######## operand_stage_flat ########
--- config.mk ---
export PLATFORM = sky130hd
export DESIGN_NAME = operand_stage_flat
export DESIGN_NICKNAME = d
export VERILOG_FILES = /design/src/rtl/operand_if.sv /design/src/rtl/operand_stage.sv /design/src/flat_wrapper.sv
export SDC_FILE = /design/constraint.sdc
export NUM_CORES = 1
export LEC_CHECK = 0
export CAP_MARGIN = 15
export CORE_ASPECT_RATIO = 0.75
export CORE_UTILIZATION = 55
export CTS_CLUSTER_DIAMETER = 150
export DETAILED_ROUTE_END_ITERATION = 8
export GPL_TIMING_DRIVEN = 0
export PLACE_DENSITY = 0.77
export SYNTH_ARGS = -nofsm -noshare
export SYNTH_HDL_FRONTEND = slang
export SYNTH_SLANG_ARGS = --single-unit
--- constraint.sdc ---
create_clock -name clk -period 2.2 [get_ports clk]
set_input_delay 0.44 -clock clk [delete_from_list [all_inputs] [get_ports clk]]
set_output_delay 0.44 -clock clk [all_outputs]
set_load 0.05 [all_outputs]
--- src/rtl/operand_if.sv ---
// Operand-stage bus: command inputs, operand handshake toward the ALU and the
// register-file writeback port, bundled so master (driver) and slave (stage) share one definition.
interface operand_if #(
  parameter int DATA_W = 16,
  parameter int AW     = 3
);
  logic              start;
  logic [AW-1:0]     rn;
  logic [AW-1:0]     rm;
  logic [1:0]        shift;
  logic              asel;
  logic              bsel;
  logic [DATA_W-1:0] imm;
  logic              busy;
  logic [DATA_W-1:0] val_A;
  logic [DATA_W-1:0] val_B;
  logic              out_valid;
  logic              out_ready;
  logic              wr_en;
  logic [AW-1:0]     wr_num;
  logic [DATA_W-1:0] wr_data;

  modport master (
    output start, rn, rm, shift, asel, bsel, imm, out_ready, wr_en, wr_num, wr_data,
    input  busy, val_A, val_B, out_valid
  );

  modport slave (
    input  start, rn, rm, shift, asel, bsel, imm, out_ready, wr_en, wr_num, wr_data,
    output busy, val_A, val_B, out_valid
  );
endinterface

--- src/rtl/operand_stage.sv ---
// Operand-fetch stage: 8-entry register file, two-cycle A/B read, 1-bit B shifter,
// asel/bsel muxes. Define OPERAND_BYPASS_EN for write-through forwarding on read edges.
module operand_stage #(
  parameter int DATA_W = 16,
  parameter int NREGS  = 8,
  parameter int AW     = 3
) (
  input  logic       clk,
  input  logic       reset,
  operand_if.slave   bus,
  output logic [1:0] dbg_state
);

  localparam logic [1:0] IDLE   = 2'd0;
  localparam logic [1:0] READ_A = 2'd1;
  localparam logic [1:0] READ_B = 2'd2;
  localparam logic [1:0] VALID  = 2'd3;

  logic [1:0]        state;
  logic [DATA_W-1:0] regs [NREGS];
  logic [DATA_W-1:0] a_reg;
  logic [DATA_W-1:0] b_reg;
  logic [AW-1:0]     rn_cap;
  logic [AW-1:0]     rm_cap;
  logic [1:0]        shift_cap;
  logic              asel_cap;
  logic              bsel_cap;
  logic [DATA_W-1:0] imm_cap;
  logic [DATA_W-1:0] rd_a;
  logic [DATA_W-1:0] rd_b;
  logic [DATA_W-1:0] rd_b_shifted;

`ifdef OPERAND_BYPASS_EN
  // A write landing on the same edge as the read is forwarded into the operand.
  assign rd_a = (bus.wr_en && bus.wr_num == rn_cap) ? bus.wr_data : regs[rn_cap];
  assign rd_b = (bus.wr_en && bus.wr_num == rm_cap) ? bus.wr_data : regs[rm_cap];
`else
  assign rd_a = regs[rn_cap];
  assign rd_b = regs[rm_cap];
`endif

  always_comb begin
    rd_b_shifted = rd_b;
    case (shift_cap)
      2'b01:   rd_b_shifted = {rd_b[DATA_W-2:0], 1'b0};
      2'b10:   rd_b_shifted = {1'b0, rd_b[DATA_W-1:1]};
      2'b11:   rd_b_shifted = {rd_b[DATA_W-1], rd_b[DATA_W-1:1]};
      default: rd_b_shifted = rd_b;
    endcase
  end

  always_ff @(posedge clk) begin
    if (reset) begin
      state     <= IDLE;
      a_reg     <= '0;
      b_reg     <= '0;
      rn_cap    <= '0;
      rm_cap    <= '0;
      shift_cap <= '0;
      asel_cap  <= 1'b0;
      bsel_cap  <= 1'b0;
      imm_cap   <= '0;
      for (int i = 0; i < NREGS; i++) regs[i] <= '0;
    end else begin
      if (bus.wr_en) regs[bus.wr_num] <= bus.wr_data;
      case (state)
        IDLE: begin
          if (bus.start) begin
            rn_cap    <= bus.rn;
            rm_cap    <= bus.rm;
            shift_cap <= bus.shift;
            asel_cap  <= bus.asel;
            bsel_cap  <= bus.bsel;
            imm_cap   <= bus.imm;
            state     <= READ_A;
          end
        end
        READ_A: begin
          a_reg <= rd_a;
          state <= READ_B;
        end
        READ_B: begin
          b_reg <= rd_b_shifted;
          state <= VALID;
        end
        VALID: begin
          if (bus.out_ready) state <= IDLE;
        end
        default: state <= IDLE;
      endcase
    end
  end

  // Handshake: out_valid rises once both operands are captured and stays high with
  // val_A/val_B frozen until a cycle with out_ready=1; out_ready is a don't-care otherwise.
  assign bus.out_valid = (state == VALID);
  assign bus.busy      = (state != IDLE);
  assign bus.val_A     = asel_cap ? '0 : a_reg;
  assign bus.val_B     = bsel_cap ? imm_cap : b_reg;
  assign dbg_state     = state;

endmodule
--- src/flat_wrapper.sv ---
// flat-port wrapper written by rule: the top's interface ports become plain ports
module operand_stage_flat 
#(
  parameter int DATA_W = 16,
  parameter int NREGS  = 8,
  parameter int AW     = 3
)
  (clk, reset, dbg_state, bus_start, bus_rn, bus_rm, bus_shift, bus_asel, bus_bsel, bus_imm, bus_out_ready, bus_wr_en, bus_wr_num, bus_wr_data, bus_busy, bus_val_A, bus_val_B, bus_out_valid);
  operand_if #(.DATA_W(DATA_W), .AW(AW)) bus_i ();
  input  logic clk;
  input  logic reset;
  output logic [1:0] dbg_state;
  input wire logic [$bits(bus_i.start)-1:0] bus_start;
  input wire logic [$bits(bus_i.rn)-1:0] bus_rn;
  input wire logic [$bits(bus_i.rm)-1:0] bus_rm;
  input wire logic [$bits(bus_i.shift)-1:0] bus_shift;
  input wire logic [$bits(bus_i.asel)-1:0] bus_asel;
  input wire logic [$bits(bus_i.bsel)-1:0] bus_bsel;
  input wire logic [$bits(bus_i.imm)-1:0] bus_imm;
  input wire logic [$bits(bus_i.out_ready)-1:0] bus_out_ready;
  input wire logic [$bits(bus_i.wr_en)-1:0] bus_wr_en;
  input wire logic [$bits(bus_i.wr_num)-1:0] bus_wr_num;
  input wire logic [$bits(bus_i.wr_data)-1:0] bus_wr_data;
  output wire logic [$bits(bus_i.busy)-1:0] bus_busy;
  output wire logic [$bits(bus_i.val_A)-1:0] bus_val_A;
  output wire logic [$bits(bus_i.val_B)-1:0] bus_val_B;
  output wire logic [$bits(bus_i.out_valid)-1:0] bus_out_valid;
  assign bus_i.start = bus_start;
  assign bus_i.rn = bus_rn;
  assign bus_i.rm = bus_rm;
  assign bus_i.shift = bus_shift;
  assign bus_i.asel = bus_asel;
  assign bus_i.bsel = bus_bsel;
  assign bus_i.imm = bus_imm;
  assign bus_i.out_ready = bus_out_ready;
  assign bus_i.wr_en = bus_wr_en;
  assign bus_i.wr_num = bus_wr_num;
  assign bus_i.wr_data = bus_wr_data;
  assign bus_busy = bus_i.busy;
  assign bus_val_A = bus_i.val_A;
  assign bus_val_B = bus_i.val_B;
  assign bus_out_valid = bus_i.out_valid;
  operand_stage #(.DATA_W(DATA_W), .NREGS(NREGS), .AW(AW)) u_core (.clk(clk), .reset(reset), .bus(bus_i), .dbg_state(dbg_state));
endmodule
==> flow_summary_export.csv <==
group,metric,value,unit
status,status,"finished clean",
die,die_h,115,um
yosys,yosys.area_share.aoi,0.0819,
finish,postLayoutCoreUtil,0.667,
timing,setup_viol,0,
global_route,antenna_found_initial,1,
drt,firstDrtPassIters,6,
power,swShare,0.355,
run,openroad.warnings,32,
yosys,fp_nets,825,
finish,n_antenna_cell,0,
cts,root_buffer,"clkbuf_16",
cts,htreeDepth,4,
drt,ant_nets,0,
finish,regMostFlops,"u_core.regs",
yosys,top_cells_by_area,"edfxtp_1 41%, dfxtp_1 13%, mux4_2 9.1%, and2_1 8.6%, mux2i_1 7.3%",
finish,ff_latch_area,0.00511,sq mm
drt,wl_met2,11900,um
finish,finalInstanceArea,0.0112,sq mm
die,nWellTaps,215,
finish,logic_area,0.00411,sq mm
power,power_leakage,3.97,nW
placed_design,dpl_worst_slack,-0.789,ns
finish,n_fill_cell,1226,
placed_design,dp_cells,1069,
cts,cts_buffer_depth,2,
drt,wl_met1,10700,um
finish,largest_reg_flops,128,
yosys,synthArstFlopShare,0,
die,die_width,153,um
yosys,ys_top_logic_family,"multiplexers",
routing by layer:
| metal | track usage | up-vias |
|---|---|---|
| met5 | 0 | - |
| met4 | 0.0943 | 0 |
| met3 | 0.0755 | 54 |
| met2 | 0.495 | 453 |
| met1 | 0.409 | 3332 |
| li1 | - | 3050 |
cells by family after synthesis:
| kind of cell | count (synthesis) |
|---|---|
| compound gates | 115 |
| fa+ha+maj | 5 |
| flops | 191 |
| buf+inv | 61 |
| simple gates | 272 |
| mux | 126 |
worst max-delay path, stage by stage:
cell	delay (ns)
clkdlybuf4s50_1	0.48
or3b_1	0.50
nor2_2	0.42
or2_4	0.40
**operand_stage_flat: routing congestion**

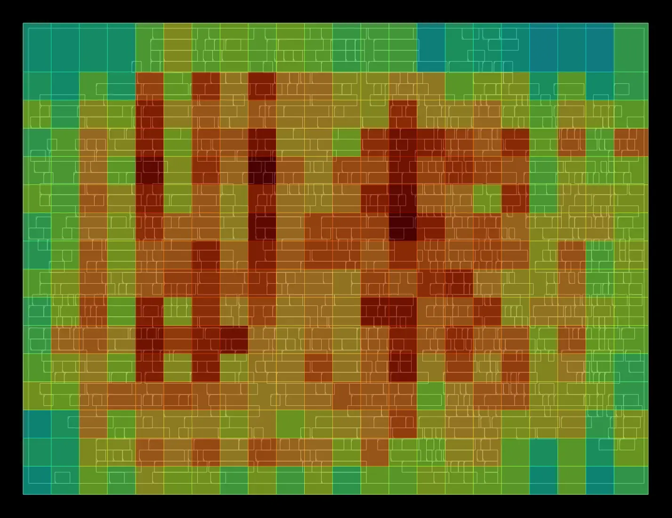
GR Layer Usage met2: 0.495
total track usage: 0.305

**operand_stage_flat: the metal 3 layer**

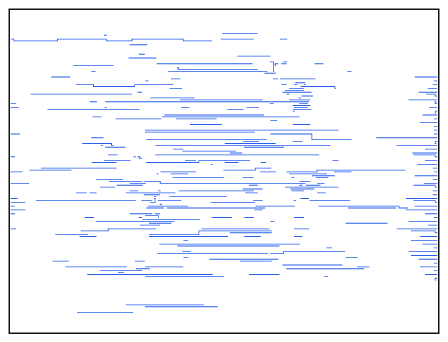
longest straight run	72.7 um
wire length on this layer	2,910 um
nets with wire on the layer	201
main direction	horizontal

**operand_stage_flat: met1 routing**

Bar = 50 um. Supply wires on this layer in gray.
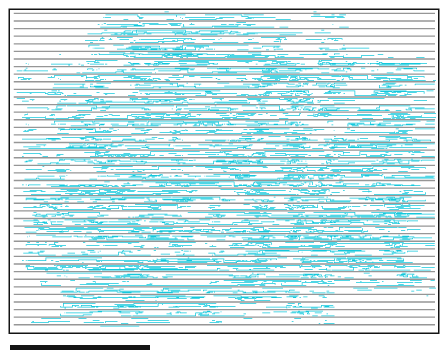
longest straight run	46.5 um
wire length on this layer	10,700 um
nets with wire on the layer	859
main direction	horizontal
Routed WL: 25,900 um
met1 Use GR: 0.409
via count: 6,889


######## alu_seq ########
**alu_seq: met1 routing**

Bar = 20 um. Supply wires on this layer in gray.
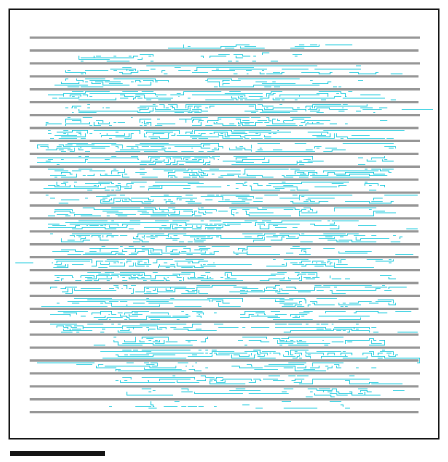
**alu_seq: met2 routing**

Cells faint in the background.
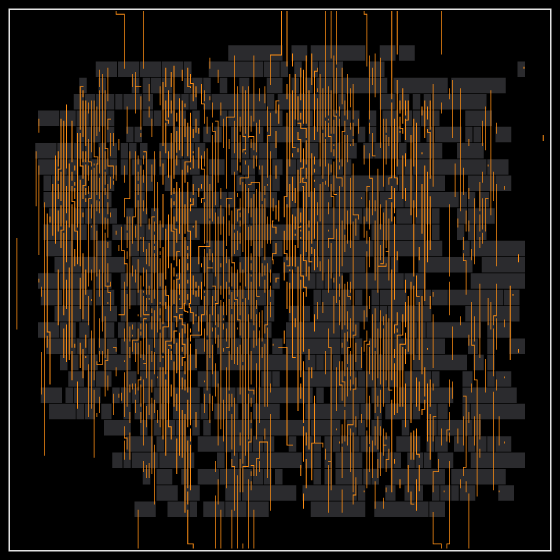
## src/rtl/alu_seq_pkg.sv

```systemverilog
// alu_seq_pkg: opcodes, FSM states and iteration-counter sizing shared by alu_seq and its mul/div engine.
package alu_seq_pkg;
  localparam logic [2:0] ALU_ADD = 3'b000;
  localparam logic [2:0] ALU_SUB = 3'b001;
  localparam logic [2:0] ALU_SLT = 3'b010;
  localparam logic [2:0] ALU_SLL = 3'b011;
  localparam logic [2:0] ALU_MUL = 3'b100;
  localparam logic [2:0] ALU_DIV = 3'b101;
  localparam logic [2:0] ALU_AND = 3'b110;
  localparam logic [2:0] ALU_OR  = 3'b111;
  typedef enum logic [1:0] {S_IDLE, S_MUL, S_DIV, S_DONE} state_e;
  function automatic int cnt_w(input int w);
    return $clog2(w);
  endfunction
endpackage

```

## src/rtl/alu_seq_muldiv.sv

```systemverilog
// alu_seq_muldiv: shared iterative engine, shift-add multiply (mode 0) or restoring divide (mode 1), one bit per step.
module alu_seq_muldiv
  import alu_seq_pkg::*;
#(
  parameter int WIDTH = 8
) (
  input  logic             clk,
  input  logic             rst_n,
  input  logic             load,
  input  logic             mode,
  input  logic             step,
  input  logic [WIDTH-1:0] a,
  input  logic [WIDTH-1:0] b,
  output logic [WIDTH-1:0] hi_n,
  output logic [WIDTH-1:0] lo_n,
  output logic             last
);
  localparam int CW = cnt_w(WIDTH);
  logic [WIDTH-1:0] hi_q, lo_q, m_q;
  logic             mode_q;
  logic [CW-1:0]    cnt_q;
  logic [WIDTH:0]   add, rem;
  // hi/lo hold the partial product (mul) or remainder/quotient-in-progress (div); *_n is the value after this step
  always_comb begin
    add  = {1'b0, hi_q} + {1'b0, lo_q[0] ? m_q : '0};
    rem  = {hi_q, lo_q[WIDTH-1]} - {1'b0, m_q};
    hi_n = mode_q ? (rem[WIDTH] ? {hi_q[WIDTH-2:0], lo_q[WIDTH-1]} : rem[WIDTH-1:0]) : add[WIDTH:1];
    lo_n = mode_q ? {lo_q[WIDTH-2:0], ~rem[WIDTH]} : {add[0], lo_q[WIDTH-1:1]};
  end
  assign last = cnt_q == CW'(WIDTH - 1);
  always_ff @(posedge clk or negedge rst_n) begin
    if (!rst_n) begin
      hi_q   <= '0;
      lo_q   <= '0;
      m_q    <= '0;
      mode_q <= 1'b0;
      cnt_q  <= '0;
    end else if (load) begin
      hi_q   <= '0;
      lo_q   <= a;
      m_q    <= b;
      mode_q <= mode;
      cnt_q  <= '0;
    end else if (step) begin
      hi_q   <= hi_n;
      lo_q   <= lo_n;
      cnt_q  <= cnt_q + 1'b1;
    end
  end
endmodule

```

## src/rtl/alu_seq.sv

```systemverilog
// alu_seq: clocked ALU with start/done handshake and iterative mul/div.
// Define ALU_SEQ_DIV_EN to build the divider; otherwise op 101 behaves as add and DivZero stays 0.
module alu_seq
  import alu_seq_pkg::*;
#(
  parameter int WIDTH = 8
) (
  input  logic             clock,
  input  logic             reset_n,
  input  logic             start,
  input  logic [2:0]       ALUControl,
  input  logic [WIDTH-1:0] A,
  input  logic [WIDTH-1:0] B,
  output logic [WIDTH-1:0] Result,
  output logic [WIDTH-1:0] ResultHi,
  output logic             Zero,
  output logic             Carry,
  output logic             DivZero,
  output logic             busy,
  output logic             done
);
  localparam int SHW = $clog2(WIDTH);
  state_e           state_q, state_d;
  logic [WIDTH-1:0] res_q, res_d, hi_q, hi_d, alu, eng_hi, eng_lo;
  logic [WIDTH:0]   sum, diff;
  logic             zero_q, zero_d, carry_q, carry_d, divz_q, divz_d;
  logic             cy, load, step, mode, last;
  always_comb begin
    sum  = {1'b0, A} + {1'b0, B};
    diff = {1'b0, A} - {1'b0, B};
    alu  = ALUControl == ALU_SUB ? diff[WIDTH-1:0]
         : ALUControl == ALU_SLT ? {{(WIDTH-1){1'b0}}, diff[WIDTH]}
         : ALUControl == ALU_SLL ? (B >= WIDTH'(WIDTH) ? '0 : A << B[SHW-1:0])
         : ALUControl == ALU_AND ? A & B
         : ALUControl == ALU_OR  ? A | B
         : sum[WIDTH-1:0];
    cy   = ALUControl == ALU_SUB ? diff[WIDTH]
         : (ALUControl == ALU_ADD || ALUControl == ALU_DIV) && sum[WIDTH];
  end
  // a start is honoured only from IDLE or DONE, so starts during MUL/DIV fall through and are dropped
  always_comb begin
    state_d = state_q == S_DONE ? S_IDLE : state_q;
    {res_d, hi_d, carry_d, divz_d} = {res_q, hi_q, carry_q, divz_q};
    load = 1'b0;
    step = 1'b0;
    mode = 1'b0;
    if (state_q == S_MUL || state_q == S_DIV) begin
      step = 1'b1;
      if (last) begin
        state_d = S_DONE;
        res_d   = eng_lo;
        hi_d    = eng_hi;
        carry_d = 1'b0;
        divz_d  = 1'b0;
      end
    end else if (start) begin
      if (ALUControl == ALU_MUL) begin
        load    = 1'b1;
        state_d = S_MUL;
      end
`ifdef ALU_SEQ_DIV_EN
      else if (ALUControl == ALU_DIV && B != '0) begin
        load    = 1'b1;
        mode    = 1'b1;
        state_d = S_DIV;
      end else if (ALUControl == ALU_DIV) begin
        state_d = S_DONE;
        res_d   = '1;
        hi_d    = A;
        carry_d = 1'b0;
        divz_d  = 1'b1;
      end
`endif
      else begin
        state_d = S_DONE;
        res_d   = alu;
        hi_d    = '0;
        carry_d = cy;
        divz_d  = 1'b0;
      end
    end
    zero_d = state_d == S_DONE ? res_d == '0 : zero_q;
  end
  always_ff @(posedge clock or negedge reset_n) begin
    if (!reset_n) begin
      state_q <= S_IDLE;
      res_q   <= '0;
      hi_q    <= '0;
      zero_q  <= 1'b0;
      carry_q <= 1'b0;
      divz_q  <= 1'b0;
    end else begin
      state_q <= state_d;
      res_q   <= res_d;
      hi_q    <= hi_d;
      zero_q  <= zero_d;
      carry_q <= carry_d;
      divz_q  <= divz_d;
    end
  end
  alu_seq_muldiv #(.WIDTH(WIDTH)) u_muldiv (
    .clk   (clock),
    .rst_n (reset_n),
    .load  (load),
    .mode  (mode),
    .step  (step),
    .a     (A),
    .b     (B),
    .hi_n  (eng_hi),
    .lo_n  (eng_lo),
    .last  (last)
  );
  assign Result   = res_q;
  assign ResultHi = hi_q;
  assign Zero     = zero_q;
  assign Carry    = carry_q;
  assign DivZero  = divz_q;
  assign busy     = state_q == S_MUL || state_q == S_DIV;
  assign done     = state_q == S_DONE;
endmodule
```

## config.mk

```make
export PLATFORM = sky130hd
export DESIGN_NAME = alu_seq
export DESIGN_NICKNAME = d
export VERILOG_FILES = /design/src/rtl/alu_seq_pkg.sv /design/src/rtl/alu_seq_muldiv.sv /design/src/rtl/alu_seq.sv
export SDC_FILE = /design/constraint.sdc
export NUM_CORES = 1
export LEC_CHECK = 0
export ABC_AREA = 1
export CAP_MARGIN = 5
export CORE_MARGIN = 4
export CORE_UTILIZATION = 58
export CTS_CLUSTER_DIAMETER = 100
export DETAILED_ROUTE_END_ITERATION = 10
export GPL_ROUTABILITY_DRIVEN = 0
export PLACE_DENSITY = 0.86
export SLEW_MARGIN = 20
export SYNTH_ARGS = -nofsm -noshare
export SYNTH_HDL_FRONTEND = slang
export SYNTH_SLANG_ARGS = --single-unit
export TNS_END_PERCENT = 50
```

## constraint.sdc

```tcl
create_clock -name clock -period 3.3 [get_ports clock]
set_clock_uncertainty 0.2 [all_clocks]
set_input_delay 0.66 -clock clock [delete_from_list [all_inputs] [get_ports clock]]
set_output_delay 0.66 -clock clock [all_outputs]
set_load 0.1 [all_outputs]
```

==> flow_summary_export.csv <==
group,metric,value,unit
cts,htreeDepth,2,
yosys,adder_share,0.137,
finish,fin_nets,696,
setup_path,worst-r2r-cell-count,14,
yosys,ys_top_cells_by_count,"161 x nand2_1, 92 x inv_1, 60 x nand3_1",
setup_path,worst_path_most_repeated_cell,"nand2_1",
drt,wire_per_inst,15.7,um
setup_path,cp_max_fo,7,
run,openroad.warnings,45,
yosys,yosys.area_share.aoi,0.161,
die,std_cell_rows,29,
timing,tns,0,ns
finish,finalInstanceArea,0.00454,sq mm
drt,drtIter0Drc,444,
timing,fin_ws,0.247,ns
yosys,ys_sh_mux,0,
global_route,grt_util_all_layers,0.278,
die,die_width,90.1,um
yosys,xor_share,0.00224,
placed_design,placed_cell_area,0.00444,sq mm
timing,final_hold_viol_count,0,
global_route,grt_pass1_vias,3972,
yosys,ys.flop_type,"dfrtp_1",
yosys,synthArstFlopShare,1.00,
global_route,antenna_found_initial,0,
setup_path,cp.arrival,3.10,ns
cts,cts_buffer_depth,2,
finish,layout-drive-gt1-share,0.0962,
yosys,ys_cells,582,
cts,root_buffer,"clkbuf_8",
drt,drcViolationCount,0,
die,die_h,90.1,um
yosys,syn_avg_cell_area,6.72,sq um
finish,signal_buffers,59,
finish,lay_top_count,"nand2_1",
setup_path,path_class,"in2reg",
finish,instances_no_fill,711,
timing,timing.slew.headroom,0.610,
yosys,top_cells_by_area,"dfrtp_1 30%, nand2_1 15%, ha_1 12%, inv_1 8.8%, nand3_1 7.7%",
placed_design,dpl_worst_slack,0.0222,ns
status,status,"finished clean",
timing,setup_viol,0,
## Picture notes: 'met1 routing' of alu_seq
nets with wire on the layer	624
longest straight run	35.9 um
wire length on this layer	4,290 um
via count: 4,150
met1 Use GR: 0.335
Routed WL: 11,200 um

## Picture notes: 'met2 routing' of alu_seq
nets with wire on the layer	550
wire length on this layer	5,190 um
longest straight run	42.8 um
GR Layer Usage met2: 0.461

## power by group
| part | total, mW | internal, mW | switching, mW |
|---|---|---|---|
| sequential | 0.968 | 0.814 | 0.154 |
| combinational | 2.44 | 0.651 | 1.78 |
| clock | 0.378 | 0.191 | 0.187 |
## state kept, by name (all words and copies together), names as in the netlist
register        cells
Carry               1
u_muldiv.cnt_q      3
ResultHi            8
u_muldiv.lo_q       8
u_muldiv.m_q        8
u_muldiv.hi_q       8
state_q             2
Result              8
Zero                1
## per-layer routing
metal,part of all wire,global-route usage
met5,0,0
met2,0.47,0.461
met1,0.38,0.335
met3,0.090,0.0442
met4,0.060,0.173

######## rect_animator ########
===== src/rtl/video_pkg.sv =====
// Shared video timing defaults, coordinate types, rectangle FSM states and
// the host move-command payload used by the rectangle animator.
package video_pkg;

   localparam int unsigned H_ACTIVE_DEF = 320;
   localparam int unsigned V_ACTIVE_DEF = 480;
   localparam int unsigned COORD_W      = 16;
   localparam int unsigned DELTA_W      = 8;

   typedef logic signed [COORD_W-1:0] coord_t;
   typedef logic signed [DELTA_W-1:0] delta_t;

   typedef enum logic [1:0] {
      IDLE,
      CALC_X,
      CALC_Y,
      COMMIT
   } state_e;

   // Host move command as latched for the next frame edge.
   typedef struct packed {
      coord_t x;
      coord_t y;
      delta_t dx;
      delta_t dy;
   } move_cmd_t;

   // Clamp a coordinate into [0, hi].
   function automatic coord_t clamp_coord(input coord_t v, input coord_t hi);
      if (v < coord_t'(0)) return coord_t'(0);
      if (v > hi) return hi;
      return v;
   endfunction

endpackage


===== src/rtl/rect_axis_step.sv =====
// One-axis bounce step: advances a position by its velocity and reflects the
// velocity off the [0, active-size] walls.
//   pos_i/d_i       current position and per-frame velocity
//   size_i/active_i rectangle extent and visible extent on this axis
//   pos_o/d_o       next position and velocity
module rect_axis_step
   import video_pkg::*;
(
   input  coord_t pos_i,
   input  delta_t d_i,
   input  coord_t size_i,
   input  coord_t active_i,
   output coord_t pos_o,
   output delta_t d_o
);

   localparam int unsigned SUM_W = 17;
   localparam logic signed [SUM_W-1:0] ZERO = '0;

   logic signed [SUM_W-1:0] sum_c;
   logic signed [SUM_W-1:0] max_c;
   delta_t                  abs_d_c;

   // Sized casts of signed operands sign-extend into the 17-bit sum.
   always_comb begin
      sum_c   = SUM_W'(pos_i) + SUM_W'(d_i);
      max_c   = SUM_W'(active_i) - SUM_W'(size_i);
      abs_d_c = d_i[DELTA_W-1] ? -d_i : d_i;
      pos_o   = pos_i;
      d_o     = d_i;
      // A stationary axis never moves or reverses.
      if (d_i != delta_t'(0)) begin
         if (sum_c <= ZERO) begin
            pos_o = coord_t'(0);
            d_o   = abs_d_c;
         end else if (sum_c >= max_c) begin
            pos_o = COORD_W'(max_c);
            d_o   = -abs_d_c;
         end else begin
            pos_o = COORD_W'(sum_c);
         end
      end
   end

endmodule


===== src/rtl/rect_animator.sv =====
// Bouncing-rectangle animator: once per vsync rising edge it steps (or loads
// from a host command) the rectangle position, one axis per cycle through a
// shared axis stepper, and publishes new half-open bounds with a frame tick.
//   clk, reset           pixel clock, synchronous active-high reset
//   vsync, enable        frame sync input, motion enable
//   cmd_valid/cmd_ready  host load handshake with cmd_x/cmd_y/cmd_dx/cmd_dy
//   x0,x1,y0,y1          registered bounds [x0,x1) x [y0,y1)
//   frame_tick           one-cycle pulse when new bounds appear
//   frame_count          number of commits since reset
module rect_animator
   import video_pkg::*;
#(
   parameter int H_ACTIVE = H_ACTIVE_DEF,
   parameter int V_ACTIVE = V_ACTIVE_DEF,
   parameter int RECT_W   = 32,
   parameter int RECT_H   = 32,
   parameter int INIT_X   = 0,
   parameter int INIT_Y   = 0,
   parameter int INIT_DX  = 1,
   parameter int INIT_DY  = 1
) (
   input  logic        clk,
   input  logic        reset,
   input  logic        vsync,
   input  logic        enable,
   input  logic        cmd_valid,
   output logic        cmd_ready,
   input  coord_t      cmd_x,
   input  coord_t      cmd_y,
   input  delta_t      cmd_dx,
   input  delta_t      cmd_dy,
   output coord_t      x0,
   output coord_t      x1,
   output coord_t      y0,
   output coord_t      y1,
   output logic        frame_tick,
   output logic [15:0] frame_count
);

   localparam coord_t X_MAX = COORD_W'(H_ACTIVE - RECT_W);
   localparam coord_t Y_MAX = COORD_W'(V_ACTIVE - RECT_H);

   state_e      state_q;
   logic        vsync_q;
   coord_t      pos_x_q, pos_y_q;
   delta_t      dx_q, dy_q;
   move_cmd_t   load_q;
   logic        load_pending_q;
   coord_t      x0_q, x1_q, y0_q, y1_q;
   logic        frame_tick_q;
   logic [15:0] frame_count_q;

   logic        edge_c;
   logic        cmd_fire_c;
   logic        calc_y_c;
   coord_t      step_pos_c, step_size_c, step_active_c;
   delta_t      step_d_c;
   coord_t      pos_d;
   delta_t      d_d;

   assign edge_c     = vsync & ~vsync_q;
   assign cmd_ready  = (state_q == IDLE) && !edge_c;
   assign cmd_fire_c = cmd_valid & cmd_ready;

   // Steer the single axis stepper to whichever axis is being calculated.
   always_comb begin
      calc_y_c      = (state_q == CALC_Y);
      step_pos_c    = calc_y_c ? pos_y_q : pos_x_q;
      step_d_c      = calc_y_c ? dy_q : dx_q;
      step_size_c   = calc_y_c ? COORD_W'(RECT_H) : COORD_W'(RECT_W);
      step_active_c = calc_y_c ? COORD_W'(V_ACTIVE) : COORD_W'(H_ACTIVE);
   end

   rect_axis_step u_axis_step (
      .pos_i    (step_pos_c),
      .d_i      (step_d_c),
      .size_i   (step_size_c),
      .active_i (step_active_c),
      .pos_o    (pos_d),
      .d_o      (d_d)
   );

   // Frame FSM, command latch and registered bounds.
   always_ff @(posedge clk) begin
      if (reset) begin
         state_q        <= IDLE;
         vsync_q        <= 1'b0;
         pos_x_q        <= COORD_W'(INIT_X);
         pos_y_q        <= COORD_W'(INIT_Y);
         dx_q           <= DELTA_W'(INIT_DX);
         dy_q           <= DELTA_W'(INIT_DY);
         load_q         <= '0;
         load_pending_q <= 1'b0;
         x0_q           <= COORD_W'(INIT_X);
         x1_q           <= COORD_W'(INIT_X + RECT_W);
         y0_q           <= COORD_W'(INIT_Y);
         y1_q           <= COORD_W'(INIT_Y + RECT_H);
         frame_tick_q   <= 1'b0;
         frame_count_q  <= '0;
      end else begin
         vsync_q      <= vsync;
         frame_tick_q <= 1'b0;
         if (cmd_fire_c) begin
            load_q <= '{x:  clamp_coord(cmd_x, X_MAX),
                        y:  clamp_coord(cmd_y, Y_MAX),
                        dx: cmd_dx,
                        dy: cmd_dy};
            load_pending_q <= 1'b1;
         end
         case (state_q)
            IDLE: begin
               if (edge_c) state_q <= CALC_X;
            end
            CALC_X: begin
               state_q <= CALC_Y;
               if (load_pending_q) begin
                  pos_x_q <= load_q.x;
                  dx_q    <= load_q.dx;
               end else if (enable) begin
                  pos_x_q <= pos_d;
                  dx_q    <= d_d;
               end
            end
            CALC_Y: begin
               state_q <= COMMIT;
               if (load_pending_q) begin
                  pos_y_q <= load_q.y;
                  dy_q    <= load_q.dy;
               end else if (enable) begin
                  pos_y_q <= pos_d;
                  dy_q    <= d_d;
               end
            end
            COMMIT: begin
               state_q        <= IDLE;
               x0_q           <= pos_x_q;
               x1_q           <= pos_x_q + COORD_W'(RECT_W);
               y0_q           <= pos_y_q;
               y1_q           <= pos_y_q + COORD_W'(RECT_H);
               frame_tick_q   <= 1'b1;
               frame_count_q  <= frame_count_q + 16'd1;
               load_pending_q <= 1'b0;
            end
            default: state_q <= IDLE;
         endcase
      end
   end

   assign x0          = x0_q;
   assign x1          = x1_q;
   assign y0          = y0_q;
   assign y1          = y1_q;
   assign frame_tick  = frame_tick_q;
   assign frame_count = frame_count_q;

endmodule


===== config.mk =====
export PLATFORM = sky130hd
export DESIGN_NAME = rect_animator
export DESIGN_NICKNAME = d
export VERILOG_FILES = /design/src/rtl/video_pkg.sv /design/src/rtl/rect_axis_step.sv /design/src/rtl/rect_animator.sv
export SDC_FILE = /design/constraint.sdc
export NUM_CORES = 1
export LEC_CHECK = 0
export ABC_AREA = 0
export CORE_MARGIN = 2
export CORE_UTILIZATION = 55
export DETAILED_ROUTE_END_ITERATION = 7
export PLACE_DENSITY_LB_ADDON = 0.2
export REMOVE_ABC_BUFFERS = 1
export SYNTH_ARGS = -nofsm -noshare
export SYNTH_HDL_FRONTEND = slang
export SYNTH_HIERARCHICAL = 1
export SYNTH_SLANG_ARGS = --single-unit

===== constraint.sdc =====
create_clock -name clk -period 7.6 [get_ports clk]
set_input_delay 2.28 -clock clk [delete_from_list [all_inputs] [get_ports clk]]
set_output_delay 2.28 -clock clk [all_outputs]
set_load 0.01 [all_outputs]

**rect_animator: met1 routing**

Bar = 50 um. Supply wires on this layer in gray.
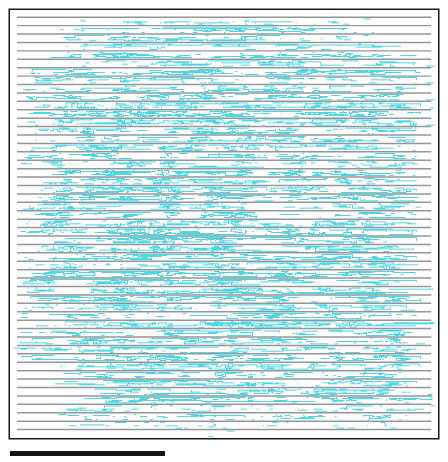
nets with wire on the layer	1,333
main direction	horizontal
share of all routed wire	47%
longest straight run	36.8 um

**rect_animator: met2 routing**

Cells faint in the background.
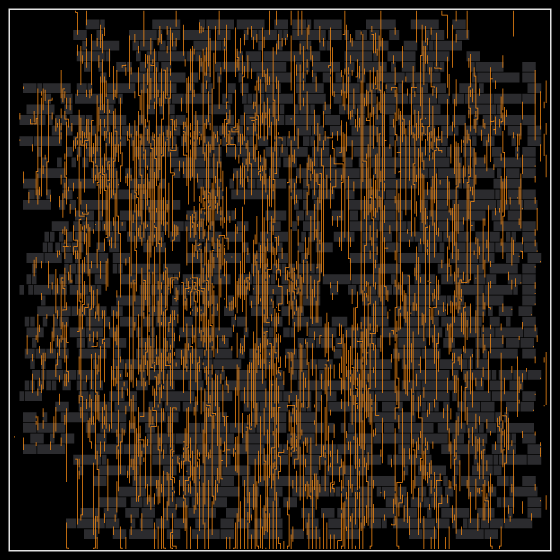
main direction	vertical
wire length on this layer	11,600 um

==> flow_summary_export.csv <==
group,metric,value,unit
setup_path,path_class,"reg2reg",
yosys,syn_avg_cell_area,8.26,sq um
yosys,syn-instance-count,1202,
finish,n_fill_cell,1546,
finish,layout-drive-gt1-share,0.0686,
placed_design,port_buffers,134,
drt,drcViolationCount,0,
yosys,ys_warn_count,6,
drt,wl_met1,11500,um
cts,cts-buffers-inserted,17,
status,status,"finished clean",
finish,comb_area_frac,0.509,
finish,ff_latch_area,0.00338,sq mm
timing,setup_viol,0,
die,std_cell_rows,49,
die,io_pins,135,
yosys,ys_ff,169,
**rect_animator: the metal 3 layer**

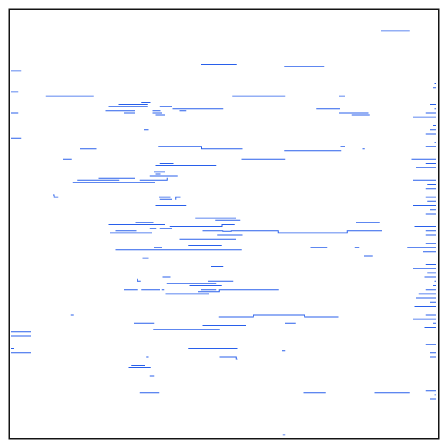
longest straight run	40.5 um
main direction	horizontal
nets with wire on the layer	118
wire length on this layer	1,020 um

[power by group]
group	leakage [nW]	internal, mW	switching, mW
clock network	0.295	0.528	0.375
logic	2.88	0.919	1.29
registers	1.37	0.992	0.107
total	4.54	2.44	1.77
[worst paths after layout]
check	end	slack, ns
worst max-delay path	dy_q[3]	0.63
worst min-delay path	load_q[4]	0.46
worst max register to register	dy_q[3]	0.63
worst min register to register	load_q[4]	0.46
[critical path, delay by kind of cell (launching register included)]
family	cells	cell delay, ns
fa+ha+maj	4	1.60
flops	1	0.37
simple gates	6	1.49
xor+xnor	1	0.22
mux	1	0.48
compound gates	11	2.58
buf+inv	1	0.15

######## i2s_sample_sequencer_flat ########
**src/rtl/i2s_sample_sequencer_if.sv**
```systemverilog
// -----------------------------------------------------------------------------
// i2s_sample_sequencer_if
// Valid/ready link between the sample sequencer and the shared audio
// processing unit.
//   procData        sample issued to the processing unit
//   procValid       issue request, held until accepted or abandoned
//   procReady       processing unit accepts the request
//   procResult      processed sample
//   procResultValid one-cycle result strobe
// master: sequencer side, slave: processing unit side.
// -----------------------------------------------------------------------------
interface i2s_sample_sequencer_if #(
    parameter int DataWidth = 12
);
    logic [DataWidth-1:0] procData;
    logic                 procValid;
    logic                 procReady;
    logic [DataWidth-1:0] procResult;
    logic                 procResultValid;

    modport master (
        output procData, procValid,
        input  procReady, procResult, procResultValid
    );

    modport slave (
        input  procData, procValid,
        output procReady, procResult, procResultValid
    );
endinterface

```
**src/rtl/i2s_sample_sequencer.sv**
```systemverilog
// -----------------------------------------------------------------------------
// i2s_sample_sequencer
// Schedules one audio sample at a time between the I2S controller and the
// shared processing unit: captures an ADC sample on the rising edge of
// adcDataValid, optionally sends it through the processing unit, and presents
// the outcome as the next DAC sample. Owns the I2S runtime configuration and
// only changes it on accepted samples. Counts dropped samples and flags
// processing timeouts.
//   clk, reset          clock, synchronous active-high reset
//   cfgWrite/Addr/Data  shadow config write (0 clk div, 1 adc scale,
//                       2 dac scale, 3 mode: 0 bypass, 1 process, 2/3 mute)
//   clockConfig/adcScale/dacScale  active config to the I2S controller
//   adcData/adcDataValid           sample from the I2S controller
//   dacData/dacDataValid           sample to the I2S controller
//   proc                processing unit link (master side)
//   clearStatus         clears overrunCount and timeoutFlag
//   overrunCount        saturating dropped-sample count
//   timeoutFlag         sticky processing timeout
//   busy                a sample is in flight
// All outputs come straight from registers.
// -----------------------------------------------------------------------------
module i2s_sample_sequencer #(
    parameter int DataWidth        = 12,
    parameter int ClockConfigWidth = 4,
    parameter int ScaleWidth       = 6,
    parameter int TimeoutCycles    = 1024
) (
    input  logic                        clk,
    input  logic                        reset,
    input  logic                        cfgWrite_i,
    input  logic [1:0]                  cfgAddr_i,
    input  logic [7:0]                  cfgData_i,
    output logic [ClockConfigWidth-1:0] clockConfig_o,
    output logic [ScaleWidth-1:0]       adcScale_o,
    output logic [ScaleWidth-1:0]       dacScale_o,
    input  logic [DataWidth-1:0]        adcData_i,
    input  logic                        adcDataValid_i,
    output logic [DataWidth-1:0]        dacData_o,
    output logic                        dacDataValid_o,
    i2s_sample_sequencer_if.master      proc,
    input  logic                        clearStatus_i,
    output logic [7:0]                  overrunCount_o,
    output logic                        timeoutFlag_o,
    output logic                        busy_o
);
    localparam int                   CntWidth   = $clog2(TimeoutCycles);
    localparam logic [CntWidth-1:0]  CntLast    = CntWidth'(TimeoutCycles - 1);
    localparam logic [ScaleWidth-1:0] ScaleReset = ScaleWidth'(12);
    localparam logic [1:0]           ModeBypass  = 2'd0;
    localparam logic [1:0]           ModeProcess = 2'd1;

    typedef enum logic [1:0] {IDLE, ISSUE, WAIT, DELIVER} state_e;

    state_e                      state_q, state_d;
    logic                        adcValidPrev_q;
    logic [DataWidth-1:0]        sample_q, sample_d;
    logic [DataWidth-1:0]        result_q, result_d;
    logic                        procValid_q, procValid_d;
    logic [CntWidth-1:0]         cnt_q, cnt_d;
    logic [DataWidth-1:0]        dacData_q, dacData_d;
    logic                        dacValid_q, dacValid_d;
    logic [7:0]                  ovr_q, ovr_d;
    logic                        tmo_q, tmo_d;
    logic [ClockConfigWidth-1:0] shClk_q, shClk_d, actClk_q, actClk_d;
    logic [ScaleWidth-1:0]       shAdc_q, shAdc_d, actAdc_q, actAdc_d;
    logic [ScaleWidth-1:0]       shDac_q, shDac_d, actDac_q, actDac_d;
    logic [1:0]                  shMode_q, shMode_d;

    logic sampleEvent, commit, timeout, overrun;
    logic unused_cfg_bits;

    // Each field keeps only the low bits it needs.
    assign unused_cfg_bits = ^cfgData_i;

    assign sampleEvent = adcDataValid_i && !adcValidPrev_q;
    assign overrun     = sampleEvent && (state_q != IDLE);

    // Sequencer FSM
    always_comb begin
        state_d     = state_q;
        sample_d    = sample_q;
        result_d    = result_q;
        procValid_d = procValid_q;
        cnt_d       = cnt_q;
        dacData_d   = dacData_q;
        dacValid_d  = dacValid_q;
        commit      = 1'b0;
        timeout     = 1'b0;
        unique case (state_q)
            IDLE: begin
                if (sampleEvent) begin
                    commit   = 1'b1;
                    sample_d = adcData_i;
                    // Route on the mode being committed now, not the old one.
                    if (shMode_q == ModeProcess) begin
                        state_d     = ISSUE;
                        procValid_d = 1'b1;
                        cnt_d       = '0;
                    end else begin
                        state_d  = DELIVER;
                        result_d = (shMode_q == ModeBypass) ? adcData_i : '0;
                    end
                end
            end
            ISSUE: begin
                // Timeout wins over a handshake on the last allowed cycle.
                if (cnt_q == CntLast) begin
                    timeout     = 1'b1;
                    state_d     = IDLE;
                    procValid_d = 1'b0;
                end else begin
                    cnt_d = cnt_q + 1'b1;
                    if (proc.procReady) begin
                        state_d     = WAIT;
                        procValid_d = 1'b0;
                    end
                end
            end
            WAIT: begin
                if (proc.procResultValid) begin
                    result_d = proc.procResult;
                    state_d  = DELIVER;
                end else if (cnt_q == CntLast) begin
                    timeout = 1'b1;
                    state_d = IDLE;
                end else begin
                    cnt_d = cnt_q + 1'b1;
                end
            end
            DELIVER: begin
                dacData_d  = result_q;
                dacValid_d = 1'b1;
                state_d    = IDLE;
            end
            default: state_d = IDLE;
        endcase
    end

    // Config shadow/active and status
    always_comb begin
        shClk_d  = shClk_q;
        shAdc_d  = shAdc_q;
        shDac_d  = shDac_q;
        shMode_d = shMode_q;
        actClk_d = actClk_q;
        actAdc_d = actAdc_q;
        actDac_d = actDac_q;
        ovr_d    = ovr_q;
        tmo_d    = tmo_q;
        if (cfgWrite_i) begin
            unique case (cfgAddr_i)
                2'd0:    shClk_d  = cfgData_i[ClockConfigWidth-1:0];
                2'd1:    shAdc_d  = cfgData_i[ScaleWidth-1:0];
                2'd2:    shDac_d  = cfgData_i[ScaleWidth-1:0];
                default: shMode_d = cfgData_i[1:0];
            endcase
        end
        if (commit) begin
            actClk_d = shClk_q;
            actAdc_d = shAdc_q;
            actDac_d = shDac_q;
        end
        // A clear in the same cycle swallows any new overrun/timeout.
        if (clearStatus_i) begin
            ovr_d = '0;
            tmo_d = 1'b0;
        end else begin
            if (overrun && ovr_q != 8'hFF) ovr_d = ovr_q + 8'd1;
            if (timeout)                   tmo_d = 1'b1;
        end
    end

    always_ff @(posedge clk) begin
        if (reset) begin
            state_q        <= IDLE;
            adcValidPrev_q <= 1'b0;
            sample_q       <= '0;
            result_q       <= '0;
            procValid_q    <= 1'b0;
            cnt_q          <= '0;
            dacData_q      <= '0;
            dacValid_q     <= 1'b0;
            ovr_q          <= '0;
            tmo_q          <= 1'b0;
            shClk_q        <= '0;
            shAdc_q        <= ScaleReset;
            shDac_q        <= ScaleReset;
            shMode_q       <= ModeBypass;
            actClk_q       <= '0;
            actAdc_q       <= ScaleReset;
            actDac_q       <= ScaleReset;
        end else begin
            state_q        <= state_d;
            adcValidPrev_q <= adcDataValid_i;
            sample_q       <= sample_d;
            result_q       <= result_d;
            procValid_q    <= procValid_d;
            cnt_q          <= cnt_d;
            dacData_q      <= dacData_d;
            dacValid_q     <= dacValid_d;
            ovr_q          <= ovr_d;
            tmo_q          <= tmo_d;
            shClk_q        <= shClk_d;
            shAdc_q        <= shAdc_d;
            shDac_q        <= shDac_d;
            shMode_q       <= shMode_d;
            actClk_q       <= actClk_d;
            actAdc_q       <= actAdc_d;
            actDac_q       <= actDac_d;
        end
    end

    assign proc.procValid = procValid_q;
    assign proc.procData  = sample_q;
    assign clockConfig_o  = actClk_q;
    assign adcScale_o     = actAdc_q;
    assign dacScale_o     = actDac_q;
    assign dacData_o      = dacData_q;
    assign dacDataValid_o = dacValid_q;
    assign overrunCount_o = ovr_q;
    assign timeoutFlag_o  = tmo_q;
    assign busy_o         = (state_q != IDLE);
endmodule

```
**src/flat_wrapper.sv**
```systemverilog
// flat-port wrapper written by rule: the top's interface ports become plain ports
module i2s_sample_sequencer_flat 
#(
    parameter int DataWidth        = 12,
    parameter int ClockConfigWidth = 4,
    parameter int ScaleWidth       = 6,
    parameter int TimeoutCycles    = 1024
)
  (clk, reset, cfgWrite_i, cfgAddr_i, cfgData_i, clockConfig_o, adcScale_o, dacScale_o, adcData_i, adcDataValid_i, dacData_o, dacDataValid_o, clearStatus_i, overrunCount_o, timeoutFlag_o, busy_o, proc_procData, proc_procValid, proc_procReady, proc_procResult, proc_procResultValid);
  i2s_sample_sequencer_if #(.DataWidth(DataWidth)) proc_i ();
  input  logic clk;
  input  logic reset;
  input  logic cfgWrite_i;
  input  logic [1:0] cfgAddr_i;
  input  logic [7:0] cfgData_i;
  output logic [ClockConfigWidth-1:0] clockConfig_o;
  output logic [ScaleWidth-1:0] adcScale_o;
  output logic [ScaleWidth-1:0] dacScale_o;
  input  logic [DataWidth-1:0] adcData_i;
  input  logic adcDataValid_i;
  output logic [DataWidth-1:0] dacData_o;
  output logic dacDataValid_o;
  input  logic clearStatus_i;
  output logic [7:0] overrunCount_o;
  output logic timeoutFlag_o;
  output logic busy_o;
  output wire logic [$bits(proc_i.procData)-1:0] proc_procData;
  output wire logic [$bits(proc_i.procValid)-1:0] proc_procValid;
  input wire logic [$bits(proc_i.procReady)-1:0] proc_procReady;
  input wire logic [$bits(proc_i.procResult)-1:0] proc_procResult;
  input wire logic [$bits(proc_i.procResultValid)-1:0] proc_procResultValid;
  assign proc_procData = proc_i.procData;
  assign proc_procValid = proc_i.procValid;
  assign proc_i.procReady = proc_procReady;
  assign proc_i.procResult = proc_procResult;
  assign proc_i.procResultValid = proc_procResultValid;
  i2s_sample_sequencer #(.DataWidth(DataWidth), .ClockConfigWidth(ClockConfigWidth), .ScaleWidth(ScaleWidth), .TimeoutCycles(TimeoutCycles)) u_core (.clk(clk), .reset(reset), .cfgWrite_i(cfgWrite_i), .cfgAddr_i(cfgAddr_i), .cfgData_i(cfgData_i), .clockConfig_o(clockConfig_o), .adcScale_o(adcScale_o), .dacScale_o(dacScale_o), .adcData_i(adcData_i), .adcDataValid_i(adcDataValid_i), .dacData_o(dacData_o), .dacDataValid_o(dacDataValid_o), .proc(proc_i), .clearStatus_i(clearStatus_i), .overrunCount_o(overrunCount_o), .timeoutFlag_o(timeoutFlag_o), .busy_o(busy_o));
endmodule
```
**config.mk**
```make
export PLATFORM = sky130hd
export DESIGN_NAME = i2s_sample_sequencer_flat
export DESIGN_NICKNAME = d
export VERILOG_FILES = /design/src/rtl/i2s_sample_sequencer_if.sv /design/src/rtl/i2s_sample_sequencer.sv /design/src/flat_wrapper.sv
export SDC_FILE = /design/constraint.sdc
export NUM_CORES = 1
export LEC_CHECK = 0
export ABC_CLOCK_PERIOD_IN_PS = 2240
export CELL_PAD_IN_SITES_DETAIL_PLACEMENT = 1
export CELL_PAD_IN_SITES_GLOBAL_PLACEMENT = 2
export CORE_MARGIN = 5
export CORE_UTILIZATION = 25
export DETAILED_ROUTE_END_ITERATION = 10
export PLACE_DENSITY = 0.77
export REMOVE_ABC_BUFFERS = 1
export SLEW_MARGIN = 20
export SYNTH_ARGS = -nofsm -noshare
export SYNTH_HDL_FRONTEND = slang
export SYNTH_SLANG_ARGS = --single-unit
```
**constraint.sdc**
```tcl
create_clock -name clk -period 2.24 [get_ports clk]
set_clock_uncertainty 0.1 [all_clocks]
set_input_delay 0.672 -clock clk [delete_from_list [all_inputs] [get_ports clk]]
set_output_delay 0.672 -clock clk [all_outputs]
set_load 0.02 [all_outputs]
```
==> flow_summary_export.csv <==
group,metric,value,unit
yosys,edf_count,0,
timing,period_needed,2.17,ns
cts,cts_tree,"built",
global_route,grt_max_degree,37,
power,pg_clk,1.51,mW
global_route,grt_util_all_layers,0.128,
finish,layout-drive-gt1-share,0.138,
finish,seq_share,0.333,
timing,hold_ws,0.353,ns
placed_design,place.gp.congestion,0.808,
global_route,grt_pass1_vias,3752,
yosys,xor_share,0.0150,
setup_path,end_kind,"output pin",
setup_path,cpLargestDelayFamily,"buffers and inverters",
setup_path,cp_max_fo,5,
finish,n_clock_buffer,9,
power,power_leakage,2.17,nW
die,die_width,138,um
finish,flops,94,
yosys,yosys.area_share.aoi,0.179,
status,status,"finished clean",
power,combPwrFrac,0.356,
drt,drcViolationCount,0,
global_route,met3_usage,0.0362,
power,switchingPower,1.93,mW
drt,dr.max_layer_used,"met4",
power,swShare,0.359,
power,powerComb,1.92,mW
yosys,ys_top_cells_by_count,"94 x dfxtp_1, 66 x nand2_1, 41 x a21oi_1, 41 x nor2_1, 31 x mux2i_1",
finish,syn_to_final_growth,38.0,%
finish,n_all_inverters,5,
yosys,syn_avg_cell_area,9.29,sq um
drt,wl_met1,5520,um
timing,tns,0,ns
worst paths after layout:
path                                  end  cells after the start  slack [ns]                startpoint
setup / recovery        overrunCount_o[4]                      1        0.07  u_core.overrunCount_o[4]
hold / removal    u_core.proc.procData[8]                      2        0.35   u_core.proc.procData[8]
setup reg to reg          u_core.cnt_q[5]                      6        0.27         u_core.state_q[0]
hold reg to reg   u_core.proc.procData[8]                      2        0.35   u_core.proc.procData[8]
worst register-to-register path, cell delays in order (launching register included):
cell and delay (ns):
dfxtp_1 0.37, inv_1 0.09, ha_1 0.38, inv_1 0.16, nor4_4 0.43, nor2_2 0.10, a311oi_1 0.26
**i2s_sample_sequencer_flat: met1 routing**

Bar = 50 um. Supply wires on this layer in gray.
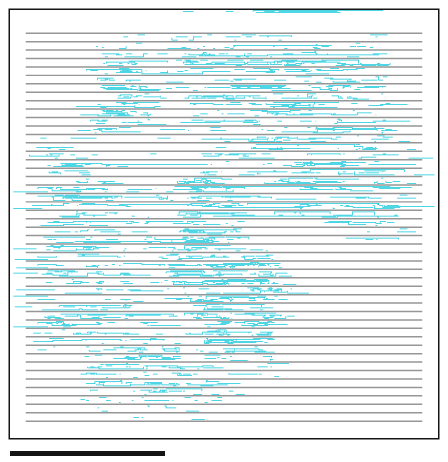
wire length on this layer	5,520 um
share of all routed wire	45%
longest straight run	54.3 um

**i2s_sample_sequencer_flat: met2 routing**

Cells faint in the background.
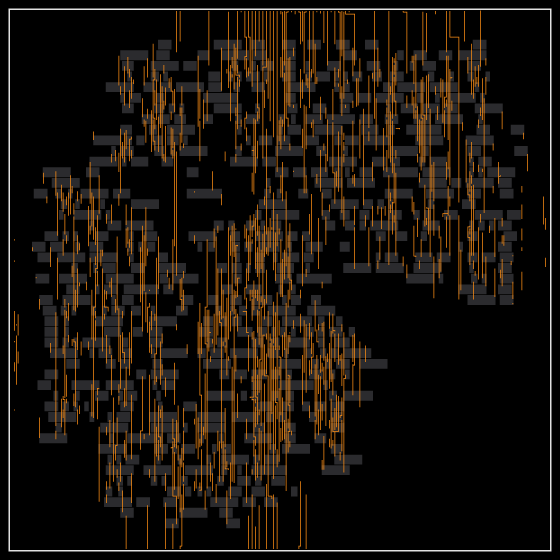
wire length on this layer	6,100 um
share of all routed wire	50%
nets with wire on the layer	530


######## seg_display_arbiter ########
**seg_display_arbiter: met1 routing**

Bar = 20 um. Supply wires on this layer in gray.
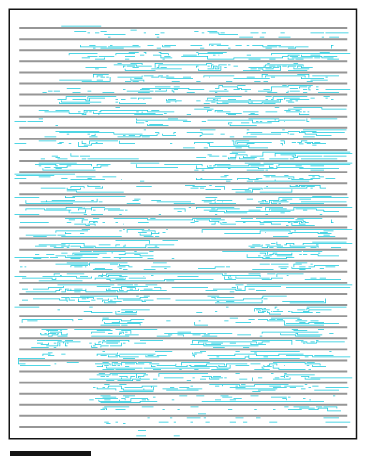
**seg_display_arbiter: met2 routing**

Cells faint in the background.
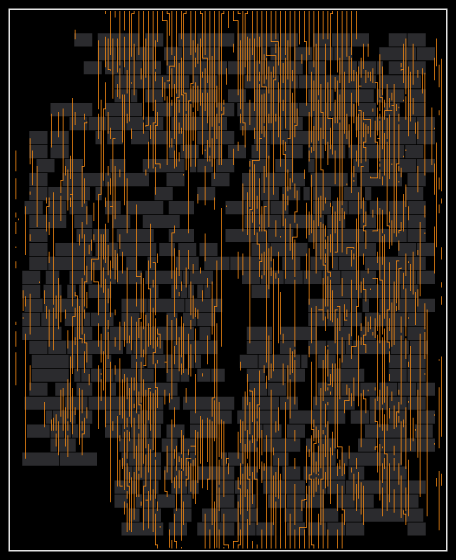
===== src/rtl/seg_display_arbiter.sv =====
// Round-robin arbiter time-sharing the seven-segment display between NREQ requesters,
// with a guaranteed minimum dwell and optional pre-emption of long holders.
module seg_display_arbiter #(
  parameter int             N            = 32,
  parameter int             NREQ         = 4,
  parameter int             DWELL_CYCLES = 4,
  parameter int             MAX_HOLD     = 8,
  parameter logic [N-1:0]   IDLE_VALUE   = '0
) (
  input  logic                    clk,
  input  logic                    rst,
  input  logic [NREQ-1:0]         req,
  input  logic [NREQ*N-1:0]       data,
  output logic [NREQ-1:0]         grant,
  output logic [$clog2(NREQ)-1:0] owner,
  output logic                    busy,
  output logic [N-1:0]            din_o
);
  localparam int IW = $clog2(NREQ);
  localparam int DW = $clog2(DWELL_CYCLES + 1);
  localparam int TW = $clog2(MAX_HOLD + 2);

  typedef enum logic [1:0] {IDLE, DWELL, HOLD} state_t;

  state_t                 st;
  logic [IW-1:0]          ptr;
  logic [DW-1:0]          dwell_cnt;
  logic [TW-1:0]          tenure;
  logic [NREQ-1:0][N-1:0] lane;
  logic [NREQ-1:0]        others;
  logic [IW:0]            pick_all, pick_oth;
  logic                   do_grant, go_idle, counting;
  logic [IW-1:0]          gidx;

  assign lane   = data;
  assign others = req & ~(NREQ'(1) << owner);

  // Returns {found, index}: first set bit of r scanning from start upward, wrapping.
  function automatic logic [IW:0] rr_pick(input logic [NREQ-1:0] r, input logic [IW-1:0] start);
    logic [IW:0] res;
    res = '0;
    for (int k = NREQ - 1; k >= 0; k--) begin
      int unsigned i;
      i = (int'(start) + k) % NREQ;
      if (r[i]) res = {1'b1, IW'(i)};
    end
    return res;
  endfunction

  assign pick_all = rr_pick(req, ptr);
  assign pick_oth = rr_pick(others, ptr);

  always_comb begin
    do_grant = 1'b0;
    go_idle  = 1'b0;
    counting = 1'b0;
    gidx     = pick_all[IW-1:0];
    if (st == IDLE) begin
      do_grant = pick_all[IW];
    end else if (st == DWELL && dwell_cnt != '0) begin
      counting = 1'b1;
    end else if (!req[owner]) begin
      // ptr sits just past the owner, so masking the owner yields the next in line
      if (pick_oth[IW]) begin
        do_grant = 1'b1;
        gidx     = pick_oth[IW-1:0];
      end else begin
        go_idle = 1'b1;
      end
    end else if (MAX_HOLD != 0 && pick_oth[IW] && tenure == TW'(MAX_HOLD)) begin
      do_grant = 1'b1;
      gidx     = pick_oth[IW-1:0];
    end
  end

  always_ff @(posedge clk) begin
    if (!rst) begin
      st        <= IDLE;
      ptr       <= '0;
      dwell_cnt <= '0;
      tenure    <= '0;
      grant     <= '0;
      owner     <= '0;
      busy      <= 1'b0;
      din_o     <= IDLE_VALUE;
    end else if (do_grant) begin
      st        <= DWELL;
      ptr       <= IW'((int'(gidx) + 1) % NREQ);
      dwell_cnt <= DW'(DWELL_CYCLES - 1);
      tenure    <= TW'(1);
      grant     <= NREQ'(1) << gidx;
      owner     <= gidx;
      busy      <= 1'b1;
      din_o     <= lane[gidx];
    end else if (st == IDLE || go_idle) begin
      st    <= IDLE;
      grant <= '0;
      busy  <= 1'b0;
      din_o <= IDLE_VALUE;
    end else begin
      if (counting) dwell_cnt <= dwell_cnt - 1'b1;
      else          st        <= HOLD;
      if (MAX_HOLD != 0 && tenure < TW'(MAX_HOLD)) tenure <= tenure + 1'b1;
      din_o <= lane[owner];
    end
  end
endmodule


===== config.mk =====
export PLATFORM = sky130hd
export DESIGN_NAME = seg_display_arbiter
export DESIGN_NICKNAME = d
export VERILOG_FILES = /design/src/rtl/seg_display_arbiter.sv
export SDC_FILE = /design/constraint.sdc
export NUM_CORES = 1
export LEC_CHECK = 0
export CAP_MARGIN = 0
export CORE_ASPECT_RATIO = 1.25
export CORE_MARGIN = 2
export CORE_UTILIZATION = 46
export DETAILED_ROUTE_END_ITERATION = 8
export MAX_ROUTING_LAYER = met4
export PLACE_DENSITY = 0.88
export SYNTH_ARGS = -nofsm -noshare
export SYNTH_HDL_FRONTEND = slang
export SYNTH_SLANG_ARGS = --single-unit

===== constraint.sdc =====
create_clock -name clk -period 8.9 [get_ports clk]
set_clock_uncertainty 0.05 [all_clocks]
set_input_delay 2.67 -clock clk [delete_from_list [all_inputs] [get_ports clk]]
set_output_delay 2.67 -clock clk [all_outputs]
set_load 0.005 [all_outputs]

==> flow_summary_export.csv <==
group,metric,value,unit
power,pg_clk,0.156,mW
global_route,grt_util_all_layers,0.262,
finish,syn_to_final_growth,48.5,%
yosys,ys_top_logic_family,"multiplexers",
finish,n_antenna_cell,0,
cts,root_buffer,"clkbuf_8",
yosys,ys_cells,351,
power,pg_seq,0.375,mW
die,die_width,84.9,um
drt,wire_per_inst,19.1,um
drt,drtIter0Drc,215,
status,status,"finished clean",
die,io_pins,173,
power,totalPowerFinal,1.46,mW
placed_design,dp_cells,594,
setup_path,startpoint,"req[2]",
die,std_cell_rows,36,
cts,htreeDepth,2,
run,maxCapViolCount,0,
finish,n_fill_cell,580,
power,powerComb,0.928,mW
finish,n_clock_buffer,8,
setup_path,reg2reg_from,"owner[1]",
yosys,yosys.area_share.aoi,0.176,
power,maxPowerGroup,"combinational cells",
timing,maxClockFrequency,168,MHz
finish,lay_top_count,"clkdlybuf4s50_1",
global_route,grt-ovfl-total,0,
setup_path,end_kind,"flop",
cts,numClockSinks,50,
finish,flops,50,
setup_path,path_class,"in2reg",
die,die_h,105,um
drt,firstDrtPassIters,4,
die,core,0.00788,sq mm
yosys,synth_area,0.00376,sq mm
drt,ant_nets,0,
Notes on 'met1 routing' of seg_display_arbiter above:
share of all routed wire	38%
wire length on this layer	4,400 um
longest straight run	36.8 um

Notes on 'met2 routing' of seg_display_arbiter above:
share of all routed wire	53%
wire length on this layer	6,120 um
nets with wire on the layer	582
longest straight run	44.5 um
main direction	vertical
via count: 3,636
Routed WL: 11,500 um
GR Layer Usage met2: 0.467

## worst max-delay path, cell delays in order
cell,delay [ns]
clkdlybuf4s50_1,0.49
mux2i_1,0.22
a21oi_2,0.10
nor4_1,0.61
a221o_1,0.58
nor2_2,0.13
nand2_1,0.94
o221ai_1,0.28
## per-layer routing
metal	track usage	routed length [um]
met4	0.0805	298
met5	-	0
met1	0.295	4400
met3	0.0490	697
met2	0.467	6120
## sequential cells by signal, indices dropped and copies added (netlist names)
signal / cells
din_o: 32
grant: 4
tenure: 4
dwell_cnt: 3
owner: 2
ptr: 2
st: 2
busy: 1

######## uart_loader_flat ########
$ cat config.mk
export PLATFORM = sky130hd
export DESIGN_NAME = uart_loader_flat
export DESIGN_NICKNAME = d
export VERILOG_FILES = /design/src/rtl/uart_loader_pkg.sv /design/src/rtl/uart_loader_if.sv /design/src/rtl/uart_loader_packer.sv /design/src/rtl/uart_loader.sv /design/src/flat_wrapper.sv
export SDC_FILE = /design/constraint.sdc
export NUM_CORES = 1
export LEC_CHECK = 0
export ABC_AREA = 1
export ABC_CLOCK_PERIOD_IN_PS = 4700
export CAP_MARGIN = 20
export CORE_MARGIN = 5
export CORE_UTILIZATION = 30
export CTS_BUF_LIST = sky130_fd_sc_hd__clkbuf_16
export CTS_CLUSTER_SIZE = 24
export DETAILED_ROUTE_END_ITERATION = 10
export PLACE_DENSITY = 0.54
export REMOVE_ABC_BUFFERS = 1
export SLEW_MARGIN = 20
export SYNTH_ARGS = -nofsm -noshare
export SYNTH_HDL_FRONTEND = slang
export SYNTH_SLANG_ARGS = --single-unit
$ cat constraint.sdc
create_clock -name clk -period 4.7 [get_ports clk]
set_input_delay 0.47 -clock clk [delete_from_list [all_inputs] [get_ports clk]]
set_output_delay 0.47 -clock clk [all_outputs]
set_load 0.03 [all_outputs]
$ cat src/rtl/uart_loader_pkg.sv
// Shared types and constants for the serial boot loader.
// The checksum state is only reachable when UART_LOADER_CHECKSUM_EN is defined.
package uart_loader_pkg;

    localparam int unsigned LEN_BYTES         = 4;
    localparam int unsigned WORD_BYTES        = 4;
    localparam logic [7:0]  DEFAULT_SYNC_BYTE = 8'hA5;

    typedef enum logic [2:0] {
        StIdle,
        StLen,
        StData,
        StWrite,
        StCsum,
        StDone,
        StError
    } state_e;

endpackage

$ cat src/rtl/uart_loader_if.sv
// Byte stream from the UART receiver plus the memory write port of the loader.
// master: the loader side; slave: the UART/memory environment side.
interface uart_loader_if #(
    parameter int unsigned ADDR_WIDTH = 32
);
    logic [7:0]            rx_data;
    logic                  rx_valid;
    logic                  rx_ready;
    logic [ADDR_WIDTH-1:0] mem_addr;
    logic [31:0]           mem_wdata;
    logic                  mem_valid;
    logic                  mem_ready;

    modport master (
        input  rx_data, rx_valid, mem_ready,
        output rx_ready, mem_addr, mem_wdata, mem_valid
    );

    modport slave (
        output rx_data, rx_valid, mem_ready,
        input  rx_ready, mem_addr, mem_wdata, mem_valid
    );
endinterface

$ cat src/rtl/uart_loader_packer.sv
// Little-endian byte-to-word shift register; first loaded byte ends up in [7:0].
// full flags the load that completes a word; next_word previews the word after this load.
module uart_loader_packer
    import uart_loader_pkg::*;
(
    input  logic        clk,
    input  logic        rst,
    input  logic        clear,
    input  logic        load,
    input  logic [7:0]  byte_in,
    output logic [31:0] word,
    output logic [31:0] next_word,
    output logic        full
);

    localparam int unsigned IdxW = $clog2(WORD_BYTES);

    logic [IdxW-1:0] idx_q;
    logic [31:0]     word_q;

    assign next_word = {byte_in, word_q[31:8]};
    assign full      = load && (idx_q == IdxW'(WORD_BYTES - 1));
    assign word      = word_q;

    // Index wraps naturally, so LEN and DATA can share this register back to back.
    always_ff @(posedge clk or negedge rst) begin
        if (!rst) begin
            idx_q  <= '0;
            word_q <= '0;
        end else if (clear) begin
            idx_q  <= '0;
            word_q <= '0;
        end else if (load) begin
            idx_q  <= idx_q + 1'b1;
            word_q <= next_word;
        end
    end

endmodule

$ cat src/rtl/uart_loader.sv
// Boot-load frame parser: sync byte, LE word count, payload words written to memory.
// Define UART_LOADER_CHECKSUM_EN to require a trailing 8-bit additive checksum byte.
module uart_loader
    import uart_loader_pkg::*;
#(
    parameter int unsigned           ADDR_WIDTH     = 32,
    parameter logic [ADDR_WIDTH-1:0] BASE_ADDR      = '0,
    parameter int unsigned           MAX_WORDS      = 4096,
    parameter logic [7:0]            SYNC_BYTE      = DEFAULT_SYNC_BYTE,
    parameter int unsigned           TIMEOUT_CYCLES = 10000000
) (
    input  logic               clk,
    input  logic               rst,
    uart_loader_if.master      bus,
    input  logic               clr,
    output logic               busy,
    output logic               done,
    output logic               error,
    output logic [31:0]        words_written
);

`ifdef UART_LOADER_CHECKSUM_EN
    localparam state_e StEnd = StCsum;
`else
    localparam state_e StEnd = StDone;
`endif

    state_e                state_q, state_d;
    logic                  rx_ready_q, mem_valid_q, busy_q, done_q, error_q;
    logic [31:0]           count_q, words_q, tmo_q;
    logic [ADDR_WIDTH-1:0] addr_q;
    logic [31:0]           pk_word, pk_next;
    logic                  pk_full, pk_clear, pk_load;
    logic                  accept, is_sync, timed_out, last_word, counting;

    assign accept    = bus.rx_valid && rx_ready_q;
    assign is_sync   = bus.rx_data == SYNC_BYTE;
    assign pk_clear  = (state_q == StIdle) && accept && is_sync;
    assign pk_load   = accept && ((state_q == StLen) || (state_q == StData));
    assign counting  = state_q inside {StLen, StData, StCsum};
    assign timed_out = tmo_q == 32'(TIMEOUT_CYCLES - 1);
    assign last_word = (words_q + 32'd1) == count_q;

    uart_loader_packer u_packer (
        .clk       (clk),
        .rst       (rst),
        .clear     (pk_clear),
        .load      (pk_load),
        .byte_in   (bus.rx_data),
        .word      (pk_word),
        .next_word (pk_next),
        .full      (pk_full)
    );

`ifdef UART_LOADER_CHECKSUM_EN
    logic [7:0] sum_q;

    always_ff @(posedge clk or negedge rst) begin
        if (!rst) begin
            sum_q <= '0;
        end else if (pk_clear) begin
            sum_q <= '0;
        end else if (pk_load) begin
            sum_q <= sum_q + bus.rx_data;
        end
    end
`endif

    always_comb begin
        state_d = state_q;
        unique case (state_q)
            StIdle: begin
                if (accept && is_sync) state_d = StLen;
            end
            StLen: begin
                if (accept) begin
                    if (pk_full) begin
                        if (pk_next > MAX_WORDS) state_d = StError;
                        else if (pk_next == '0)  state_d = StEnd;
                        else                     state_d = StData;
                    end
                end else if (timed_out) begin
                    state_d = StError;
                end
            end
            StData: begin
                if (accept) begin
                    if (pk_full) state_d = StWrite;
                end else if (timed_out) begin
                    state_d = StError;
                end
            end
            StWrite: begin
                if (bus.mem_ready) state_d = last_word ? StEnd : StData;
            end
`ifdef UART_LOADER_CHECKSUM_EN
            StCsum: begin
                if (accept)         state_d = (bus.rx_data == sum_q) ? StDone : StError;
                else if (timed_out) state_d = StError;
            end
`endif
            StDone, StError: begin
                if (clr) state_d = StIdle;
            end
            default: state_d = StIdle;
        endcase
    end

    // Handshake/status outputs are registered copies of the next state.
    always_ff @(posedge clk or negedge rst) begin
        if (!rst) begin
            state_q     <= StIdle;
            rx_ready_q  <= 1'b1;
            mem_valid_q <= 1'b0;
            busy_q      <= 1'b0;
            done_q      <= 1'b0;
            error_q     <= 1'b0;
            count_q     <= '0;
            words_q     <= '0;
            tmo_q       <= '0;
            addr_q      <= BASE_ADDR;
        end else begin
            state_q     <= state_d;
            rx_ready_q  <= state_d inside {StIdle, StLen, StData, StCsum};
            mem_valid_q <= state_d == StWrite;
            busy_q      <= state_d inside {StLen, StData, StWrite, StCsum};
            done_q      <= state_d == StDone;
            error_q     <= state_d == StError;
            if (pk_clear) begin
                count_q <= '0;
                words_q <= '0;
                addr_q  <= BASE_ADDR;
            end
            if ((state_q == StLen) && pk_full) count_q <= pk_next;
            if ((state_q == StWrite) && bus.mem_ready) begin
                words_q <= words_q + 32'd1;
                addr_q  <= addr_q + ADDR_WIDTH'(4);
            end
            // Memory stalls in WRITE are not line faults, so the idle timer only runs on rx.
            if (accept || !counting) tmo_q <= '0;
            else                     tmo_q <= tmo_q + 32'd1;
        end
    end

    assign bus.rx_ready  = rx_ready_q;
    assign bus.mem_valid = mem_valid_q;
    assign bus.mem_addr  = addr_q;
    assign bus.mem_wdata = pk_word;
    assign busy          = busy_q;
    assign done          = done_q;
    assign error         = error_q;
    assign words_written = words_q;

endmodule

$ cat src/flat_wrapper.sv
// flat-port wrapper written by rule: the top's interface ports become plain ports
module uart_loader_flat import uart_loader_pkg::*;
#(
    parameter int unsigned           ADDR_WIDTH     = 32,
    parameter logic [ADDR_WIDTH-1:0] BASE_ADDR      = '0,
    parameter int unsigned           MAX_WORDS      = 4096,
    parameter logic [7:0]            SYNC_BYTE      = DEFAULT_SYNC_BYTE,
    parameter int unsigned           TIMEOUT_CYCLES = 10000000
)
  (clk, rst, clr, busy, done, error, words_written, bus_rx_data, bus_rx_valid, bus_mem_ready, bus_rx_ready, bus_mem_addr, bus_mem_wdata, bus_mem_valid);
  uart_loader_if #(.ADDR_WIDTH(ADDR_WIDTH)) bus_i ();
  input  logic clk;
  input  logic rst;
  input  logic clr;
  output logic busy;
  output logic done;
  output logic error;
  output logic [31:0] words_written;
  input wire logic [$bits(bus_i.rx_data)-1:0] bus_rx_data;
  input wire logic [$bits(bus_i.rx_valid)-1:0] bus_rx_valid;
  input wire logic [$bits(bus_i.mem_ready)-1:0] bus_mem_ready;
  output wire logic [$bits(bus_i.rx_ready)-1:0] bus_rx_ready;
  output wire logic [$bits(bus_i.mem_addr)-1:0] bus_mem_addr;
  output wire logic [$bits(bus_i.mem_wdata)-1:0] bus_mem_wdata;
  output wire logic [$bits(bus_i.mem_valid)-1:0] bus_mem_valid;
  assign bus_i.rx_data = bus_rx_data;
  assign bus_i.rx_valid = bus_rx_valid;
  assign bus_i.mem_ready = bus_mem_ready;
  assign bus_rx_ready = bus_i.rx_ready;
  assign bus_mem_addr = bus_i.mem_addr;
  assign bus_mem_wdata = bus_i.mem_wdata;
  assign bus_mem_valid = bus_i.mem_valid;
  uart_loader #(.ADDR_WIDTH(ADDR_WIDTH), .BASE_ADDR(BASE_ADDR), .MAX_WORDS(MAX_WORDS), .SYNC_BYTE(SYNC_BYTE), .TIMEOUT_CYCLES(TIMEOUT_CYCLES)) u_core (.clk(clk), .rst(rst), .bus(bus_i), .clr(clr), .busy(busy), .done(done), .error(error), .words_written(words_written));
endmodule
==> flow_summary_export.csv <==
group,metric,value,unit
yosys,synth_cell_types,45,
status,status,"finished clean",
power,pg_seq,2.33,mW
drt,drcViolationCount,0,
finish,n_antenna_cell,0,
cts,clk_pin_slew,0.07,ns
drt,drtIter0Drc,657,
setup_path,setup.worst_path.start_class,"flop",
yosys,synth_simple_gate_area_share,0.309,
setup_path,regToRegSetupSlack,1.89,ns
yosys,synth-seq-area-share,0.464,
power,seq_power_share,0.353,
power,power_leakage,5.06,nW
placed_design,dpl_worst_slack,1.24,ns
worst_hold_path,hold_class,"in2async",
global_route,met3_usage,0.0324,
setup_path,path_cells,"ha_1 > nand2_1 > nor2_4 > nand3_1 > inv_1 > nand2_1 > nand2_1 > nand2_1 > nand2_1 > nand2_1 > nor2_1 > nand2_1 > nor2_1 > nand3_1 > nand2_1 > o211ai_1 > nand2_2 > nand2_1 > inv_1",
cts,cts_buffer_depth,2,
die,io_pins,114,
yosys,ys_warn_count,0,
timing,tightest_slew,0.833,ns
power,maxPowerGroup,"combinational cells",
die,die_width,184,um
global_route,grt_pass1_wl,46200,um
drt,ant_nets,0,
global_route,grt-ovfl-total,0,
placed_design,port_buffers,111,
die,std_cell_rows,63,
timing,fin_crit_sh,0.599,
timing,hold_ws,0.0593,ns
drt,wire_per_inst,16.7,um
power,powerComb,2.92,mW
yosys,ys_ff,168,
power,power_density,591,mW/mm^2
run,maxCapViolCount,0,
yosys,synth_area,0.00906,sq mm
drt,wl_met2,13800,um
yosys,ys_top_cells_by_count,"310 x nand2_1, 168 x inv_1, 167 x dfrtp_1",
setup_path,cp_max_fo,7,
yosys,synthArstFlopShare,1.00,
setup_path,crit_buf_inv,2,
setup_path,worstPathRequired,5.07,ns
metrics by stage:
stage          instances  instance area, sq um  utilization
3_3_place_gp        1698                 10600        0.358
5_1_grt             1730                 11200        0.377
2_1_floorplan       1187                  8960            -
4_1_cts             1730                 11200        0.377
6_report            1730                 11200        0.377
3_5_place_dp        1698                 10600        0.358
sequential cells by signal, indices dropped and copies added (netlist names), 2 cells and up:
name,flops
u_core.bus.mem_addr,30
u_core.count_q,32
u_core.state_q,3
u_core.tmo_q,32
u_core.u_packer.idx_q,2
u_core.u_packer.word,32
u_core.words_written,32
**uart_loader_flat: met2 routing**

Cells faint in the background.
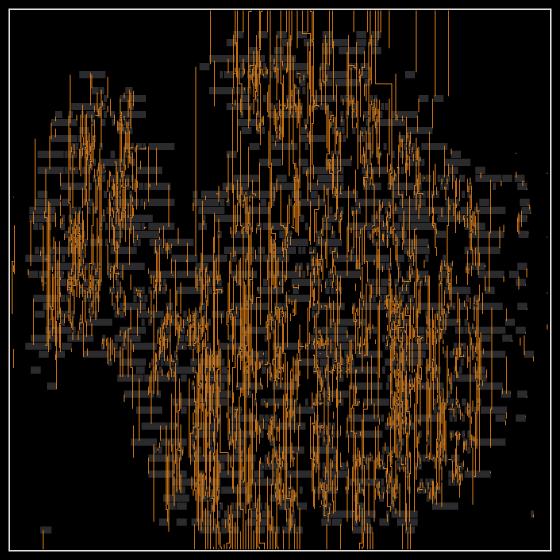
nets with wire on the layer	1,063
main direction	vertical
wire length on this layer	13,800 um
longest straight run	67.8 um
share of all routed wire	48%
via count: 8,454
GR Layer Usage met2: 0.281
Routed WL: 28,900 um


######## poli_gate_scheduler ########
**poli_gate_scheduler: met1 routing**

Bar = 20 um. Supply wires on this layer in gray.
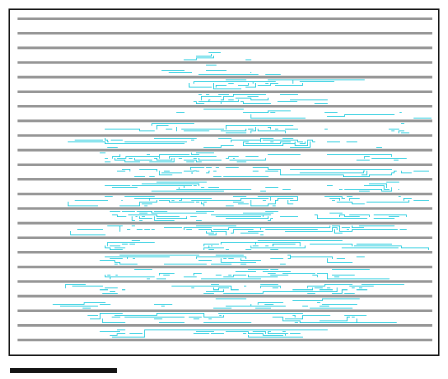
**poli_gate_scheduler: met2 routing**

Cells faint in the background.
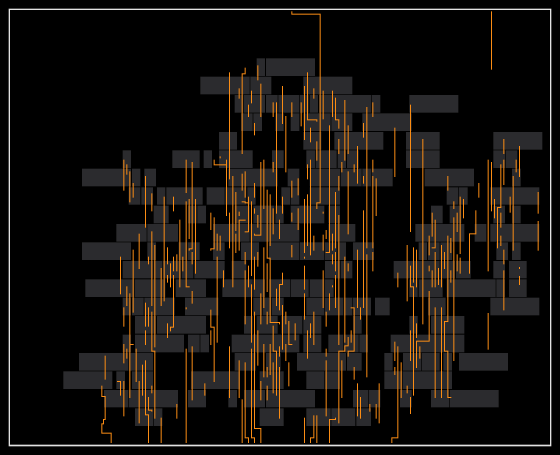
`src/rtl/poli_gate_scheduler.sv`:
```
// Round-robin scheduler that time-shares one polymorphic NAND/NOR/XOR/BUF gate between two requesters.
// Optional macro POLI_SELFCHECK_EN adds a selfcheck_err output comparing the sampled X against the expected function.
module poli_gate_scheduler #(
  parameter int unsigned SETTLE_CYCLES = 4,
  parameter int unsigned EVAL_CYCLES   = 2,
  parameter int unsigned CNT_W         = 8
) (
  input  logic       clk,
  input  logic       rst,
  input  logic       req0_valid,
  output logic       req0_ready,
  input  logic [1:0] req0_mode,
  input  logic       req0_a,
  input  logic       req0_b,
  input  logic       req1_valid,
  output logic       req1_ready,
  input  logic [1:0] req1_mode,
  input  logic       req1_a,
  input  logic       req1_b,
  output logic       resp_valid,
  input  logic       resp_ready,
  output logic       resp_id,
  output logic [1:0] resp_mode,
  output logic       resp_x,
  output logic       poli_sel,
  output logic       poli_vxx,
  output logic       poli_vyy,
  output logic       poli_a,
  output logic       poli_b,
  input  logic       poli_x,
  output logic       busy
`ifdef POLI_SELFCHECK_EN
  ,
  output logic       selfcheck_err
`endif
);

  localparam logic [CNT_W-1:0] SETTLE_LOAD = CNT_W'(SETTLE_CYCLES - 1);
  localparam logic [CNT_W-1:0] EVAL_LOAD   = CNT_W'(EVAL_CYCLES - 1);

  typedef enum logic [1:0] {IDLE, CONFIG, EVAL, RESP} state_t;

  typedef struct packed {
    logic       id;
    logic [1:0] mode;
    logic       a;
    logic       b;
  } op_t;

  // Mode to gate pin map {sel, vxx, vyy}
  function automatic logic [2:0] mode_cfg(input logic [1:0] mode);
    logic [2:0] cfg;
    case (mode)
      2'b00:   cfg = 3'b011;
      2'b01:   cfg = 3'b000;
      2'b10:   cfg = 3'b110;
      default: cfg = 3'b101;
    endcase
    return cfg;
  endfunction

`ifdef POLI_SELFCHECK_EN
  function automatic logic expect_x(input op_t op);
    logic x;
    case (op.mode)
      2'b00:   x = ~(op.a & op.b);
      2'b01:   x = ~(op.a | op.b);
      2'b10:   x = op.a ^ op.b;
      default: x = op.a;
    endcase
    return x;
  endfunction

  logic err_q, err_d;
`endif

  state_t           state_q, state_d;
  logic [CNT_W-1:0] cnt_q, cnt_d;
  op_t              op_q, op_d;
  logic [1:0]       cur_mode_q, cur_mode_d;
  logic             cfg_valid_q, cfg_valid_d;
  logic             last_q, last_d;
  logic             resp_valid_q, resp_valid_d;
  logic             resp_id_q, resp_id_d;
  logic [1:0]       resp_mode_q, resp_mode_d;
  logic             resp_x_q, resp_x_d;
  logic [2:0]       cfg_q, cfg_d;
  logic [1:0]       opnd_q, opnd_d;
  logic             busy_q, busy_d;
  logic [1:0]       grant;

  // Next-state, datapath and handshake logic
  always_comb begin
    state_d      = state_q;
    cnt_d        = cnt_q;
    op_d         = op_q;
    cur_mode_d   = cur_mode_q;
    cfg_valid_d  = cfg_valid_q;
    last_d       = last_q;
    resp_valid_d = resp_valid_q;
    resp_id_d    = resp_id_q;
    resp_mode_d  = resp_mode_q;
    resp_x_d     = resp_x_q;
    cfg_d        = cfg_q;
    opnd_d       = opnd_q;
`ifdef POLI_SELFCHECK_EN
    err_d        = 1'b0;
`endif
    req0_ready   = 1'b0;
    req1_ready   = 1'b0;

    // Alternate only under contention; last_q names the previous winner
    if (req0_valid && req1_valid) begin
      grant = last_q ? 2'b01 : 2'b10;
    end else begin
      grant = {req1_valid, req0_valid};
    end

    unique case (state_q)
      IDLE: begin
        req0_ready = grant[0];
        req1_ready = grant[1];
        if (grant != 2'b00) begin
          if (grant[1]) begin
            op_d = {1'b1, req1_mode, req1_a, req1_b};
          end else begin
            op_d = {1'b0, req0_mode, req0_a, req0_b};
          end
          last_d = grant[1];
          if (!cfg_valid_q || (op_d.mode != cur_mode_q)) begin
            state_d    = CONFIG;
            cnt_d      = SETTLE_LOAD;
            cfg_d      = mode_cfg(op_d.mode);
            cur_mode_d = op_d.mode;
          end else begin
            state_d = EVAL;
            cnt_d   = EVAL_LOAD;
            opnd_d  = {op_d.a, op_d.b};
          end
        end
      end
      CONFIG: begin
        if (cnt_q == '0) begin
          cfg_valid_d = 1'b1;
          state_d     = EVAL;
          cnt_d       = EVAL_LOAD;
          opnd_d      = {op_q.a, op_q.b};
        end else begin
          cnt_d = cnt_q - CNT_W'(1);
        end
      end
      EVAL: begin
        if (cnt_q == '0) begin
          state_d      = RESP;
          resp_valid_d = 1'b1;
          resp_id_d    = op_q.id;
          resp_mode_d  = op_q.mode;
          resp_x_d     = poli_x;
`ifdef POLI_SELFCHECK_EN
          err_d        = (poli_x != expect_x(op_q));
`endif
        end else begin
          cnt_d = cnt_q - CNT_W'(1);
        end
      end
      RESP: begin
        if (resp_ready) begin
          resp_valid_d = 1'b0;
          state_d      = IDLE;
        end
      end
      default: state_d = IDLE;
    endcase

    busy_d = (state_d != IDLE);
  end

  // State and output registers
  always_ff @(posedge clk) begin
    if (rst) begin
      state_q      <= IDLE;
      cnt_q        <= '0;
      op_q         <= '0;
      cur_mode_q   <= 2'b00;
      cfg_valid_q  <= 1'b0;
      last_q       <= 1'b1;
      resp_valid_q <= 1'b0;
      resp_id_q    <= 1'b0;
      resp_mode_q  <= 2'b00;
      resp_x_q     <= 1'b0;
      cfg_q        <= 3'b000;
      opnd_q       <= 2'b00;
      busy_q       <= 1'b0;
`ifdef POLI_SELFCHECK_EN
      err_q        <= 1'b0;
`endif
    end else begin
      state_q      <= state_d;
      cnt_q        <= cnt_d;
      op_q         <= op_d;
      cur_mode_q   <= cur_mode_d;
      cfg_valid_q  <= cfg_valid_d;
      last_q       <= last_d;
      resp_valid_q <= resp_valid_d;
      resp_id_q    <= resp_id_d;
      resp_mode_q  <= resp_mode_d;
      resp_x_q     <= resp_x_d;
      cfg_q        <= cfg_d;
      opnd_q       <= opnd_d;
      busy_q       <= busy_d;
`ifdef POLI_SELFCHECK_EN
      err_q        <= err_d;
`endif
    end
  end

  assign resp_valid = resp_valid_q;
  assign resp_id    = resp_id_q;
  assign resp_mode  = resp_mode_q;
  assign resp_x     = resp_x_q;
  assign poli_sel   = cfg_q[2];
  assign poli_vxx   = cfg_q[1];
  assign poli_vyy   = cfg_q[0];
  assign poli_a     = opnd_q[1];
  assign poli_b     = opnd_q[0];
  assign busy       = busy_q;
`ifdef POLI_SELFCHECK_EN
  assign selfcheck_err = err_q;
`endif

endmodule
```
`config.mk`:
```
export PLATFORM = sky130hd
export DESIGN_NAME = poli_gate_scheduler
export DESIGN_NICKNAME = d
export VERILOG_FILES = /design/src/rtl/poli_gate_scheduler.sv
export SDC_FILE = /design/constraint.sdc
export NUM_CORES = 1
export LEC_CHECK = 0
export CAP_MARGIN = 25
export CORE_ASPECT_RATIO = 0.8
export CORE_UTILIZATION = 35
export CTS_CLUSTER_DIAMETER = 40
export CTS_CLUSTER_SIZE = 40
export DETAILED_ROUTE_END_ITERATION = 8
export DONT_BUFFER_PORTS = 1
export SYNTH_ARGS = -nofsm -noshare
export SYNTH_HDL_FRONTEND = slang
export SYNTH_SLANG_ARGS = --single-unit
```
`constraint.sdc`:
```
create_clock -name clk -period 3.4 [get_ports clk]
set_input_delay 0.68 -clock clk [delete_from_list [all_inputs] [get_ports clk]]
set_output_delay 0.68 -clock clk [all_outputs]
set_load 0.1 [all_outputs]
```
==> flow_summary_export.csv <==
group,metric,value,unit
status,status,"finished clean",
setup_path,setup.worst_path.start_class,"flop",
finish,seq_share,0.324,
setup_path,end_kind,"output pin",
setup_path,crit_buf_inv,2,
yosys,top_area_cell,"dfxtp_1",
timing,rsz0062_at_grt,"no",
timing,tightest_slew,1.05,ns
finish,finalInstanceArea,0.00185,sq mm
drt,firstDrtPassIters,4,
die,die-area,0.00512,sq mm
setup_path,reg2reg_from,"state_q[1]",
power,clkPwrFrac,0.143,
finish,lay_top_count,"dfxtp_1",
drt,dr.max_layer_used,"met4",
timing,timing.slew.headroom,0.299,
power,intPower,1.03,mW
cts,numClockSinks,30,
Notes on 'met1 routing' of poli_gate_scheduler above:
nets with wire on the layer	200
wire length on this layer	1,830 um

Notes on 'met2 routing' of poli_gate_scheduler above:
share of all routed wire	42%
nets with wire on the layer	164
GR Layer Usage met2: 0.219
Routed WL: 3680 um
via count: 1,354

## per-stage QoR
stage | cells | total power [mW] | hold WS (ns)
final | 256 | 2.14 | 0.463
after global routing | 256 | 2.31 | 0.434
after global placement | 248 | 1.84 | 0.451
after floorplan | 193 | 1.65 | 0.440
after detailed placement | 248 | 1.84 | 0.454
after CTS | 256 | 2.15 | 0.449

######## hpdcache_req_arbiter ########
**hpdcache_req_arbiter: met1 routing**

Bar = 100 um. Supply wires on this layer in gray.
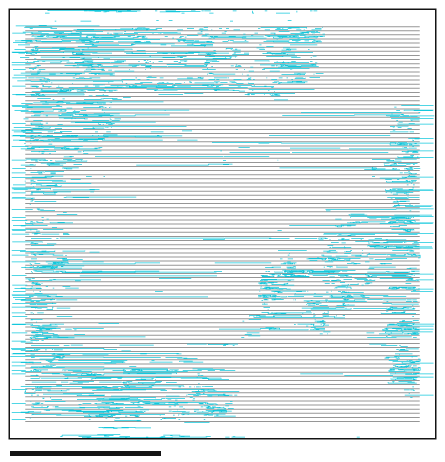
### config.mk
export PLATFORM = sky130hd
export DESIGN_NAME = hpdcache_req_arbiter
export DESIGN_NICKNAME = d
export VERILOG_FILES = /design/src/rtl/hpdcache_req_arbiter.sv
export SDC_FILE = /design/constraint.sdc
export NUM_CORES = 1
export LEC_CHECK = 0
export CORE_AREA = 10 10 271 273
export CTS_BUF_LIST = sky130_fd_sc_hd__clkbuf_16
export DETAILED_ROUTE_END_ITERATION = 8
export DIE_AREA = 0 0 281 283
export PLACE_DENSITY_LB_ADDON = 0.2
export SLEW_MARGIN = 20
export SYNTH_ARGS = -nofsm -noshare
export SYNTH_HDL_FRONTEND = slang
export SYNTH_SLANG_ARGS = --single-unit
export TNS_END_PERCENT = 5
### constraint.sdc
create_clock -name clk_i -period 3.3 [get_ports clk_i]
set_clock_uncertainty 0.2 [all_clocks]
set_input_delay 0.66 -clock clk_i [delete_from_list [all_inputs] [get_ports clk_i]]
set_output_delay 0.66 -clock clk_i [all_outputs]
set_load 0.01 [all_outputs]
### src/rtl/hpdcache_req_arbiter.sv
// hpdcache_req_arbiter: round-robin arbiter sharing one HPDcache core port among NREQ requesters.
// Ports: clk_i/rst_i (sync, active-high); req_* per-requester request, tag-phase and response-valid
// signals; cache_req_* muxed request toward the cache (tag/pma/abort one cycle after acceptance);
// cache_rsp_* response from the cache, routed back by SID; err_o sticky error (bad SID or underflow).
module hpdcache_req_arbiter #(
    parameter int NREQ    = 3,
    parameter int REQ_W   = 128,
    parameter int SID_W   = 3,
    parameter int TAG_W   = 20,
    parameter int PMA_W   = 2,
    parameter int RSP_W   = 40,
    parameter int MAX_OUT = 4
) (
    input  logic                  clk_i,
    input  logic                  rst_i,
    input  logic [NREQ-1:0]       req_valid_i,
    output logic [NREQ-1:0]       req_ready_o,
    input  logic [NREQ*REQ_W-1:0] req_i,
    input  logic [NREQ-1:0]       req_need_rsp_i,
    input  logic [NREQ*TAG_W-1:0] req_tag_i,
    input  logic [NREQ*PMA_W-1:0] req_pma_i,
    input  logic [NREQ-1:0]       req_abort_i,
    output logic [NREQ-1:0]       rsp_valid_o,
    output logic [RSP_W-1:0]      rsp_o,
    output logic                  cache_req_valid_o,
    input  logic                  cache_req_ready_i,
    output logic [REQ_W-1:0]      cache_req_o,
    output logic [SID_W-1:0]      cache_req_sid_o,
    output logic                  cache_req_need_rsp_o,
    output logic [TAG_W-1:0]      cache_req_tag_o,
    output logic [PMA_W-1:0]      cache_req_pma_o,
    output logic                  cache_req_abort_o,
    input  logic                  cache_rsp_valid_i,
    input  logic [SID_W-1:0]      cache_rsp_sid_i,
    input  logic [RSP_W-1:0]      cache_rsp_i,
    output logic                  err_o
);
    localparam int IW = $clog2(NREQ);
    localparam int CW = $clog2(MAX_OUT + 1);
    localparam logic [CW-1:0] MAXC = CW'(MAX_OUT);

    logic [NREQ-1:0] elig;
    logic [NREQ-1:0] uf;
    logic [IW-1:0]   gnt;
    logic [IW-1:0]   rr_ptr;
    logic [IW-1:0]   lock_idx;
    logic [IW-1:0]   s1_idx;
    logic            lock;
    logic            s1_valid;
    logic            s1_need;
    logic            acc;
    logic            bad_sid;
    logic [CW-1:0]   cnt     [NREQ];
    logic [CW-1:0]   cnt_nxt [NREQ];

    // Descending search so the candidate closest to rr_ptr is written last and wins.
    always_comb begin
        elig = '0;
        gnt  = '0;
        for (int i = 0; i < NREQ; i++) elig[i] = req_valid_i[i] && (cnt[i] < MAXC);
        for (int k = NREQ - 1; k >= 0; k--)
            if (elig[(int'(rr_ptr) + k) % NREQ]) gnt = IW'((int'(rr_ptr) + k) % NREQ);
        if (lock) gnt = lock_idx;
    end

    assign cache_req_valid_o    = |elig;
    assign acc                  = cache_req_valid_o && cache_req_ready_i;
    assign req_ready_o          = acc ? NREQ'(1) << gnt : '0;
    assign cache_req_o          = req_i[gnt*REQ_W +: REQ_W];
    assign cache_req_need_rsp_o = req_need_rsp_i[gnt];
    assign cache_req_sid_o      = SID_W'(gnt);
    assign cache_req_tag_o      = s1_valid ? req_tag_i[s1_idx*TAG_W +: TAG_W] : '0;
    assign cache_req_pma_o      = s1_valid ? req_pma_i[s1_idx*PMA_W +: PMA_W] : '0;
    assign cache_req_abort_o    = s1_valid && req_abort_i[s1_idx];
    assign bad_sid              = cache_rsp_valid_i && !(32'(cache_rsp_sid_i) < NREQ);
    assign rsp_valid_o          = (cache_rsp_valid_i && !bad_sid) ? NREQ'(1) << cache_rsp_sid_i : '0;
    assign rsp_o                = cache_rsp_i;

    // Net counter update: +issue, -refunded abort, -response; saturates at zero on underflow.
    always_comb begin
        logic [CW:0] up;
        logic [CW:0] dn;
        up = '0;
        dn = '0;
        uf = '0;
        for (int i = 0; i < NREQ; i++) begin
            up = {1'b0, cnt[i]} + (CW+1)'(acc && 32'(gnt) == i && cache_req_need_rsp_o);
            dn = (CW+1)'(s1_valid && s1_need && req_abort_i[i] && 32'(s1_idx) == i)
               + (CW+1)'(rsp_valid_o[i]);
            uf[i] = up < dn;
            cnt_nxt[i] = uf[i] ? '0 : CW'(up - dn);
        end
    end

    always_ff @(posedge clk_i) begin
        if (rst_i) begin
            rr_ptr   <= '0;
            lock     <= 1'b0;
            lock_idx <= '0;
            s1_valid <= 1'b0;
            s1_idx   <= '0;
            s1_need  <= 1'b0;
            err_o    <= 1'b0;
            for (int i = 0; i < NREQ; i++) cnt[i] <= '0;
        end else begin
            lock     <= cache_req_valid_o && !cache_req_ready_i;
            lock_idx <= gnt;
            s1_valid <= acc;
            s1_idx   <= gnt;
            s1_need  <= cache_req_need_rsp_o;
            err_o    <= err_o || bad_sid || (|uf);
            if (acc) rr_ptr <= (32'(gnt) == NREQ - 1) ? '0 : gnt + 1'b1;
            for (int i = 0; i < NREQ; i++) cnt[i] <= cnt_nxt[i];
        end
    end
endmodule

==> flow_summary_export.csv <==
group,metric,value,unit
status,status,"finished with violations",
status,violations,"negative setup slack",
setup_path,end_kind,"output pin",
yosys,synthArstFlopShare,0,
finish,lay_top_count,"clkdlybuf4s50_1",
yosys,ys_warn_count,0,
power,power_density,253,mW/mm^2
yosys,top_cells_by_area,"mux2i_1 32%, o2bb2ai_1 23%, buf_4 7.2%, dfxtp_1 7.1%, ha_1 3.9%",
cts,htreeDepth,1,
finish,fin_nets,1758,
power,power_leakage,5.29,nW
drt,via_per_inst,3.40,
yosys,ys.flop_type,"dfxtp_1",
setup_path,regToRegSetupSlack,-0.35,ns
timing,fin_ws,-0.410,ns
finish,bufAreaShareNonClock,0.554,
finish,n_clock_buffer,3,
timing,setup_viol,142,
setup_path,path_cells,"buf_12 > ha_4 > buf_4 > mux2_4 > a21o_1 > a31oi_4 > buf_12 > buf_16 > buf_12 > buf_16 > buf_6 > buf_6 > mux2i_1 > o2bb2ai_1 > buf_4",
worst_hold_path,min_to,"err_o",
setup_path,startpoint,"rr_ptr[1]",
cts,clk_pin_slew,0.05,ns
finish,signal_buffers,737,
worst_hold_path,holdCritStartpoint,"err_o",
timing,tightest_slew,0.560,ns
finish,final_cell_mix,"490 x clkdlybuf4s50_1, 140 x mux2i_1, 118 x o2bb2ai_1, 91 x buf_2, 66 x buf_4",
setup_path,cp.arrival,2.85,ns
finish,n_antenna_cell,2,
setup_path,rr_endpoint,"cnt[0][2]",
cts,ctsHoldBuffers,0,
global_route,antenna_found_initial,13,
global_route,busiest_layer,"met2",
global_route,grt_util_all_layers,0.111,
cts,cts-buffers-inserted,3,
power,clkPwrFrac,0.075,
global_route,met3_usage,0.0461,
cts,cts_setup_buffers,21,
yosys,adder_share,0.0515,
setup_path,crit_path_top_delay_cell,"dfxtp_4",
drt,wl_met2,24200,um
About 'met1 routing' of hpdcache_req_arbiter:
longest straight run	113 um
share of all routed wire	38%

## cells by family (layout without fill, tap and decap cells)
logic type | count (synthesis) | count (layout)
compound gates | 168 | 168
xor+xnor | 6 | 6
fa+ha+maj | 18 | 18
buf+inv | 111 | 757
flops | 17 | 17
mux | 155 | 155
other cells | 1 | 3
simple gates | 111 | 111
## sequential cells by signal (all words and copies together) (netlist names)
signal	flops
cnt	9
s1_valid	1
s1_idx	2
rr_ptr	2
s1_need	1
lock	1
err_o	1
## worst min-delay path, cell delays in order, from the launching register on
cell	delay, ns
dfxtp_1	0.33
a211oi_1	0.05
a21oi_1	0.11

######## carry_skip_subtractor_seq ########
**carry_skip_subtractor_seq: met1 routing**

Bar = 50 um. Supply wires on this layer in gray.
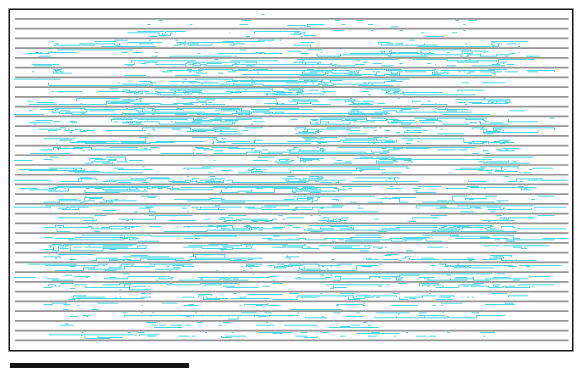
**carry_skip_subtractor_seq: met2 routing**

Cells faint in the background.
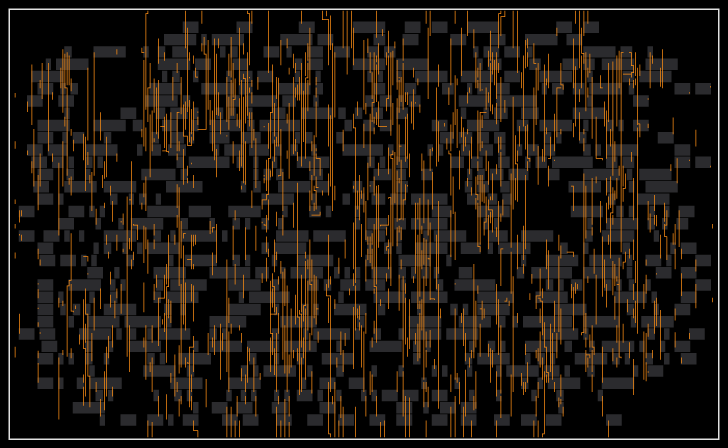
`src/rtl/carry_skip_subtractor_seq.sv`:
```
// Multi-cycle block-serial subtractor: diff = a - b - bin, one BLK_W-bit block per cycle.
// Define CSS_OVF_EN to add the signed-overflow output ovf.
module carry_skip_subtractor_seq #(
    parameter int unsigned WIDTH = 32,
    parameter int unsigned BLK_W = 8
) (
    input  logic             clk,
    input  logic             rst,
    input  logic             in_valid,
    output logic             in_ready,
    input  logic [WIDTH-1:0] a,
    input  logic [WIDTH-1:0] b,
    input  logic             bin,
    output logic             out_valid,
    input  logic             out_ready,
    output logic [WIDTH-1:0] diff,
    output logic             bout
`ifdef CSS_OVF_EN
    ,
    output logic             ovf
`endif
);

    localparam int unsigned NBLK = WIDTH / BLK_W;
    localparam int unsigned K_W  = (NBLK > 1) ? $clog2(NBLK) : 1;

    localparam logic [1:0] S_IDLE = 2'd0;
    localparam logic [1:0] S_RUN  = 2'd1;
    localparam logic [1:0] S_DONE = 2'd2;

    logic [1:0]       state;
    logic [1:0]       state_nxt;
    logic [WIDTH-1:0] a_r;
    logic [WIDTH-1:0] b_r;
    logic [K_W-1:0]   k;
    logic             carry;

    logic             accept;
    logic             last_blk;
    logic [31:0]      blk_off;
    logic [WIDTH-1:0] a_sh;
    logic [WIDTH-1:0] nb_sh;
    logic [BLK_W-1:0] blk_a;
    logic [BLK_W-1:0] blk_nb;
    logic [BLK_W-1:0] blk_p;
    logic [BLK_W:0]   blk_sum;
    logic [BLK_W-1:0] blk_d;
    logic             carry_nxt;
    logic [WIDTH-1:0] blk_mask;
    logic [WIDTH-1:0] diff_nxt;

    assign accept   = in_valid && in_ready;
    assign last_blk = (k == K_W'(NBLK - 1));

    // State register
    always_ff @(posedge clk) begin
        if (rst) begin
            state <= S_IDLE;
        end else begin
            state <= state_nxt;
        end
    end

    // Next-state logic
    always_comb begin
        state_nxt = state;
        case (state)
            S_IDLE:  if (accept) state_nxt = S_RUN;
            S_RUN:   if (last_blk) state_nxt = S_DONE;
            S_DONE:  if (out_ready) state_nxt = S_IDLE;
            default: state_nxt = S_IDLE;
        endcase
    end

    // One block of a + ~b + c; a fully-propagating block passes the incoming carry straight through
    always_comb begin
        blk_off   = 32'(k) * 32'(BLK_W);
        a_sh      = a_r >> blk_off;
        nb_sh     = (~b_r) >> blk_off;
        blk_a     = a_sh[BLK_W-1:0];
        blk_nb    = nb_sh[BLK_W-1:0];
        blk_p     = blk_a ^ blk_nb;
        blk_sum   = {1'b0, blk_a} + {1'b0, blk_nb} + (BLK_W+1)'(carry);
        blk_d     = blk_sum[BLK_W-1:0];
        carry_nxt = (&blk_p) ? carry : blk_sum[BLK_W];
        blk_mask  = WIDTH'({BLK_W{1'b1}}) << blk_off;
        diff_nxt  = (diff & ~blk_mask) | (WIDTH'(blk_d) << blk_off);
    end

    // Operand latch, block walk and registered outputs
    always_ff @(posedge clk) begin
        if (rst) begin
            a_r       <= '0;
            b_r       <= '0;
            k         <= '0;
            carry     <= 1'b0;
            diff      <= '0;
            bout      <= 1'b0;
            in_ready  <= 1'b1;
            out_valid <= 1'b0;
`ifdef CSS_OVF_EN
            ovf       <= 1'b0;
`endif
        end else begin
            in_ready  <= (state_nxt == S_IDLE);
            out_valid <= (state_nxt == S_DONE);
            case (state)
                S_IDLE: begin
                    if (accept) begin
                        a_r   <= a;
                        b_r   <= b;
                        carry <= ~bin;
                        k     <= '0;
                    end
                end
                S_RUN: begin
                    diff  <= diff_nxt;
                    carry <= carry_nxt;
                    k     <= k + K_W'(1);
                    if (last_blk) begin
                        bout <= ~carry_nxt;
`ifdef CSS_OVF_EN
                        ovf  <= (a_r[WIDTH-1] != b_r[WIDTH-1]) &&
                                (blk_d[BLK_W-1] != a_r[WIDTH-1]);
`endif
                    end
                end
                default: ;
            endcase
        end
    end

endmodule

```
`config.mk`:
```
export PLATFORM = sky130hd
export DESIGN_NAME = carry_skip_subtractor_seq
export DESIGN_NICKNAME = d
export VERILOG_FILES = /design/src/rtl/carry_skip_subtractor_seq.sv
export SDC_FILE = /design/constraint.sdc
export NUM_CORES = 1
export LEC_CHECK = 0
export CAP_MARGIN = 0
export CELL_PAD_IN_SITES_DETAIL_PLACEMENT = 1
export CELL_PAD_IN_SITES_GLOBAL_PLACEMENT = 2
export CORE_ASPECT_RATIO = 0.6
export CORE_UTILIZATION = 32
export CTS_CLUSTER_SIZE = 25
export DETAILED_ROUTE_END_ITERATION = 12
export PLACE_DENSITY_LB_ADDON = 0.1
export SKIP_CTS_REPAIR_TIMING = 1
export SLEW_MARGIN = 20
export SYNTH_ARGS = -nofsm -noshare
export SYNTH_HDL_FRONTEND = slang
export SYNTH_SLANG_ARGS = --single-unit
```
`constraint.sdc`:
```
create_clock -name clk -period 7.7 [get_ports clk]
set_input_delay 0.77 -clock clk [delete_from_list [all_inputs] [get_ports clk]]
set_output_delay 0.77 -clock clk [all_outputs]
set_load 0.005 [all_outputs]
```
==> flow_summary_export.csv <==
group,metric,value,unit
yosys,syn-instance-count,543,
status,status,"finished clean",
finish,flops,104,
setup_path,worstPathRequired,7.89,ns
finish,lay_top_count,"nand2_1",
yosys,synth-seq-area-share,0.452,
global_route,met1_usage,0.286,
finish,syn_to_final_growth,32.1,%
finish,final_cell_mix,"153 x nand2_1, 103 x dfxtp_1, 102 x clkdlybuf4s50_1, 88 x a21oi_1, 31 x nor2_1",
global_route,grt_max_degree,68,
finish,top_regs,"a_r: 32 flops, b_r: 32 flops, diff: 32 flops",
power,intPower,0.967,mW
setup_path,regToRegSetupSlack,4.10,ns
die,io_pins,104,
drt,ant_nets,0,
timing,rsz0062_at_grt,"no",
yosys,edf_count,0,
global_route,grt_pass1_wl,22400,um
finish,ff_latch_area,0.00208,sq mm
finish,comb_area_frac,0.383,
timing,tightest_slew,1.08,ns
## Picture notes: 'met1 routing' of carry_skip_subtractor_seq
longest straight run	57.5 um
main direction	horizontal
share of all routed wire	52%
nets with wire on the layer	641
wire length on this layer	7,280 um

## Picture notes: 'met2 routing' of carry_skip_subtractor_seq
nets with wire on the layer	596
share of all routed wire	42%
longest straight run	45.6 um
main direction	vertical
wire length on this layer	5,790 um
GR Layer Usage met2: 0.297
via count: 4,170
Routed WL: 13,900 um

-- worst max path at each step --
stage,start,to,slack [ns],depth (start not counted)
3_3_place_gp,k[1],diff[14],4.11,9
3_5_place_dp,k[1],diff[14],4.02,9
4_1_cts,k[1],diff[22],3.99,9
6_report,k[0],diff[29],4.10,8
2_1_floorplan,k[1],diff[14],4.59,8
5_1_grt,k[0],diff[29],3.90,8
-- worst min-delay path: stages (launching register included) --
cell and delay [ns]:
dfxtp_1 0.31, nand2_1 0.05, a21oi_1 0.05

######## mem_arbiter ########
`src/rtl/mem_arbiter.sv`:
```
// mem_arbiter: two-requester (CPU, host) arbiter for a single-port data memory.
// Each access owns the memory for one cycle; read data is registered and
// returned to the owner on the following cycle. Ties go to the requester that
// was not served by the most recent grant.
// Optional feature: define MEM_ARB_HOST_LOCK_EN to let the host hold exclusive
// ownership via host_lock; without it host_lock is ignored and no lock state
// exists.
module mem_arbiter #(
  parameter int unsigned AW = 32,
  parameter int unsigned DW = 32
) (
  input  logic          clk,
  input  logic          rst,
  // CPU requester
  input  logic          cpu_req,
  input  logic          cpu_we,
  input  logic [AW-1:0] cpu_addr,
  input  logic [DW-1:0] cpu_wdata,
  output logic          cpu_gnt,
  output logic          cpu_rvalid,
  output logic [DW-1:0] cpu_rdata,
  output logic          cpu_stall,
  // host / loader requester
  input  logic          host_req,
  input  logic          host_we,
  input  logic [AW-1:0] host_addr,
  input  logic [DW-1:0] host_wdata,
  input  logic          host_lock,
  output logic          host_gnt,
  output logic          host_rvalid,
  output logic [DW-1:0] host_rdata,
  // data memory
  output logic          mem_read,
  output logic          mem_write,
  output logic [AW-1:0] mem_address,
  output logic [DW-1:0] mem_wdata,
  input  logic [DW-1:0] mem_rdata
);

  typedef enum logic [1:0] {
    IDLE     = 2'd0,
    CPU_ACC  = 2'd1,
    HOST_ACC = 2'd2
  } state_e;

  typedef enum logic {
    OWN_CPU  = 1'b0,
    OWN_HOST = 1'b1
  } owner_e;

  state_e          state_q, state_d;
  owner_e          last_q, last_d;
  logic [AW-1:0]   addr_q, addr_d;
  logic [DW-1:0]   wdata_q, wdata_d;
  logic            we_q, we_d;
  logic            cpu_rvalid_q, cpu_rvalid_d;
  logic            host_rvalid_q, host_rvalid_d;
  logic [DW-1:0]   cpu_rdata_q, cpu_rdata_d;
  logic [DW-1:0]   host_rdata_q, host_rdata_d;

  logic            cpu_own_c;
  logic            host_own_c;
  logic            lock_block_c;
  logic            cpu_elig_c;
  logic            host_elig_c;
  logic            cpu_win_c;
  logic            host_win_c;

  // Ownership of the current cycle is decoded straight from the state register
  assign cpu_own_c  = (state_q == CPU_ACC);
  assign host_own_c = (state_q == HOST_ACC);

`ifdef MEM_ARB_HOST_LOCK_EN
  logic lock_q, lock_d;

  // The lock keeps the CPU out only while host_lock stays high; the edge that
  // sees host_lock=0 both clears the lock and lets the CPU compete.
  assign lock_block_c = lock_q & host_lock;

  // Lock is armed by a host acceptance with host_lock=1, cleared by host_lock=0
  always_comb begin
    lock_d = lock_q;
    if (host_win_c && host_lock) begin
      lock_d = 1'b1;
    end else if (!host_lock) begin
      lock_d = 1'b0;
    end
  end

  // Lock register
  always_ff @(posedge clk) begin
    if (rst) begin
      lock_q <= 1'b0;
    end else begin
      lock_q <= lock_d;
    end
  end
`else
  logic unused_host_lock;

  assign unused_host_lock = host_lock;
  assign lock_block_c     = 1'b0;
`endif

  // A requester may win only if it is not being served in the current cycle
  assign cpu_elig_c  = cpu_req & ~cpu_own_c & ~lock_block_c;
  assign host_elig_c = host_req & ~host_own_c;

  // Tie-break: the side not served by the last grant wins
  assign cpu_win_c  = cpu_elig_c & (~host_elig_c | (last_q == OWN_HOST));
  assign host_win_c = host_elig_c & ~cpu_win_c;

  // Next state, payload capture, pointer update and read-data return
  always_comb begin
    state_d       = IDLE;
    last_d        = last_q;
    addr_d        = addr_q;
    wdata_d       = wdata_q;
    we_d          = we_q;
    cpu_rvalid_d  = 1'b0;
    host_rvalid_d = 1'b0;
    cpu_rdata_d   = cpu_rdata_q;
    host_rdata_d  = host_rdata_q;

    // Capture read data at the end of the access cycle for its owner
    if (cpu_own_c && !we_q) begin
      cpu_rvalid_d = 1'b1;
      cpu_rdata_d  = mem_rdata;
    end
    if (host_own_c && !we_q) begin
      host_rvalid_d = 1'b1;
      host_rdata_d  = mem_rdata;
    end

    if (cpu_win_c) begin
      state_d = CPU_ACC;
      last_d  = OWN_CPU;
      addr_d  = cpu_addr;
      wdata_d = cpu_wdata;
      we_d    = cpu_we;
    end else if (host_win_c) begin
      state_d = HOST_ACC;
      last_d  = OWN_HOST;
      addr_d  = host_addr;
      wdata_d = host_wdata;
      we_d    = host_we;
    end
  end

  // State, pointer, payload and read-return registers
  always_ff @(posedge clk) begin
    if (rst) begin
      state_q       <= IDLE;
      last_q        <= OWN_HOST;
      addr_q        <= '0;
      wdata_q       <= '0;
      we_q          <= 1'b0;
      cpu_rvalid_q  <= 1'b0;
      host_rvalid_q <= 1'b0;
      cpu_rdata_q   <= '0;
      host_rdata_q  <= '0;
    end else begin
      state_q       <= state_d;
      last_q        <= last_d;
      addr_q        <= addr_d;
      wdata_q       <= wdata_d;
      we_q          <= we_d;
      cpu_rvalid_q  <= cpu_rvalid_d;
      host_rvalid_q <= host_rvalid_d;
      cpu_rdata_q   <= cpu_rdata_d;
      host_rdata_q  <= host_rdata_d;
    end
  end

  // Output decode from registered state and payload
  always_comb begin
    cpu_gnt     = 1'b0;
    host_gnt    = 1'b0;
    mem_read    = 1'b0;
    mem_write   = 1'b0;
    mem_address = addr_q;
    mem_wdata   = wdata_q;
    cpu_rvalid  = cpu_rvalid_q;
    host_rvalid = host_rvalid_q;
    cpu_rdata   = cpu_rdata_q;
    host_rdata  = host_rdata_q;
    if (state_q != IDLE) begin
      cpu_gnt   = cpu_own_c;
      host_gnt  = host_own_c;
      mem_write = we_q;
      mem_read  = ~we_q;
    end
  end

  // CPU is stalled whenever it asks and is not being served this cycle
  assign cpu_stall = cpu_req & ~cpu_own_c;

endmodule

```
`config.mk`:
```
export PLATFORM = sky130hd
export DESIGN_NAME = mem_arbiter
export DESIGN_NICKNAME = d
export VERILOG_FILES = /design/src/rtl/mem_arbiter.sv
export SDC_FILE = /design/constraint.sdc
export NUM_CORES = 1
export LEC_CHECK = 0
export CORE_ASPECT_RATIO = 1.4
export CORE_MARGIN = 2
export CORE_UTILIZATION = 41
export CTS_CLUSTER_SIZE = 10
export DETAILED_ROUTE_END_ITERATION = 10
export GPL_ROUTABILITY_DRIVEN = 0
export HOLD_SLACK_MARGIN = 0.06
export MAX_ROUTING_LAYER = met4
export PLACE_DENSITY = 0.85
export SLEW_MARGIN = 20
export SYNTH_ARGS = -nofsm -noshare
export SYNTH_HDL_FRONTEND = slang
export SYNTH_SLANG_ARGS = --single-unit
export TNS_END_PERCENT = 1
```
`constraint.sdc`:
```
create_clock -name clk -period 1.8 [get_ports clk]
set_input_delay 0.36 -clock clk [delete_from_list [all_inputs] [get_ports clk]]
set_output_delay 0.36 -clock clk [all_outputs]
set_load 0.1 [all_outputs]
```
**mem_arbiter: met1 routing**

Bar = 20 um. Supply wires on this layer in gray.
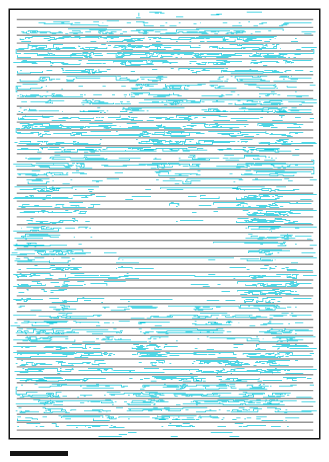
main direction	horizontal
longest straight run	40.0 um
wire length on this layer	8,040 um
nets with wire on the layer	957
share of all routed wire	35%
via count: 6,426
Routed WL: 22,700 um
met1 Use GR: 0.306

**mem_arbiter: met2 routing**

Cells faint in the background.
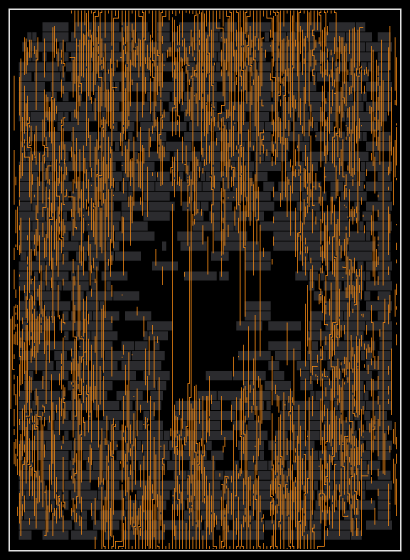
wire length on this layer	12,100 um
main direction	vertical
nets with wire on the layer	1,014
longest straight run	66.3 um
share of all routed wire	53%

==> layout make-up <==
cell class	instances	area share
repair buffers	327	0.424
multi-input cells	411	0.242
flip-flops and latches	134	0.238
clock buffers	19	0.0393
inverters	69	0.0230
well taps	189	0.0210
clock inverters	13	0.0129
==> kinds of logic (layout without fill, tap and decap cells) <==
logic type             after synthesis  after routing  synth area share
buffers and inverters              138            428             0.107
flip-flops                         134            134             0.445
AND-OR/OR-AND                      262            262             0.350
AND/OR/NAND/NOR                    149            149            0.0983
==> repair_timing <==
item	CTS	global route
setup buffers	2	0
gates cloned	0	0
gates resized	1	2
setup endpoints to repair	1	2
==> flow_summary_export.csv <==
group,metric,value,unit
cts,root_buffer,"clkbuf_16",
timing,fin_skew,0.0158,ns
yosys,synth_area,0.00602,sq mm
power,intPower,6.90,mW
timing,setup_viol,0,
yosys,syn_avg_cell_area,8.82,sq um
setup_path,startpoint,"state_q[0]",
drt,drcViolationCount,0,
finish,finalInstanceArea,0.0113,sq mm
global_route,grt_util_all_layers,0.295,
yosys,top_cells_by_area,"dfxtp_1 45%, a221oi_2 15%, nand2_1 8.3%, o211ai_1 8.1%, a21oi_1 5.3%",
setup_path,cp_max_fo,3,
drt,dr.max_layer_used,"met4",
setup_path,path_cells,"nor2_1 > nor2_1 > buf_12",
finish,n_antenna_cell,0,
yosys,ys_warn_count,0,
setup_path,cp.arrival,1.35,ns
setup_path,reg2reg_from,"state_q[0]",
run,maxCapViolCount,0,
yosys,netlist.area_leader.share,0.445,
drt,met3_length,1690,um
worst_hold_path,holdCritStartpoint,"rst",
global_route,met2_usage,0.521,
setup_path,end_kind,"output pin",
die,core,0.0144,sq mm
finish,ff_latch_area,0.00268,sq mm
global_route,busiest_layer,"met2",
global_route,grt-ovfl-total,0,
finish,postLayoutCoreUtil,0.781,
status,status,"finished clean",
power,power_leakage,4.20,nW
timing,tightest_slew,0.385,ns
timing,final_hold_viol_count,0,
timing,fin_crit_sh,0.947,
power,switchingPower,4.19,mW
finish,syn_to_final_growth,87.3,%
yosys,top_area_cell,"dfxtp_1",
yosys,ys_top_cells_by_count,"134 x dfxtp_1, 133 x nand2_1, 66 x inv_1",
global_route,grt_pass1_vias,6692,

######## alu_sequencer ########
--- config.mk ---
export PLATFORM = sky130hd
export DESIGN_NAME = alu_sequencer
export DESIGN_NICKNAME = d
export VERILOG_FILES = /design/src/rtl/alu_sequencer.sv
export SDC_FILE = /design/constraint.sdc
export NUM_CORES = 1
export LEC_CHECK = 0
export ABC_AREA = 1
export CAP_MARGIN = 20
export CORE_MARGIN = 2
export CORE_UTILIZATION = 43
export DETAILED_ROUTE_END_ITERATION = 8
export HOLD_SLACK_MARGIN = 0.12
export PLACE_DENSITY = 0.79
export REMOVE_ABC_BUFFERS = 1
export SYNTH_ARGS = -nofsm -noshare
export SYNTH_HDL_FRONTEND = slang
export SYNTH_SLANG_ARGS = --single-unit
--- constraint.sdc ---
create_clock -name clk -period 2 [get_ports clk]
set_clock_uncertainty 0.2 [all_clocks]
set_input_delay 0.5 -clock clk [delete_from_list [all_inputs] [get_ports clk]]
set_output_delay 0.5 -clock clk [all_outputs]
set_load 0.05 [all_outputs]
--- src/rtl/alu_sequencer.sv ---
// alu_sequencer: command-level controller for a six-control-bit ALU, with a shift-add multiply.
module alu_sequencer #(
  parameter int WIDTH    = 16,
  parameter int MUL_BITS = 16
) (
  input  logic             clk,
  input  logic             reset,
  input  logic             cmd_valid,
  output logic             cmd_ready,
  input  logic [4:0]       cmd_op,
  input  logic [WIDTH-1:0] cmd_a,
  input  logic [WIDTH-1:0] cmd_b,
  output logic [WIDTH-1:0] alu_x,
  output logic [WIDTH-1:0] alu_y,
  output logic             alu_zx,
  output logic             alu_nx,
  output logic             alu_zy,
  output logic             alu_ny,
  output logic             alu_f,
  output logic             alu_no,
  input  logic [WIDTH-1:0] alu_result,
  input  logic             alu_zr,
  input  logic             alu_ng,
  output logic             rsp_valid,
  input  logic             rsp_ready,
  output logic [WIDTH-1:0] rsp_data,
  output logic             rsp_zr,
  output logic             rsp_ng,
  output logic             rsp_err
);
  localparam int IW = $clog2(MUL_BITS);
  localparam logic [5:0] CTL_ZERO = 6'b101010;
  localparam logic [5:0] CTL_ADD  = 6'b000010;
  typedef enum logic [2:0] {IDLE, EXEC, MUL_DBL, MUL_ADD, DONE} state_t;
  state_t state_q, state_d;
  logic [4:0] op_q, op_d;
  logic [WIDTH-1:0] a_q, a_d, b_q, b_d, acc_q, acc_d, rsp_data_q, rsp_data_d;
  logic [IW-1:0] idx_q, idx_d;
  logic rsp_zr_q, rsp_zr_d, rsp_ng_q, rsp_ng_d, rsp_err_q, rsp_err_d;
  logic [5:0] ctl, nat_ctl;
  logic load;
  always_comb begin
    case (op_q)
      5'd0:    nat_ctl = 6'b101010;
      5'd1:    nat_ctl = 6'b111111;
      5'd2:    nat_ctl = 6'b111010;
      5'd3:    nat_ctl = 6'b001100;
      5'd4:    nat_ctl = 6'b110000;
      5'd5:    nat_ctl = 6'b001101;
      5'd6:    nat_ctl = 6'b110001;
      5'd7:    nat_ctl = 6'b001111;
      5'd8:    nat_ctl = 6'b110011;
      5'd9:    nat_ctl = 6'b011111;
      5'd10:   nat_ctl = 6'b110111;
      5'd11:   nat_ctl = 6'b001110;
      5'd12:   nat_ctl = 6'b110010;
      5'd13:   nat_ctl = 6'b000010;
      5'd14:   nat_ctl = 6'b010011;
      5'd15:   nat_ctl = 6'b000111;
      5'd16:   nat_ctl = 6'b000000;
      5'd17:   nat_ctl = 6'b010101;
      default: nat_ctl = CTL_ZERO;
    endcase
  end
  always_comb begin
    state_d    = state_q;
    op_d       = op_q;
    a_d        = a_q;
    b_d        = b_q;
    acc_d      = acc_q;
    idx_d      = idx_q;
    rsp_data_d = rsp_data_q;
    rsp_zr_d   = rsp_zr_q;
    rsp_ng_d   = rsp_ng_q;
    rsp_err_d  = rsp_err_q;
    alu_x      = '0;
    alu_y      = '0;
    ctl        = CTL_ZERO;
    load       = 1'b0;
    case (state_q)
      IDLE: if (cmd_valid) begin
        op_d  = cmd_op;
        a_d   = cmd_a;
        b_d   = cmd_b;
        acc_d = '0;
        idx_d = IW'(MUL_BITS - 1);
        state_d = cmd_op < 5'd18 ? EXEC : cmd_op == 5'd18 ? MUL_DBL : DONE;
        if (cmd_op > 5'd18) begin
          rsp_data_d = '0;
          rsp_zr_d   = 1'b1;
          rsp_ng_d   = 1'b0;
          rsp_err_d  = 1'b1;
        end
      end
      EXEC: begin
        alu_x   = a_q;
        alu_y   = b_q;
        ctl     = nat_ctl;
        load    = 1'b1;
        state_d = DONE;
      end
      // Doubling step; the index only advances once the bit's add (if any) is done.
      MUL_DBL: begin
        alu_x = acc_q;
        alu_y = acc_q;
        ctl   = CTL_ADD;
        acc_d = alu_result;
        if (b_q[idx_q]) state_d = MUL_ADD;
        else begin
          idx_d   = idx_q - 1'b1;
          load    = idx_q == '0;
          state_d = idx_q == '0 ? DONE : MUL_DBL;
        end
      end
      MUL_ADD: begin
        alu_x   = acc_q;
        alu_y   = a_q;
        ctl     = CTL_ADD;
        acc_d   = alu_result;
        idx_d   = idx_q - 1'b1;
        load    = idx_q == '0;
        state_d = idx_q == '0 ? DONE : MUL_DBL;
      end
      DONE: state_d = rsp_ready ? IDLE : DONE;
      default: state_d = IDLE;
    endcase
    if (load) begin
      rsp_data_d = alu_result;
      rsp_zr_d   = alu_zr;
      rsp_ng_d   = alu_ng;
      rsp_err_d  = 1'b0;
    end
  end
  always_ff @(posedge clk) begin
    if (reset) begin
      state_q    <= IDLE;
      op_q       <= '0;
      a_q        <= '0;
      b_q        <= '0;
      acc_q      <= '0;
      idx_q      <= '0;
      rsp_data_q <= '0;
      rsp_zr_q   <= 1'b0;
      rsp_ng_q   <= 1'b0;
      rsp_err_q  <= 1'b0;
    end else begin
      state_q    <= state_d;
      op_q       <= op_d;
      a_q        <= a_d;
      b_q        <= b_d;
      acc_q      <= acc_d;
      idx_q      <= idx_d;
      rsp_data_q <= rsp_data_d;
      rsp_zr_q   <= rsp_zr_d;
      rsp_ng_q   <= rsp_ng_d;
      rsp_err_q  <= rsp_err_d;
    end
  end
  assign {alu_zx, alu_nx, alu_zy, alu_ny, alu_f, alu_no} = ctl;
  assign cmd_ready = state_q == IDLE;
  assign rsp_valid = state_q == DONE;
  assign rsp_data  = rsp_data_q;
  assign rsp_zr    = rsp_zr_q;
  assign rsp_ng    = rsp_ng_q;
  assign rsp_err   = rsp_err_q;
endmodule

**alu_sequencer: met1 routing**

Bar = 20 um. Supply wires on this layer in gray.
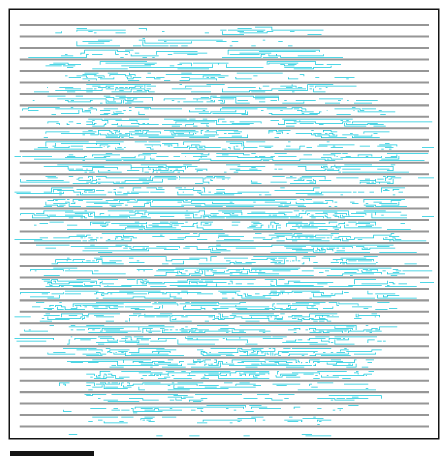
wire length on this layer	6,360 um
share of all routed wire	34%
nets with wire on the layer	717
longest straight run	37.7 um

**alu_sequencer: met2 routing**

Cells faint in the background.
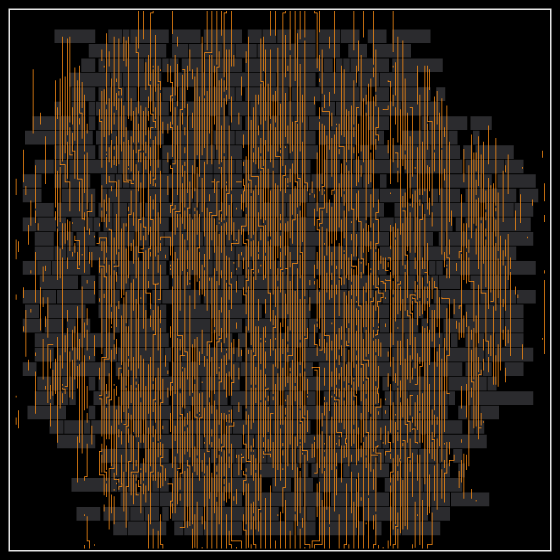
wire length on this layer	9,250 um
main direction	vertical

[cells by family after synthesis]
logic type,synth area share
simple gates,0.207
compound gates,0.236
buf+inv,0.119
flops,0.416
fa+ha+maj,0.0214
[stage by stage]
stage | setup WS, ns | total power, mW
after CTS | -0.399 | 4.78
after detailed placement | -0.510 | 3.27
after floorplan | -1.26 | 2.64
after global routing | -0.596 | 5.28
final | -0.556 | 5.13
after global placement | -0.372 | 3.22
[timing repair]
item,CTS,global route
gates resized,114,60
setup endpoints to repair,60,74
gates cloned,1,5
buffers inserted,6,23
hold buffers,0,0
pin swaps,11,19
==> flow_summary_export.csv <==
group,metric,value,unit
timing,fin_ws,-0.556,ns
yosys,ys_warn_count,0,
power,power_density,691,mW/mm^2
status,status,"finished with violations",
setup_path,cpPeakStageDelay,0.38,ns
yosys,netlist.area_leader.share,0.416,
setup_path,reg2reg_from,"state_q[1]",
setup_path,worstPathRequired,1.30,ns
status,violations,"negative setup slack",
cts,cts_tree,"built",
setup_path,setup.worst_path.start_class,"flop",
yosys,yosysChipArea,0.00409,sq mm
timing,tns,-17.21,ns
setup_path,cp.arrival,1.86,ns
timing,setup_viol,59,
finish,n_fill_cell,462,
global_route,met3_usage,0.0683,
placed_design,dp_cells,830,
finish,syn_to_final_growth,81.6,%
yosys,ys_top_cells_by_count,"119 x nand2_1, 85 x dfxtp_1, 74 x inv_1",
drt,ant_nets,0,

######## keypad_scanner ########
## config.mk

```make
export PLATFORM = sky130hd
export DESIGN_NAME = keypad_scanner
export DESIGN_NICKNAME = d
export VERILOG_FILES = /design/src/rtl/keypad_scanner.sv
export SDC_FILE = /design/constraint.sdc
export NUM_CORES = 1
export LEC_CHECK = 0
export ABC_AREA = 1
export CAP_MARGIN = 40
export CORE_MARGIN = 2
export CORE_UTILIZATION = 40
export DETAILED_ROUTE_END_ITERATION = 8
export PLACE_DENSITY = 0.6
export SLEW_MARGIN = 20
export SYNTH_ARGS = -nofsm -noshare
export SYNTH_HDL_FRONTEND = slang
export SYNTH_SLANG_ARGS = --single-unit
```

## constraint.sdc

```tcl
create_clock -name clk -period 4.81 [get_ports clk]
set_input_delay 0.7215 -clock clk [delete_from_list [all_inputs] [get_ports clk]]
set_output_delay 0.7215 -clock clk [all_outputs]
set_load 0.01 [all_outputs]
```

## src/rtl/keypad_scanner.sv

```systemverilog
// 4x3 matrix keypad scanner: drives rows one at a time, debounces whole-frame snapshots and
// emits one encoded key code with a single-cycle strobe per press/release cycle.
module keypad_scanner #(
  parameter int unsigned SCAN_DIV = 1000,
  parameter int unsigned DEBOUNCE = 8
) (
  input  logic       clk,
  input  logic       reset_1,
  input  logic [2:0] col_in,
  output logic [3:0] row_out,
  output logic [3:0] Code_1,
  output logic       Valid_1,
  output logic       key_held,
  output logic       multi_err
);

  localparam int unsigned DivW   = (SCAN_DIV > 1) ? $clog2(SCAN_DIV) : 1;
  localparam logic [DivW-1:0] DivMax = DivW'(SCAN_DIV - 1);
  localparam logic [7:0]      DebMax = 8'(DEBOUNCE);
  localparam bit              DebOne = (DEBOUNCE <= 1);

  typedef enum logic [1:0] {StIdle, StDebounce, StPressed, StRelease} state_e;

  logic [2:0]      col_sync1_q, col_sync1_d, col_sync2_q, col_sync2_d;
  logic [DivW-1:0] div_q, div_d;
  logic [1:0]      row_q, row_d;
  logic [11:0]     snap_q, snap_d, cand_q, cand_d;
  logic            frame_done_q, frame_done_d;
  state_e          state_q, state_d;
  logic [7:0]      deb_cnt_q, deb_cnt_d, rel_cnt_q, rel_cnt_d;
  logic [3:0]      code_q, code_d;
  logic            valid_q, valid_d, held_q, held_d, multi_q, multi_d;

  logic sample, snap_empty, snap_single, snap_multi;

  // Snapshot bit 3r+c maps to row r, column c in layout order.
  function automatic logic [3:0] encode(input logic [11:0] k);
    logic [3:0] c;
    c = 4'h0;
    case (k)
      12'h001: c = 4'h1;
      12'h002: c = 4'h2;
      12'h004: c = 4'h3;
      12'h008: c = 4'h4;
      12'h010: c = 4'h5;
      12'h020: c = 4'h6;
      12'h040: c = 4'h7;
      12'h080: c = 4'h8;
      12'h100: c = 4'h9;
      12'h200: c = 4'hA;
      12'h400: c = 4'h0;
      12'h800: c = 4'hB;
      default: c = 4'h0;
    endcase
    return c;
  endfunction

  always_comb begin
    col_sync1_d  = col_in;
    col_sync2_d  = col_sync1_q;
    sample       = (div_q == DivMax);
    div_d        = sample ? '0 : div_q + 1'b1;
    row_d        = sample ? row_q + 2'd1 : row_q;
    snap_d       = snap_q;
    if (sample) snap_d[3*int'(row_q) +: 3] = ~col_sync2_q;
    frame_done_d = sample && (row_q == 2'd3);
  end

  assign row_out = ~(4'b0001 << row_q);

  always_comb begin
    snap_empty  = (snap_q == 12'h000);
    snap_single = !snap_empty && ((snap_q & (snap_q - 12'd1)) == 12'h000);
    snap_multi  = !snap_empty && !snap_single;
  end

  always_comb begin
    state_d   = state_q;
    cand_d    = cand_q;
    deb_cnt_d = deb_cnt_q;
    rel_cnt_d = rel_cnt_q;
    code_d    = code_q;
    valid_d   = 1'b0;
    held_d    = held_q;
    multi_d   = multi_q;
    if (frame_done_q) begin
      multi_d = snap_multi;
      unique case (state_q)
        StIdle: begin
          if (snap_single) begin
            cand_d = snap_q;
            if (DebOne) begin
              code_d    = encode(snap_q);
              valid_d   = 1'b1;
              held_d    = 1'b1;
              deb_cnt_d = DebMax;
              state_d   = StPressed;
            end else begin
              deb_cnt_d = 8'd1;
              state_d   = StDebounce;
            end
          end
        end
        StDebounce: begin
          if (snap_q == cand_q) begin
            deb_cnt_d = deb_cnt_q + 8'd1;
            if ({1'b0, deb_cnt_q} + 9'd1 >= {1'b0, DebMax}) begin
              deb_cnt_d = DebMax;
              code_d    = encode(cand_q);
              valid_d   = 1'b1;
              held_d    = 1'b1;
              state_d   = StPressed;
            end
          end else begin
            deb_cnt_d = 8'd0;
            state_d   = StIdle;
          end
        end
        StPressed: begin
          // A second key while one is held is ignored until everything opens.
          if (snap_empty) begin
            if (DebOne) begin
              held_d    = 1'b0;
              deb_cnt_d = 8'd0;
              rel_cnt_d = 8'd0;
              state_d   = StIdle;
            end else begin
              rel_cnt_d = 8'd1;
              state_d   = StRelease;
            end
          end
        end
        StRelease: begin
          if (snap_empty) begin
            rel_cnt_d = rel_cnt_q + 8'd1;
            if ({1'b0, rel_cnt_q} + 9'd1 >= {1'b0, DebMax}) begin
              held_d    = 1'b0;
              deb_cnt_d = 8'd0;
              rel_cnt_d = 8'd0;
              state_d   = StIdle;
            end
          end else begin
            rel_cnt_d = 8'd0;
            state_d   = StPressed;
          end
        end
      endcase
    end
  end

  always_ff @(posedge clk or posedge reset_1) begin
    if (reset_1) begin
      col_sync1_q  <= 3'b111;
      col_sync2_q  <= 3'b111;
      div_q        <= '0;
      row_q        <= 2'd0;
      snap_q       <= 12'h000;
      frame_done_q <= 1'b0;
      state_q      <= StIdle;
      cand_q       <= 12'h000;
      deb_cnt_q    <= 8'd0;
      rel_cnt_q    <= 8'd0;
      code_q       <= 4'h0;
      valid_q      <= 1'b0;
      held_q       <= 1'b0;
      multi_q      <= 1'b0;
    end else begin
      col_sync1_q  <= col_sync1_d;
      col_sync2_q  <= col_sync2_d;
      div_q        <= div_d;
      row_q        <= row_d;
      snap_q       <= snap_d;
      frame_done_q <= frame_done_d;
      state_q      <= state_d;
      cand_q       <= cand_d;
      deb_cnt_q    <= deb_cnt_d;
      rel_cnt_q    <= rel_cnt_d;
      code_q       <= code_d;
      valid_q      <= valid_d;
      held_q       <= held_d;
      multi_q      <= multi_d;
    end
  end

  assign Code_1    = code_q;
  assign Valid_1   = valid_q;
  assign key_held  = held_q;
  assign multi_err = multi_q;

endmodule

```

**keypad_scanner: met1 routing**

Bar = 20 um. Supply wires on this layer in gray.
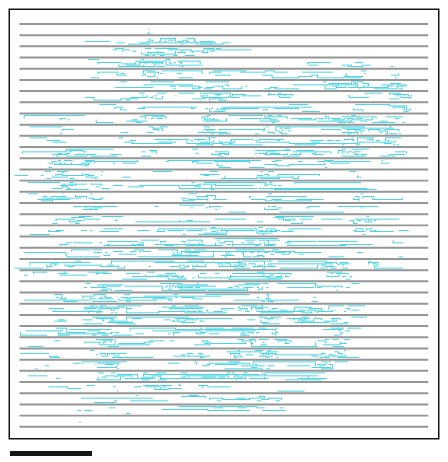
share of all routed wire	50%
wire length on this layer	4,120 um
met1 Use GR: 0.211
Routed WL: 8300 um
via count: 3,407

**keypad_scanner: met2 routing**

Cells faint in the background.
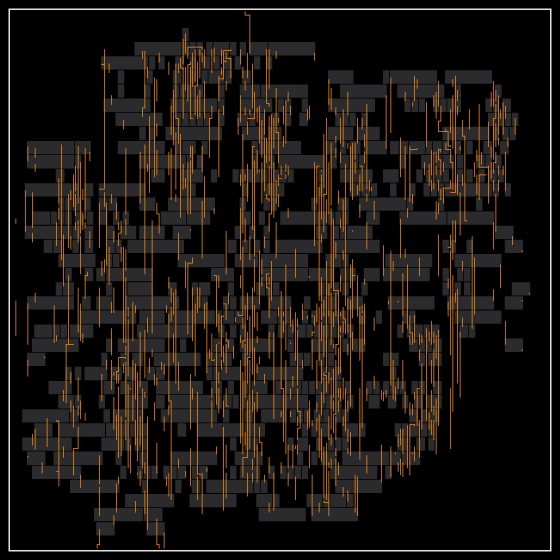
wire length on this layer	3,790 um
nets with wire on the layer	452
longest straight run	27.2 um
main direction	vertical
GR Layer Usage met2: 0.266

**keypad_scanner: the metal 3 layer**

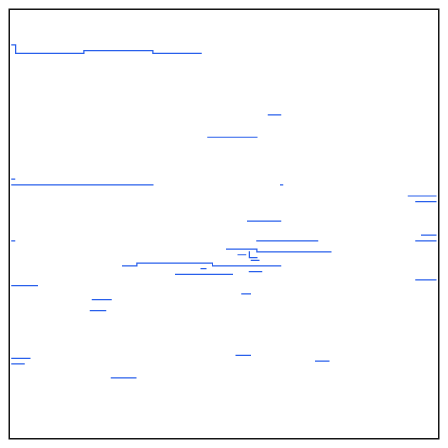
longest straight run	34.3 um
share of all routed wire	3.3%
nets with wire on the layer	25
wire length on this layer	275 um

==> flow_summary_export.csv <==
group,metric,value,unit
yosys,yosys.area_share.aoi,0.0794,
finish,finalInstanceArea,0.00457,sq mm
status,status,"finished clean",
placed_design,dp_cells,689,
timing,fin_crit_sh,0.549,
yosys,post-synth-top-count-cell,"nand2_1",
yosys,syn-instance-count,543,
power,powerComb,0.0176,mW
finish,flops,68,
yosys,synth_cell_types,35,
worst_hold_path,min_to,"col_sync2_q[2]",
timing,drv_slew,0,
yosys,top_cells_by_area,"dfrtp_1 39%, nand2_1 15%, inv_1 6.8%, nor2_1 6.4%, nand3_1 4.0%",
timing,fin_ws,2.17,ns
finish,n_antenna_cell,0,
setup_path,worst-r2r-cell-count,9,
placed_design,port_buffers,15,
global_route,antenna_found_initial,0,
timing,fin_skew,0.0123,ns
timing,tns,0,ns
[registers in the layout, summed over array words and instances (netlist names)]
signal,flops
cand_q,12
rel_cnt_q,8
deb_cnt_q,8
col_sync1_q,3
Valid_1,1
multi_err,1
col_sync2_q,3
div_q,10
snap_q,12
Code_1,4
key_held,1
frame_done_q,1
row_q,2
state_q,2
[worst max-delay path: stages, from the launching register on]
cell             delay, ns
dfrtp_1               0.49
inv_1                 0.21
ha_1                  0.30
inv_1                 0.07
clkdlybuf4s50_1       0.52

######## alu_arbiter ########
**alu_arbiter: met1 routing**

Bar = 20 um. Supply wires on this layer in gray.
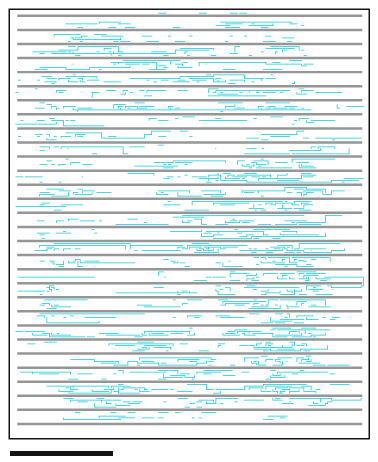
**alu_arbiter: met2 routing**

Cells faint in the background.
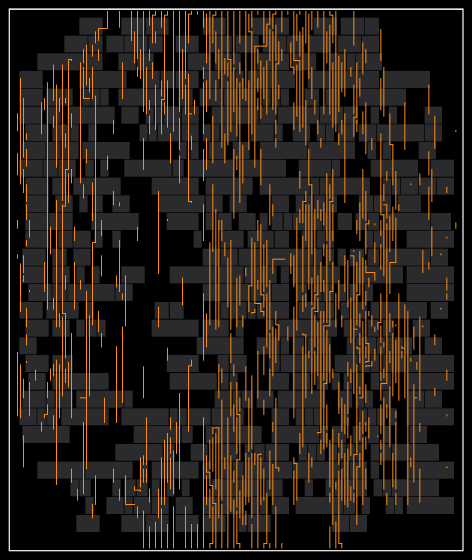
`config.mk`:
```
export PLATFORM = sky130hd
export DESIGN_NAME = alu_arbiter
export DESIGN_NICKNAME = d
export VERILOG_FILES = /design/src/rtl/alu_pkg.sv /design/src/rtl/rr_arbiter2.sv /design/src/rtl/alu_arbiter.sv
export SDC_FILE = /design/constraint.sdc
export NUM_CORES = 1
export LEC_CHECK = 0
export ABC_AREA = 1
export CORE_ASPECT_RATIO = 1.2
export CORE_UTILIZATION = 44
export DETAILED_ROUTE_END_ITERATION = 10
export PLACE_DENSITY = 0.86
export SLEW_MARGIN = 0
export SYNTH_ARGS = -nofsm -noshare
export SYNTH_HDL_FRONTEND = slang
export SYNTH_SLANG_ARGS = --single-unit
```
`constraint.sdc`:
```
create_clock -name clk -period 2.1 [get_ports clk]
set_input_delay 0.525 -clock clk [delete_from_list [all_inputs] [get_ports clk]]
set_output_delay 0.525 -clock clk [all_outputs]
set_load 0.1 [all_outputs]
```
`src/rtl/alu_pkg.sv`:
```
// alu_pkg: shared definitions for the ALU arbiter slice.
//   - state_e   : arbiter FSM state encoding
//   - FLAG_*    : bit positions of the flags inside resp_flags ({C,N,P,Z})
//   - MAX_WIDTH_DEF : default operand/result width
//   - pack_flags: assembles the four ALU flags into the resp_flags layout
package alu_pkg;

  localparam int MAX_WIDTH_DEF = 8;

  localparam int FLAG_C = 3;
  localparam int FLAG_N = 2;
  localparam int FLAG_P = 1;
  localparam int FLAG_Z = 0;

  typedef enum logic [1:0] {
    ST_IDLE = 2'd0,
    ST_EXEC = 2'd1,
    ST_CAPT = 2'd2,
    ST_RESP = 2'd3
  } state_e;

  function automatic logic [3:0] pack_flags(input logic c, input logic n,
                                            input logic p, input logic z);
    logic [3:0] f;
    f         = 4'b0000;
    f[FLAG_C] = c;
    f[FLAG_N] = n;
    f[FLAG_P] = p;
    f[FLAG_Z] = z;
    return f;
  endfunction

endpackage

```
`src/rtl/rr_arbiter2.sv`:
```
// rr_arbiter2: two-way round-robin grant, purely combinational.
//   valid0/valid1 : requests
//   last          : requester granted most recently (0 or 1)
//   grant0/grant1 : one-hot (or zero) grant
// A lone request always wins; on a tie the requester that was not granted
// last wins.
module rr_arbiter2 (
  input  logic valid0,
  input  logic valid1,
  input  logic last,
  output logic grant0,
  output logic grant1
);

  // Grant selection: lone requester wins, tie goes to the one not served last.
  always_comb begin
    grant0 = 1'b0;
    grant1 = 1'b0;
    if (valid0 && valid1) begin
      grant0 = last;
      grant1 = ~last;
    end else if (valid0) begin
      grant0 = 1'b1;
    end else if (valid1) begin
      grant1 = 1'b1;
    end else begin
      grant0 = 1'b0;
      grant1 = 1'b0;
    end
  end

endmodule

```
`src/rtl/alu_arbiter.sv`:
```
// alu_arbiter: shares one ALU between two requesters, one operation in flight.
//   clk, rst (sync, active-low)
//   reqN_valid/reqN_ready + reqN_selop/shamt/a/b : requester N (N=0,1)
//   alu_enaf, alu_selop/shamt/busA/busB          : registered ALU drive
//   alu_busC, alu_C/N/P/Z                        : ALU result and flags
//   resp_valid/resp_ready, resp_id/data/flags    : result channel
//   busy, ops_done                               : status
// Flow: IDLE --accept--> EXEC (enaf=1) --> CAPT (capture result) --> RESP
// --handshake--> IDLE.
module alu_arbiter
  import alu_pkg::*;
#(
  parameter int MAX_WIDTH = MAX_WIDTH_DEF,
  parameter int CNT_W     = 16
) (
  input  logic                 clk,
  input  logic                 rst,
  input  logic                 req0_valid,
  output logic                 req0_ready,
  input  logic [2:0]           req0_selop,
  input  logic [1:0]           req0_shamt,
  input  logic [MAX_WIDTH-1:0] req0_a,
  input  logic [MAX_WIDTH-1:0] req0_b,
  input  logic                 req1_valid,
  output logic                 req1_ready,
  input  logic [2:0]           req1_selop,
  input  logic [1:0]           req1_shamt,
  input  logic [MAX_WIDTH-1:0] req1_a,
  input  logic [MAX_WIDTH-1:0] req1_b,
  output logic                 alu_enaf,
  output logic [2:0]           alu_selop,
  output logic [1:0]           alu_shamt,
  output logic [MAX_WIDTH-1:0] alu_busA,
  output logic [MAX_WIDTH-1:0] alu_busB,
  input  logic [MAX_WIDTH-1:0] alu_busC,
  input  logic                 alu_C,
  input  logic                 alu_N,
  input  logic                 alu_P,
  input  logic                 alu_Z,
  output logic                 resp_valid,
  input  logic                 resp_ready,
  output logic                 resp_id,
  output logic [MAX_WIDTH-1:0] resp_data,
  output logic [3:0]           resp_flags,
  output logic                 busy,
  output logic [CNT_W-1:0]     ops_done
);

  state_e               state_q, state_d;
  logic                 last_q, last_d;
  logic [2:0]           selop_q, selop_d;
  logic [1:0]           shamt_q, shamt_d;
  logic [MAX_WIDTH-1:0] a_q, a_d;
  logic [MAX_WIDTH-1:0] b_q, b_d;
  logic                 enaf_q, enaf_d;
  logic                 rvalid_q, rvalid_d;
  logic                 id_q, id_d;
  logic [MAX_WIDTH-1:0] data_q, data_d;
  logic [3:0]           flags_q, flags_d;
  logic [CNT_W-1:0]     ops_q, ops_d;

  logic grant0_s, grant1_s;
  logic accept0_s, accept1_s;

  rr_arbiter2 u_rr (
    .valid0 (req0_valid),
    .valid1 (req1_valid),
    .last   (last_q),
    .grant0 (grant0_s),
    .grant1 (grant1_s)
  );

  // Ready is offered only in IDLE and never while reset is being applied.
  always_comb begin
    req0_ready = 1'b0;
    req1_ready = 1'b0;
    if (rst && (state_q == ST_IDLE)) begin
      req0_ready = grant0_s;
      req1_ready = grant1_s;
    end else begin
      req0_ready = 1'b0;
      req1_ready = 1'b0;
    end
  end

  assign accept0_s = req0_valid & req0_ready;
  assign accept1_s = req1_valid & req1_ready;

  // Next-state and next-register computation for the operation FSM.
  always_comb begin
    state_d = state_q;
    last_d  = last_q;
    selop_d = selop_q;
    shamt_d = shamt_q;
    a_d     = a_q;
    b_d     = b_q;
    id_d    = id_q;
    data_d  = data_q;
    flags_d = flags_q;
    ops_d   = ops_q;
    case (state_q)
      ST_IDLE: begin
        if (accept0_s) begin
          state_d = ST_EXEC;
          selop_d = req0_selop;
          shamt_d = req0_shamt;
          a_d     = req0_a;
          b_d     = req0_b;
          id_d    = 1'b0;
          last_d  = 1'b0;
        end else if (accept1_s) begin
          state_d = ST_EXEC;
          selop_d = req1_selop;
          shamt_d = req1_shamt;
          a_d     = req1_a;
          b_d     = req1_b;
          id_d    = 1'b1;
          last_d  = 1'b1;
        end else begin
          state_d = ST_IDLE;
        end
      end
      ST_EXEC: begin
        state_d = ST_CAPT;
      end
      ST_CAPT: begin
        // ALU flags were latched by the ALU at the end of EXEC.
        state_d = ST_RESP;
        data_d  = alu_busC;
        flags_d = pack_flags(alu_C, alu_N, alu_P, alu_Z);
      end
      ST_RESP: begin
        if (resp_ready) begin
          state_d = ST_IDLE;
          ops_d   = ops_q + {{(CNT_W-1){1'b0}}, 1'b1};
        end else begin
          state_d = ST_RESP;
        end
      end
      default: begin
        state_d = ST_IDLE;
      end
    endcase
    enaf_d   = (state_d == ST_EXEC);
    rvalid_d = (state_d == ST_RESP);
  end

  // State and datapath registers with synchronous active-low reset.
  always_ff @(posedge clk) begin
    if (!rst) begin
      state_q  <= ST_IDLE;
      last_q   <= 1'b1;
      selop_q  <= 3'b000;
      shamt_q  <= 2'b00;
      a_q      <= {MAX_WIDTH{1'b0}};
      b_q      <= {MAX_WIDTH{1'b0}};
      enaf_q   <= 1'b0;
      rvalid_q <= 1'b0;
      id_q     <= 1'b0;
      data_q   <= {MAX_WIDTH{1'b0}};
      flags_q  <= 4'b0000;
      ops_q    <= {CNT_W{1'b0}};
    end else begin
      state_q  <= state_d;
      last_q   <= last_d;
      selop_q  <= selop_d;
      shamt_q  <= shamt_d;
      a_q      <= a_d;
      b_q      <= b_d;
      enaf_q   <= enaf_d;
      rvalid_q <= rvalid_d;
      id_q     <= id_d;
      data_q   <= data_d;
      flags_q  <= flags_d;
      ops_q    <= ops_d;
    end
  end

  assign alu_enaf   = enaf_q;
  assign alu_selop  = selop_q;
  assign alu_shamt  = shamt_q;
  assign alu_busA   = a_q;
  assign alu_busB   = b_q;
  assign resp_valid = rvalid_q;
  assign resp_id    = id_q;
  assign resp_data  = data_q;
  assign resp_flags = flags_q;
  assign busy       = (state_q != ST_IDLE);
  assign ops_done   = ops_q;

endmodule

```
==> flow_summary_export.csv <==
group,metric,value,unit
setup_path,startpoint,"req1_valid",
cts,cts_resized,1,
setup_path,crit_end,"req1_ready",
drt,met3_length,304,um
status,status,"finished clean",
worst_hold_path,holdPathStages,2,
yosys,netlist.area_leader.share,0.461,
setup_path,setup.worst_path.start_class,"input pin",
global_route,grt-ovfl-total,0,
finish,final_cell_mix,"88 x nor2_1, 57 x clkdlybuf4s50_1, 53 x dfxtp_1, 53 x buf_4, 35 x nand2_1",
placed_design,port_buffers,113,
timing,hold_ws,0.483,ns
finish,n_antenna_cell,0,
yosys,ys_top_logic_family,"simple AND/OR/NAND/NOR gates",
placed_design,place.gp.congestion,0.796,
yosys,ys_warn_count,0,
power,combPwrFrac,0.452,
global_route,antenna_found_initial,0,
yosys,ys_ff,55,
drt,via_count,2446,
Notes on 'met1 routing' of alu_arbiter above:
share of all routed wire	40%
longest straight run	46.0 um
nets with wire on the layer	431

Notes on 'met2 routing' of alu_arbiter above:
nets with wire on the layer	398
longest straight run	34.7 um
wire length on this layer	3,160 um

worst max-delay path, cell delays in order:
cell and delay [ns]:
clkdlybuf4s50_1 0.49, a21boi_2 0.19, nand2_2 0.09, clkinvlp_4 0.08, buf_12 0.16
final cells by class:
type	instances	area [sq um]
Fill cell	410	1620
Timing Repair Buffer	120	1160
Multi-Input combinational cell	227	1130
Sequential cell	55	1100
Inverter	23	93.8
Tap cell	62	77.6
Clock buffer	6	72.6
Clock inverter	2	12.5

######## ft245_tx_arbiter ########
**ft245_tx_arbiter: metal 4**

Supply wires on this layer in gray.
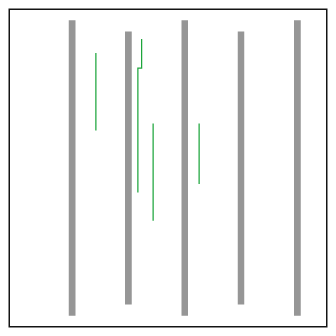
**ft245_tx_arbiter: routing congestion**

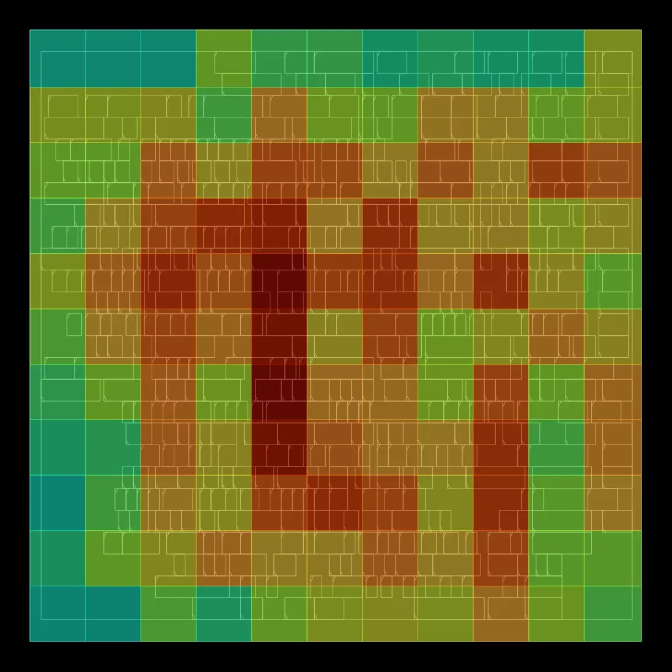
`src/rtl/ft245_tx_arbiter.sv`:
```
`default_nettype none
// ft245_tx_arbiter: round-robin, packet-granular arbiter onto one FT245 TX byte port,
// with optional per-packet channel header byte and mid-packet starvation timeout. Rev 1.0
module ft245_tx_arbiter #(
  parameter int         N_CH           = 4,
  parameter bit         HDR_EN         = 1'b1,
  parameter logic [3:0] HDR_TAG        = 4'hA,
  parameter int         TIMEOUT_CYCLES = 1024
) (
  input  logic              clk,
  input  logic              rst,
  input  logic [8*N_CH-1:0] req_data,
  input  logic [N_CH-1:0]   req_valid,
  input  logic [N_CH-1:0]   req_last,
  output logic [N_CH-1:0]   req_ack,
  output logic [7:0]        tx_data_si,
  output logic              tx_rdy_si,
  input  logic              tx_ack_si,
  output logic              grant_valid,
  output logic [3:0]        grant_ch,
  output logic              timeout_err
);

  localparam bit              TO_EN   = (TIMEOUT_CYCLES > 0);
  localparam int              TW      = TO_EN ? $clog2(TIMEOUT_CYCLES + 1) : 1;
  localparam logic [TW-1:0]   TLIM    = TW'(TIMEOUT_CYCLES);
  localparam logic [3:0]      LAST_CH = 4'(N_CH - 1);

  typedef enum logic [1:0] {
    IDLE    = 2'd0,
    HDR     = 2'd1,
    PAYLOAD = 2'd2
  } state_t;

  state_t          state, state_nx;
  logic [3:0]      ptr, ptr_nx;
  logic [3:0]      grant_ch_nx;
  logic            grant_valid_nx;
  logic [7:0]      tx_data_nx;
  logic            tx_rdy_nx;
  logic [N_CH-1:0] req_ack_nx;
  logic            timeout_err_nx;
  logic            last_q, last_nx;
  logic [TW-1:0]   cnt, cnt_nx;

  logic            found;
  logic [3:0]      winner;
  logic [4:0]      idx;
  logic [N_CH-1:0] sel_mask;
  logic            g_valid;
  logic            g_last;
  logic [7:0]      g_data;
  logic [3:0]      ptr_after;

  // First valid requester at or after ptr, wrapping modulo N_CH.
  always_comb begin
    found  = 1'b0;
    winner = 4'd0;
    idx    = 5'd0;
    for (int k = 0; k < N_CH; k++) begin
      idx = {1'b0, ptr} + 5'(k);
      if (idx >= 5'(N_CH)) idx = idx - 5'(N_CH);
      if (!found && (|((req_valid >> idx) & N_CH'(1)))) begin
        found  = 1'b1;
        winner = idx[3:0];
      end
    end
  end

  assign sel_mask  = N_CH'(1) << grant_ch;
  assign g_valid   = |(req_valid & sel_mask);
  assign g_last    = |(req_last & sel_mask);
  assign g_data    = 8'(req_data >> {grant_ch, 3'b000});
  assign ptr_after = (grant_ch == LAST_CH) ? 4'd0 : grant_ch + 4'd1;

  always_comb begin
    state_nx       = state;
    ptr_nx         = ptr;
    grant_valid_nx = grant_valid;
    grant_ch_nx    = grant_ch;
    tx_data_nx     = tx_data_si;
    tx_rdy_nx      = tx_rdy_si;
    req_ack_nx     = '0;
    timeout_err_nx = 1'b0;
    last_nx        = last_q;
    cnt_nx         = cnt;

    if (tx_rdy_si && tx_ack_si) tx_rdy_nx = 1'b0;

    case (state)
      IDLE: begin
        if (found) begin
          grant_valid_nx = 1'b1;
          grant_ch_nx    = winner;
          last_nx        = 1'b0;
          cnt_nx         = '0;
          if (HDR_EN) begin
            tx_data_nx = {HDR_TAG, winner};
            tx_rdy_nx  = 1'b1;
            state_nx   = HDR;
          end else begin
            state_nx = PAYLOAD;
          end
        end
      end
      HDR: begin
        if (tx_rdy_si && tx_ack_si) state_nx = PAYLOAD;
      end
      PAYLOAD: begin
        // Loads happen only with the holding register empty, so ack and load never coincide.
        if (tx_rdy_si) begin
          if (tx_ack_si && last_q) begin
            grant_valid_nx = 1'b0;
            ptr_nx         = ptr_after;
            state_nx       = IDLE;
          end
        end else if (TO_EN && (cnt == TLIM)) begin
          timeout_err_nx = 1'b1;
          grant_valid_nx = 1'b0;
          ptr_nx         = ptr_after;
          cnt_nx         = '0;
          state_nx       = IDLE;
        end else if (g_valid) begin
          tx_data_nx = g_data;
          tx_rdy_nx  = 1'b1;
          req_ack_nx = sel_mask;
          last_nx    = g_last;
          cnt_nx     = '0;
        end else if (TO_EN) begin
          cnt_nx = cnt + TW'(1);
        end
      end
      default: state_nx = IDLE;
    endcase
  end

  always_ff @(posedge clk) begin
    if (rst) begin
      state       <= IDLE;
      ptr         <= 4'd0;
      grant_valid <= 1'b0;
      grant_ch    <= 4'd0;
      tx_data_si  <= 8'd0;
      tx_rdy_si   <= 1'b0;
      req_ack     <= '0;
      timeout_err <= 1'b0;
      last_q      <= 1'b0;
      cnt         <= '0;
    end else begin
      state       <= state_nx;
      ptr         <= ptr_nx;
      grant_valid <= grant_valid_nx;
      grant_ch    <= grant_ch_nx;
      tx_data_si  <= tx_data_nx;
      tx_rdy_si   <= tx_rdy_nx;
      req_ack     <= req_ack_nx;
      timeout_err <= timeout_err_nx;
      last_q      <= last_nx;
      cnt         <= cnt_nx;
    end
  end

endmodule
`default_nettype wire

```
`config.mk`:
```
export PLATFORM = sky130hd
export DESIGN_NAME = ft245_tx_arbiter
export DESIGN_NICKNAME = d
export VERILOG_FILES = /design/src/rtl/ft245_tx_arbiter.sv
export SDC_FILE = /design/constraint.sdc
export NUM_CORES = 1
export LEC_CHECK = 0
export ABC_AREA = 1
export CORE_UTILIZATION = 52
export CTS_CLUSTER_DIAMETER = 50
export DETAILED_ROUTE_END_ITERATION = 10
export HOLD_SLACK_MARGIN = 0.12
export PLACE_DENSITY = 0.88
export REMOVE_ABC_BUFFERS = 1
export SYNTH_ARGS = -nofsm -noshare
export SYNTH_HDL_FRONTEND = slang
export SYNTH_SLANG_ARGS = --single-unit
```
`constraint.sdc`:
```
create_clock -name clk -period 2.9 [get_ports clk]
set_clock_uncertainty 0.15 [all_clocks]
set_input_delay 0.87 -clock clk [delete_from_list [all_inputs] [get_ports clk]]
set_output_delay 0.87 -clock clk [all_outputs]
set_load 0.05 [all_outputs]
```
==> flow_summary_export.csv <==
group,metric,value,unit
cts,cts_tree,"built",
drt,met3_length,597,um
setup_path,cp.arrival,2.84,ns
status,status,"finished clean",
placed_design,port_buffers,61,
cts,root_buffer,"clkbuf_8",
timing,tns,0,ns
setup_path,regToRegSetupSlack,0.17,ns
placed_design,place_hpwl,6120,um
setup_path,setup.worst_path.start_class,"flop",
finish,clock_area_frac,0.0310,
worst_hold_path,holdPathStages,2,
finish,n_fill_cell,413,
power,intPower,1.44,mW
finish,lay_top_count,"nand2_1",
timing,period_needed,2.73,ns
drt,wirelength,8320,um
die,fp_util,0.549,
## Picture notes: 'metal 4' of ft245_tx_arbiter
wire length on this layer	93.4 um
main direction	vertical
nets with wire on the layer	4

## Picture notes: 'routing congestion' of ft245_tx_arbiter
total track usage: 0.280
M3 GR Usage: 0.0587
GR peak layer: met2

-- critical path, stage by stage, from the launching register on --
cell and delay (ns):
dfxtp_2 0.44, inv_4 0.10, ha_1 0.26, inv_1 0.09, nand2_1 0.06, nand2_2 0.10
inv_1 0.05, ha_1 0.17, nand2_1 0.07, nand2_1 0.05, inv_1 0.06, nand2_2 0.06
o21ai_2 0.16, inv_1 0.06, nor2_2 0.15, o21ai_4 0.09, buf_12 0.16, buf_4 0.15
a21oi_1 0.12, o21a_1 0.12

######## layer_link ########
$ cat config.mk
export PLATFORM = sky130hd
export DESIGN_NAME = layer_link
export DESIGN_NICKNAME = d
export VERILOG_FILES = /design/src/rtl/nn_pkg.sv /design/src/rtl/hs_capture.sv /design/src/rtl/layer_link.sv
export SDC_FILE = /design/constraint.sdc
export NUM_CORES = 1
export LEC_CHECK = 0
export ABC_AREA = 1
export CAP_MARGIN = 30
export CORE_AREA = 2 2 101 142
export DETAILED_ROUTE_END_ITERATION = 8
export DIE_AREA = 0 0 103 144
export PLACE_DENSITY = 0.85
export SLEW_MARGIN = 5
export SYNTH_ARGS = -nofsm -noshare
export SYNTH_HDL_FRONTEND = slang
export SYNTH_HIERARCHICAL = 1
export SYNTH_SLANG_ARGS = --single-unit
$ cat constraint.sdc
create_clock -name clk -period 3.7 [get_ports clk]
set_input_delay 0.37 -clock clk [delete_from_list [all_inputs] [get_ports clk]]
set_output_delay 0.37 -clock clk [all_outputs]
set_load 0.01 [all_outputs]
$ cat src/rtl/nn_pkg.sv
// Shared constants for the layer link: vector geometry and the link state encoding.
package nn_pkg;

  localparam int PK_WIDTH = 7;
  localparam int PK_LEN   = 9;
  localparam int VEC_W    = PK_WIDTH * PK_LEN;

  localparam logic [3:0] FWD_WAIT     = 4'd0;
  localparam logic [3:0] FWD_ACK      = 4'd1;
  localparam logic [3:0] FWD_DROP     = 4'd2;
  localparam logic [3:0] FWD_ISSUE    = 4'd3;
  localparam logic [3:0] HI_SKIP_RISE = 4'd4;
  localparam logic [3:0] HI_SKIP_FALL = 4'd5;
  localparam logic [3:0] BWD_WAIT     = 4'd6;
  localparam logic [3:0] BWD_ACK      = 4'd7;
  localparam logic [3:0] BWD_DROP     = 4'd8;
  localparam logic [3:0] BWD_ISSUE    = 4'd9;
  localparam logic [3:0] LO_SKIP_RISE = 4'd10;
  localparam logic [3:0] LO_SKIP_FALL = 4'd11;
  localparam logic [3:0] DONE         = 4'd12;

endpackage

$ cat src/rtl/hs_capture.sv
// One direction of the valid/ack handshake: capture the vector while armed,
// pulse ack for one cycle, then wait for valid to drop before reporting done.
module hs_capture
  import nn_pkg::*;
#(
  parameter int W = VEC_W
) (
  input  logic         clk,
  input  logic         reset,
  input  logic [W-1:0] vec_in,
  input  logic         valid,
  input  logic         arm,
  output logic         ack,
  output logic [W-1:0] vec_reg,
  output logic         done
);

  localparam logic [1:0] HS_IDLE = 2'd0;
  localparam logic [1:0] HS_ACK  = 2'd1;
  localparam logic [1:0] HS_DROP = 2'd2;

  logic [1:0] hs_state;

  always_ff @(posedge clk or negedge reset) begin
    if (!reset) begin
      hs_state <= HS_IDLE;
      ack      <= 1'b0;
      vec_reg  <= '0;
    end else begin
      ack <= 1'b0;
      case (hs_state)
        HS_IDLE: begin
          if (arm && valid) begin
            vec_reg  <= vec_in;
            ack      <= 1'b1;
            hs_state <= HS_ACK;
          end
        end
        HS_ACK:  hs_state <= HS_DROP;
        HS_DROP: if (!valid) hs_state <= HS_IDLE;
        default: hs_state <= HS_IDLE;
      endcase
    end
  end

  // Valid still high after ack keeps us in HS_DROP, so it is never re-captured.
  assign done = (hs_state == HS_DROP) && !valid;

endmodule

$ cat src/rtl/layer_link.sv
// Forward/backward sequencer between layer N (lo side) and layer N+1 (hi side).
//
// state        | meaning
// FWD_WAIT     | armed for layer N activations
// FWD_ACK      | lo_ack pulse
// FWD_DROP     | waiting for lo_valid low
// FWD_ISSUE    | hi_mult pulse
// HI_SKIP_RISE | waiting for layer N+1 forward output (owned by link above)
// HI_SKIP_FALL | waiting for it to drop; phase goes to backward
// BWD_WAIT     | armed for layer N+1 delta
// BWD_ACK      | hi_ack pulse
// BWD_DROP     | waiting for hi_valid low
// BWD_ISSUE    | lo_backprop pulse
// LO_SKIP_RISE | waiting for layer N delta (owned by link below)
// LO_SKIP_FALL | waiting for it to drop
// DONE         | count round trip, back to forward
module layer_link #(
  parameter int PK_WIDTH       = nn_pkg::PK_WIDTH,
  parameter int PK_LEN         = nn_pkg::PK_LEN,
  parameter int LOWER_IS_INPUT = 0
) (
  input  logic                       clk,
  input  logic                       reset,
  input  logic [PK_WIDTH*PK_LEN-1:0] lo_vec_in,
  input  logic                       lo_valid,
  output logic                       lo_ack,
  output logic [PK_WIDTH*PK_LEN-1:0] lo_vec_out,
  output logic                       lo_backprop,
  input  logic [PK_WIDTH*PK_LEN-1:0] hi_vec_in,
  input  logic                       hi_valid,
  output logic                       hi_ack,
  output logic [PK_WIDTH*PK_LEN-1:0] hi_vec_out,
  output logic                       hi_mult,
  output logic                       phase,
  output logic [7:0]                 round_cnt
);

  import nn_pkg::*;

  logic [3:0] state;
  logic [3:0] state_nxt;
  logic       fwd_done;
  logic       bwd_done;

  hs_capture #(.W(PK_WIDTH*PK_LEN)) u_fwd (
    .clk     (clk),
    .reset   (reset),
    .vec_in  (lo_vec_in),
    .valid   (lo_valid),
    .arm     (state == FWD_WAIT),
    .ack     (lo_ack),
    .vec_reg (hi_vec_out),
    .done    (fwd_done)
  );

  hs_capture #(.W(PK_WIDTH*PK_LEN)) u_bwd (
    .clk     (clk),
    .reset   (reset),
    .vec_in  (hi_vec_in),
    .valid   (hi_valid),
    .arm     (state == BWD_WAIT),
    .ack     (hi_ack),
    .vec_reg (lo_vec_out),
    .done    (bwd_done)
  );

  always_comb begin
    state_nxt = state;
    case (state)
      FWD_WAIT:     if (lo_valid) state_nxt = FWD_ACK;
      FWD_ACK:      state_nxt = FWD_DROP;
      FWD_DROP:     if (fwd_done) state_nxt = FWD_ISSUE;
      FWD_ISSUE:    state_nxt = HI_SKIP_RISE;
      HI_SKIP_RISE: if (hi_valid) state_nxt = HI_SKIP_FALL;
      HI_SKIP_FALL: if (!hi_valid) state_nxt = BWD_WAIT;
      BWD_WAIT:     if (hi_valid) state_nxt = BWD_ACK;
      BWD_ACK:      state_nxt = BWD_DROP;
      BWD_DROP:     if (bwd_done) state_nxt = BWD_ISSUE;
      // A network-input lower layer never sends a delta, so there is nothing to skip.
      BWD_ISSUE:    state_nxt = (LOWER_IS_INPUT != 0) ? DONE : LO_SKIP_RISE;
      LO_SKIP_RISE: if (lo_valid) state_nxt = LO_SKIP_FALL;
      LO_SKIP_FALL: if (!lo_valid) state_nxt = DONE;
      DONE:         state_nxt = FWD_WAIT;
      default:      state_nxt = FWD_WAIT;
    endcase
  end

  always_ff @(posedge clk or negedge reset) begin
    if (!reset) begin
      state     <= FWD_WAIT;
      phase     <= 1'b0;
      round_cnt <= 8'd0;
    end else begin
      state <= state_nxt;
      if (state == HI_SKIP_FALL && !hi_valid) begin
        phase <= 1'b1;
      end else if (state == DONE) begin
        phase     <= 1'b0;
        round_cnt <= round_cnt + 8'd1;
      end
    end
  end

  assign hi_mult     = (state == FWD_ISSUE);
  assign lo_backprop = (state == BWD_ISSUE);

endmodule

**layer_link: the metal 3 layer**

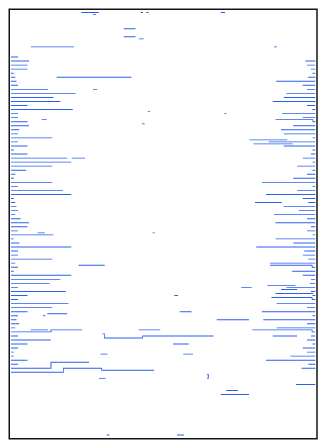
wire length on this layer	1,380 um
main direction	horizontal
M3 GR Usage: 0.0686
Routed WL: 16,600 um

**layer_link: met1 routing**

Bar = 20 um. Supply wires on this layer in gray.
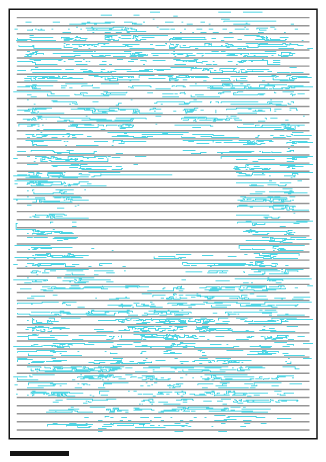
wire length on this layer	6,300 um
main direction	horizontal
nets with wire on the layer	883
longest straight run	30.8 um
via count: 5,488
met1 Use GR: 0.256

final cells by class:
cell class | instances | area [sq um]
fillers | 1067 | 4340
flip-flops and latches | 145 | 3630
repair buffers | 277 | 2750
multi-input cells | 459 | 2020
clock buffers | 21 | 450
well taps | 185 | 231
clock inverters | 11 | 130
inverters | 28 | 105
per-layer routing:
metal	global-route usage	routed length (um)
met5	0	0
met4	0.0769	293
met3	0.0686	1380
met2	0.373	8640
met1	0.256	6300
where the power goes:
part | internal, mW | switching [mW] | total, mW
logic | 1.54 | 1.57 | 3.11
registers | 2.24 | 0.393 | 2.64
clock network | 1.02 | 0.665 | 1.68
==> flow_summary_export.csv <==
group,metric,value,unit
finish,layout-drive-gt1-share,0.0574,
status,violations,"negative hold slack",
timing,hold_ws,-0.00689,ns
finish,lay_top_count,"nand2_1",
yosys,ys_top_logic_family,"simple AND/OR/NAND/NOR gates",
timing,final_hold_viol_count,4,
setup_path,crit_buf_inv,2,
finish,syn_to_final_growth,54.4,%
yosys,synth-seq-area-share,0.602,
setup_path,cpPeakStageDelay,0.59,ns
yosys,syn-instance-count,672,
status,status,"finished with violations",
run,maxCapViolCount,0,
die,die_h,144,um
power,peakVddDrop,0.438,mV

######## vc_allocator ########
### src/rtl/noc_params.sv
// Shared router parameters and the port enumeration used across the NoC.
package noc_params;

   localparam int PORT_NUM = 5;
   localparam int VC_NUM   = 2;
   localparam int VC_SIZE  = $clog2(VC_NUM);

   // Router ports in index order; encodings 5..7 are not valid ports.
   typedef enum logic [2:0] {
      LOCAL = 3'd0,
      NORTH = 3'd1,
      SOUTH = 3'd2,
      WEST  = 3'd3,
      EAST  = 3'd4
   } port_t;

endpackage

### src/rtl/round_robin_arbiter.sv
// Round-robin arbiter: combinational one-hot grant, registered priority
// pointer that moves past the winner whenever a grant is issued.
module round_robin_arbiter #(
   parameter int N = 4
) (
   input  logic         clk,
   input  logic         rst,
   input  logic [N-1:0] requests_i,
   output logic [N-1:0] grants_o
);

   localparam int PW = (N > 1) ? $clog2(N) : 1;

   logic [PW-1:0] ptr_q, ptr_d;
   logic [PW:0]   sum;
   logic [PW-1:0] idx;
   logic          found;

   // Search from the pointer upward (wrapping), first active request wins.
   always_comb begin
      grants_o = '0;
      ptr_d    = ptr_q;
      found    = 1'b0;
      sum      = '0;
      idx      = '0;
      for (int i = 0; i < N; i++) begin
         sum = {1'b0, ptr_q} + (PW+1)'(i);
         if (sum >= (PW+1)'(N)) begin
            sum = sum - (PW+1)'(N);
         end
         idx = sum[PW-1:0];
         if (!found && requests_i[idx]) begin
            found         = 1'b1;
            grants_o[idx] = 1'b1;
            ptr_d         = (idx == PW'(N-1)) ? '0 : idx + 1'b1;
         end
      end
   end

   // Pointer register; reset gives requester 0 the highest priority.
   always_ff @(posedge clk) begin
      if (!rst) begin
         ptr_q <= '0;
      end else begin
         ptr_q <= ptr_d;
      end
   end

endmodule

### src/rtl/vc_allocator.sv
// Virtual-channel allocator: per output port, one round-robin winner per
// cycle receives the lowest-index free downstream VC of that port.
module vc_allocator
   import noc_params::*;
(
   input  logic                                        clk,
   input  logic                                        rst,
   input  logic  [PORT_NUM-1:0][VC_NUM-1:0]            request_i,
   input  port_t [PORT_NUM-1:0][VC_NUM-1:0]            out_port_i,
   input  logic  [PORT_NUM-1:0][VC_NUM-1:0]            idle_downstream_vc_i,
   output logic  [PORT_NUM-1:0][VC_NUM-1:0]            vc_valid_o,
   output logic  [PORT_NUM-1:0][VC_NUM-1:0][VC_SIZE-1:0] vc_new_o
);

   localparam int N_REQ = PORT_NUM * VC_NUM;

   logic [PORT_NUM-1:0][VC_NUM-1:0] avail_q, avail_d;
   logic [N_REQ-1:0]                pend_q, pend_d;
   logic [N_REQ-1:0]                valid_q, valid_d;
   logic [N_REQ-1:0][VC_SIZE-1:0]   new_q, new_d;

   logic [PORT_NUM-1:0][N_REQ-1:0]   cand;
   logic [PORT_NUM-1:0][N_REQ-1:0]   grant;
   logic [PORT_NUM-1:0][VC_SIZE-1:0] free_vc;

   // Candidate matrix and one arbiter per output port. Requesters granted
   // last cycle are masked so a still-high request is not served twice.
   for (genvar gp = 0; gp < PORT_NUM; gp++) begin : g_port
      for (genvar gr = 0; gr < N_REQ; gr++) begin : g_req
         assign cand[gp][gr] = request_i[gr / VC_NUM][gr % VC_NUM]
                            && (out_port_i[gr / VC_NUM][gr % VC_NUM] == port_t'(gp))
                            && !pend_q[gr]
                            && (|avail_q[gp]);
      end

      round_robin_arbiter #(
         .N (N_REQ)
      ) u_arb (
         .clk        (clk),
         .rst        (rst),
         .requests_i (cand[gp]),
         .grants_o   (grant[gp])
      );
   end

   // Lowest-index free VC of each output port (priority encoder).
   always_comb begin
      free_vc = '0;
      for (int p = 0; p < PORT_NUM; p++) begin
         for (int v = VC_NUM - 1; v >= 0; v--) begin
            if (avail_q[p][v]) begin
               free_vc[p] = VC_SIZE'(v);
            end
         end
      end
   end

   // Next state: apply releases, then claim the VC of each grant.
   always_comb begin
      avail_d = avail_q | idle_downstream_vc_i;
      valid_d = '0;
      new_d   = '0;
      pend_d  = '0;
      for (int p = 0; p < PORT_NUM; p++) begin
         for (int r = 0; r < N_REQ; r++) begin
            if (grant[p][r]) begin
               valid_d[r] = 1'b1;
               new_d[r]   = free_vc[p];
               pend_d[r]  = 1'b1;
            end
         end
         if (|grant[p]) begin
            avail_d[p][free_vc[p]] = 1'b0;
         end
      end
   end

   // State and output registers; reset frees every VC and drops grants.
   always_ff @(posedge clk) begin
      if (!rst) begin
         avail_q <= '1;
         pend_q  <= '0;
         valid_q <= '0;
         new_q   <= '0;
      end else begin
         avail_q <= avail_d;
         pend_q  <= pend_d;
         valid_q <= valid_d;
         new_q   <= new_d;
      end
   end

   assign vc_valid_o = valid_q;
   assign vc_new_o   = new_q;

endmodule
### config.mk
export PLATFORM = sky130hd
export DESIGN_NAME = vc_allocator
export DESIGN_NICKNAME = d
export VERILOG_FILES = /design/src/rtl/noc_params.sv /design/src/rtl/round_robin_arbiter.sv /design/src/rtl/vc_allocator.sv
export SDC_FILE = /design/constraint.sdc
export NUM_CORES = 1
export LEC_CHECK = 0
export CAP_MARGIN = 25
export CORE_AREA = 10 10 254 256
export DETAILED_ROUTE_END_ITERATION = 8
export DIE_AREA = 0 0 264 266
export DONT_BUFFER_PORTS = 1
export HOLD_SLACK_MARGIN = 0.03
export MAX_ROUTING_LAYER = met4
export PLACE_DENSITY_LB_ADDON = 0.12
export SLEW_MARGIN = 20
export SYNTH_ARGS = -nofsm -noshare
export SYNTH_HDL_FRONTEND = slang
export SYNTH_SLANG_ARGS = --single-unit
### constraint.sdc
create_clock -name clk -period 6.45 [get_ports clk]
set_input_delay 1.29 -clock clk [delete_from_list [all_inputs] [get_ports clk]]
set_output_delay 1.29 -clock clk [all_outputs]
set_load 0.02 [all_outputs]
**vc_allocator: routing congestion**

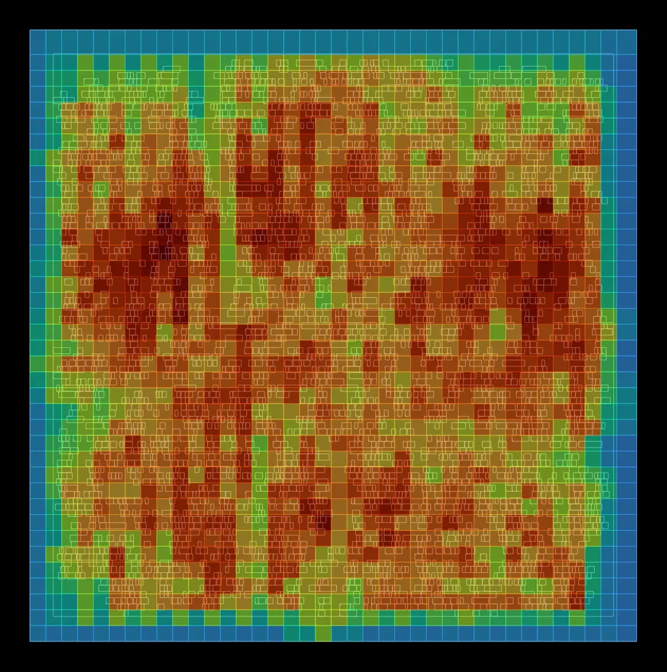
Avg WL per Cell: 27.9 um
M3 GR Usage: 0.0708
final core occ: 0.424
met1 Use GR: 0.440

==> flow_summary_export.csv <==
group,metric,value,unit
setup_path,cp_max_fo,6,
yosys,yosys.area_share.aoi,0.376,
finish,bufAreaShareNonClock,0.0561,
setup_path,worst_path_most_repeated_cell,"a311o_1",
yosys,ys_warn_count,0,
global_route,met2_usage,0.510,
drt,dr.max_layer_used,"met4",
cts,ctsHoldBuffers,0,
yosys,top_area_cell,"nand2_1",
setup_path,regToRegSetupSlack,0.45,ns
die,die_width,264,um
cts,cts_tree,"built",
yosys,ys_cells,3671,
cts,cts_setup_buffers,0,
yosys,ys_sh_mux,0.0476,
timing,fin_ws,0.431,ns
finish,finalInstanceArea,0.0253,sq mm
timing,rsz0062_at_grt,"no",
setup_path,path_class,"in2reg",
drt,wl_met1,52400,um
cts,cts_buffer_depth,2,
setup_path,end_kind,"flop",
setup_path,setup.worst_path.start_class,"input pin",
timing,fin_skew,0.0152,ns
setup_path,worst-r2r-cell-count,19,
yosys,synth-seq-area-share,0.0425,
status,status,"finished clean",
finish,seq_share,0.0400,
finish,n_fill_cell,6573,
run,openroad.warnings,98,
yosys,synth_area,0.0235,sq mm
finish,num-multi-input-gates,3303,
placed_design,port_buffers,0,
**vc_allocator: metal 4**

Supply wires on this layer in gray.
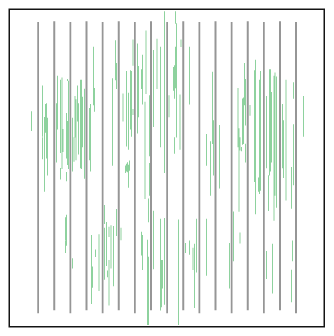
wire length on this layer	6,170 um
nets with wire on the layer	132
main direction	vertical
longest straight run	136 um

-- stage by stage --
stage,hold slack [ns],cells,util
after floorplan,0.506,3671,-
after global placement,0.536,4434,0.421
after detailed placement,0.542,4434,0.421
after CTS,0.559,4442,0.424
after global routing,0.596,4446,0.424
final,0.559,4446,0.424
-- tightest hold or removal path: stages, from the launching register on --
cell and delay, ns:
dfxtp_1 0.35, nor2_1 0.11, o21ai_1 0.06
-- state kept, by name, indices dropped and copies added, names as in the netlist --
register            flops
g_port.u_arb.ptr_q     20
vc_valid_o             10
avail_q                10
vc_new_o               10

######## pwm_expander_core ########
**pwm_expander_core: met1 routing**

Bar = 50 um. Supply wires on this layer in gray.
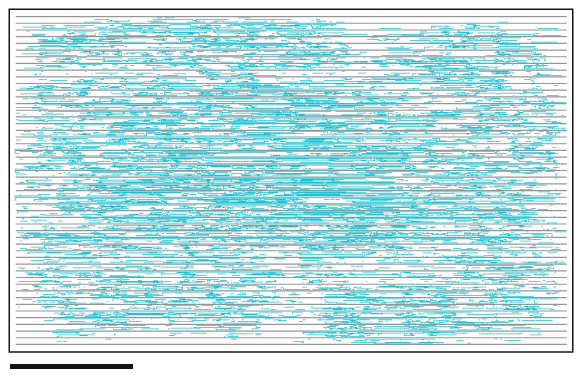
### src/rtl/pwm_expander_core.sv
// pwm_expander_core: SPI mode-0 slave (sampled in the CLK domain) driving a
// byte-addressed register file of PWM channels with read-back, burst access
// and period-boundary commits of period/duty.
// Ports:
//   CLK, RST        system clock, asynchronous active-high reset
//   _CS, SCLK, MOSI SPI slave inputs, asynchronous to CLK
//   MISO            SPI read data, MSB first, 0 outside read data bytes
//   PWMOutputs      one registered PWM pin per channel
module pwm_expander_core #(
  parameter int unsigned NumOfPWMOutputs = 4,
  parameter int unsigned CounterWidth    = 16
) (
  input  logic                       CLK,
  input  logic                       RST,
  input  logic                       _CS,
  input  logic                       SCLK,
  input  logic                       MOSI,
  output logic                       MISO,
  output logic [NumOfPWMOutputs-1:0] PWMOutputs
);

  localparam int unsigned NumCh = NumOfPWMOutputs;
  localparam int unsigned CW    = CounterWidth;

  typedef enum logic [1:0] {ST_IDLE, ST_CMD, ST_DATA} state_t;

  state_t state, state_n;

  logic [1:0] cs_sync, sclk_sync, mosi_sync;
  logic       cs_d, sclk_d;
  logic       cs_s, sclk_s, mosi_s;
  logic       cs_rise_c, sclk_rise_c, sclk_fall_c;

  logic [2:0] bit_cnt;
  logic [6:0] rx_shift;
  logic [6:0] addr;
  logic       rd_mode;
  logic [7:0] tx_shift;

  logic       byte_done_c, wr_en_c, load_tx_c;
  logic [7:0] rx_byte_c, rd_data_c;
  logic [6:0] rd_addr_c;
  logic [3:0] wr_ch, rd_ch;
  logic [2:0] wr_off, rd_off;

  logic [NumCh-1:0] en, inv, pend_wr, commit_pend;
  logic [CW-1:0]    period_sh [NumCh];
  logic [CW-1:0]    duty_sh   [NumCh];
  logic [CW-1:0]    period_a  [NumCh];
  logic [CW-1:0]    duty_a    [NumCh];
  logic [CW-1:0]    cnt       [NumCh];

  // Byte view of a counter-width register; the high byte is 0 when CW = 8.
  function automatic logic [7:0] get_byte(input logic [CW-1:0] v, input logic hi);
    logic [15:0] w;
    w = 16'(v);
    return hi ? w[15:8] : w[7:0];
  endfunction

  // Replace one byte; a high-byte write is truncated away when CW = 8.
  function automatic logic [CW-1:0] put_byte(input logic [CW-1:0] v, input logic [7:0] b,
                                             input logic hi);
    logic [15:0] w;
    w = 16'(v);
    if (hi) w[15:8] = b;
    else    w[7:0]  = b;
    return CW'(w);
  endfunction

  // Two-flop synchronisers plus one stage for edge detection.
  always_ff @(posedge CLK or posedge RST) begin
    if (RST) begin
      cs_sync   <= 2'b11;
      sclk_sync <= 2'b00;
      mosi_sync <= 2'b00;
      cs_d      <= 1'b1;
      sclk_d    <= 1'b0;
    end else begin
      cs_sync   <= {cs_sync[0], _CS};
      sclk_sync <= {sclk_sync[0], SCLK};
      mosi_sync <= {mosi_sync[0], MOSI};
      cs_d      <= cs_sync[1];
      sclk_d    <= sclk_sync[1];
    end
  end

  assign cs_s        = cs_sync[1];
  assign sclk_s      = sclk_sync[1];
  assign mosi_s      = mosi_sync[1];
  assign cs_rise_c   = cs_s & ~cs_d;
  assign sclk_rise_c = sclk_s & ~sclk_d;
  assign sclk_fall_c = ~sclk_s & sclk_d;

  assign rx_byte_c   = {rx_shift, mosi_s};
  assign byte_done_c = (state != ST_IDLE) && !cs_s && sclk_rise_c && (bit_cnt == 3'd7);
  assign wr_en_c     = byte_done_c && (state == ST_DATA) && !rd_mode;
  // Command completion reads the start address; later bytes read the next one.
  assign rd_addr_c   = (state == ST_CMD) ? rx_byte_c[6:0] : addr + 7'd1;
  assign load_tx_c   = byte_done_c && ((state == ST_CMD) ? rx_byte_c[7] : rd_mode);
  assign wr_ch       = addr[6:3];
  assign wr_off      = addr[2:0];
  assign rd_ch       = rd_addr_c[6:3];
  assign rd_off      = rd_addr_c[2:0];
  assign MISO        = tx_shift[7];

  // Transaction phase register.
  always_ff @(posedge CLK or posedge RST) begin
    if (RST) state <= ST_IDLE;
    else     state <= state_n;
  end

  // Phase sequencing: disarmed until the first _CS rise, then command/data.
  always_comb begin
    state_n = state;
    case (state)
      ST_IDLE: if (cs_rise_c) state_n = ST_CMD;
      ST_CMD:  if (byte_done_c) state_n = ST_DATA;
      ST_DATA: if (cs_s) state_n = ST_CMD;
      default: state_n = ST_IDLE;
    endcase
  end

  // Bit framing, address tracking and the MISO shift register.
  always_ff @(posedge CLK or posedge RST) begin
    if (RST) begin
      bit_cnt  <= 3'd0;
      rx_shift <= 7'd0;
      addr     <= 7'd0;
      rd_mode  <= 1'b0;
      tx_shift <= 8'd0;
    end else if (state == ST_IDLE || cs_s) begin
      bit_cnt  <= 3'd0;
      tx_shift <= 8'd0;
    end else begin
      if (sclk_rise_c) begin
        bit_cnt  <= bit_cnt + 3'd1;
        rx_shift <= rx_byte_c[6:0];
      end
      if (byte_done_c) begin
        if (state == ST_CMD) begin
          rd_mode <= rx_byte_c[7];
          addr    <= rx_byte_c[6:0];
        end else begin
          addr    <= addr + 7'd1;
        end
      end
      // No shift on the falling edge between bytes so bit 7 is presented first.
      if (load_tx_c)                           tx_shift <= rd_data_c;
      else if (sclk_fall_c && bit_cnt != 3'd0) tx_shift <= {tx_shift[6:0], 1'b0};
    end
  end

  // Register read mux; unimplemented channels and reserved offsets read 0.
  always_comb begin
    rd_data_c = 8'd0;
    for (int unsigned n = 0; n < NumCh; n++) begin
      if (rd_ch == 4'(n)) begin
        case (rd_off)
          3'd0:    rd_data_c = {6'd0, inv[n], en[n]};
          3'd1:    rd_data_c = get_byte(period_sh[n], 1'b0);
          3'd2:    rd_data_c = get_byte(period_sh[n], 1'b1);
          3'd3:    rd_data_c = get_byte(duty_sh[n], 1'b0);
          3'd4:    rd_data_c = get_byte(duty_sh[n], 1'b1);
          default: rd_data_c = 8'd0;
        endcase
      end
    end
  end

  // Per-channel registers, shadow commit and PWM generation.
  always_ff @(posedge CLK or posedge RST) begin
    if (RST) begin
      en          <= '0;
      inv         <= '0;
      pend_wr     <= '0;
      commit_pend <= '0;
      PWMOutputs  <= '0;
      for (int unsigned n = 0; n < NumCh; n++) begin
        period_sh[n] <= '0;
        duty_sh[n]   <= '0;
        period_a[n]  <= '0;
        duty_a[n]    <= '0;
        cnt[n]       <= '0;
      end
    end else begin
      for (int unsigned n = 0; n < NumCh; n++) begin
        if (wr_en_c && wr_ch == 4'(n)) begin
          case (wr_off)
            3'd0: begin
              en[n]  <= rx_byte_c[0];
              inv[n] <= rx_byte_c[1];
            end
            3'd1:    period_sh[n] <= put_byte(period_sh[n], rx_byte_c, 1'b0);
            3'd2:    period_sh[n] <= put_byte(period_sh[n], rx_byte_c, 1'b1);
            3'd3:    duty_sh[n]   <= put_byte(duty_sh[n], rx_byte_c, 1'b0);
            3'd4:    duty_sh[n]   <= put_byte(duty_sh[n], rx_byte_c, 1'b1);
            default: ;
          endcase
          if (wr_off >= 3'd1 && wr_off <= 3'd4) pend_wr[n] <= 1'b1;
        end
        // Commit at the wrap when running, immediately when disabled.
        if (commit_pend[n] && (!en[n] || cnt[n] >= period_a[n])) begin
          period_a[n]    <= period_sh[n];
          duty_a[n]      <= duty_sh[n];
          commit_pend[n] <= 1'b0;
        end
        // Placed after the commit so a coinciding _CS rise re-arms the commit.
        if (cs_rise_c && pend_wr[n]) begin
          commit_pend[n] <= 1'b1;
          pend_wr[n]     <= 1'b0;
        end
        if (!en[n])                       cnt[n] <= '0;
        else if (cnt[n] >= period_a[n])   cnt[n] <= '0;
        else                              cnt[n] <= cnt[n] + CW'(1);
        PWMOutputs[n] <= en[n] & ((cnt[n] < duty_a[n]) ^ inv[n]);
      end
    end
  end

endmodule
### config.mk
export PLATFORM = sky130hd
export DESIGN_NAME = pwm_expander_core
export DESIGN_NICKNAME = d
export VERILOG_FILES = /design/src/rtl/pwm_expander_core.sv
export SDC_FILE = /design/constraint.sdc
export NUM_CORES = 1
export LEC_CHECK = 0
export ABC_CLOCK_PERIOD_IN_PS = 21900
export CAP_MARGIN = 20
export CORE_ASPECT_RATIO = 0.6
export CORE_MARGIN = 2
export CORE_UTILIZATION = 64
export DETAILED_ROUTE_END_ITERATION = 16
export PLACE_DENSITY = 0.8
export SYNTH_ARGS = -nofsm -noshare
export SYNTH_HDL_FRONTEND = slang
export SYNTH_SLANG_ARGS = --single-unit
### constraint.sdc
create_clock -name CLK -period 21.9 [get_ports CLK]
set_clock_uncertainty 0.05 [all_clocks]
set_input_delay 5.475 -clock CLK [delete_from_list [all_inputs] [get_ports CLK]]
set_output_delay 5.475 -clock CLK [all_outputs]
set_load 0.05 [all_outputs]
==> flow_summary_export.csv <==
group,metric,value,unit
status,status,"finished clean",
finish,lay_top_count,"dfrtp_1",
finish,fin_nets,1923,
setup_path,path_cells,"clkdlybuf4s50_1 > inv_8 > buf_12 > buf_4",
yosys,syn-instance-count,1795,
setup_path,rr_endpoint,"tx_shift[5]",
finish,num-multi-input-gates,1180,
setup_path,end_kind,"async pin",
yosys,top_cells_by_area,"dfrtp_1 48%, mux2_2 11%, ha_1 8.9%, inv_1 3.2%, o21ai_0 2.9%",
timing,period_needed,7.79,ns
setup_path,path_class,"in2async",
yosys,synth_area,0.0193,sq mm
drt,drtIter0Drc,1551,
power,pg_clk,0.630,mW
finish,logic_area,0.00894,sq mm
global_route,met1_usage,0.497,
finish,ff_latch_area,0.00941,sq mm
die,fp_util,0.648,
finish,syn_to_final_growth,7.79,%
yosys,ys_ff,376,
worst_hold_path,hold_class,"reg2reg",
setup_path,regToRegSetupSlack,18.08,ns
die,die_width,228,um
global_route,antenna_found_initial,3,
setup_path,cp.arrival,8.26,ns
setup_path,crit_end,"duty_sh[50]",
power,switchingPower,0.464,mW
yosys,syn_avg_cell_area,10.8,sq um
worst_hold_path,min_to,"mosi_sync[1]",
cts,cts_tree,"built",
cts,cts_buffer_depth,3,
## Picture notes: 'met1 routing' of pwm_expander_core
wire length on this layer	23.1 mm
longest straight run	67.6 um

## stage by stage
step / cells / utilization
after floorplan: 1795 / -
after CTS: 2213 / 0.698
final: 2215 / 0.698
after global routing: 2213 / 0.698
after detailed placement: 2151 / 0.660
after global placement: 2150 / 0.659
## cell families (layout without fill, tap and decap cells)
logic type               Yosys count  count (layout)  share of synthesized area
buffers and inverters            239             249                     0.0519
multiplexers                     229             229                      0.131
AND/OR/NAND/NOR                  419             419                      0.102
AND-OR/OR-AND                    335             335                      0.112
flip-flops                       376             376                      0.486
adder cells (fa/ha/maj)          137             137                     0.0886
XOR/XNOR                          60              60                     0.0272
other                              0               2                          0

######## int_dot_accum ########
**int_dot_accum: met1 routing**

Bar = 50 um. Supply wires on this layer in gray.
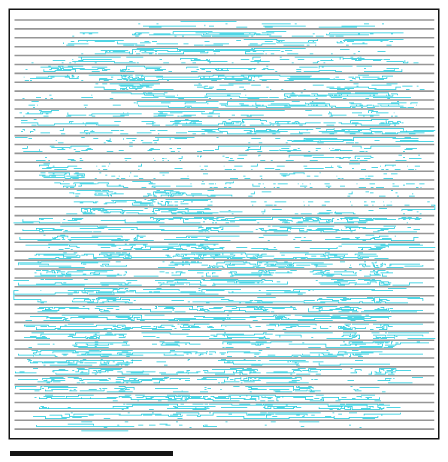
## src/rtl/int_dot_accum.sv

```systemverilog
// Sequential dot-product engine: bias + sum(pixel * weight) over N_TERMS beats.
// Optional ACC_SAT_EN macro: saturating accumulator with sticky ovf; otherwise wraps.
module int_dot_accum #(
  parameter int N_TERMS = 784,
  parameter int PIX_W   = 8,
  parameter int WGT_W   = 16
) (
  input  logic                    clk,
  input  logic                    rst,
  input  logic                    start,
  input  logic [31:0]             bias,
  input  logic                    in_vld,
  output logic                    in_rdy,
  input  logic [PIX_W-1:0]        pixel,
  input  logic signed [WGT_W-1:0] weight,
  output logic [31:0]             acc_out,
  output logic                    out_vld,
  input  logic                    out_rdy,
  output logic                    busy,
  output logic                    ovf
);

  // state | meaning
  // IDLE  | waiting for start; beats ignored
  // ACCUM | accepting beats, one product per fired beat
  // HOLD  | result presented on acc_out until out_rdy

  localparam int          PROD_W = PIX_W + WGT_W + 1;
  localparam logic [15:0] LAST   = 16'(N_TERMS - 1);

  typedef enum logic [1:0] {IDLE, ACCUM, HOLD} state_t;

  state_t                    state, state_nxt;
  logic [31:0]               acc, acc_nxt;
  logic [15:0]               cnt, cnt_nxt;
  logic                      fire;
  logic signed [PROD_W-1:0]  pix_ext, wgt_ext, prod;
  logic [31:0]               acc_sum;

  // Pixel is unsigned, so it gets a zero sign bit before the signed multiply.
  assign pix_ext = PROD_W'({1'b0, pixel});
  assign wgt_ext = PROD_W'(weight);
  assign prod    = pix_ext * wgt_ext;

`ifdef ACC_SAT_EN
  logic [32:0] sum_wide;
  logic        sum_ovf;
  logic        ovf_r, ovf_nxt;

  assign sum_wide = {acc[31], acc} + 33'(prod);
  assign sum_ovf  = sum_wide[32] ^ sum_wide[31];
  assign acc_sum  = !sum_ovf     ? sum_wide[31:0] :
                    sum_wide[32] ? 32'h8000_0000  : 32'h7FFF_FFFF;
  assign ovf      = ovf_r;
`else
  assign acc_sum  = acc + 32'(prod);
  assign ovf      = 1'b0;
`endif

  assign fire    = in_vld && (state == ACCUM);
  assign in_rdy  = (state == ACCUM);
  assign out_vld = (state == HOLD);
  assign busy    = (state != IDLE);
  assign acc_out = acc;

  always_comb begin
    state_nxt = state;
    acc_nxt   = acc;
    cnt_nxt   = cnt;
`ifdef ACC_SAT_EN
    ovf_nxt   = ovf_r;
`endif
    case (state)
      IDLE: begin
        if (start) begin
          acc_nxt   = bias;
          cnt_nxt   = 16'd0;
`ifdef ACC_SAT_EN
          ovf_nxt   = 1'b0;
`endif
          state_nxt = ACCUM;
        end
      end
      ACCUM: begin
        if (fire) begin
          acc_nxt = acc_sum;
          cnt_nxt = cnt + 16'd1;
`ifdef ACC_SAT_EN
          ovf_nxt = ovf_r | sum_ovf;
`endif
          if (cnt == LAST) state_nxt = HOLD;
        end
      end
      HOLD: begin
        // start arriving alongside out_rdy is deliberately dropped
        if (out_rdy) state_nxt = IDLE;
      end
      default: state_nxt = IDLE;
    endcase
  end

  always_ff @(posedge clk) begin
    if (rst) begin
      state <= IDLE;
      acc   <= 32'd0;
      cnt   <= 16'd0;
`ifdef ACC_SAT_EN
      ovf_r <= 1'b0;
`endif
    end else begin
      state <= state_nxt;
      acc   <= acc_nxt;
      cnt   <= cnt_nxt;
`ifdef ACC_SAT_EN
      ovf_r <= ovf_nxt;
`endif
    end
  end

endmodule

```

## config.mk

```make
export PLATFORM = sky130hd
export DESIGN_NAME = int_dot_accum
export DESIGN_NICKNAME = d
export VERILOG_FILES = /design/src/rtl/int_dot_accum.sv
export SDC_FILE = /design/constraint.sdc
export NUM_CORES = 1
export LEC_CHECK = 0
export CORE_UTILIZATION = 50
export CTS_BUF_LIST = sky130_fd_sc_hd__clkbuf_8
export DETAILED_ROUTE_END_ITERATION = 12
export GPL_ROUTABILITY_DRIVEN = 0
export GPL_TIMING_DRIVEN = 1
export PLACE_DENSITY_LB_ADDON = 0.08
export SLEW_MARGIN = 20
export SYNTH_ARGS = -nofsm -noshare
export SYNTH_HDL_FRONTEND = slang
export SYNTH_SLANG_ARGS = --single-unit
```

## constraint.sdc

```tcl
create_clock -name clk -period 8.55 [get_ports clk]
set_input_delay 0.855 -clock clk [delete_from_list [all_inputs] [get_ports clk]]
set_output_delay 0.855 -clock clk [all_outputs]
set_load 0.02 [all_outputs]
```

==> flow_summary_export.csv <==
group,metric,value,unit
finish,finalInstanceArea,0.00955,sq mm
worst_hold_path,holdCritStartpoint,"acc_out[27]",
yosys,synth_cell_types,63,
placed_design,port_buffers,95,
drt,drtIter0Drc,300,
yosys,xor_share,0.0612,
drt,firstDrtPassIters,5,
setup_path,cp_max_fo,9,
finish,fin_nets,1337,
setup_path,crit_path_top_delay_cell,"clkdlybuf4s50_1",
drt,via_per_inst,5.42,
timing,maxClockFrequency,127,MHz
timing,fin_crit_sh,0.918,
status,status,"finished clean",
timing,rsz0062_at_grt,"no",
Notes on 'met1 routing' of int_dot_accum above:
share of all routed wire	47%
nets with wire on the layer	1,234
Routed WL: 19,200 um
via count: 7,084
met1 Use GR: 0.338

-- worst reg2reg max path, stage by stage, from the launching register on --
cell       delay [ns]
dfxtp_1          0.34
ha_1             0.24
fa_1             0.43
a211oi_1         0.24
o21bai_1         0.14
o21bai_1         0.31
a31oi_1          0.19
a21oi_1          0.32
nor3b_1          0.09
a2111oi_0        0.59
o22a_1           0.26
a21oi_1          0.06
-- metal layers --
layer,up-vias,GRT usage
met5,-,0
met4,0,0.0264
met3,6,0.0248
met2,153,0.400
met1,3437,0.338
li1,3488,-

######## load_store_unit_flat ########
**load_store_unit_flat: the metal 3 layer**

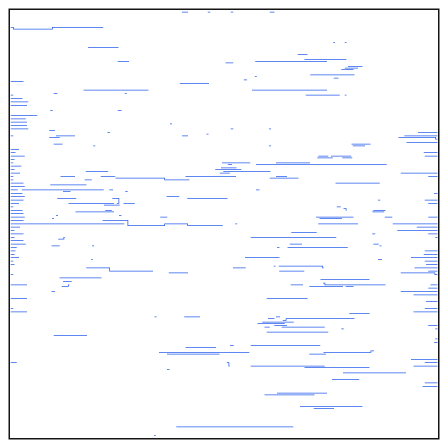
**load_store_unit_flat: met2 routing**

Cells faint in the background.
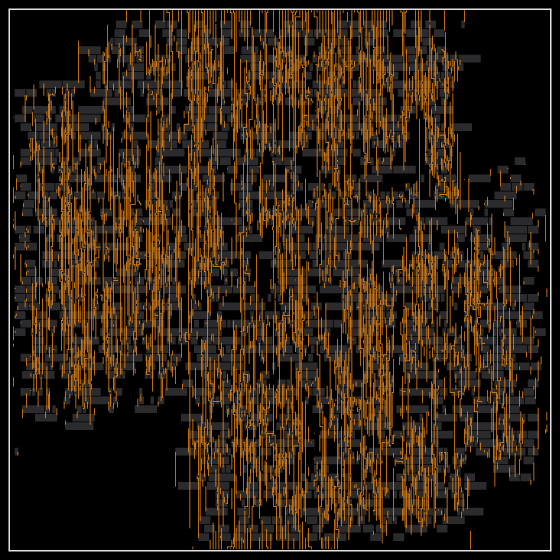
**load_store_unit_flat: metal 4**

Supply wires on this layer in gray.
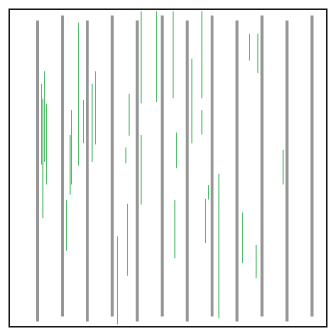
## src/rtl/load_store_unit_if.sv

```systemverilog
// Pipeline and data-memory signals of the load/store unit, bundled so that the
// unit and its environment connect through a single port.
interface load_store_unit_if #(
    parameter int ADRESS_SIZE = 32
);
    logic                   ReqValid;
    logic                   ReqReady;
    logic                   ReqWrite;
    logic [2:0]             Funct3;
    logic [ADRESS_SIZE-1:0] Adress;
    logic [31:0]            StoreData;
    logic                   RespValid;
    logic [31:0]            LoadResult;
    logic                   Fault;
    logic                   MemEn;
    logic                   WriteEnable;
    logic [3:0]             ByteEn;
    logic [ADRESS_SIZE-1:0] MemoryAdress;
    logic [31:0]            InputData;
    logic [31:0]            MemData;

    // Environment side: the pipeline issuing requests plus the memory answering them
    modport master (
        output ReqValid, ReqWrite, Funct3, Adress, StoreData, MemData,
        input  ReqReady, RespValid, LoadResult, Fault,
               MemEn, WriteEnable, ByteEn, MemoryAdress, InputData
    );

    modport slave (
        input  ReqValid, ReqWrite, Funct3, Adress, StoreData, MemData,
        output ReqReady, RespValid, LoadResult, Fault,
               MemEn, WriteEnable, ByteEn, MemoryAdress, InputData
    );
endinterface

```

## src/rtl/load_store_unit.sv

```systemverilog
// Byte/half/word load-store unit in front of a word-wide byte-enabled memory;
// accesses crossing a word boundary are done as two word accesses.
module load_store_unit #(
    parameter int ADRESS_SIZE      = 32,
    parameter bit ALLOW_MISALIGNED = 1'b1
) (
    input logic               clk,
    input logic               reset,
    load_store_unit_if.slave  bus
);
    typedef enum logic [2:0] {IDLE, ACC0, ACC1, RESP, ERR} state_t;

    state_t      state;
    logic        wr;
    logic [2:0]  f3;
    logic [1:0]  off;
    logic [31:0] sdata;
    logic [6:0]  wmask;
    logic [31:0] lo;
    logic [31:0] hi;

    logic [3:0]  req_mask;
    logic [6:0]  req_wmask;
    logic        req_split;
    logic        req_illegal;

    always_comb begin
        unique case (bus.Funct3[1:0])
            2'b00:   req_mask = 4'b0001;
            2'b01:   req_mask = 4'b0011;
            default: req_mask = 4'b1111;
        endcase
        req_wmask = {3'b000, req_mask} << bus.Adress[1:0];
        req_split = |req_wmask[6:4];
        if (bus.ReqWrite)
            req_illegal = bus.Funct3 > 3'b010;
        else
            req_illegal = (bus.Funct3 == 3'b011) || (bus.Funct3 == 3'b110) ||
                          (bus.Funct3 == 3'b111);
    end

    // Align the two fetched words to the request offset and extend to 32 bits
    function automatic logic [31:0] extend(input logic [63:0] w, input logic [1:0] o,
                                           input logic [2:0] fn);
        logic [63:0] s;
        s = w >> {o, 3'b000};
        case (fn)
            3'b000:  return {{24{s[7]}}, s[7:0]};
            3'b001:  return {{16{s[15]}}, s[15:0]};
            3'b010:  return s[31:0];
            3'b100:  return {24'h0, s[7:0]};
            3'b101:  return {16'h0, s[15:0]};
            default: return 32'h0;
        endcase
    endfunction

    always_ff @(posedge clk) begin
        if (reset) begin
            state            <= IDLE;
            bus.ReqReady     <= 1'b1;
            bus.RespValid    <= 1'b0;
            bus.Fault        <= 1'b0;
            bus.LoadResult   <= 32'h0;
            bus.MemEn        <= 1'b0;
            bus.WriteEnable  <= 1'b0;
            bus.ByteEn       <= 4'h0;
            bus.MemoryAdress <= '0;
            bus.InputData    <= 32'h0;
            wr               <= 1'b0;
            f3               <= 3'b000;
            off              <= 2'b00;
            sdata            <= 32'h0;
            wmask            <= 7'h0;
            lo               <= 32'h0;
            hi               <= 32'h0;
        end else begin
            bus.RespValid <= 1'b0;
            bus.Fault     <= 1'b0;
            case (state)
                IDLE: if (bus.ReqValid) begin
                    wr           <= bus.ReqWrite;
                    f3           <= bus.Funct3;
                    off          <= bus.Adress[1:0];
                    sdata        <= bus.StoreData;
                    wmask        <= req_wmask;
                    hi           <= 32'h0;
                    bus.ReqReady <= 1'b0;
                    if (req_illegal || (req_split && !ALLOW_MISALIGNED)) begin
                        state          <= ERR;
                        bus.RespValid  <= 1'b1;
                        bus.Fault      <= 1'b1;
                        bus.LoadResult <= 32'h0;
                    end else begin
                        state            <= ACC0;
                        bus.MemEn        <= 1'b1;
                        bus.WriteEnable  <= bus.ReqWrite;
                        bus.ByteEn       <= req_wmask[3:0];
                        bus.MemoryAdress <= {bus.Adress[ADRESS_SIZE-1:2], 2'b00};
                        bus.InputData    <= bus.StoreData << {bus.Adress[1:0], 3'b000};
                    end
                end
                ACC0: begin
                    lo <= bus.MemData;
                    if (|wmask[6:4]) begin
                        state            <= ACC1;
                        bus.MemoryAdress <= bus.MemoryAdress + ADRESS_SIZE'(4);
                        bus.ByteEn       <= {1'b0, wmask[6:4]};
                        bus.InputData    <= sdata >> {3'd4 - {1'b0, off}, 3'b000};
                    end else begin
                        state           <= RESP;
                        bus.MemEn       <= 1'b0;
                        bus.WriteEnable <= 1'b0;
                        bus.ByteEn      <= 4'h0;
                        bus.RespValid   <= 1'b1;
                        bus.LoadResult  <= wr ? 32'h0 : extend({hi, bus.MemData}, off, f3);
                    end
                end
                ACC1: begin
                    hi              <= bus.MemData;
                    state           <= RESP;
                    bus.MemEn       <= 1'b0;
                    bus.WriteEnable <= 1'b0;
                    bus.ByteEn      <= 4'h0;
                    bus.RespValid   <= 1'b1;
                    bus.LoadResult  <= wr ? 32'h0 : extend({bus.MemData, lo}, off, f3);
                end
                RESP, ERR: begin
                    state        <= IDLE;
                    bus.ReqReady <= 1'b1;
                end
                default: state <= IDLE;
            endcase
        end
    end
endmodule

```

## src/flat_wrapper.sv

```systemverilog
// flat-port wrapper written by rule: the top's interface ports become plain ports
module load_store_unit_flat 
#(
    parameter int ADRESS_SIZE      = 32,
    parameter bit ALLOW_MISALIGNED = 1'b1
)
  (clk, reset, bus_ReqValid, bus_ReqWrite, bus_Funct3, bus_Adress, bus_StoreData, bus_MemData, bus_ReqReady, bus_RespValid, bus_LoadResult, bus_Fault, bus_MemEn, bus_WriteEnable, bus_ByteEn, bus_MemoryAdress, bus_InputData);
  load_store_unit_if #(.ADRESS_SIZE(ADRESS_SIZE)) bus_i ();
  input logic clk;
  input logic reset;
  input wire logic [$bits(bus_i.ReqValid)-1:0] bus_ReqValid;
  input wire logic [$bits(bus_i.ReqWrite)-1:0] bus_ReqWrite;
  input wire logic [$bits(bus_i.Funct3)-1:0] bus_Funct3;
  input wire logic [$bits(bus_i.Adress)-1:0] bus_Adress;
  input wire logic [$bits(bus_i.StoreData)-1:0] bus_StoreData;
  input wire logic [$bits(bus_i.MemData)-1:0] bus_MemData;
  output wire logic [$bits(bus_i.ReqReady)-1:0] bus_ReqReady;
  output wire logic [$bits(bus_i.RespValid)-1:0] bus_RespValid;
  output wire logic [$bits(bus_i.LoadResult)-1:0] bus_LoadResult;
  output wire logic [$bits(bus_i.Fault)-1:0] bus_Fault;
  output wire logic [$bits(bus_i.MemEn)-1:0] bus_MemEn;
  output wire logic [$bits(bus_i.WriteEnable)-1:0] bus_WriteEnable;
  output wire logic [$bits(bus_i.ByteEn)-1:0] bus_ByteEn;
  output wire logic [$bits(bus_i.MemoryAdress)-1:0] bus_MemoryAdress;
  output wire logic [$bits(bus_i.InputData)-1:0] bus_InputData;
  assign bus_i.ReqValid = bus_ReqValid;
  assign bus_i.ReqWrite = bus_ReqWrite;
  assign bus_i.Funct3 = bus_Funct3;
  assign bus_i.Adress = bus_Adress;
  assign bus_i.StoreData = bus_StoreData;
  assign bus_i.MemData = bus_MemData;
  assign bus_ReqReady = bus_i.ReqReady;
  assign bus_RespValid = bus_i.RespValid;
  assign bus_LoadResult = bus_i.LoadResult;
  assign bus_Fault = bus_i.Fault;
  assign bus_MemEn = bus_i.MemEn;
  assign bus_WriteEnable = bus_i.WriteEnable;
  assign bus_ByteEn = bus_i.ByteEn;
  assign bus_MemoryAdress = bus_i.MemoryAdress;
  assign bus_InputData = bus_i.InputData;
  load_store_unit #(.ADRESS_SIZE(ADRESS_SIZE), .ALLOW_MISALIGNED(ALLOW_MISALIGNED)) u_core (.clk(clk), .reset(reset), .bus(bus_i));
endmodule
```

## config.mk

```make
export PLATFORM = sky130hd
export DESIGN_NAME = load_store_unit_flat
export DESIGN_NICKNAME = d
export VERILOG_FILES = /design/src/rtl/load_store_unit_if.sv /design/src/rtl/load_store_unit.sv /design/src/flat_wrapper.sv
export SDC_FILE = /design/constraint.sdc
export NUM_CORES = 1
export LEC_CHECK = 0
export CELL_PAD_IN_SITES_DETAIL_PLACEMENT = 0
export CELL_PAD_IN_SITES_GLOBAL_PLACEMENT = 1
export CORE_UTILIZATION = 39
export DETAILED_ROUTE_END_ITERATION = 10
export PLACE_DENSITY = 0.83
export SLEW_MARGIN = 20
export SYNTH_ARGS = -nofsm -noshare
export SYNTH_HDL_FRONTEND = slang
export SYNTH_SLANG_ARGS = --single-unit
export TNS_END_PERCENT = 5
```

## constraint.sdc

```tcl
create_clock -name clk -period 3.2 [get_ports clk]
set_input_delay 0.32 -clock clk [delete_from_list [all_inputs] [get_ports clk]]
set_output_delay 0.32 -clock clk [all_outputs]
set_load 0.05 [all_outputs]
```

==> flow_summary_export.csv <==
group,metric,value,unit
power,clkPwrFrac,0.306,
yosys,synth-seq-area-share,0.361,
setup_path,critical_path_cell_count,7,
setup_path,path_class,"reg2reg",
placed_design,place.gp.congestion,0.902,
yosys,ys_top_cells_by_count,"221 x nand2_1, 203 x dfxtp_1, 153 x nor2_1",
yosys,post-synth-top-count-cell,"nand2_1",
power,pg_seq,3.15,mW
global_route,grt_util_all_layers,0.247,
finish,instances_no_fill,1957,
power,totalPowerFinal,9.12,mW
power,seq_power_share,0.345,
power,combPwrFrac,0.350,
timing,setup_viol,0,
setup_path,setup.worst_path.start_class,"flop",
yosys,yosysChipArea,0.0113,sq mm
finish,clock_area_frac,0.0559,
global_route,grt_pass1_wl,57900,um
placed_design,place_hpwl,25800,um
cts,root_buffer,"clkbuf_16",
finish,comb_area_frac,0.459,
status,status,"finished clean",
timing,drv_slew,0,
## Picture notes: 'the metal 3 layer' of load_store_unit_flat
longest straight run	52.2 um
nets with wire on the layer	187
Routed WL: 37,400 um
M3 GR Usage: 0.0311
via count: 11,252

## Picture notes: 'met2 routing' of load_store_unit_flat
share of all routed wire	46%
nets with wire on the layer	1,354
main direction	vertical
longest straight run	61.2 um
GR Layer Usage met2: 0.396

## Picture notes: 'metal 4' of load_store_unit_flat
longest straight run	78.2 um
share of all routed wire	3.1%

## cell usage in the layout (no fill, tap or decap), types with 12 or more instances in the layout
cell type	n
clkbuf_16	25
a21oi_1	125
clkdlybuf4s50_1	203
mux2i_1	97
nand3_1	16
a22oi_1	27
o22ai_1	21
a211oi_1	54
mux2_2	23
nand2b_1	12
nor3_1	52
nand2_1	221
and4_1	13
dfxtp_1	201
nor2_1	153
nor2b_1	21
o221ai_1	15
nand4_1	13
a2bb2oi_1	15
a31oi_1	18
inv_1	17
o21ai_0	38
buf_4	32

######## qei_gen_flat ########
$ cat config.mk
export PLATFORM = sky130hd
export DESIGN_NAME = qei_gen_flat
export DESIGN_NICKNAME = d
export VERILOG_FILES = /design/src/rtl/qei_gen_if.sv /design/src/rtl/qei_gen.sv /design/src/flat_wrapper.sv
export SDC_FILE = /design/constraint.sdc
export NUM_CORES = 1
export LEC_CHECK = 0
export ABC_AREA = 1
export CORE_ASPECT_RATIO = 0.6
export CORE_UTILIZATION = 32
export CTS_CLUSTER_SIZE = 12
export DETAILED_ROUTE_END_ITERATION = 6
export DONT_BUFFER_PORTS = 1
export SYNTH_ARGS = -nofsm -noshare
export SYNTH_HDL_FRONTEND = slang
export SYNTH_SLANG_ARGS = --single-unit
$ cat constraint.sdc
create_clock -name clk -period 6.9 [get_ports clk]
set_clock_uncertainty 0.1 [all_clocks]
set_input_delay 1.035 -clock clk [delete_from_list [all_inputs] [get_ports clk]]
set_output_delay 1.035 -clock clk [all_outputs]
set_load 0.03 [all_outputs]
$ cat src/rtl/qei_gen_if.sv
// Command/status bundle between a quadrature-generator controller and qei_gen.
interface qei_gen_if #(
    parameter int per_w = 16
);
    logic             clr;
    logic             en;
    logic [per_w-1:0] period_i;
    logic             dir_i;
    logic             A_o;
    logic             B_o;
    logic             I_o;
    logic             step_o;
    logic [31:0]      pos_o;

    modport master (
        output clr, en, period_i, dir_i,
        input  A_o, B_o, I_o, step_o, pos_o
    );

    modport slave (
        input  clr, en, period_i, dir_i,
        output A_o, B_o, I_o, step_o, pos_o
    );
endinterface

$ cat src/rtl/qei_gen.sv
// Quadrature A/B (+ optional index) generator with programmable edge period and emitted-position tracking.
// Index output and revolution counter are compiled in only when QEI_GEN_INDEX_EN is defined.
//
// state | meaning
// 00    | A=0 B=0
// 01    | A=0 B=1 (first step forward from 00)
// 11    | A=1 B=1
// 10    | A=1 B=0 (first step reverse from 00)
module qei_gen #(
    parameter int per_w = 16,
    parameter int cpr   = 2048
) (
    input  logic      clk,
    input  logic      rst,
    qei_gen_if.slave  bus
);
    localparam logic [1:0] PH_00 = 2'b00;
    localparam logic [1:0] PH_01 = 2'b01;
    localparam logic [1:0] PH_11 = 2'b11;
    localparam logic [1:0] PH_10 = 2'b10;

    generate
        if (cpr < 4) begin : g_cpr_chk
            $error("qei_gen: cpr must be >= 4");
        end
    endgenerate

    logic [1:0]       phase_q, phase_d;
    logic [per_w-1:0] timer_q, timer_d;
    logic [per_w-1:0] period_q, period_d;
    logic             dir_q, dir_d;
    logic [31:0]      pos_q, pos_d;
    logic             step_q, step_d;
    logic             step_now;

    // Period and direction are latched together so a mid-dwell change only affects the following dwell.
    assign step_now = bus.en && !bus.clr && (period_q != '0) && (timer_q == period_q - 1'b1);

    always_comb begin
        phase_d  = phase_q;
        timer_d  = timer_q;
        period_d = period_q;
        dir_d    = dir_q;
        pos_d    = pos_q;
        step_d   = 1'b0;
        if (bus.clr) begin
            phase_d  = PH_00;
            timer_d  = '0;
            period_d = '0;
            pos_d    = '0;
        end else if (bus.en) begin
            if (period_q == '0) begin
                period_d = bus.period_i;
                dir_d    = bus.dir_i;
                timer_d  = '0;
            end else if (step_now) begin
                timer_d  = '0;
                period_d = bus.period_i;
                dir_d    = bus.dir_i;
                step_d   = 1'b1;
                pos_d    = dir_q ? pos_q + 32'd1 : pos_q - 32'd1;
                case (phase_q)
                    PH_00:   phase_d = dir_q ? PH_01 : PH_10;
                    PH_01:   phase_d = dir_q ? PH_11 : PH_00;
                    PH_11:   phase_d = dir_q ? PH_10 : PH_01;
                    default: phase_d = dir_q ? PH_00 : PH_11;
                endcase
            end else begin
                timer_d = timer_q + 1'b1;
            end
        end
    end

    always_ff @(posedge clk or negedge rst) begin
        if (!rst) begin
            phase_q  <= PH_00;
            timer_q  <= '0;
            period_q <= '0;
            dir_q    <= 1'b0;
            pos_q    <= '0;
            step_q   <= 1'b0;
        end else begin
            phase_q  <= phase_d;
            timer_q  <= timer_d;
            period_q <= period_d;
            dir_q    <= dir_d;
            pos_q    <= pos_d;
            step_q   <= step_d;
        end
    end

    assign bus.A_o    = phase_q[1];
    assign bus.B_o    = phase_q[0];
    assign bus.step_o = step_q;
    assign bus.pos_o  = pos_q;

`ifdef QEI_GEN_INDEX_EN
    localparam int         REV_W   = $clog2(cpr);
    localparam logic [REV_W-1:0] REV_MAX = REV_W'(cpr - 1);

    logic [REV_W-1:0] rev_q, rev_d;
    logic             idx_q, idx_d;

    always_comb begin
        rev_d = rev_q;
        if (bus.clr) begin
            rev_d = '0;
        end else if (step_now) begin
            if (dir_q) rev_d = (rev_q == REV_MAX) ? '0 : rev_q + 1'b1;
            else       rev_d = (rev_q == '0) ? REV_MAX : rev_q - 1'b1;
        end
        idx_d = (rev_d == '0);
    end

    always_ff @(posedge clk or negedge rst) begin
        if (!rst) begin
            rev_q <= '0;
            idx_q <= 1'b0;
        end else begin
            rev_q <= rev_d;
            idx_q <= idx_d;
        end
    end

    assign bus.I_o = idx_q;
`else
    assign bus.I_o = 1'b0;
`endif
endmodule
$ cat src/flat_wrapper.sv
// flat-port wrapper written by rule: the top's interface ports become plain ports
module qei_gen_flat 
#(
    parameter int per_w = 16,
    parameter int cpr   = 2048
)
  (clk, rst, bus_clr, bus_en, bus_period_i, bus_dir_i, bus_A_o, bus_B_o, bus_I_o, bus_step_o, bus_pos_o);
  qei_gen_if #(.per_w(per_w)) bus_i ();
  input  logic clk;
  input  logic rst;
  input wire logic [$bits(bus_i.clr)-1:0] bus_clr;
  input wire logic [$bits(bus_i.en)-1:0] bus_en;
  input wire logic [$bits(bus_i.period_i)-1:0] bus_period_i;
  input wire logic [$bits(bus_i.dir_i)-1:0] bus_dir_i;
  output wire logic [$bits(bus_i.A_o)-1:0] bus_A_o;
  output wire logic [$bits(bus_i.B_o)-1:0] bus_B_o;
  output wire logic [$bits(bus_i.I_o)-1:0] bus_I_o;
  output wire logic [$bits(bus_i.step_o)-1:0] bus_step_o;
  output wire logic [$bits(bus_i.pos_o)-1:0] bus_pos_o;
  assign bus_i.clr = bus_clr;
  assign bus_i.en = bus_en;
  assign bus_i.period_i = bus_period_i;
  assign bus_i.dir_i = bus_dir_i;
  assign bus_A_o = bus_i.A_o;
  assign bus_B_o = bus_i.B_o;
  assign bus_I_o = bus_i.I_o;
  assign bus_step_o = bus_i.step_o;
  assign bus_pos_o = bus_i.pos_o;
  qei_gen #(.per_w(per_w), .cpr(cpr)) u_core (.clk(clk), .rst(rst), .bus(bus_i));
endmodule
**qei_gen_flat: met1 routing**

Bar = 50 um. Supply wires on this layer in gray.
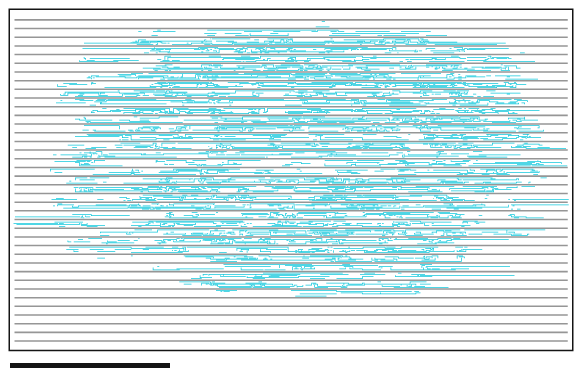
share of all routed wire	56%
main direction	horizontal
via count: 5,662
Routed WL: 18,400 um

==> flow_summary_export.csv <==
group,metric,value,unit
yosys,edf_count,0,
yosys,ys_ff,68,
global_route,grt_pass1_vias,5071,
yosys,synth_cell_types,44,
global_route,antenna_found_initial,0,
timing,setup_viol,0,
finish,postLayoutCoreUtil,0.361,
worst_hold_path,hold_class,"in2async",
power,seq_power_share,0.234,
timing,period_needed,3.50,ns
run,maxCapViolCount,0,
yosys,ys_warn_count,0,
finish,ff_latch_area,0.00170,sq mm
placed_design,place_hpwl,14500,um
yosys,xor_share,0.0677,
global_route,grt_max_degree,69,
drt,drcViolationCount,0,
drt,via_per_inst,5.17,
finish,clock_area_frac,0.0492,
setup_path,setup.worst_path.start_class,"input pin",
die,fp_util,0.333,
cts,clock_latency,0.34,ns
status,status,"finished clean",
die,std_cell_rows,37,
**qei_gen_flat: met2 routing**

Cells faint in the background.
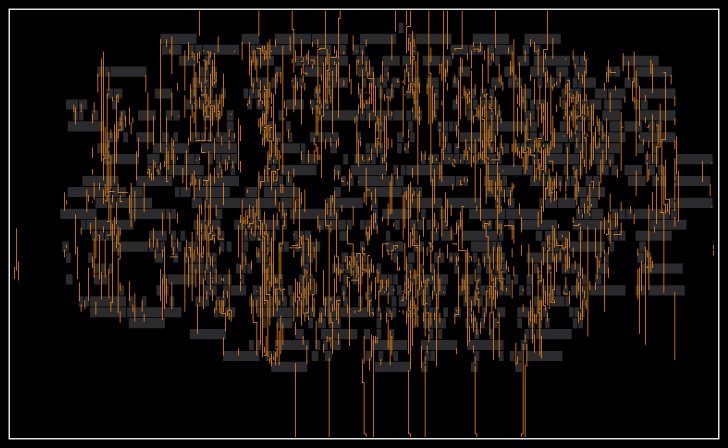
nets with wire on the layer	702
share of all routed wire	32%
GR Layer Usage met2: 0.229

[layer usage]
metal  up-vias  global-route usage  wire length (um)
met5         -                   0                 0
met4         0              0.0342               108
met3        10              0.0665              2140
met2       238               0.229              5890
met1      2576               0.355             10300
li1       2838                   -                 -
[power by group through the flow]
stage / logic, mW / registers, mW / clock network (mW)
2_1_floorplan: 0.752 / 0.445 / 0
3_3_place_gp: 0.956 / 0.460 / 0
3_5_place_dp: 0.959 / 0.460 / 0
4_1_cts: 0.965 / 0.453 / 0.507
5_1_grt: 1.11 / 0.457 / 0.526
6_report: 0.984 / 0.454 / 0.500

######## seg7_scan_ctrl_flat ########
[src/rtl/seg7_scan_if.sv]
// ============================================================================
// Module  : seg7_scan_if
// Brief   : CPU-side control/write bus of the 7-segment scan controller.
// Revision: 1.0 - initial release
// ============================================================================
`default_nettype none

interface seg7_scan_if;
    logic       enable;
    logic [2:0] bright;
    logic       wr_en;
    logic [1:0] wr_addr;
    logic [7:0] wr_data;

    modport master (output enable, bright, wr_en, wr_addr, wr_data);
    modport slave  (input  enable, bright, wr_en, wr_addr, wr_data);
endinterface

`default_nettype wire

[src/rtl/seg7_scan_ctrl.sv]
// ============================================================================
// Module  : seg7_scan_ctrl
// Brief   : 4-digit 7-segment scan controller with blanking, brightness and
//           frame-boundary updates. Option: SEG7_SCAN_HEX_DECODE_EN.
// Revision: 1.0 - initial release
// ============================================================================
`default_nettype none

module seg7_scan_ctrl #(
    parameter int CLK_HZ       = 50_000_000,
    parameter int SCAN_HZ      = 1000,
    parameter int BLANK_CYCLES = 64
) (
    input  wire logic       clk,
    input  wire logic       resetb,
    seg7_scan_if.slave      bus,
    output logic [7:0]      abcdefgh_n_o,
    output logic [3:0]      digit_n_o,
    output logic            frame_tick_o,
    output logic [1:0]      scan_idx_o
);

    localparam int DIGIT_CYCLES = CLK_HZ / SCAN_HZ;
    localparam int SPAN         = DIGIT_CYCLES - BLANK_CYCLES;
    localparam int CW           = $clog2(DIGIT_CYCLES);

    localparam logic [CW-1:0] C_LAST       = CW'(DIGIT_CYCLES - 1);
    localparam logic [CW-1:0] C_PRE        = CW'(DIGIT_CYCLES - 2);
    localparam logic [CW-1:0] C_BLANK_LAST = CW'(BLANK_CYCLES - 1);

    localparam logic [1:0] S_OFF   = 2'd0;
    localparam logic [1:0] S_BLANK = 2'd1;
    localparam logic [1:0] S_ON    = 2'd2;
    localparam logic [1:0] S_DARK  = 2'd3;

    logic [1:0]    state_q, state_d;
    logic [CW-1:0] cnt_q, cnt_d;
    logic [1:0]    idx_q, idx_d;
    logic [CW-1:0] on_end_q, on_end_d;
    logic [7:0]    seg_q, seg_d;
    logic [3:0]    dig_q, dig_d;
    logic          ft_q, ft_d;
    logic [7:0]    shadow_q [0:3];
    logic [7:0]    active_q [0:3];
    logic [7:0]    w_shadow_fwd [0:3];
    logic          w_slot_end;
    logic          w_load;
    logic [31:0]   w_on_len;
    logic [CW-1:0] w_on_end;
    logic [7:0]    w_seg_on;

`ifdef SEG7_SCAN_HEX_DECODE_EN
    function automatic logic [6:0] f_hex(input logic [3:0] v);
        logic [6:0] s;
        case (v)
            4'h0: s = 7'h7E;  4'h1: s = 7'h30;  4'h2: s = 7'h6D;  4'h3: s = 7'h79;
            4'h4: s = 7'h33;  4'h5: s = 7'h5B;  4'h6: s = 7'h5F;  4'h7: s = 7'h70;
            4'h8: s = 7'h7F;  4'h9: s = 7'h7B;  4'hA: s = 7'h77;  4'hB: s = 7'h1F;
            4'hC: s = 7'h4E;  4'hD: s = 7'h3D;  4'hE: s = 7'h4F;  default: s = 7'h47;
        endcase
        return s;
    endfunction

    assign w_seg_on = {f_hex(active_q[idx_q][3:0]), active_q[idx_q][4]};
`else
    assign w_seg_on = active_q[idx_q];
`endif

    // Lit window of the slot, measured from the end of blanking.
    assign w_on_len = (32'(SPAN) * ({29'd0, bus.bright} + 32'd1)) >> 3;
    assign w_on_end = CW'(32'(BLANK_CYCLES) + w_on_len - 32'd1);

    // A write landing in the copy cycle is forwarded so it is not lost.
    always_comb begin
        for (int i = 0; i < 4; i++) begin
            w_shadow_fwd[i] = (bus.wr_en && (bus.wr_addr == 2'(i))) ? bus.wr_data : shadow_q[i];
        end
    end

    always_comb begin
        state_d    = state_q;
        cnt_d      = cnt_q + 1'b1;
        idx_d      = idx_q;
        on_end_d   = on_end_q;
        w_slot_end = 1'b0;
        w_load     = 1'b0;
        if (!bus.enable) begin
            state_d = S_OFF;
            cnt_d   = '0;
            idx_d   = '0;
        end else begin
            case (state_q)
                S_OFF: begin
                    state_d = S_BLANK;
                    cnt_d   = '0;
                    idx_d   = '0;
                    w_load  = 1'b1;
                end
                S_BLANK: begin
                    if (cnt_q == C_BLANK_LAST) begin
                        state_d  = S_ON;
                        on_end_d = w_on_end;
                    end
                end
                S_ON: begin
                    if (cnt_q == C_LAST)
                        w_slot_end = 1'b1;
                    else if (cnt_q == on_end_q)
                        state_d = S_DARK;
                end
                S_DARK: begin
                    if (cnt_q == C_LAST)
                        w_slot_end = 1'b1;
                end
                default: state_d = S_OFF;
            endcase
            if (w_slot_end) begin
                state_d = S_BLANK;
                cnt_d   = '0;
                idx_d   = idx_q + 2'd1;
                w_load  = (idx_q == 2'd3);
            end
        end
    end

    // Tick is raised for the cycle in which the frame-end copy happens.
    assign ft_d = bus.enable && ((state_q == S_ON) || (state_q == S_DARK)) &&
                  (cnt_q == C_PRE) && (idx_q == 2'd3);

    always_comb begin
        seg_d = 8'hFF;
        dig_d = 4'hF;
        if (bus.enable && (state_q == S_ON)) begin
            seg_d = ~w_seg_on;
            dig_d = ~(4'b0001 << idx_q);
        end
    end

    always_ff @(posedge clk or negedge resetb) begin
        if (!resetb) begin
            state_q  <= S_OFF;
            cnt_q    <= '0;
            idx_q    <= '0;
            on_end_q <= '0;
            seg_q    <= 8'hFF;
            dig_q    <= 4'hF;
            ft_q     <= 1'b0;
            for (int i = 0; i < 4; i++) begin
                shadow_q[i] <= '0;
                active_q[i] <= '0;
            end
        end else begin
            state_q  <= state_d;
            cnt_q    <= cnt_d;
            idx_q    <= idx_d;
            on_end_q <= on_end_d;
            seg_q    <= seg_d;
            dig_q    <= dig_d;
            ft_q     <= ft_d;
            if (bus.wr_en)
                shadow_q[bus.wr_addr] <= bus.wr_data;
            if (w_load) begin
                for (int i = 0; i < 4; i++)
                    active_q[i] <= w_shadow_fwd[i];
            end
        end
    end

    assign abcdefgh_n_o = seg_q;
    assign digit_n_o    = dig_q;
    assign frame_tick_o = ft_q;
    assign scan_idx_o   = idx_q;

endmodule

`default_nettype wire

[src/flat_wrapper.sv]
// flat-port wrapper written by rule: the top's interface ports become plain ports
module seg7_scan_ctrl_flat 
#(
    parameter int CLK_HZ       = 50_000_000,
    parameter int SCAN_HZ      = 1000,
    parameter int BLANK_CYCLES = 64
)
  (clk, resetb, abcdefgh_n_o, digit_n_o, frame_tick_o, scan_idx_o, bus_enable, bus_bright, bus_wr_en, bus_wr_addr, bus_wr_data);
  seg7_scan_if bus_i ();
  input  wire logic clk;
  input  wire logic resetb;
  output logic [7:0] abcdefgh_n_o;
  output logic [3:0] digit_n_o;
  output logic frame_tick_o;
  output logic [1:0] scan_idx_o;
  input wire logic [$bits(bus_i.enable)-1:0] bus_enable;
  input wire logic [$bits(bus_i.bright)-1:0] bus_bright;
  input wire logic [$bits(bus_i.wr_en)-1:0] bus_wr_en;
  input wire logic [$bits(bus_i.wr_addr)-1:0] bus_wr_addr;
  input wire logic [$bits(bus_i.wr_data)-1:0] bus_wr_data;
  assign bus_i.enable = bus_enable;
  assign bus_i.bright = bus_bright;
  assign bus_i.wr_en = bus_wr_en;
  assign bus_i.wr_addr = bus_wr_addr;
  assign bus_i.wr_data = bus_wr_data;
  seg7_scan_ctrl #(.CLK_HZ(CLK_HZ), .SCAN_HZ(SCAN_HZ), .BLANK_CYCLES(BLANK_CYCLES)) u_core (.clk(clk), .resetb(resetb), .bus(bus_i), .abcdefgh_n_o(abcdefgh_n_o), .digit_n_o(digit_n_o), .frame_tick_o(frame_tick_o), .scan_idx_o(scan_idx_o));
endmodule
[config.mk]
export PLATFORM = sky130hd
export DESIGN_NAME = seg7_scan_ctrl_flat
export DESIGN_NICKNAME = d
export VERILOG_FILES = /design/src/rtl/seg7_scan_if.sv /design/src/rtl/seg7_scan_ctrl.sv /design/src/flat_wrapper.sv
export SDC_FILE = /design/constraint.sdc
export NUM_CORES = 1
export LEC_CHECK = 0
export ABC_AREA = 1
export ABC_CLOCK_PERIOD_IN_PS = 3550
export CAP_MARGIN = 20
export CELL_PAD_IN_SITES_DETAIL_PLACEMENT = 1
export CELL_PAD_IN_SITES_GLOBAL_PLACEMENT = 1
export CORE_AREA = 3 3 125 127
export DETAILED_ROUTE_END_ITERATION = 6
export DIE_AREA = 0 0 128 130
export DONT_BUFFER_PORTS = 1
export PLACE_DENSITY_LB_ADDON = 0.08
export SLEW_MARGIN = 40
export SYNTH_ARGS = -nofsm -noshare
export SYNTH_HDL_FRONTEND = slang
export SYNTH_SLANG_ARGS = --single-unit
export TNS_END_PERCENT = 50
[constraint.sdc]
create_clock -name clk -period 3.55 [get_ports clk]
set_input_delay 0.71 -clock clk [delete_from_list [all_inputs] [get_ports clk]]
set_output_delay 0.71 -clock clk [all_outputs]
set_load 0.05 [all_outputs]
**seg7_scan_ctrl_flat: met1 routing**

Bar = 50 um. Supply wires on this layer in gray.
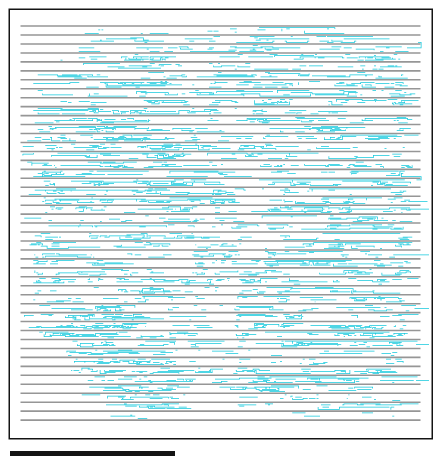
share of all routed wire	42%
main direction	horizontal
longest straight run	44.2 um
nets with wire on the layer	727
via count: 4,624
met1 Use GR: 0.227
Routed WL: 15,300 um

**seg7_scan_ctrl_flat: met2 routing**

Cells faint in the background.
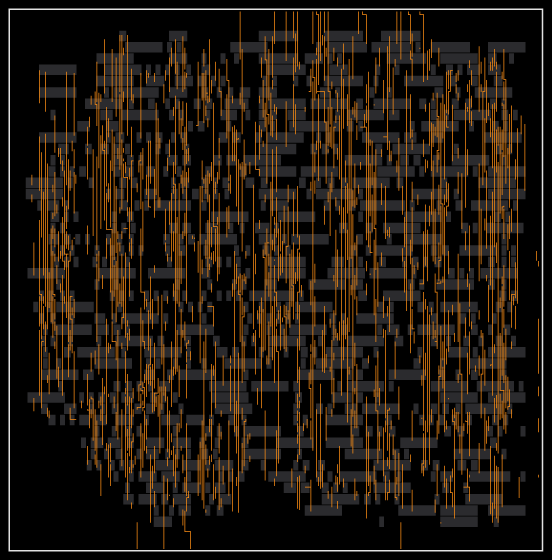
main direction	vertical
nets with wire on the layer	635
share of all routed wire	53%
longest straight run	88.7 um
wire length on this layer	8,120 um

==> flow_summary_export.csv <==
group,metric,value,unit
status,status,"finished clean",
setup_path,worstPathRequired,3.85,ns
cts,clk_pin_slew,0.06,ns
finish,n_clock_buffer,21,
setup_path,setup.worst_path.start_class,"input pin",
finish,n_fill_cell,1742,
yosys,ys_sh_mux,0,
setup_path,startpoint,"bus_bright[0]",
drt,ant_nets,0,
setup_path,worst_path_most_repeated_cell,"ha_1",
yosys,xor_share,0.0210,
finish,layout-drive-gt1-share,0.103,
run,maxCapViolCount,0,
timing,setup_viol,0,
finish,comb_area_frac,0.372,
timing,final_hold_viol_count,0,
setup_path,critical_path_cell_count,15,
cts,cts_buffer_depth,2,
finish,n_all_inverters,110,
timing,period_needed,3.08,ns
setup_path,regToRegSetupSlack,1.06,ns
yosys,synth-seq-area-share,0.487,
finish,num-multi-input-gates,477,
yosys,yosys.area_share.aoi,0.120,
timing,drv_slew,0,
cts,htreeDepth,4,
power,peakVddDrop,0.389,mV
setup_path,path_class,"in2reg",
global_route,grt_max_degree,102,
yosys,synth_area,0.00584,sq mm
cts,clock_latency,0.42,ns
setup_path,cpLargestDelayFamily,"adder cells",
yosys,yosysChipArea,0.00584,sq mm
yosys,synth_simple_gate_area_share,0.225,
placed_design,dp_cells,889,
setup_path,crit_path_top_delay_cell,"ha_1",
finish,top_area_cell_class,"flip-flops and latches",
setup_path,worst-r2r-cell-count,13,
run,openroad.warnings,44,
**seg7_scan_ctrl_flat: the metal 3 layer**

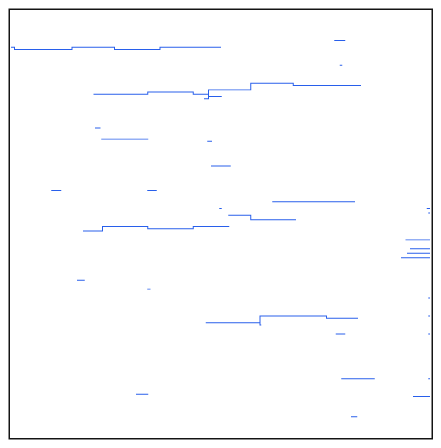
share of all routed wire	2.5%
nets with wire on the layer	19
M3 GR Usage: 0.0499

==> per-layer routing <==
metal | track usage | up-vias | share of wire
met2 | 0.361 | 42 | 0.53
met3 | 0.0499 | 18 | 0.025
li1 | - | 2288 | -
met5 | 0 | - | 0
met1 | 0.227 | 2276 | 0.42
met4 | 0.0799 | 0 | 0.024
==> power by group <==
part           total [mW]  switching [mW]  internal [mW]
Sequential           1.70           0.142           1.56
Clock                1.72           0.593           1.13
Combinational       0.797           0.537          0.260
Total                4.22            1.27           2.95

######## math_expression_pipe ########
**math_expression_pipe: met1 routing**

Bar = 100 um. Supply wires on this layer in gray.
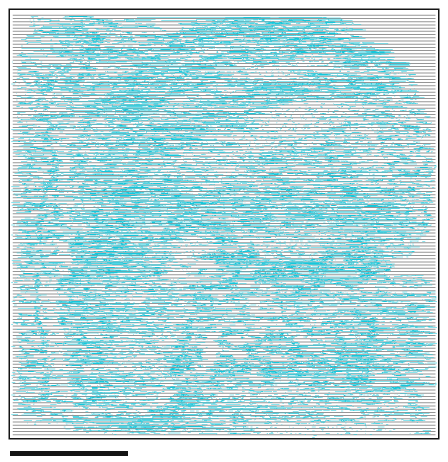
**math_expression_pipe: met2 routing**

Cells faint in the background.
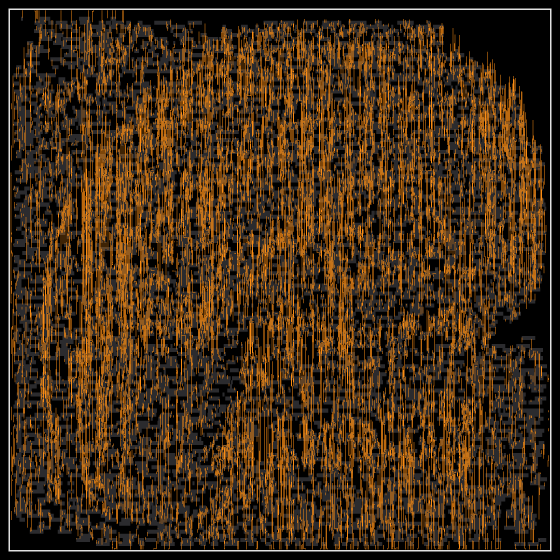
**math_expression_pipe: the metal 3 layer**

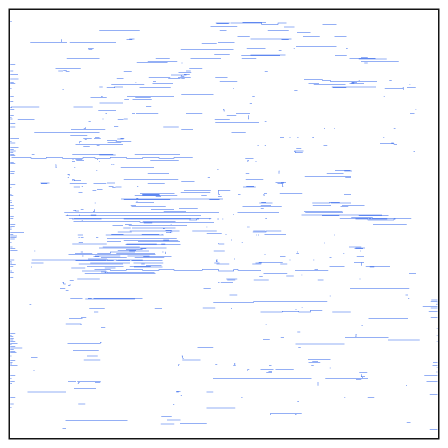
===== config.mk =====
export PLATFORM = sky130hd
export DESIGN_NAME = math_expression_pipe
export DESIGN_NICKNAME = d
export VERILOG_FILES = /design/src/rtl/math_expression_pipe.sv
export SDC_FILE = /design/constraint.sdc
export NUM_CORES = 2
export LEC_CHECK = 0
export ABC_AREA = 0
export CORE_MARGIN = 2
export CORE_UTILIZATION = 50
export DETAILED_ROUTE_END_ITERATION = 7
export PLACE_DENSITY_LB_ADDON = 0.05
export SYNTH_ARGS = -nofsm -noshare
export SYNTH_HDL_FRONTEND = slang
export SYNTH_SLANG_ARGS = --single-unit

===== constraint.sdc =====
create_clock -name clk -period 11.3 [get_ports clk]
set_input_delay 2.26 -clock clk [delete_from_list [all_inputs] [get_ports clk]]
set_output_delay 2.26 -clock clk [all_outputs]
set_load 0.05 [all_outputs]

===== src/rtl/math_expression_pipe.sv =====
// Four-stage valid/ready pipeline: q = ((C_MUL*c + C_ADD)*(a-b) - D_MUL*d) >>> SHIFT, rmd = low SHIFT bits.
// Define MATH_EXPR_SAT_EN to clamp q to the signed OW range and flag clamped results on out_sat.
module math_expression_pipe #(
   parameter int W     = 32,
   parameter int CW    = 4,
   parameter int C_MUL = 3,
   parameter int C_ADD = 1,
   parameter int D_MUL = 4,
   parameter int SHIFT = 1,
   parameter int TAG_W = 4,
   parameter int OW    = 2*W+CW+3
) (
   input  logic                    clk,
   input  logic                    reset_n,
   input  logic                    flush,
   input  logic                    in_valid,
   output logic                    in_ready,
   input  logic signed [W-1:0]     a,
   input  logic signed [W-1:0]     b,
   input  logic signed [W-1:0]     c,
   input  logic signed [W-1:0]     d,
   input  logic [TAG_W-1:0]        in_tag,
   output logic                    out_valid,
   input  logic                    out_ready,
   output logic signed [OW-1:0]    q,
   output logic [SHIFT-1:0]        rmd,
   output logic [TAG_W-1:0]        out_tag,
   output logic                    out_sat
);

   localparam int NW   = 2*W+CW+3;
   localparam int CHW  = W+CW+1;
   localparam int DTW  = W+CW;
   localparam int PW   = 2*W+CW+2;
   localparam int CMIN = -(2**(CW-1));
   localparam int CMAX = 2**(CW-1)-1;

   if (SHIFT < 1) begin : g_bad_shift
      $error("math_expression_pipe: SHIFT must be >= 1");
   end
   if (C_MUL < CMIN || C_MUL > CMAX || C_ADD < CMIN || C_ADD > CMAX ||
       D_MUL < CMIN || D_MUL > CMAX) begin : g_bad_coef
      $error("math_expression_pipe: coefficient does not fit signed CW bits");
   end

   localparam logic signed [CW-1:0] K_CM = C_MUL[CW-1:0];
   localparam logic signed [CW-1:0] K_CA = C_ADD[CW-1:0];
   localparam logic signed [CW-1:0] K_DM = D_MUL[CW-1:0];

   logic                    v0, v1, v2;
   logic signed [W-1:0]     a0, b0, c0, d0;
   logic [TAG_W-1:0]        t0, t1, t2;
   logic signed [CHW-1:0]   cterm1;
   logic signed [W:0]       diff1;
   logic signed [DTW-1:0]   dterm1, dterm2;
   logic signed [PW-1:0]    prod2;

   logic signed [CHW-1:0]   c_x, cm_x, ca_x, cterm_n;
   logic signed [W:0]       diff_n;
   logic signed [DTW-1:0]   d_x, dm_x, dterm_n;
   logic signed [PW-1:0]    cterm_w, diff_w, prod_n;
   logic signed [NW-1:0]    num, sh;
   logic signed [OW-1:0]    q_wrap, q_next;
   logic                    en3, ld2, ld1, ld0;

   always_comb begin
      cm_x    = {{(CHW-CW){K_CM[CW-1]}}, K_CM};
      ca_x    = {{(CHW-CW){K_CA[CW-1]}}, K_CA};
      dm_x    = {{(DTW-CW){K_DM[CW-1]}}, K_DM};
      c_x     = {{(CW+1){c0[W-1]}}, c0};
      cterm_n = c_x * cm_x + ca_x;
      diff_n  = {a0[W-1], a0} - {b0[W-1], b0};
      d_x     = {{CW{d0[W-1]}}, d0};
      dterm_n = d_x * dm_x;
      cterm_w = {{(PW-CHW){cterm1[CHW-1]}}, cterm1};
      diff_w  = {{(PW-W-1){diff1[W]}}, diff1};
      prod_n  = cterm_w * diff_w;
      num     = {prod2[PW-1], prod2} - {{(NW-DTW){dterm2[DTW-1]}}, dterm2};
      sh      = num >>> SHIFT;
      q_wrap  = OW'(sh);
   end

`ifdef MATH_EXPR_SAT_EN
   localparam int QW = NW+OW;
   localparam logic signed [OW-1:0] Q_MIN = {1'b1, {(OW-1){1'b0}}};
   localparam logic signed [OW-1:0] Q_MAX = ~Q_MIN;
   logic sat_n;

   // Result fits iff sign-extending the truncated value reproduces the full one.
   always_comb begin
      sat_n  = (QW'(q_wrap) != QW'(sh));
      q_next = q_wrap;
      if (sat_n) q_next = sh[NW-1] ? Q_MIN : Q_MAX;
   end
`else
   assign q_next  = q_wrap;
   assign out_sat = 1'b0;
`endif

   // A stage may load when it is empty or its current entry moves on this cycle.
   assign en3      = !out_valid || out_ready;
   assign ld2      = !v2 || en3;
   assign ld1      = !v1 || ld2;
   assign ld0      = !v0 || ld1;
   assign in_ready = reset_n && !flush && ld0;

   always_ff @(posedge clk or negedge reset_n) begin
      if (!reset_n) begin
         v0 <= 1'b0;  v1 <= 1'b0;  v2 <= 1'b0;  out_valid <= 1'b0;
         a0 <= '0;  b0 <= '0;  c0 <= '0;  d0 <= '0;
         t0 <= '0;  t1 <= '0;  t2 <= '0;
         cterm1 <= '0;  diff1 <= '0;  dterm1 <= '0;  dterm2 <= '0;  prod2 <= '0;
         q <= '0;  rmd <= '0;  out_tag <= '0;
`ifdef MATH_EXPR_SAT_EN
         out_sat <= 1'b0;
`endif
      end else if (flush) begin
         v0 <= 1'b0;  v1 <= 1'b0;  v2 <= 1'b0;  out_valid <= 1'b0;
      end else begin
         if (ld0) v0 <= in_valid;
         if (ld0 && in_valid) begin
            a0 <= a;  b0 <= b;  c0 <= c;  d0 <= d;  t0 <= in_tag;
         end
         if (ld1) v1 <= v0;
         if (ld1 && v0) begin
            cterm1 <= cterm_n;  diff1 <= diff_n;  dterm1 <= dterm_n;  t1 <= t0;
         end
         if (ld2) v2 <= v1;
         if (ld2 && v1) begin
            prod2 <= prod_n;  dterm2 <= dterm1;  t2 <= t1;
         end
         if (en3) out_valid <= v2;
         if (en3 && v2) begin
            q       <= q_next;
            rmd     <= num[SHIFT-1:0];
            out_tag <= t2;
`ifdef MATH_EXPR_SAT_EN
            out_sat <= sat_n;
`endif
         end
      end
   end

endmodule

==> flow_summary_export.csv <==
group,metric,value,unit
drt,dr.max_layer_used,"met4",
setup_path,rr_endpoint,"prod2[67]",
status,status,"finished clean",
finish,logic_area,0.0478,sq mm
die,die-area,0.132,sq mm
finish,clock_area_frac,0.0235,
yosys,yosysChipArea,0.0647,sq mm
yosys,ys.flop_type,"dfrtp_1",
timing,setup_viol,0,
yosys,synth_cell_types,88,
yosys,xor_share,0.0259,
die,die_width,364,um
placed_design,place.gp.congestion,0.899,
run,openroad.warnings,34,
## Picture notes: 'met1 routing' of math_expression_pipe
main direction	horizontal
longest straight run	104 um
share of all routed wire	44%
nets with wire on the layer	7,821

## Picture notes: 'met2 routing' of math_expression_pipe
share of all routed wire	49%
longest straight run	99.6 um
main direction	vertical
nets with wire on the layer	7,264
wire length on this layer	82.6 mm
Routed WL: 169,000 um
via count: 45,807
GR Layer Usage met2: 0.447

## Picture notes: 'the metal 3 layer' of math_expression_pipe
wire length on this layer	7,530 um
main direction	horizontal
share of all routed wire	4.5%
M3 GR Usage: 0.0296

[per-stage QoR]
stage / hold slack, ns / instance area, sq um / util
4_1_cts: 0.467 / 69800 / 0.545
6_report: 0.466 / 69800 / 0.545
2_1_floorplan: 0.433 / 64700 / -
5_1_grt: 0.493 / 69800 / 0.545
3_3_place_gp: 0.454 / 68200 / 0.533
3_5_place_dp: 0.455 / 68200 / 0.533

######## serial_adder ########
**serial_adder: met1 routing**

Bar = 20 um. Supply wires on this layer in gray.
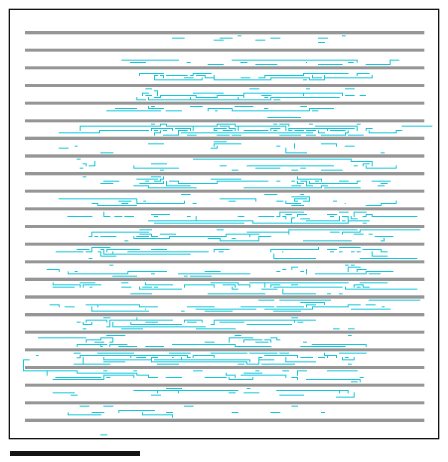
**serial_adder: met2 routing**

Cells faint in the background.
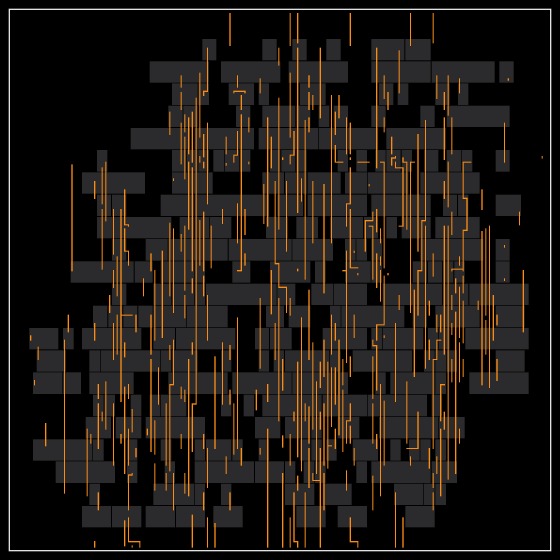
$ cat src/rtl/serial_adder.sv
// Bit-serial adder: one full-adder cell plus a carry flop, LSB-first, start/busy/done handshake.
// Optional build macro SERIAL_ADDER_SUB_EN adds a 'sub' input selecting a-b (two's complement).
module serial_adder #(
  parameter int WIDTH = 8
) (
  input  logic             clk,
  input  logic             rst,
  input  logic             start,
`ifdef SERIAL_ADDER_SUB_EN
  input  logic             sub,
`endif
  input  logic [WIDTH-1:0] a,
  input  logic [WIDTH-1:0] b,
  input  logic             cin,
  output logic             busy,
  output logic             done,
  output logic [WIDTH-1:0] sum,
  output logic             cout
);

  localparam int CW = (WIDTH > 1) ? $clog2(WIDTH) : 1;

  typedef enum logic [1:0] {
    S_IDLE,
    S_ADD,
    S_DONE
  } state_t;

  state_t           state_q, state_d;
  logic [WIDTH-1:0] a_sh_q, a_sh_d;
  logic [WIDTH-1:0] b_sh_q, b_sh_d;
  logic [WIDTH-1:0] res_q, res_d;
  logic [WIDTH-1:0] sum_q, sum_d;
  logic             c_q, c_d;
  logic             cout_q, cout_d;
  logic [CW-1:0]    cnt_q, cnt_d;

  logic [WIDTH-1:0] b_load;
  logic             c_load;
  logic             fa_s;
  logic             fa_c;
  logic             last_bit;

  // Subtraction is a+~b+1: invert b and force the carry flop to 1 at capture.
  always_comb begin
`ifdef SERIAL_ADDER_SUB_EN
    b_load = sub ? ~b : b;
    c_load = sub ? 1'b1 : cin;
`else
    b_load = b;
    c_load = cin;
`endif
  end

  always_comb begin
    fa_s     = a_sh_q[0] ^ b_sh_q[0] ^ c_q;
    fa_c     = (a_sh_q[0] & b_sh_q[0]) | (a_sh_q[0] & c_q) | (b_sh_q[0] & c_q);
    last_bit = (cnt_q == CW'(WIDTH - 1));
  end

  always_comb begin
    state_d = state_q;
    a_sh_d  = a_sh_q;
    b_sh_d  = b_sh_q;
    res_d   = res_q;
    sum_d   = sum_q;
    c_d     = c_q;
    cout_d  = cout_q;
    cnt_d   = cnt_q;
    case (state_q)
      S_IDLE, S_DONE: begin
        if (start) begin
          a_sh_d  = a;
          b_sh_d  = b_load;
          c_d     = c_load;
          cnt_d   = '0;
          state_d = S_ADD;
        end else begin
          state_d = S_IDLE;
        end
      end
      S_ADD: begin
        a_sh_d = a_sh_q >> 1;
        b_sh_d = b_sh_q >> 1;
        c_d    = fa_c;
        // Result fills from the MSB end so the final bit lands it fully aligned.
        res_d            = res_q >> 1;
        res_d[WIDTH-1]   = fa_s;
        cnt_d            = cnt_q + CW'(1);
        if (last_bit) begin
          sum_d   = res_d;
          cout_d  = fa_c;
          state_d = S_DONE;
        end
      end
      default: state_d = S_IDLE;
    endcase
  end

  always_ff @(posedge clk) begin
    if (rst) begin
      state_q <= S_IDLE;
      a_sh_q  <= '0;
      b_sh_q  <= '0;
      res_q   <= '0;
      sum_q   <= '0;
      c_q     <= 1'b0;
      cout_q  <= 1'b0;
      cnt_q   <= '0;
    end else begin
      state_q <= state_d;
      a_sh_q  <= a_sh_d;
      b_sh_q  <= b_sh_d;
      res_q   <= res_d;
      sum_q   <= sum_d;
      c_q     <= c_d;
      cout_q  <= cout_d;
      cnt_q   <= cnt_d;
    end
  end

  assign busy = (state_q == S_ADD);
  assign done = (state_q == S_DONE);
  assign sum  = sum_q;
  assign cout = cout_q;

endmodule
$ cat config.mk
export PLATFORM = sky130hd
export DESIGN_NAME = serial_adder
export DESIGN_NICKNAME = d
export VERILOG_FILES = /design/src/rtl/serial_adder.sv
export SDC_FILE = /design/constraint.sdc
export NUM_CORES = 1
export LEC_CHECK = 0
export CORE_MARGIN = 2
export CORE_UTILIZATION = 40
export DETAILED_ROUTE_END_ITERATION = 10
export GPL_TIMING_DRIVEN = 0
export HOLD_SLACK_MARGIN = 0.12
export PLACE_DENSITY = 0.67
export SETUP_SLACK_MARGIN = 0.2
export SLEW_MARGIN = 20
export SYNTH_ARGS = -nofsm -noshare
export SYNTH_HDL_FRONTEND = slang
export SYNTH_SLANG_ARGS = --single-unit
export TNS_END_PERCENT = 1
$ cat constraint.sdc
create_clock -name clk -period 1.1 [get_ports clk]
set_input_delay 0.165 -clock clk [delete_from_list [all_inputs] [get_ports clk]]
set_output_delay 0.165 -clock clk [all_outputs]
set_load 0.005 [all_outputs]
==> flow_summary_export.csv <==
group,metric,value,unit
cts,ctsHoldBuffers,0,
power,swShare,0.254,
yosys,top_area_cell,"dfxtp_1",
status,violations,"negative setup slack",
timing,tns,-3.37,ns
timing,setup_viol,39,
status,status,"finished with violations",
yosys,ys_cells,189,
finish,n_fill_cell,360,
power,clkPwrFrac,0.334,
global_route,grt_pass1_wl,6290,um
drt,ant_nets,0,
yosys,ys_warn_count,0,
finish,n_all_inverters,1,
power,power_density,1350,mW/mm^2
yosys,ys_top_cells_by_count,"57 x nand2_1, 38 x dfxtp_1, 21 x a21oi_1",
cts,cts-buffers-inserted,5,
drt,firstDrtPassIters,4,
finish,n_clock_buffer,7,
yosys,adder_share,0.0292,
die,std_cell_rows,22,
finish,num-multi-input-gates,134,
power,pg_seq,1.49,mW
yosys,syn-instance-count,189,
setup_path,cpPeakStageDelay,0.33,ns
drt,drtIter0Drc,84,
drt,met3_length,172,um
yosys,ys_sh_mux,0,
global_route,grt_util_all_layers,0.191,
drt,dr.max_layer_used,"met4",
finish,instances_no_fill,283,
finish,bufAreaShareNonClock,0.212,
cts,cts_setup_buffers,5,
worst_hold_path,hold_class,"in2reg",
yosys,syn_avg_cell_area,8.15,sq um
timing,fin_crit_sh,1.21,
cts,cts_buffer_depth,2,
global_route,grt_max_degree,12,
die,io_pins,31,
yosys,ys_ff,38,
power,seq_power_share,0.510,
global_route,antenna_found_initial,0,
yosys,xor_share,0,
placed_design,place_hpwl,2320,um
timing,fin_ws,-0.232,ns
About 'met1 routing' of serial_adder:
longest straight run	24.4 um
wire length on this layer	1,690 um
nets with wire on the layer	230

About 'met2 routing' of serial_adder:
share of all routed wire	46%
main direction	vertical
longest straight run	37.4 um
nets with wire on the layer	211
wire length on this layer	1,650 um
via count: 1,413
GR Layer Usage met2: 0.308
Routed WL: 3580 um

-- registers in the layout (all words and copies together), names as in the netlist --
register and cells:
a_sh_q 8, b_sh_q 8, c_q 1, cnt_q 3, cout 1, res_q 7
state_q 2, sum 8
-- kinds of logic (layout without fill, tap and decap cells) --
| kind of cell | Yosys count | after routing |
|---|---|---|
| AND/OR/NAND/NOR | 94 | 94 |
| buffers and inverters | 17 | 63 |
| flip-flops | 38 | 38 |
| adder cells (fa/ha/maj) | 3 | 3 |
| AND-OR/OR-AND | 37 | 37 |

######## d_task_beat_arbiter ########
**d_task_beat_arbiter: met1 routing**

Bar = 50 um. Supply wires on this layer in gray.
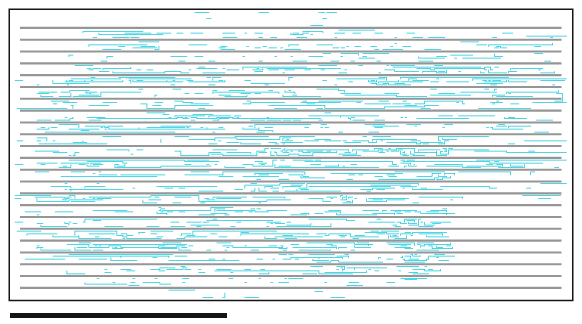
**d_task_beat_arbiter: met2 routing**

Cells faint in the background.
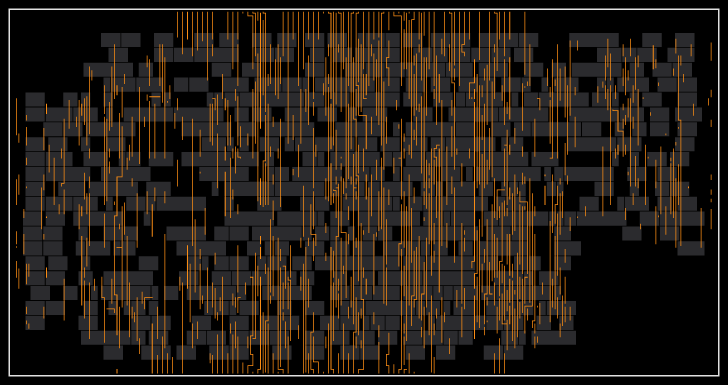
**d_task_beat_arbiter: the metal 3 layer**

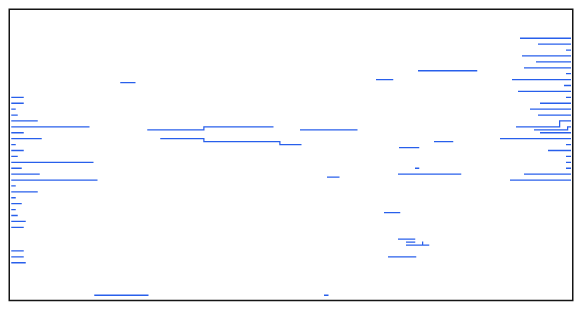
==> src/rtl/d_task_beat_arbiter.sv <==
// Round-robin arbiter that shares the two-stage task pipeline between several
// MSHR task sources. It captures one task and plays it out as 1 or BEATS beats.
// The grant stays locked to that task until its last beat is accepted.
module d_task_beat_arbiter #(
    parameter int unsigned NUM_REQ = 3,
    parameter int unsigned BEATS   = 2,
    parameter int unsigned BEAT_W  = 1
) (
    input  logic                  clock,
    input  logic                  reset,
    input  logic [NUM_REQ-1:0]    in_valid,
    output logic [NUM_REQ-1:0]    in_ready,
    input  logic [NUM_REQ*36-1:0] in_task,
    output logic                  out_valid,
    input  logic                  out_ready,
    output logic                  out_counter,
    output logic [BEAT_W-1:0]     out_beat,
    output logic                  out_last,
    output logic                  out_needPb,
    output logic                  out_isReleaseAck,
    output logic [5:0]            out_req_sourceId,
    output logic [9:0]            out_req_set,
    output logic [2:0]            out_req_opcode,
    output logic [2:0]            out_req_param,
    output logic [2:0]            out_req_size,
    output logic [2:0]            out_req_way,
    output logic                  out_req_denied,
    output logic [3:0]            out_req_sinkId,
    output logic                  out_req_dirty
);

    localparam int unsigned TASK_W = 36;
    localparam int unsigned PTR_W  = $clog2(NUM_REQ);
    localparam logic [BEAT_W-1:0] LAST_DATA_BEAT = BEAT_W'(BEATS - 1);
    localparam logic [PTR_W-1:0]  LAST_REQ       = PTR_W'(NUM_REQ - 1);

    typedef enum logic [0:0] {StIdle, StBusy} state_e;

    state_e              state_q;
    logic [TASK_W-1:0]   task_q;
    logic [BEAT_W-1:0]   beat_q;
    logic [PTR_W-1:0]    ptr_q;
    logic                counter_q;

    logic                busy;
    logic                has_data;
    logic                is_rel_ack;
    logic                last_beat;
    logic                fire;
    logic                accept_ok;
    logic                any_valid;
    logic                accept;
    logic                found;
    logic [PTR_W-1:0]    scan_idx;
    logic [PTR_W-1:0]    winner;
    logic [PTR_W-1:0]    ptr_next;
    logic [NUM_REQ-1:0]  grant_oh;
    logic [TASK_W-1:0]   win_task;

    // Decode the held task and the beat handshake.
    always_comb begin
        busy       = (state_q == StBusy);
        has_data   = task_q[0];
        is_rel_ack = task_q[1];
        // A single-beat task only ever sits at beat 0, so its last beat is 0.
        last_beat  = (beat_q == (has_data ? LAST_DATA_BEAT : '0));
        fire       = busy & out_ready;
        // Either nothing is held, or the held task is finishing this cycle.
        accept_ok  = ~busy | (fire & last_beat);
        any_valid  = |in_valid;
    end

    // Round-robin scan: first valid requester at or after ptr, wrapping.
    always_comb begin
        found    = 1'b0;
        winner   = '0;
        scan_idx = '0;
        for (int unsigned k = 0; k < NUM_REQ; k++) begin
            scan_idx = PTR_W'((32'(ptr_q) + k) % NUM_REQ);
            if (!found && in_valid[scan_idx]) begin
                found  = 1'b1;
                winner = scan_idx;
            end
        end
        ptr_next = (winner == LAST_REQ) ? '0 : winner + PTR_W'(1);
    end

    // One-hot grant and the task it selects.
    always_comb begin
        grant_oh = '0;
        win_task = '0;
        for (int unsigned i = 0; i < NUM_REQ; i++) begin
            if (winner == PTR_W'(i)) begin
                grant_oh[i] = 1'b1;
                win_task    = in_task[i*TASK_W +: TASK_W];
            end
        end
    end

    // Grant is gated by reset so nothing is offered while reset is held.
    always_comb begin
        accept   = accept_ok & any_valid & found & reset;
        in_ready = accept ? grant_oh : '0;
    end

    // Task FSM: capture on accept, step beats on fire, drop back to idle when done.
    always_ff @(posedge clock or negedge reset) begin
        if (!reset) begin
            state_q   <= StIdle;
            task_q    <= '0;
            beat_q    <= '0;
            ptr_q     <= '0;
            counter_q <= 1'b0;
        end else if (accept) begin
            // Also covers back-to-back: the last beat fires in this same cycle.
            state_q   <= StBusy;
            task_q    <= win_task;
            beat_q    <= '0;
            ptr_q     <= ptr_next;
            counter_q <= ~counter_q;
        end else if (fire) begin
            if (last_beat) begin
                state_q <= StIdle;
            end else begin
                beat_q <= beat_q + BEAT_W'(1);
            end
        end
    end

    // Drive the pipeline beat from the held task.
    always_comb begin
        out_valid        = busy;
        out_counter      = counter_q;
        out_beat         = beat_q;
        out_last         = busy & last_beat;
        out_needPb       = busy & has_data & ~is_rel_ack;
        out_req_sourceId = task_q[35:30];
        out_req_set      = task_q[29:20];
        out_req_opcode   = task_q[19:17];
        out_req_param    = task_q[16:14];
        out_req_size     = task_q[13:11];
        out_req_way      = task_q[10:8];
        out_req_denied   = task_q[7];
        out_req_sinkId   = task_q[6:3];
        out_req_dirty    = task_q[2];
        out_isReleaseAck = is_rel_ack;
    end

endmodule

==> config.mk <==
export PLATFORM = sky130hd
export DESIGN_NAME = d_task_beat_arbiter
export DESIGN_NICKNAME = d
export VERILOG_FILES = /design/src/rtl/d_task_beat_arbiter.sv
export SDC_FILE = /design/constraint.sdc
export NUM_CORES = 1
export LEC_CHECK = 0
export CORE_ASPECT_RATIO = 0.5
export CORE_MARGIN = 2
export CORE_UTILIZATION = 35
export CTS_CLUSTER_DIAMETER = 100
export DETAILED_ROUTE_END_ITERATION = 16
export GPL_TIMING_DRIVEN = 0
export PLACE_DENSITY_LB_ADDON = 0.3
export SLEW_MARGIN = 10
export SYNTH_ARGS = -nofsm -noshare
export SYNTH_HDL_FRONTEND = slang
export SYNTH_SLANG_ARGS = --single-unit
==> constraint.sdc <==
create_clock -name clock -period 2.4 [get_ports clock]
set_input_delay 0.36 -clock clock [delete_from_list [all_inputs] [get_ports clock]]
set_output_delay 0.36 -clock clock [all_outputs]
set_load 0.05 [all_outputs]
==> flow_summary_export.csv <==
group,metric,value,unit
yosys,ys.flop_type,"dfrtp_1",
yosys,netlist.area_leader.share,0.373,
power,pg_clk,0.653,mW
finish,flops,41,
power,switchingPower,3.59,mW
drt,wl_met1,3810,um
setup_path,regToRegSetupSlack,-0.03,ns
global_route,grt-ovfl-total,0,
placed_design,dpl_worst_slack,-1.16,ns
status,violations,"negative setup slack",
status,status,"finished with violations",
global_route,grt_max_degree,35,
drt,drtIter0Drc,114,
finish,fin_nets,584,
yosys,syn_avg_cell_area,9.62,sq um
yosys,edf_count,0,
yosys,synth_area,0.00275,sq mm
run,openroad.warnings,32,
drt,firstDrtPassIters,4,
yosys,ys_cells,286,
timing,fin_ws,-0.239,ns
yosys,ys_top_cells_by_count,"43 x nand2_1, 41 x dfrtp_1, 38 x mux2i_1",
cts,htreeDepth,2,
cts,numClockSinks,41,
power,pg_seq,1.25,mW
timing,fin_skew,0.00347,ns
finish,ff_latch_area,0.00103,sq mm
timing,fin_crit_sh,1.10,
timing,setup_viol,12,
power,clkPwrFrac,0.085,
## Picture notes: 'met1 routing' of d_task_beat_arbiter
main direction	horizontal
longest straight run	29.9 um
wire length on this layer	3,810 um
met1 Use GR: 0.240
via count: 2,780

## Picture notes: 'met2 routing' of d_task_beat_arbiter
share of all routed wire	51%
nets with wire on the layer	498
longest straight run	30.9 um
main direction	vertical
GR Layer Usage met2: 0.368
Routed WL: 8940 um

## Picture notes: 'the metal 3 layer' of d_task_beat_arbiter
share of all routed wire	5.0%
longest straight run	19.6 um
wire length on this layer	449 um
main direction	horizontal
nets with wire on the layer	64
M3 GR Usage: 0.0402

==> metrics by stage <==
| step | hold slack (ns) | util | area (sq um) | instances |
|---|---|---|---|---|
| 2_1_floorplan | 0.0644 | - | 2770 | 286 |
| 3_3_place_gp | 0.459 | 0.598 | 4460 | 550 |
| 3_5_place_dp | 0.243 | 0.600 | 4480 | 551 |
| 4_1_cts | 0.0641 | 0.653 | 4870 | 571 |
| 5_1_grt | 0.0706 | 0.680 | 5080 | 575 |
| 6_report | 0.0505 | 0.680 | 5080 | 575 |


## Gallery

Routing congestion.
picture 1
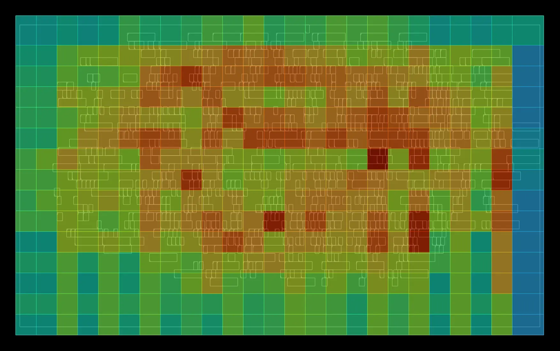
picture 2
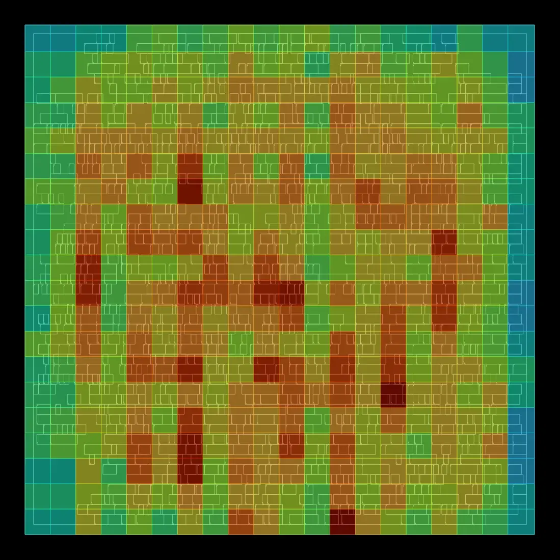
picture 3
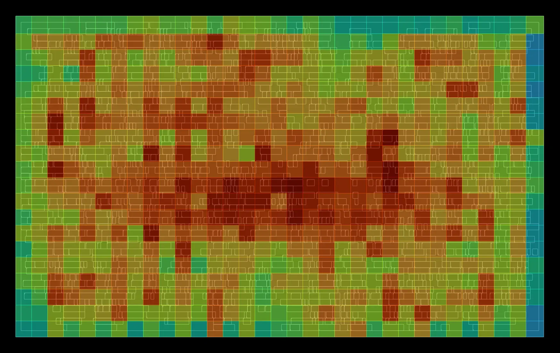
picture 4
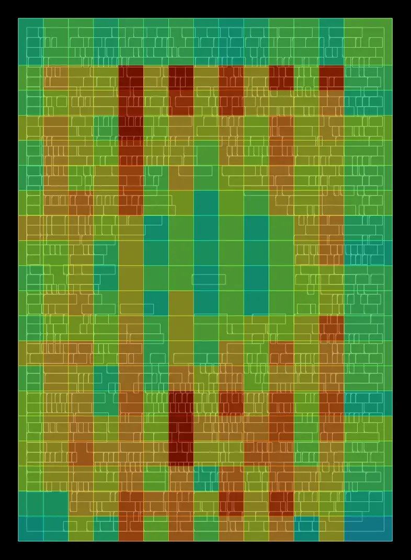
picture 5
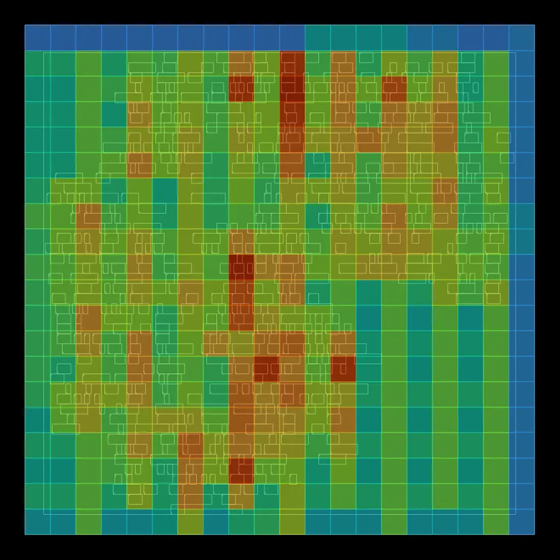
picture 6
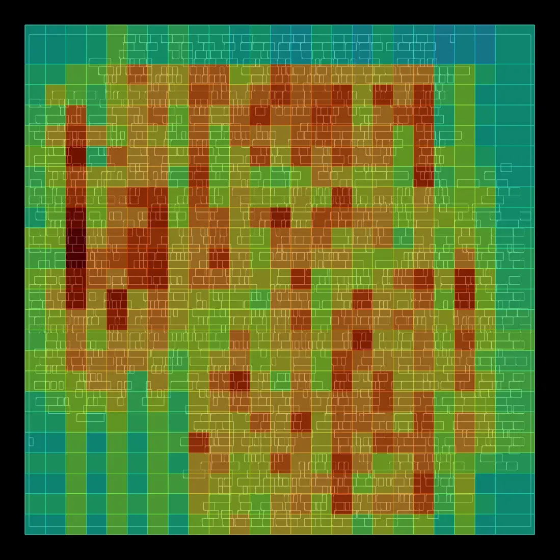
Of these, highest track usage: picture 3
- load_store_unit_flat = picture 6
- pwm_expander_core = picture 3
- rect_animator = picture 2
- qei_gen_flat = picture 1
- layer_link = picture 4
- i2s_sample_sequencer_flat = picture 5


==> gallery <==
Metal 4.
Supply wires on this layer in gray.
(a)
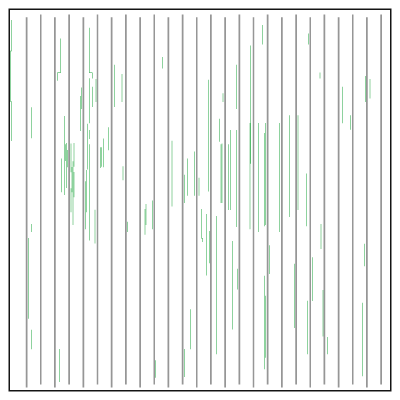
(b)
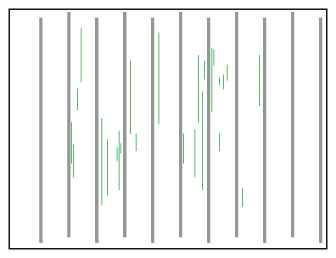
(c)
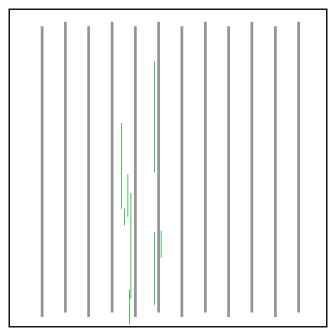
(d)
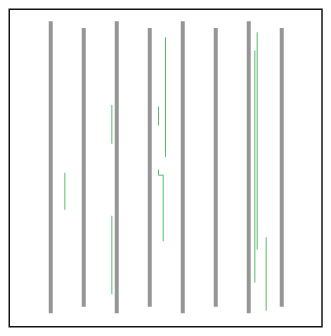
(e)
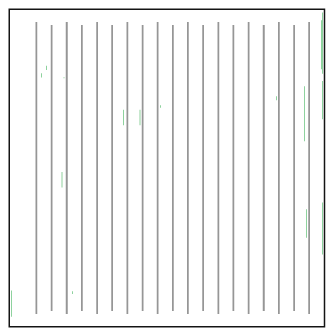
(f)
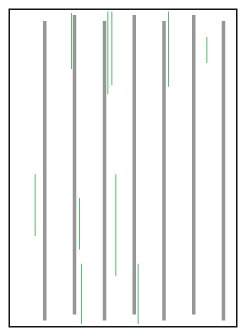
uart_loader_flat -> (c)
operand_stage_flat -> (b)
layer_link -> (f)
seg7_scan_ctrl_flat -> (d)
hpdcache_req_arbiter -> (e)
math_expression_pipe -> (a)

Key to (a):
main direction	vertical
wire length on this layer	4,010 um

No activity file was given, so power comes from the tool's default toggle rates.
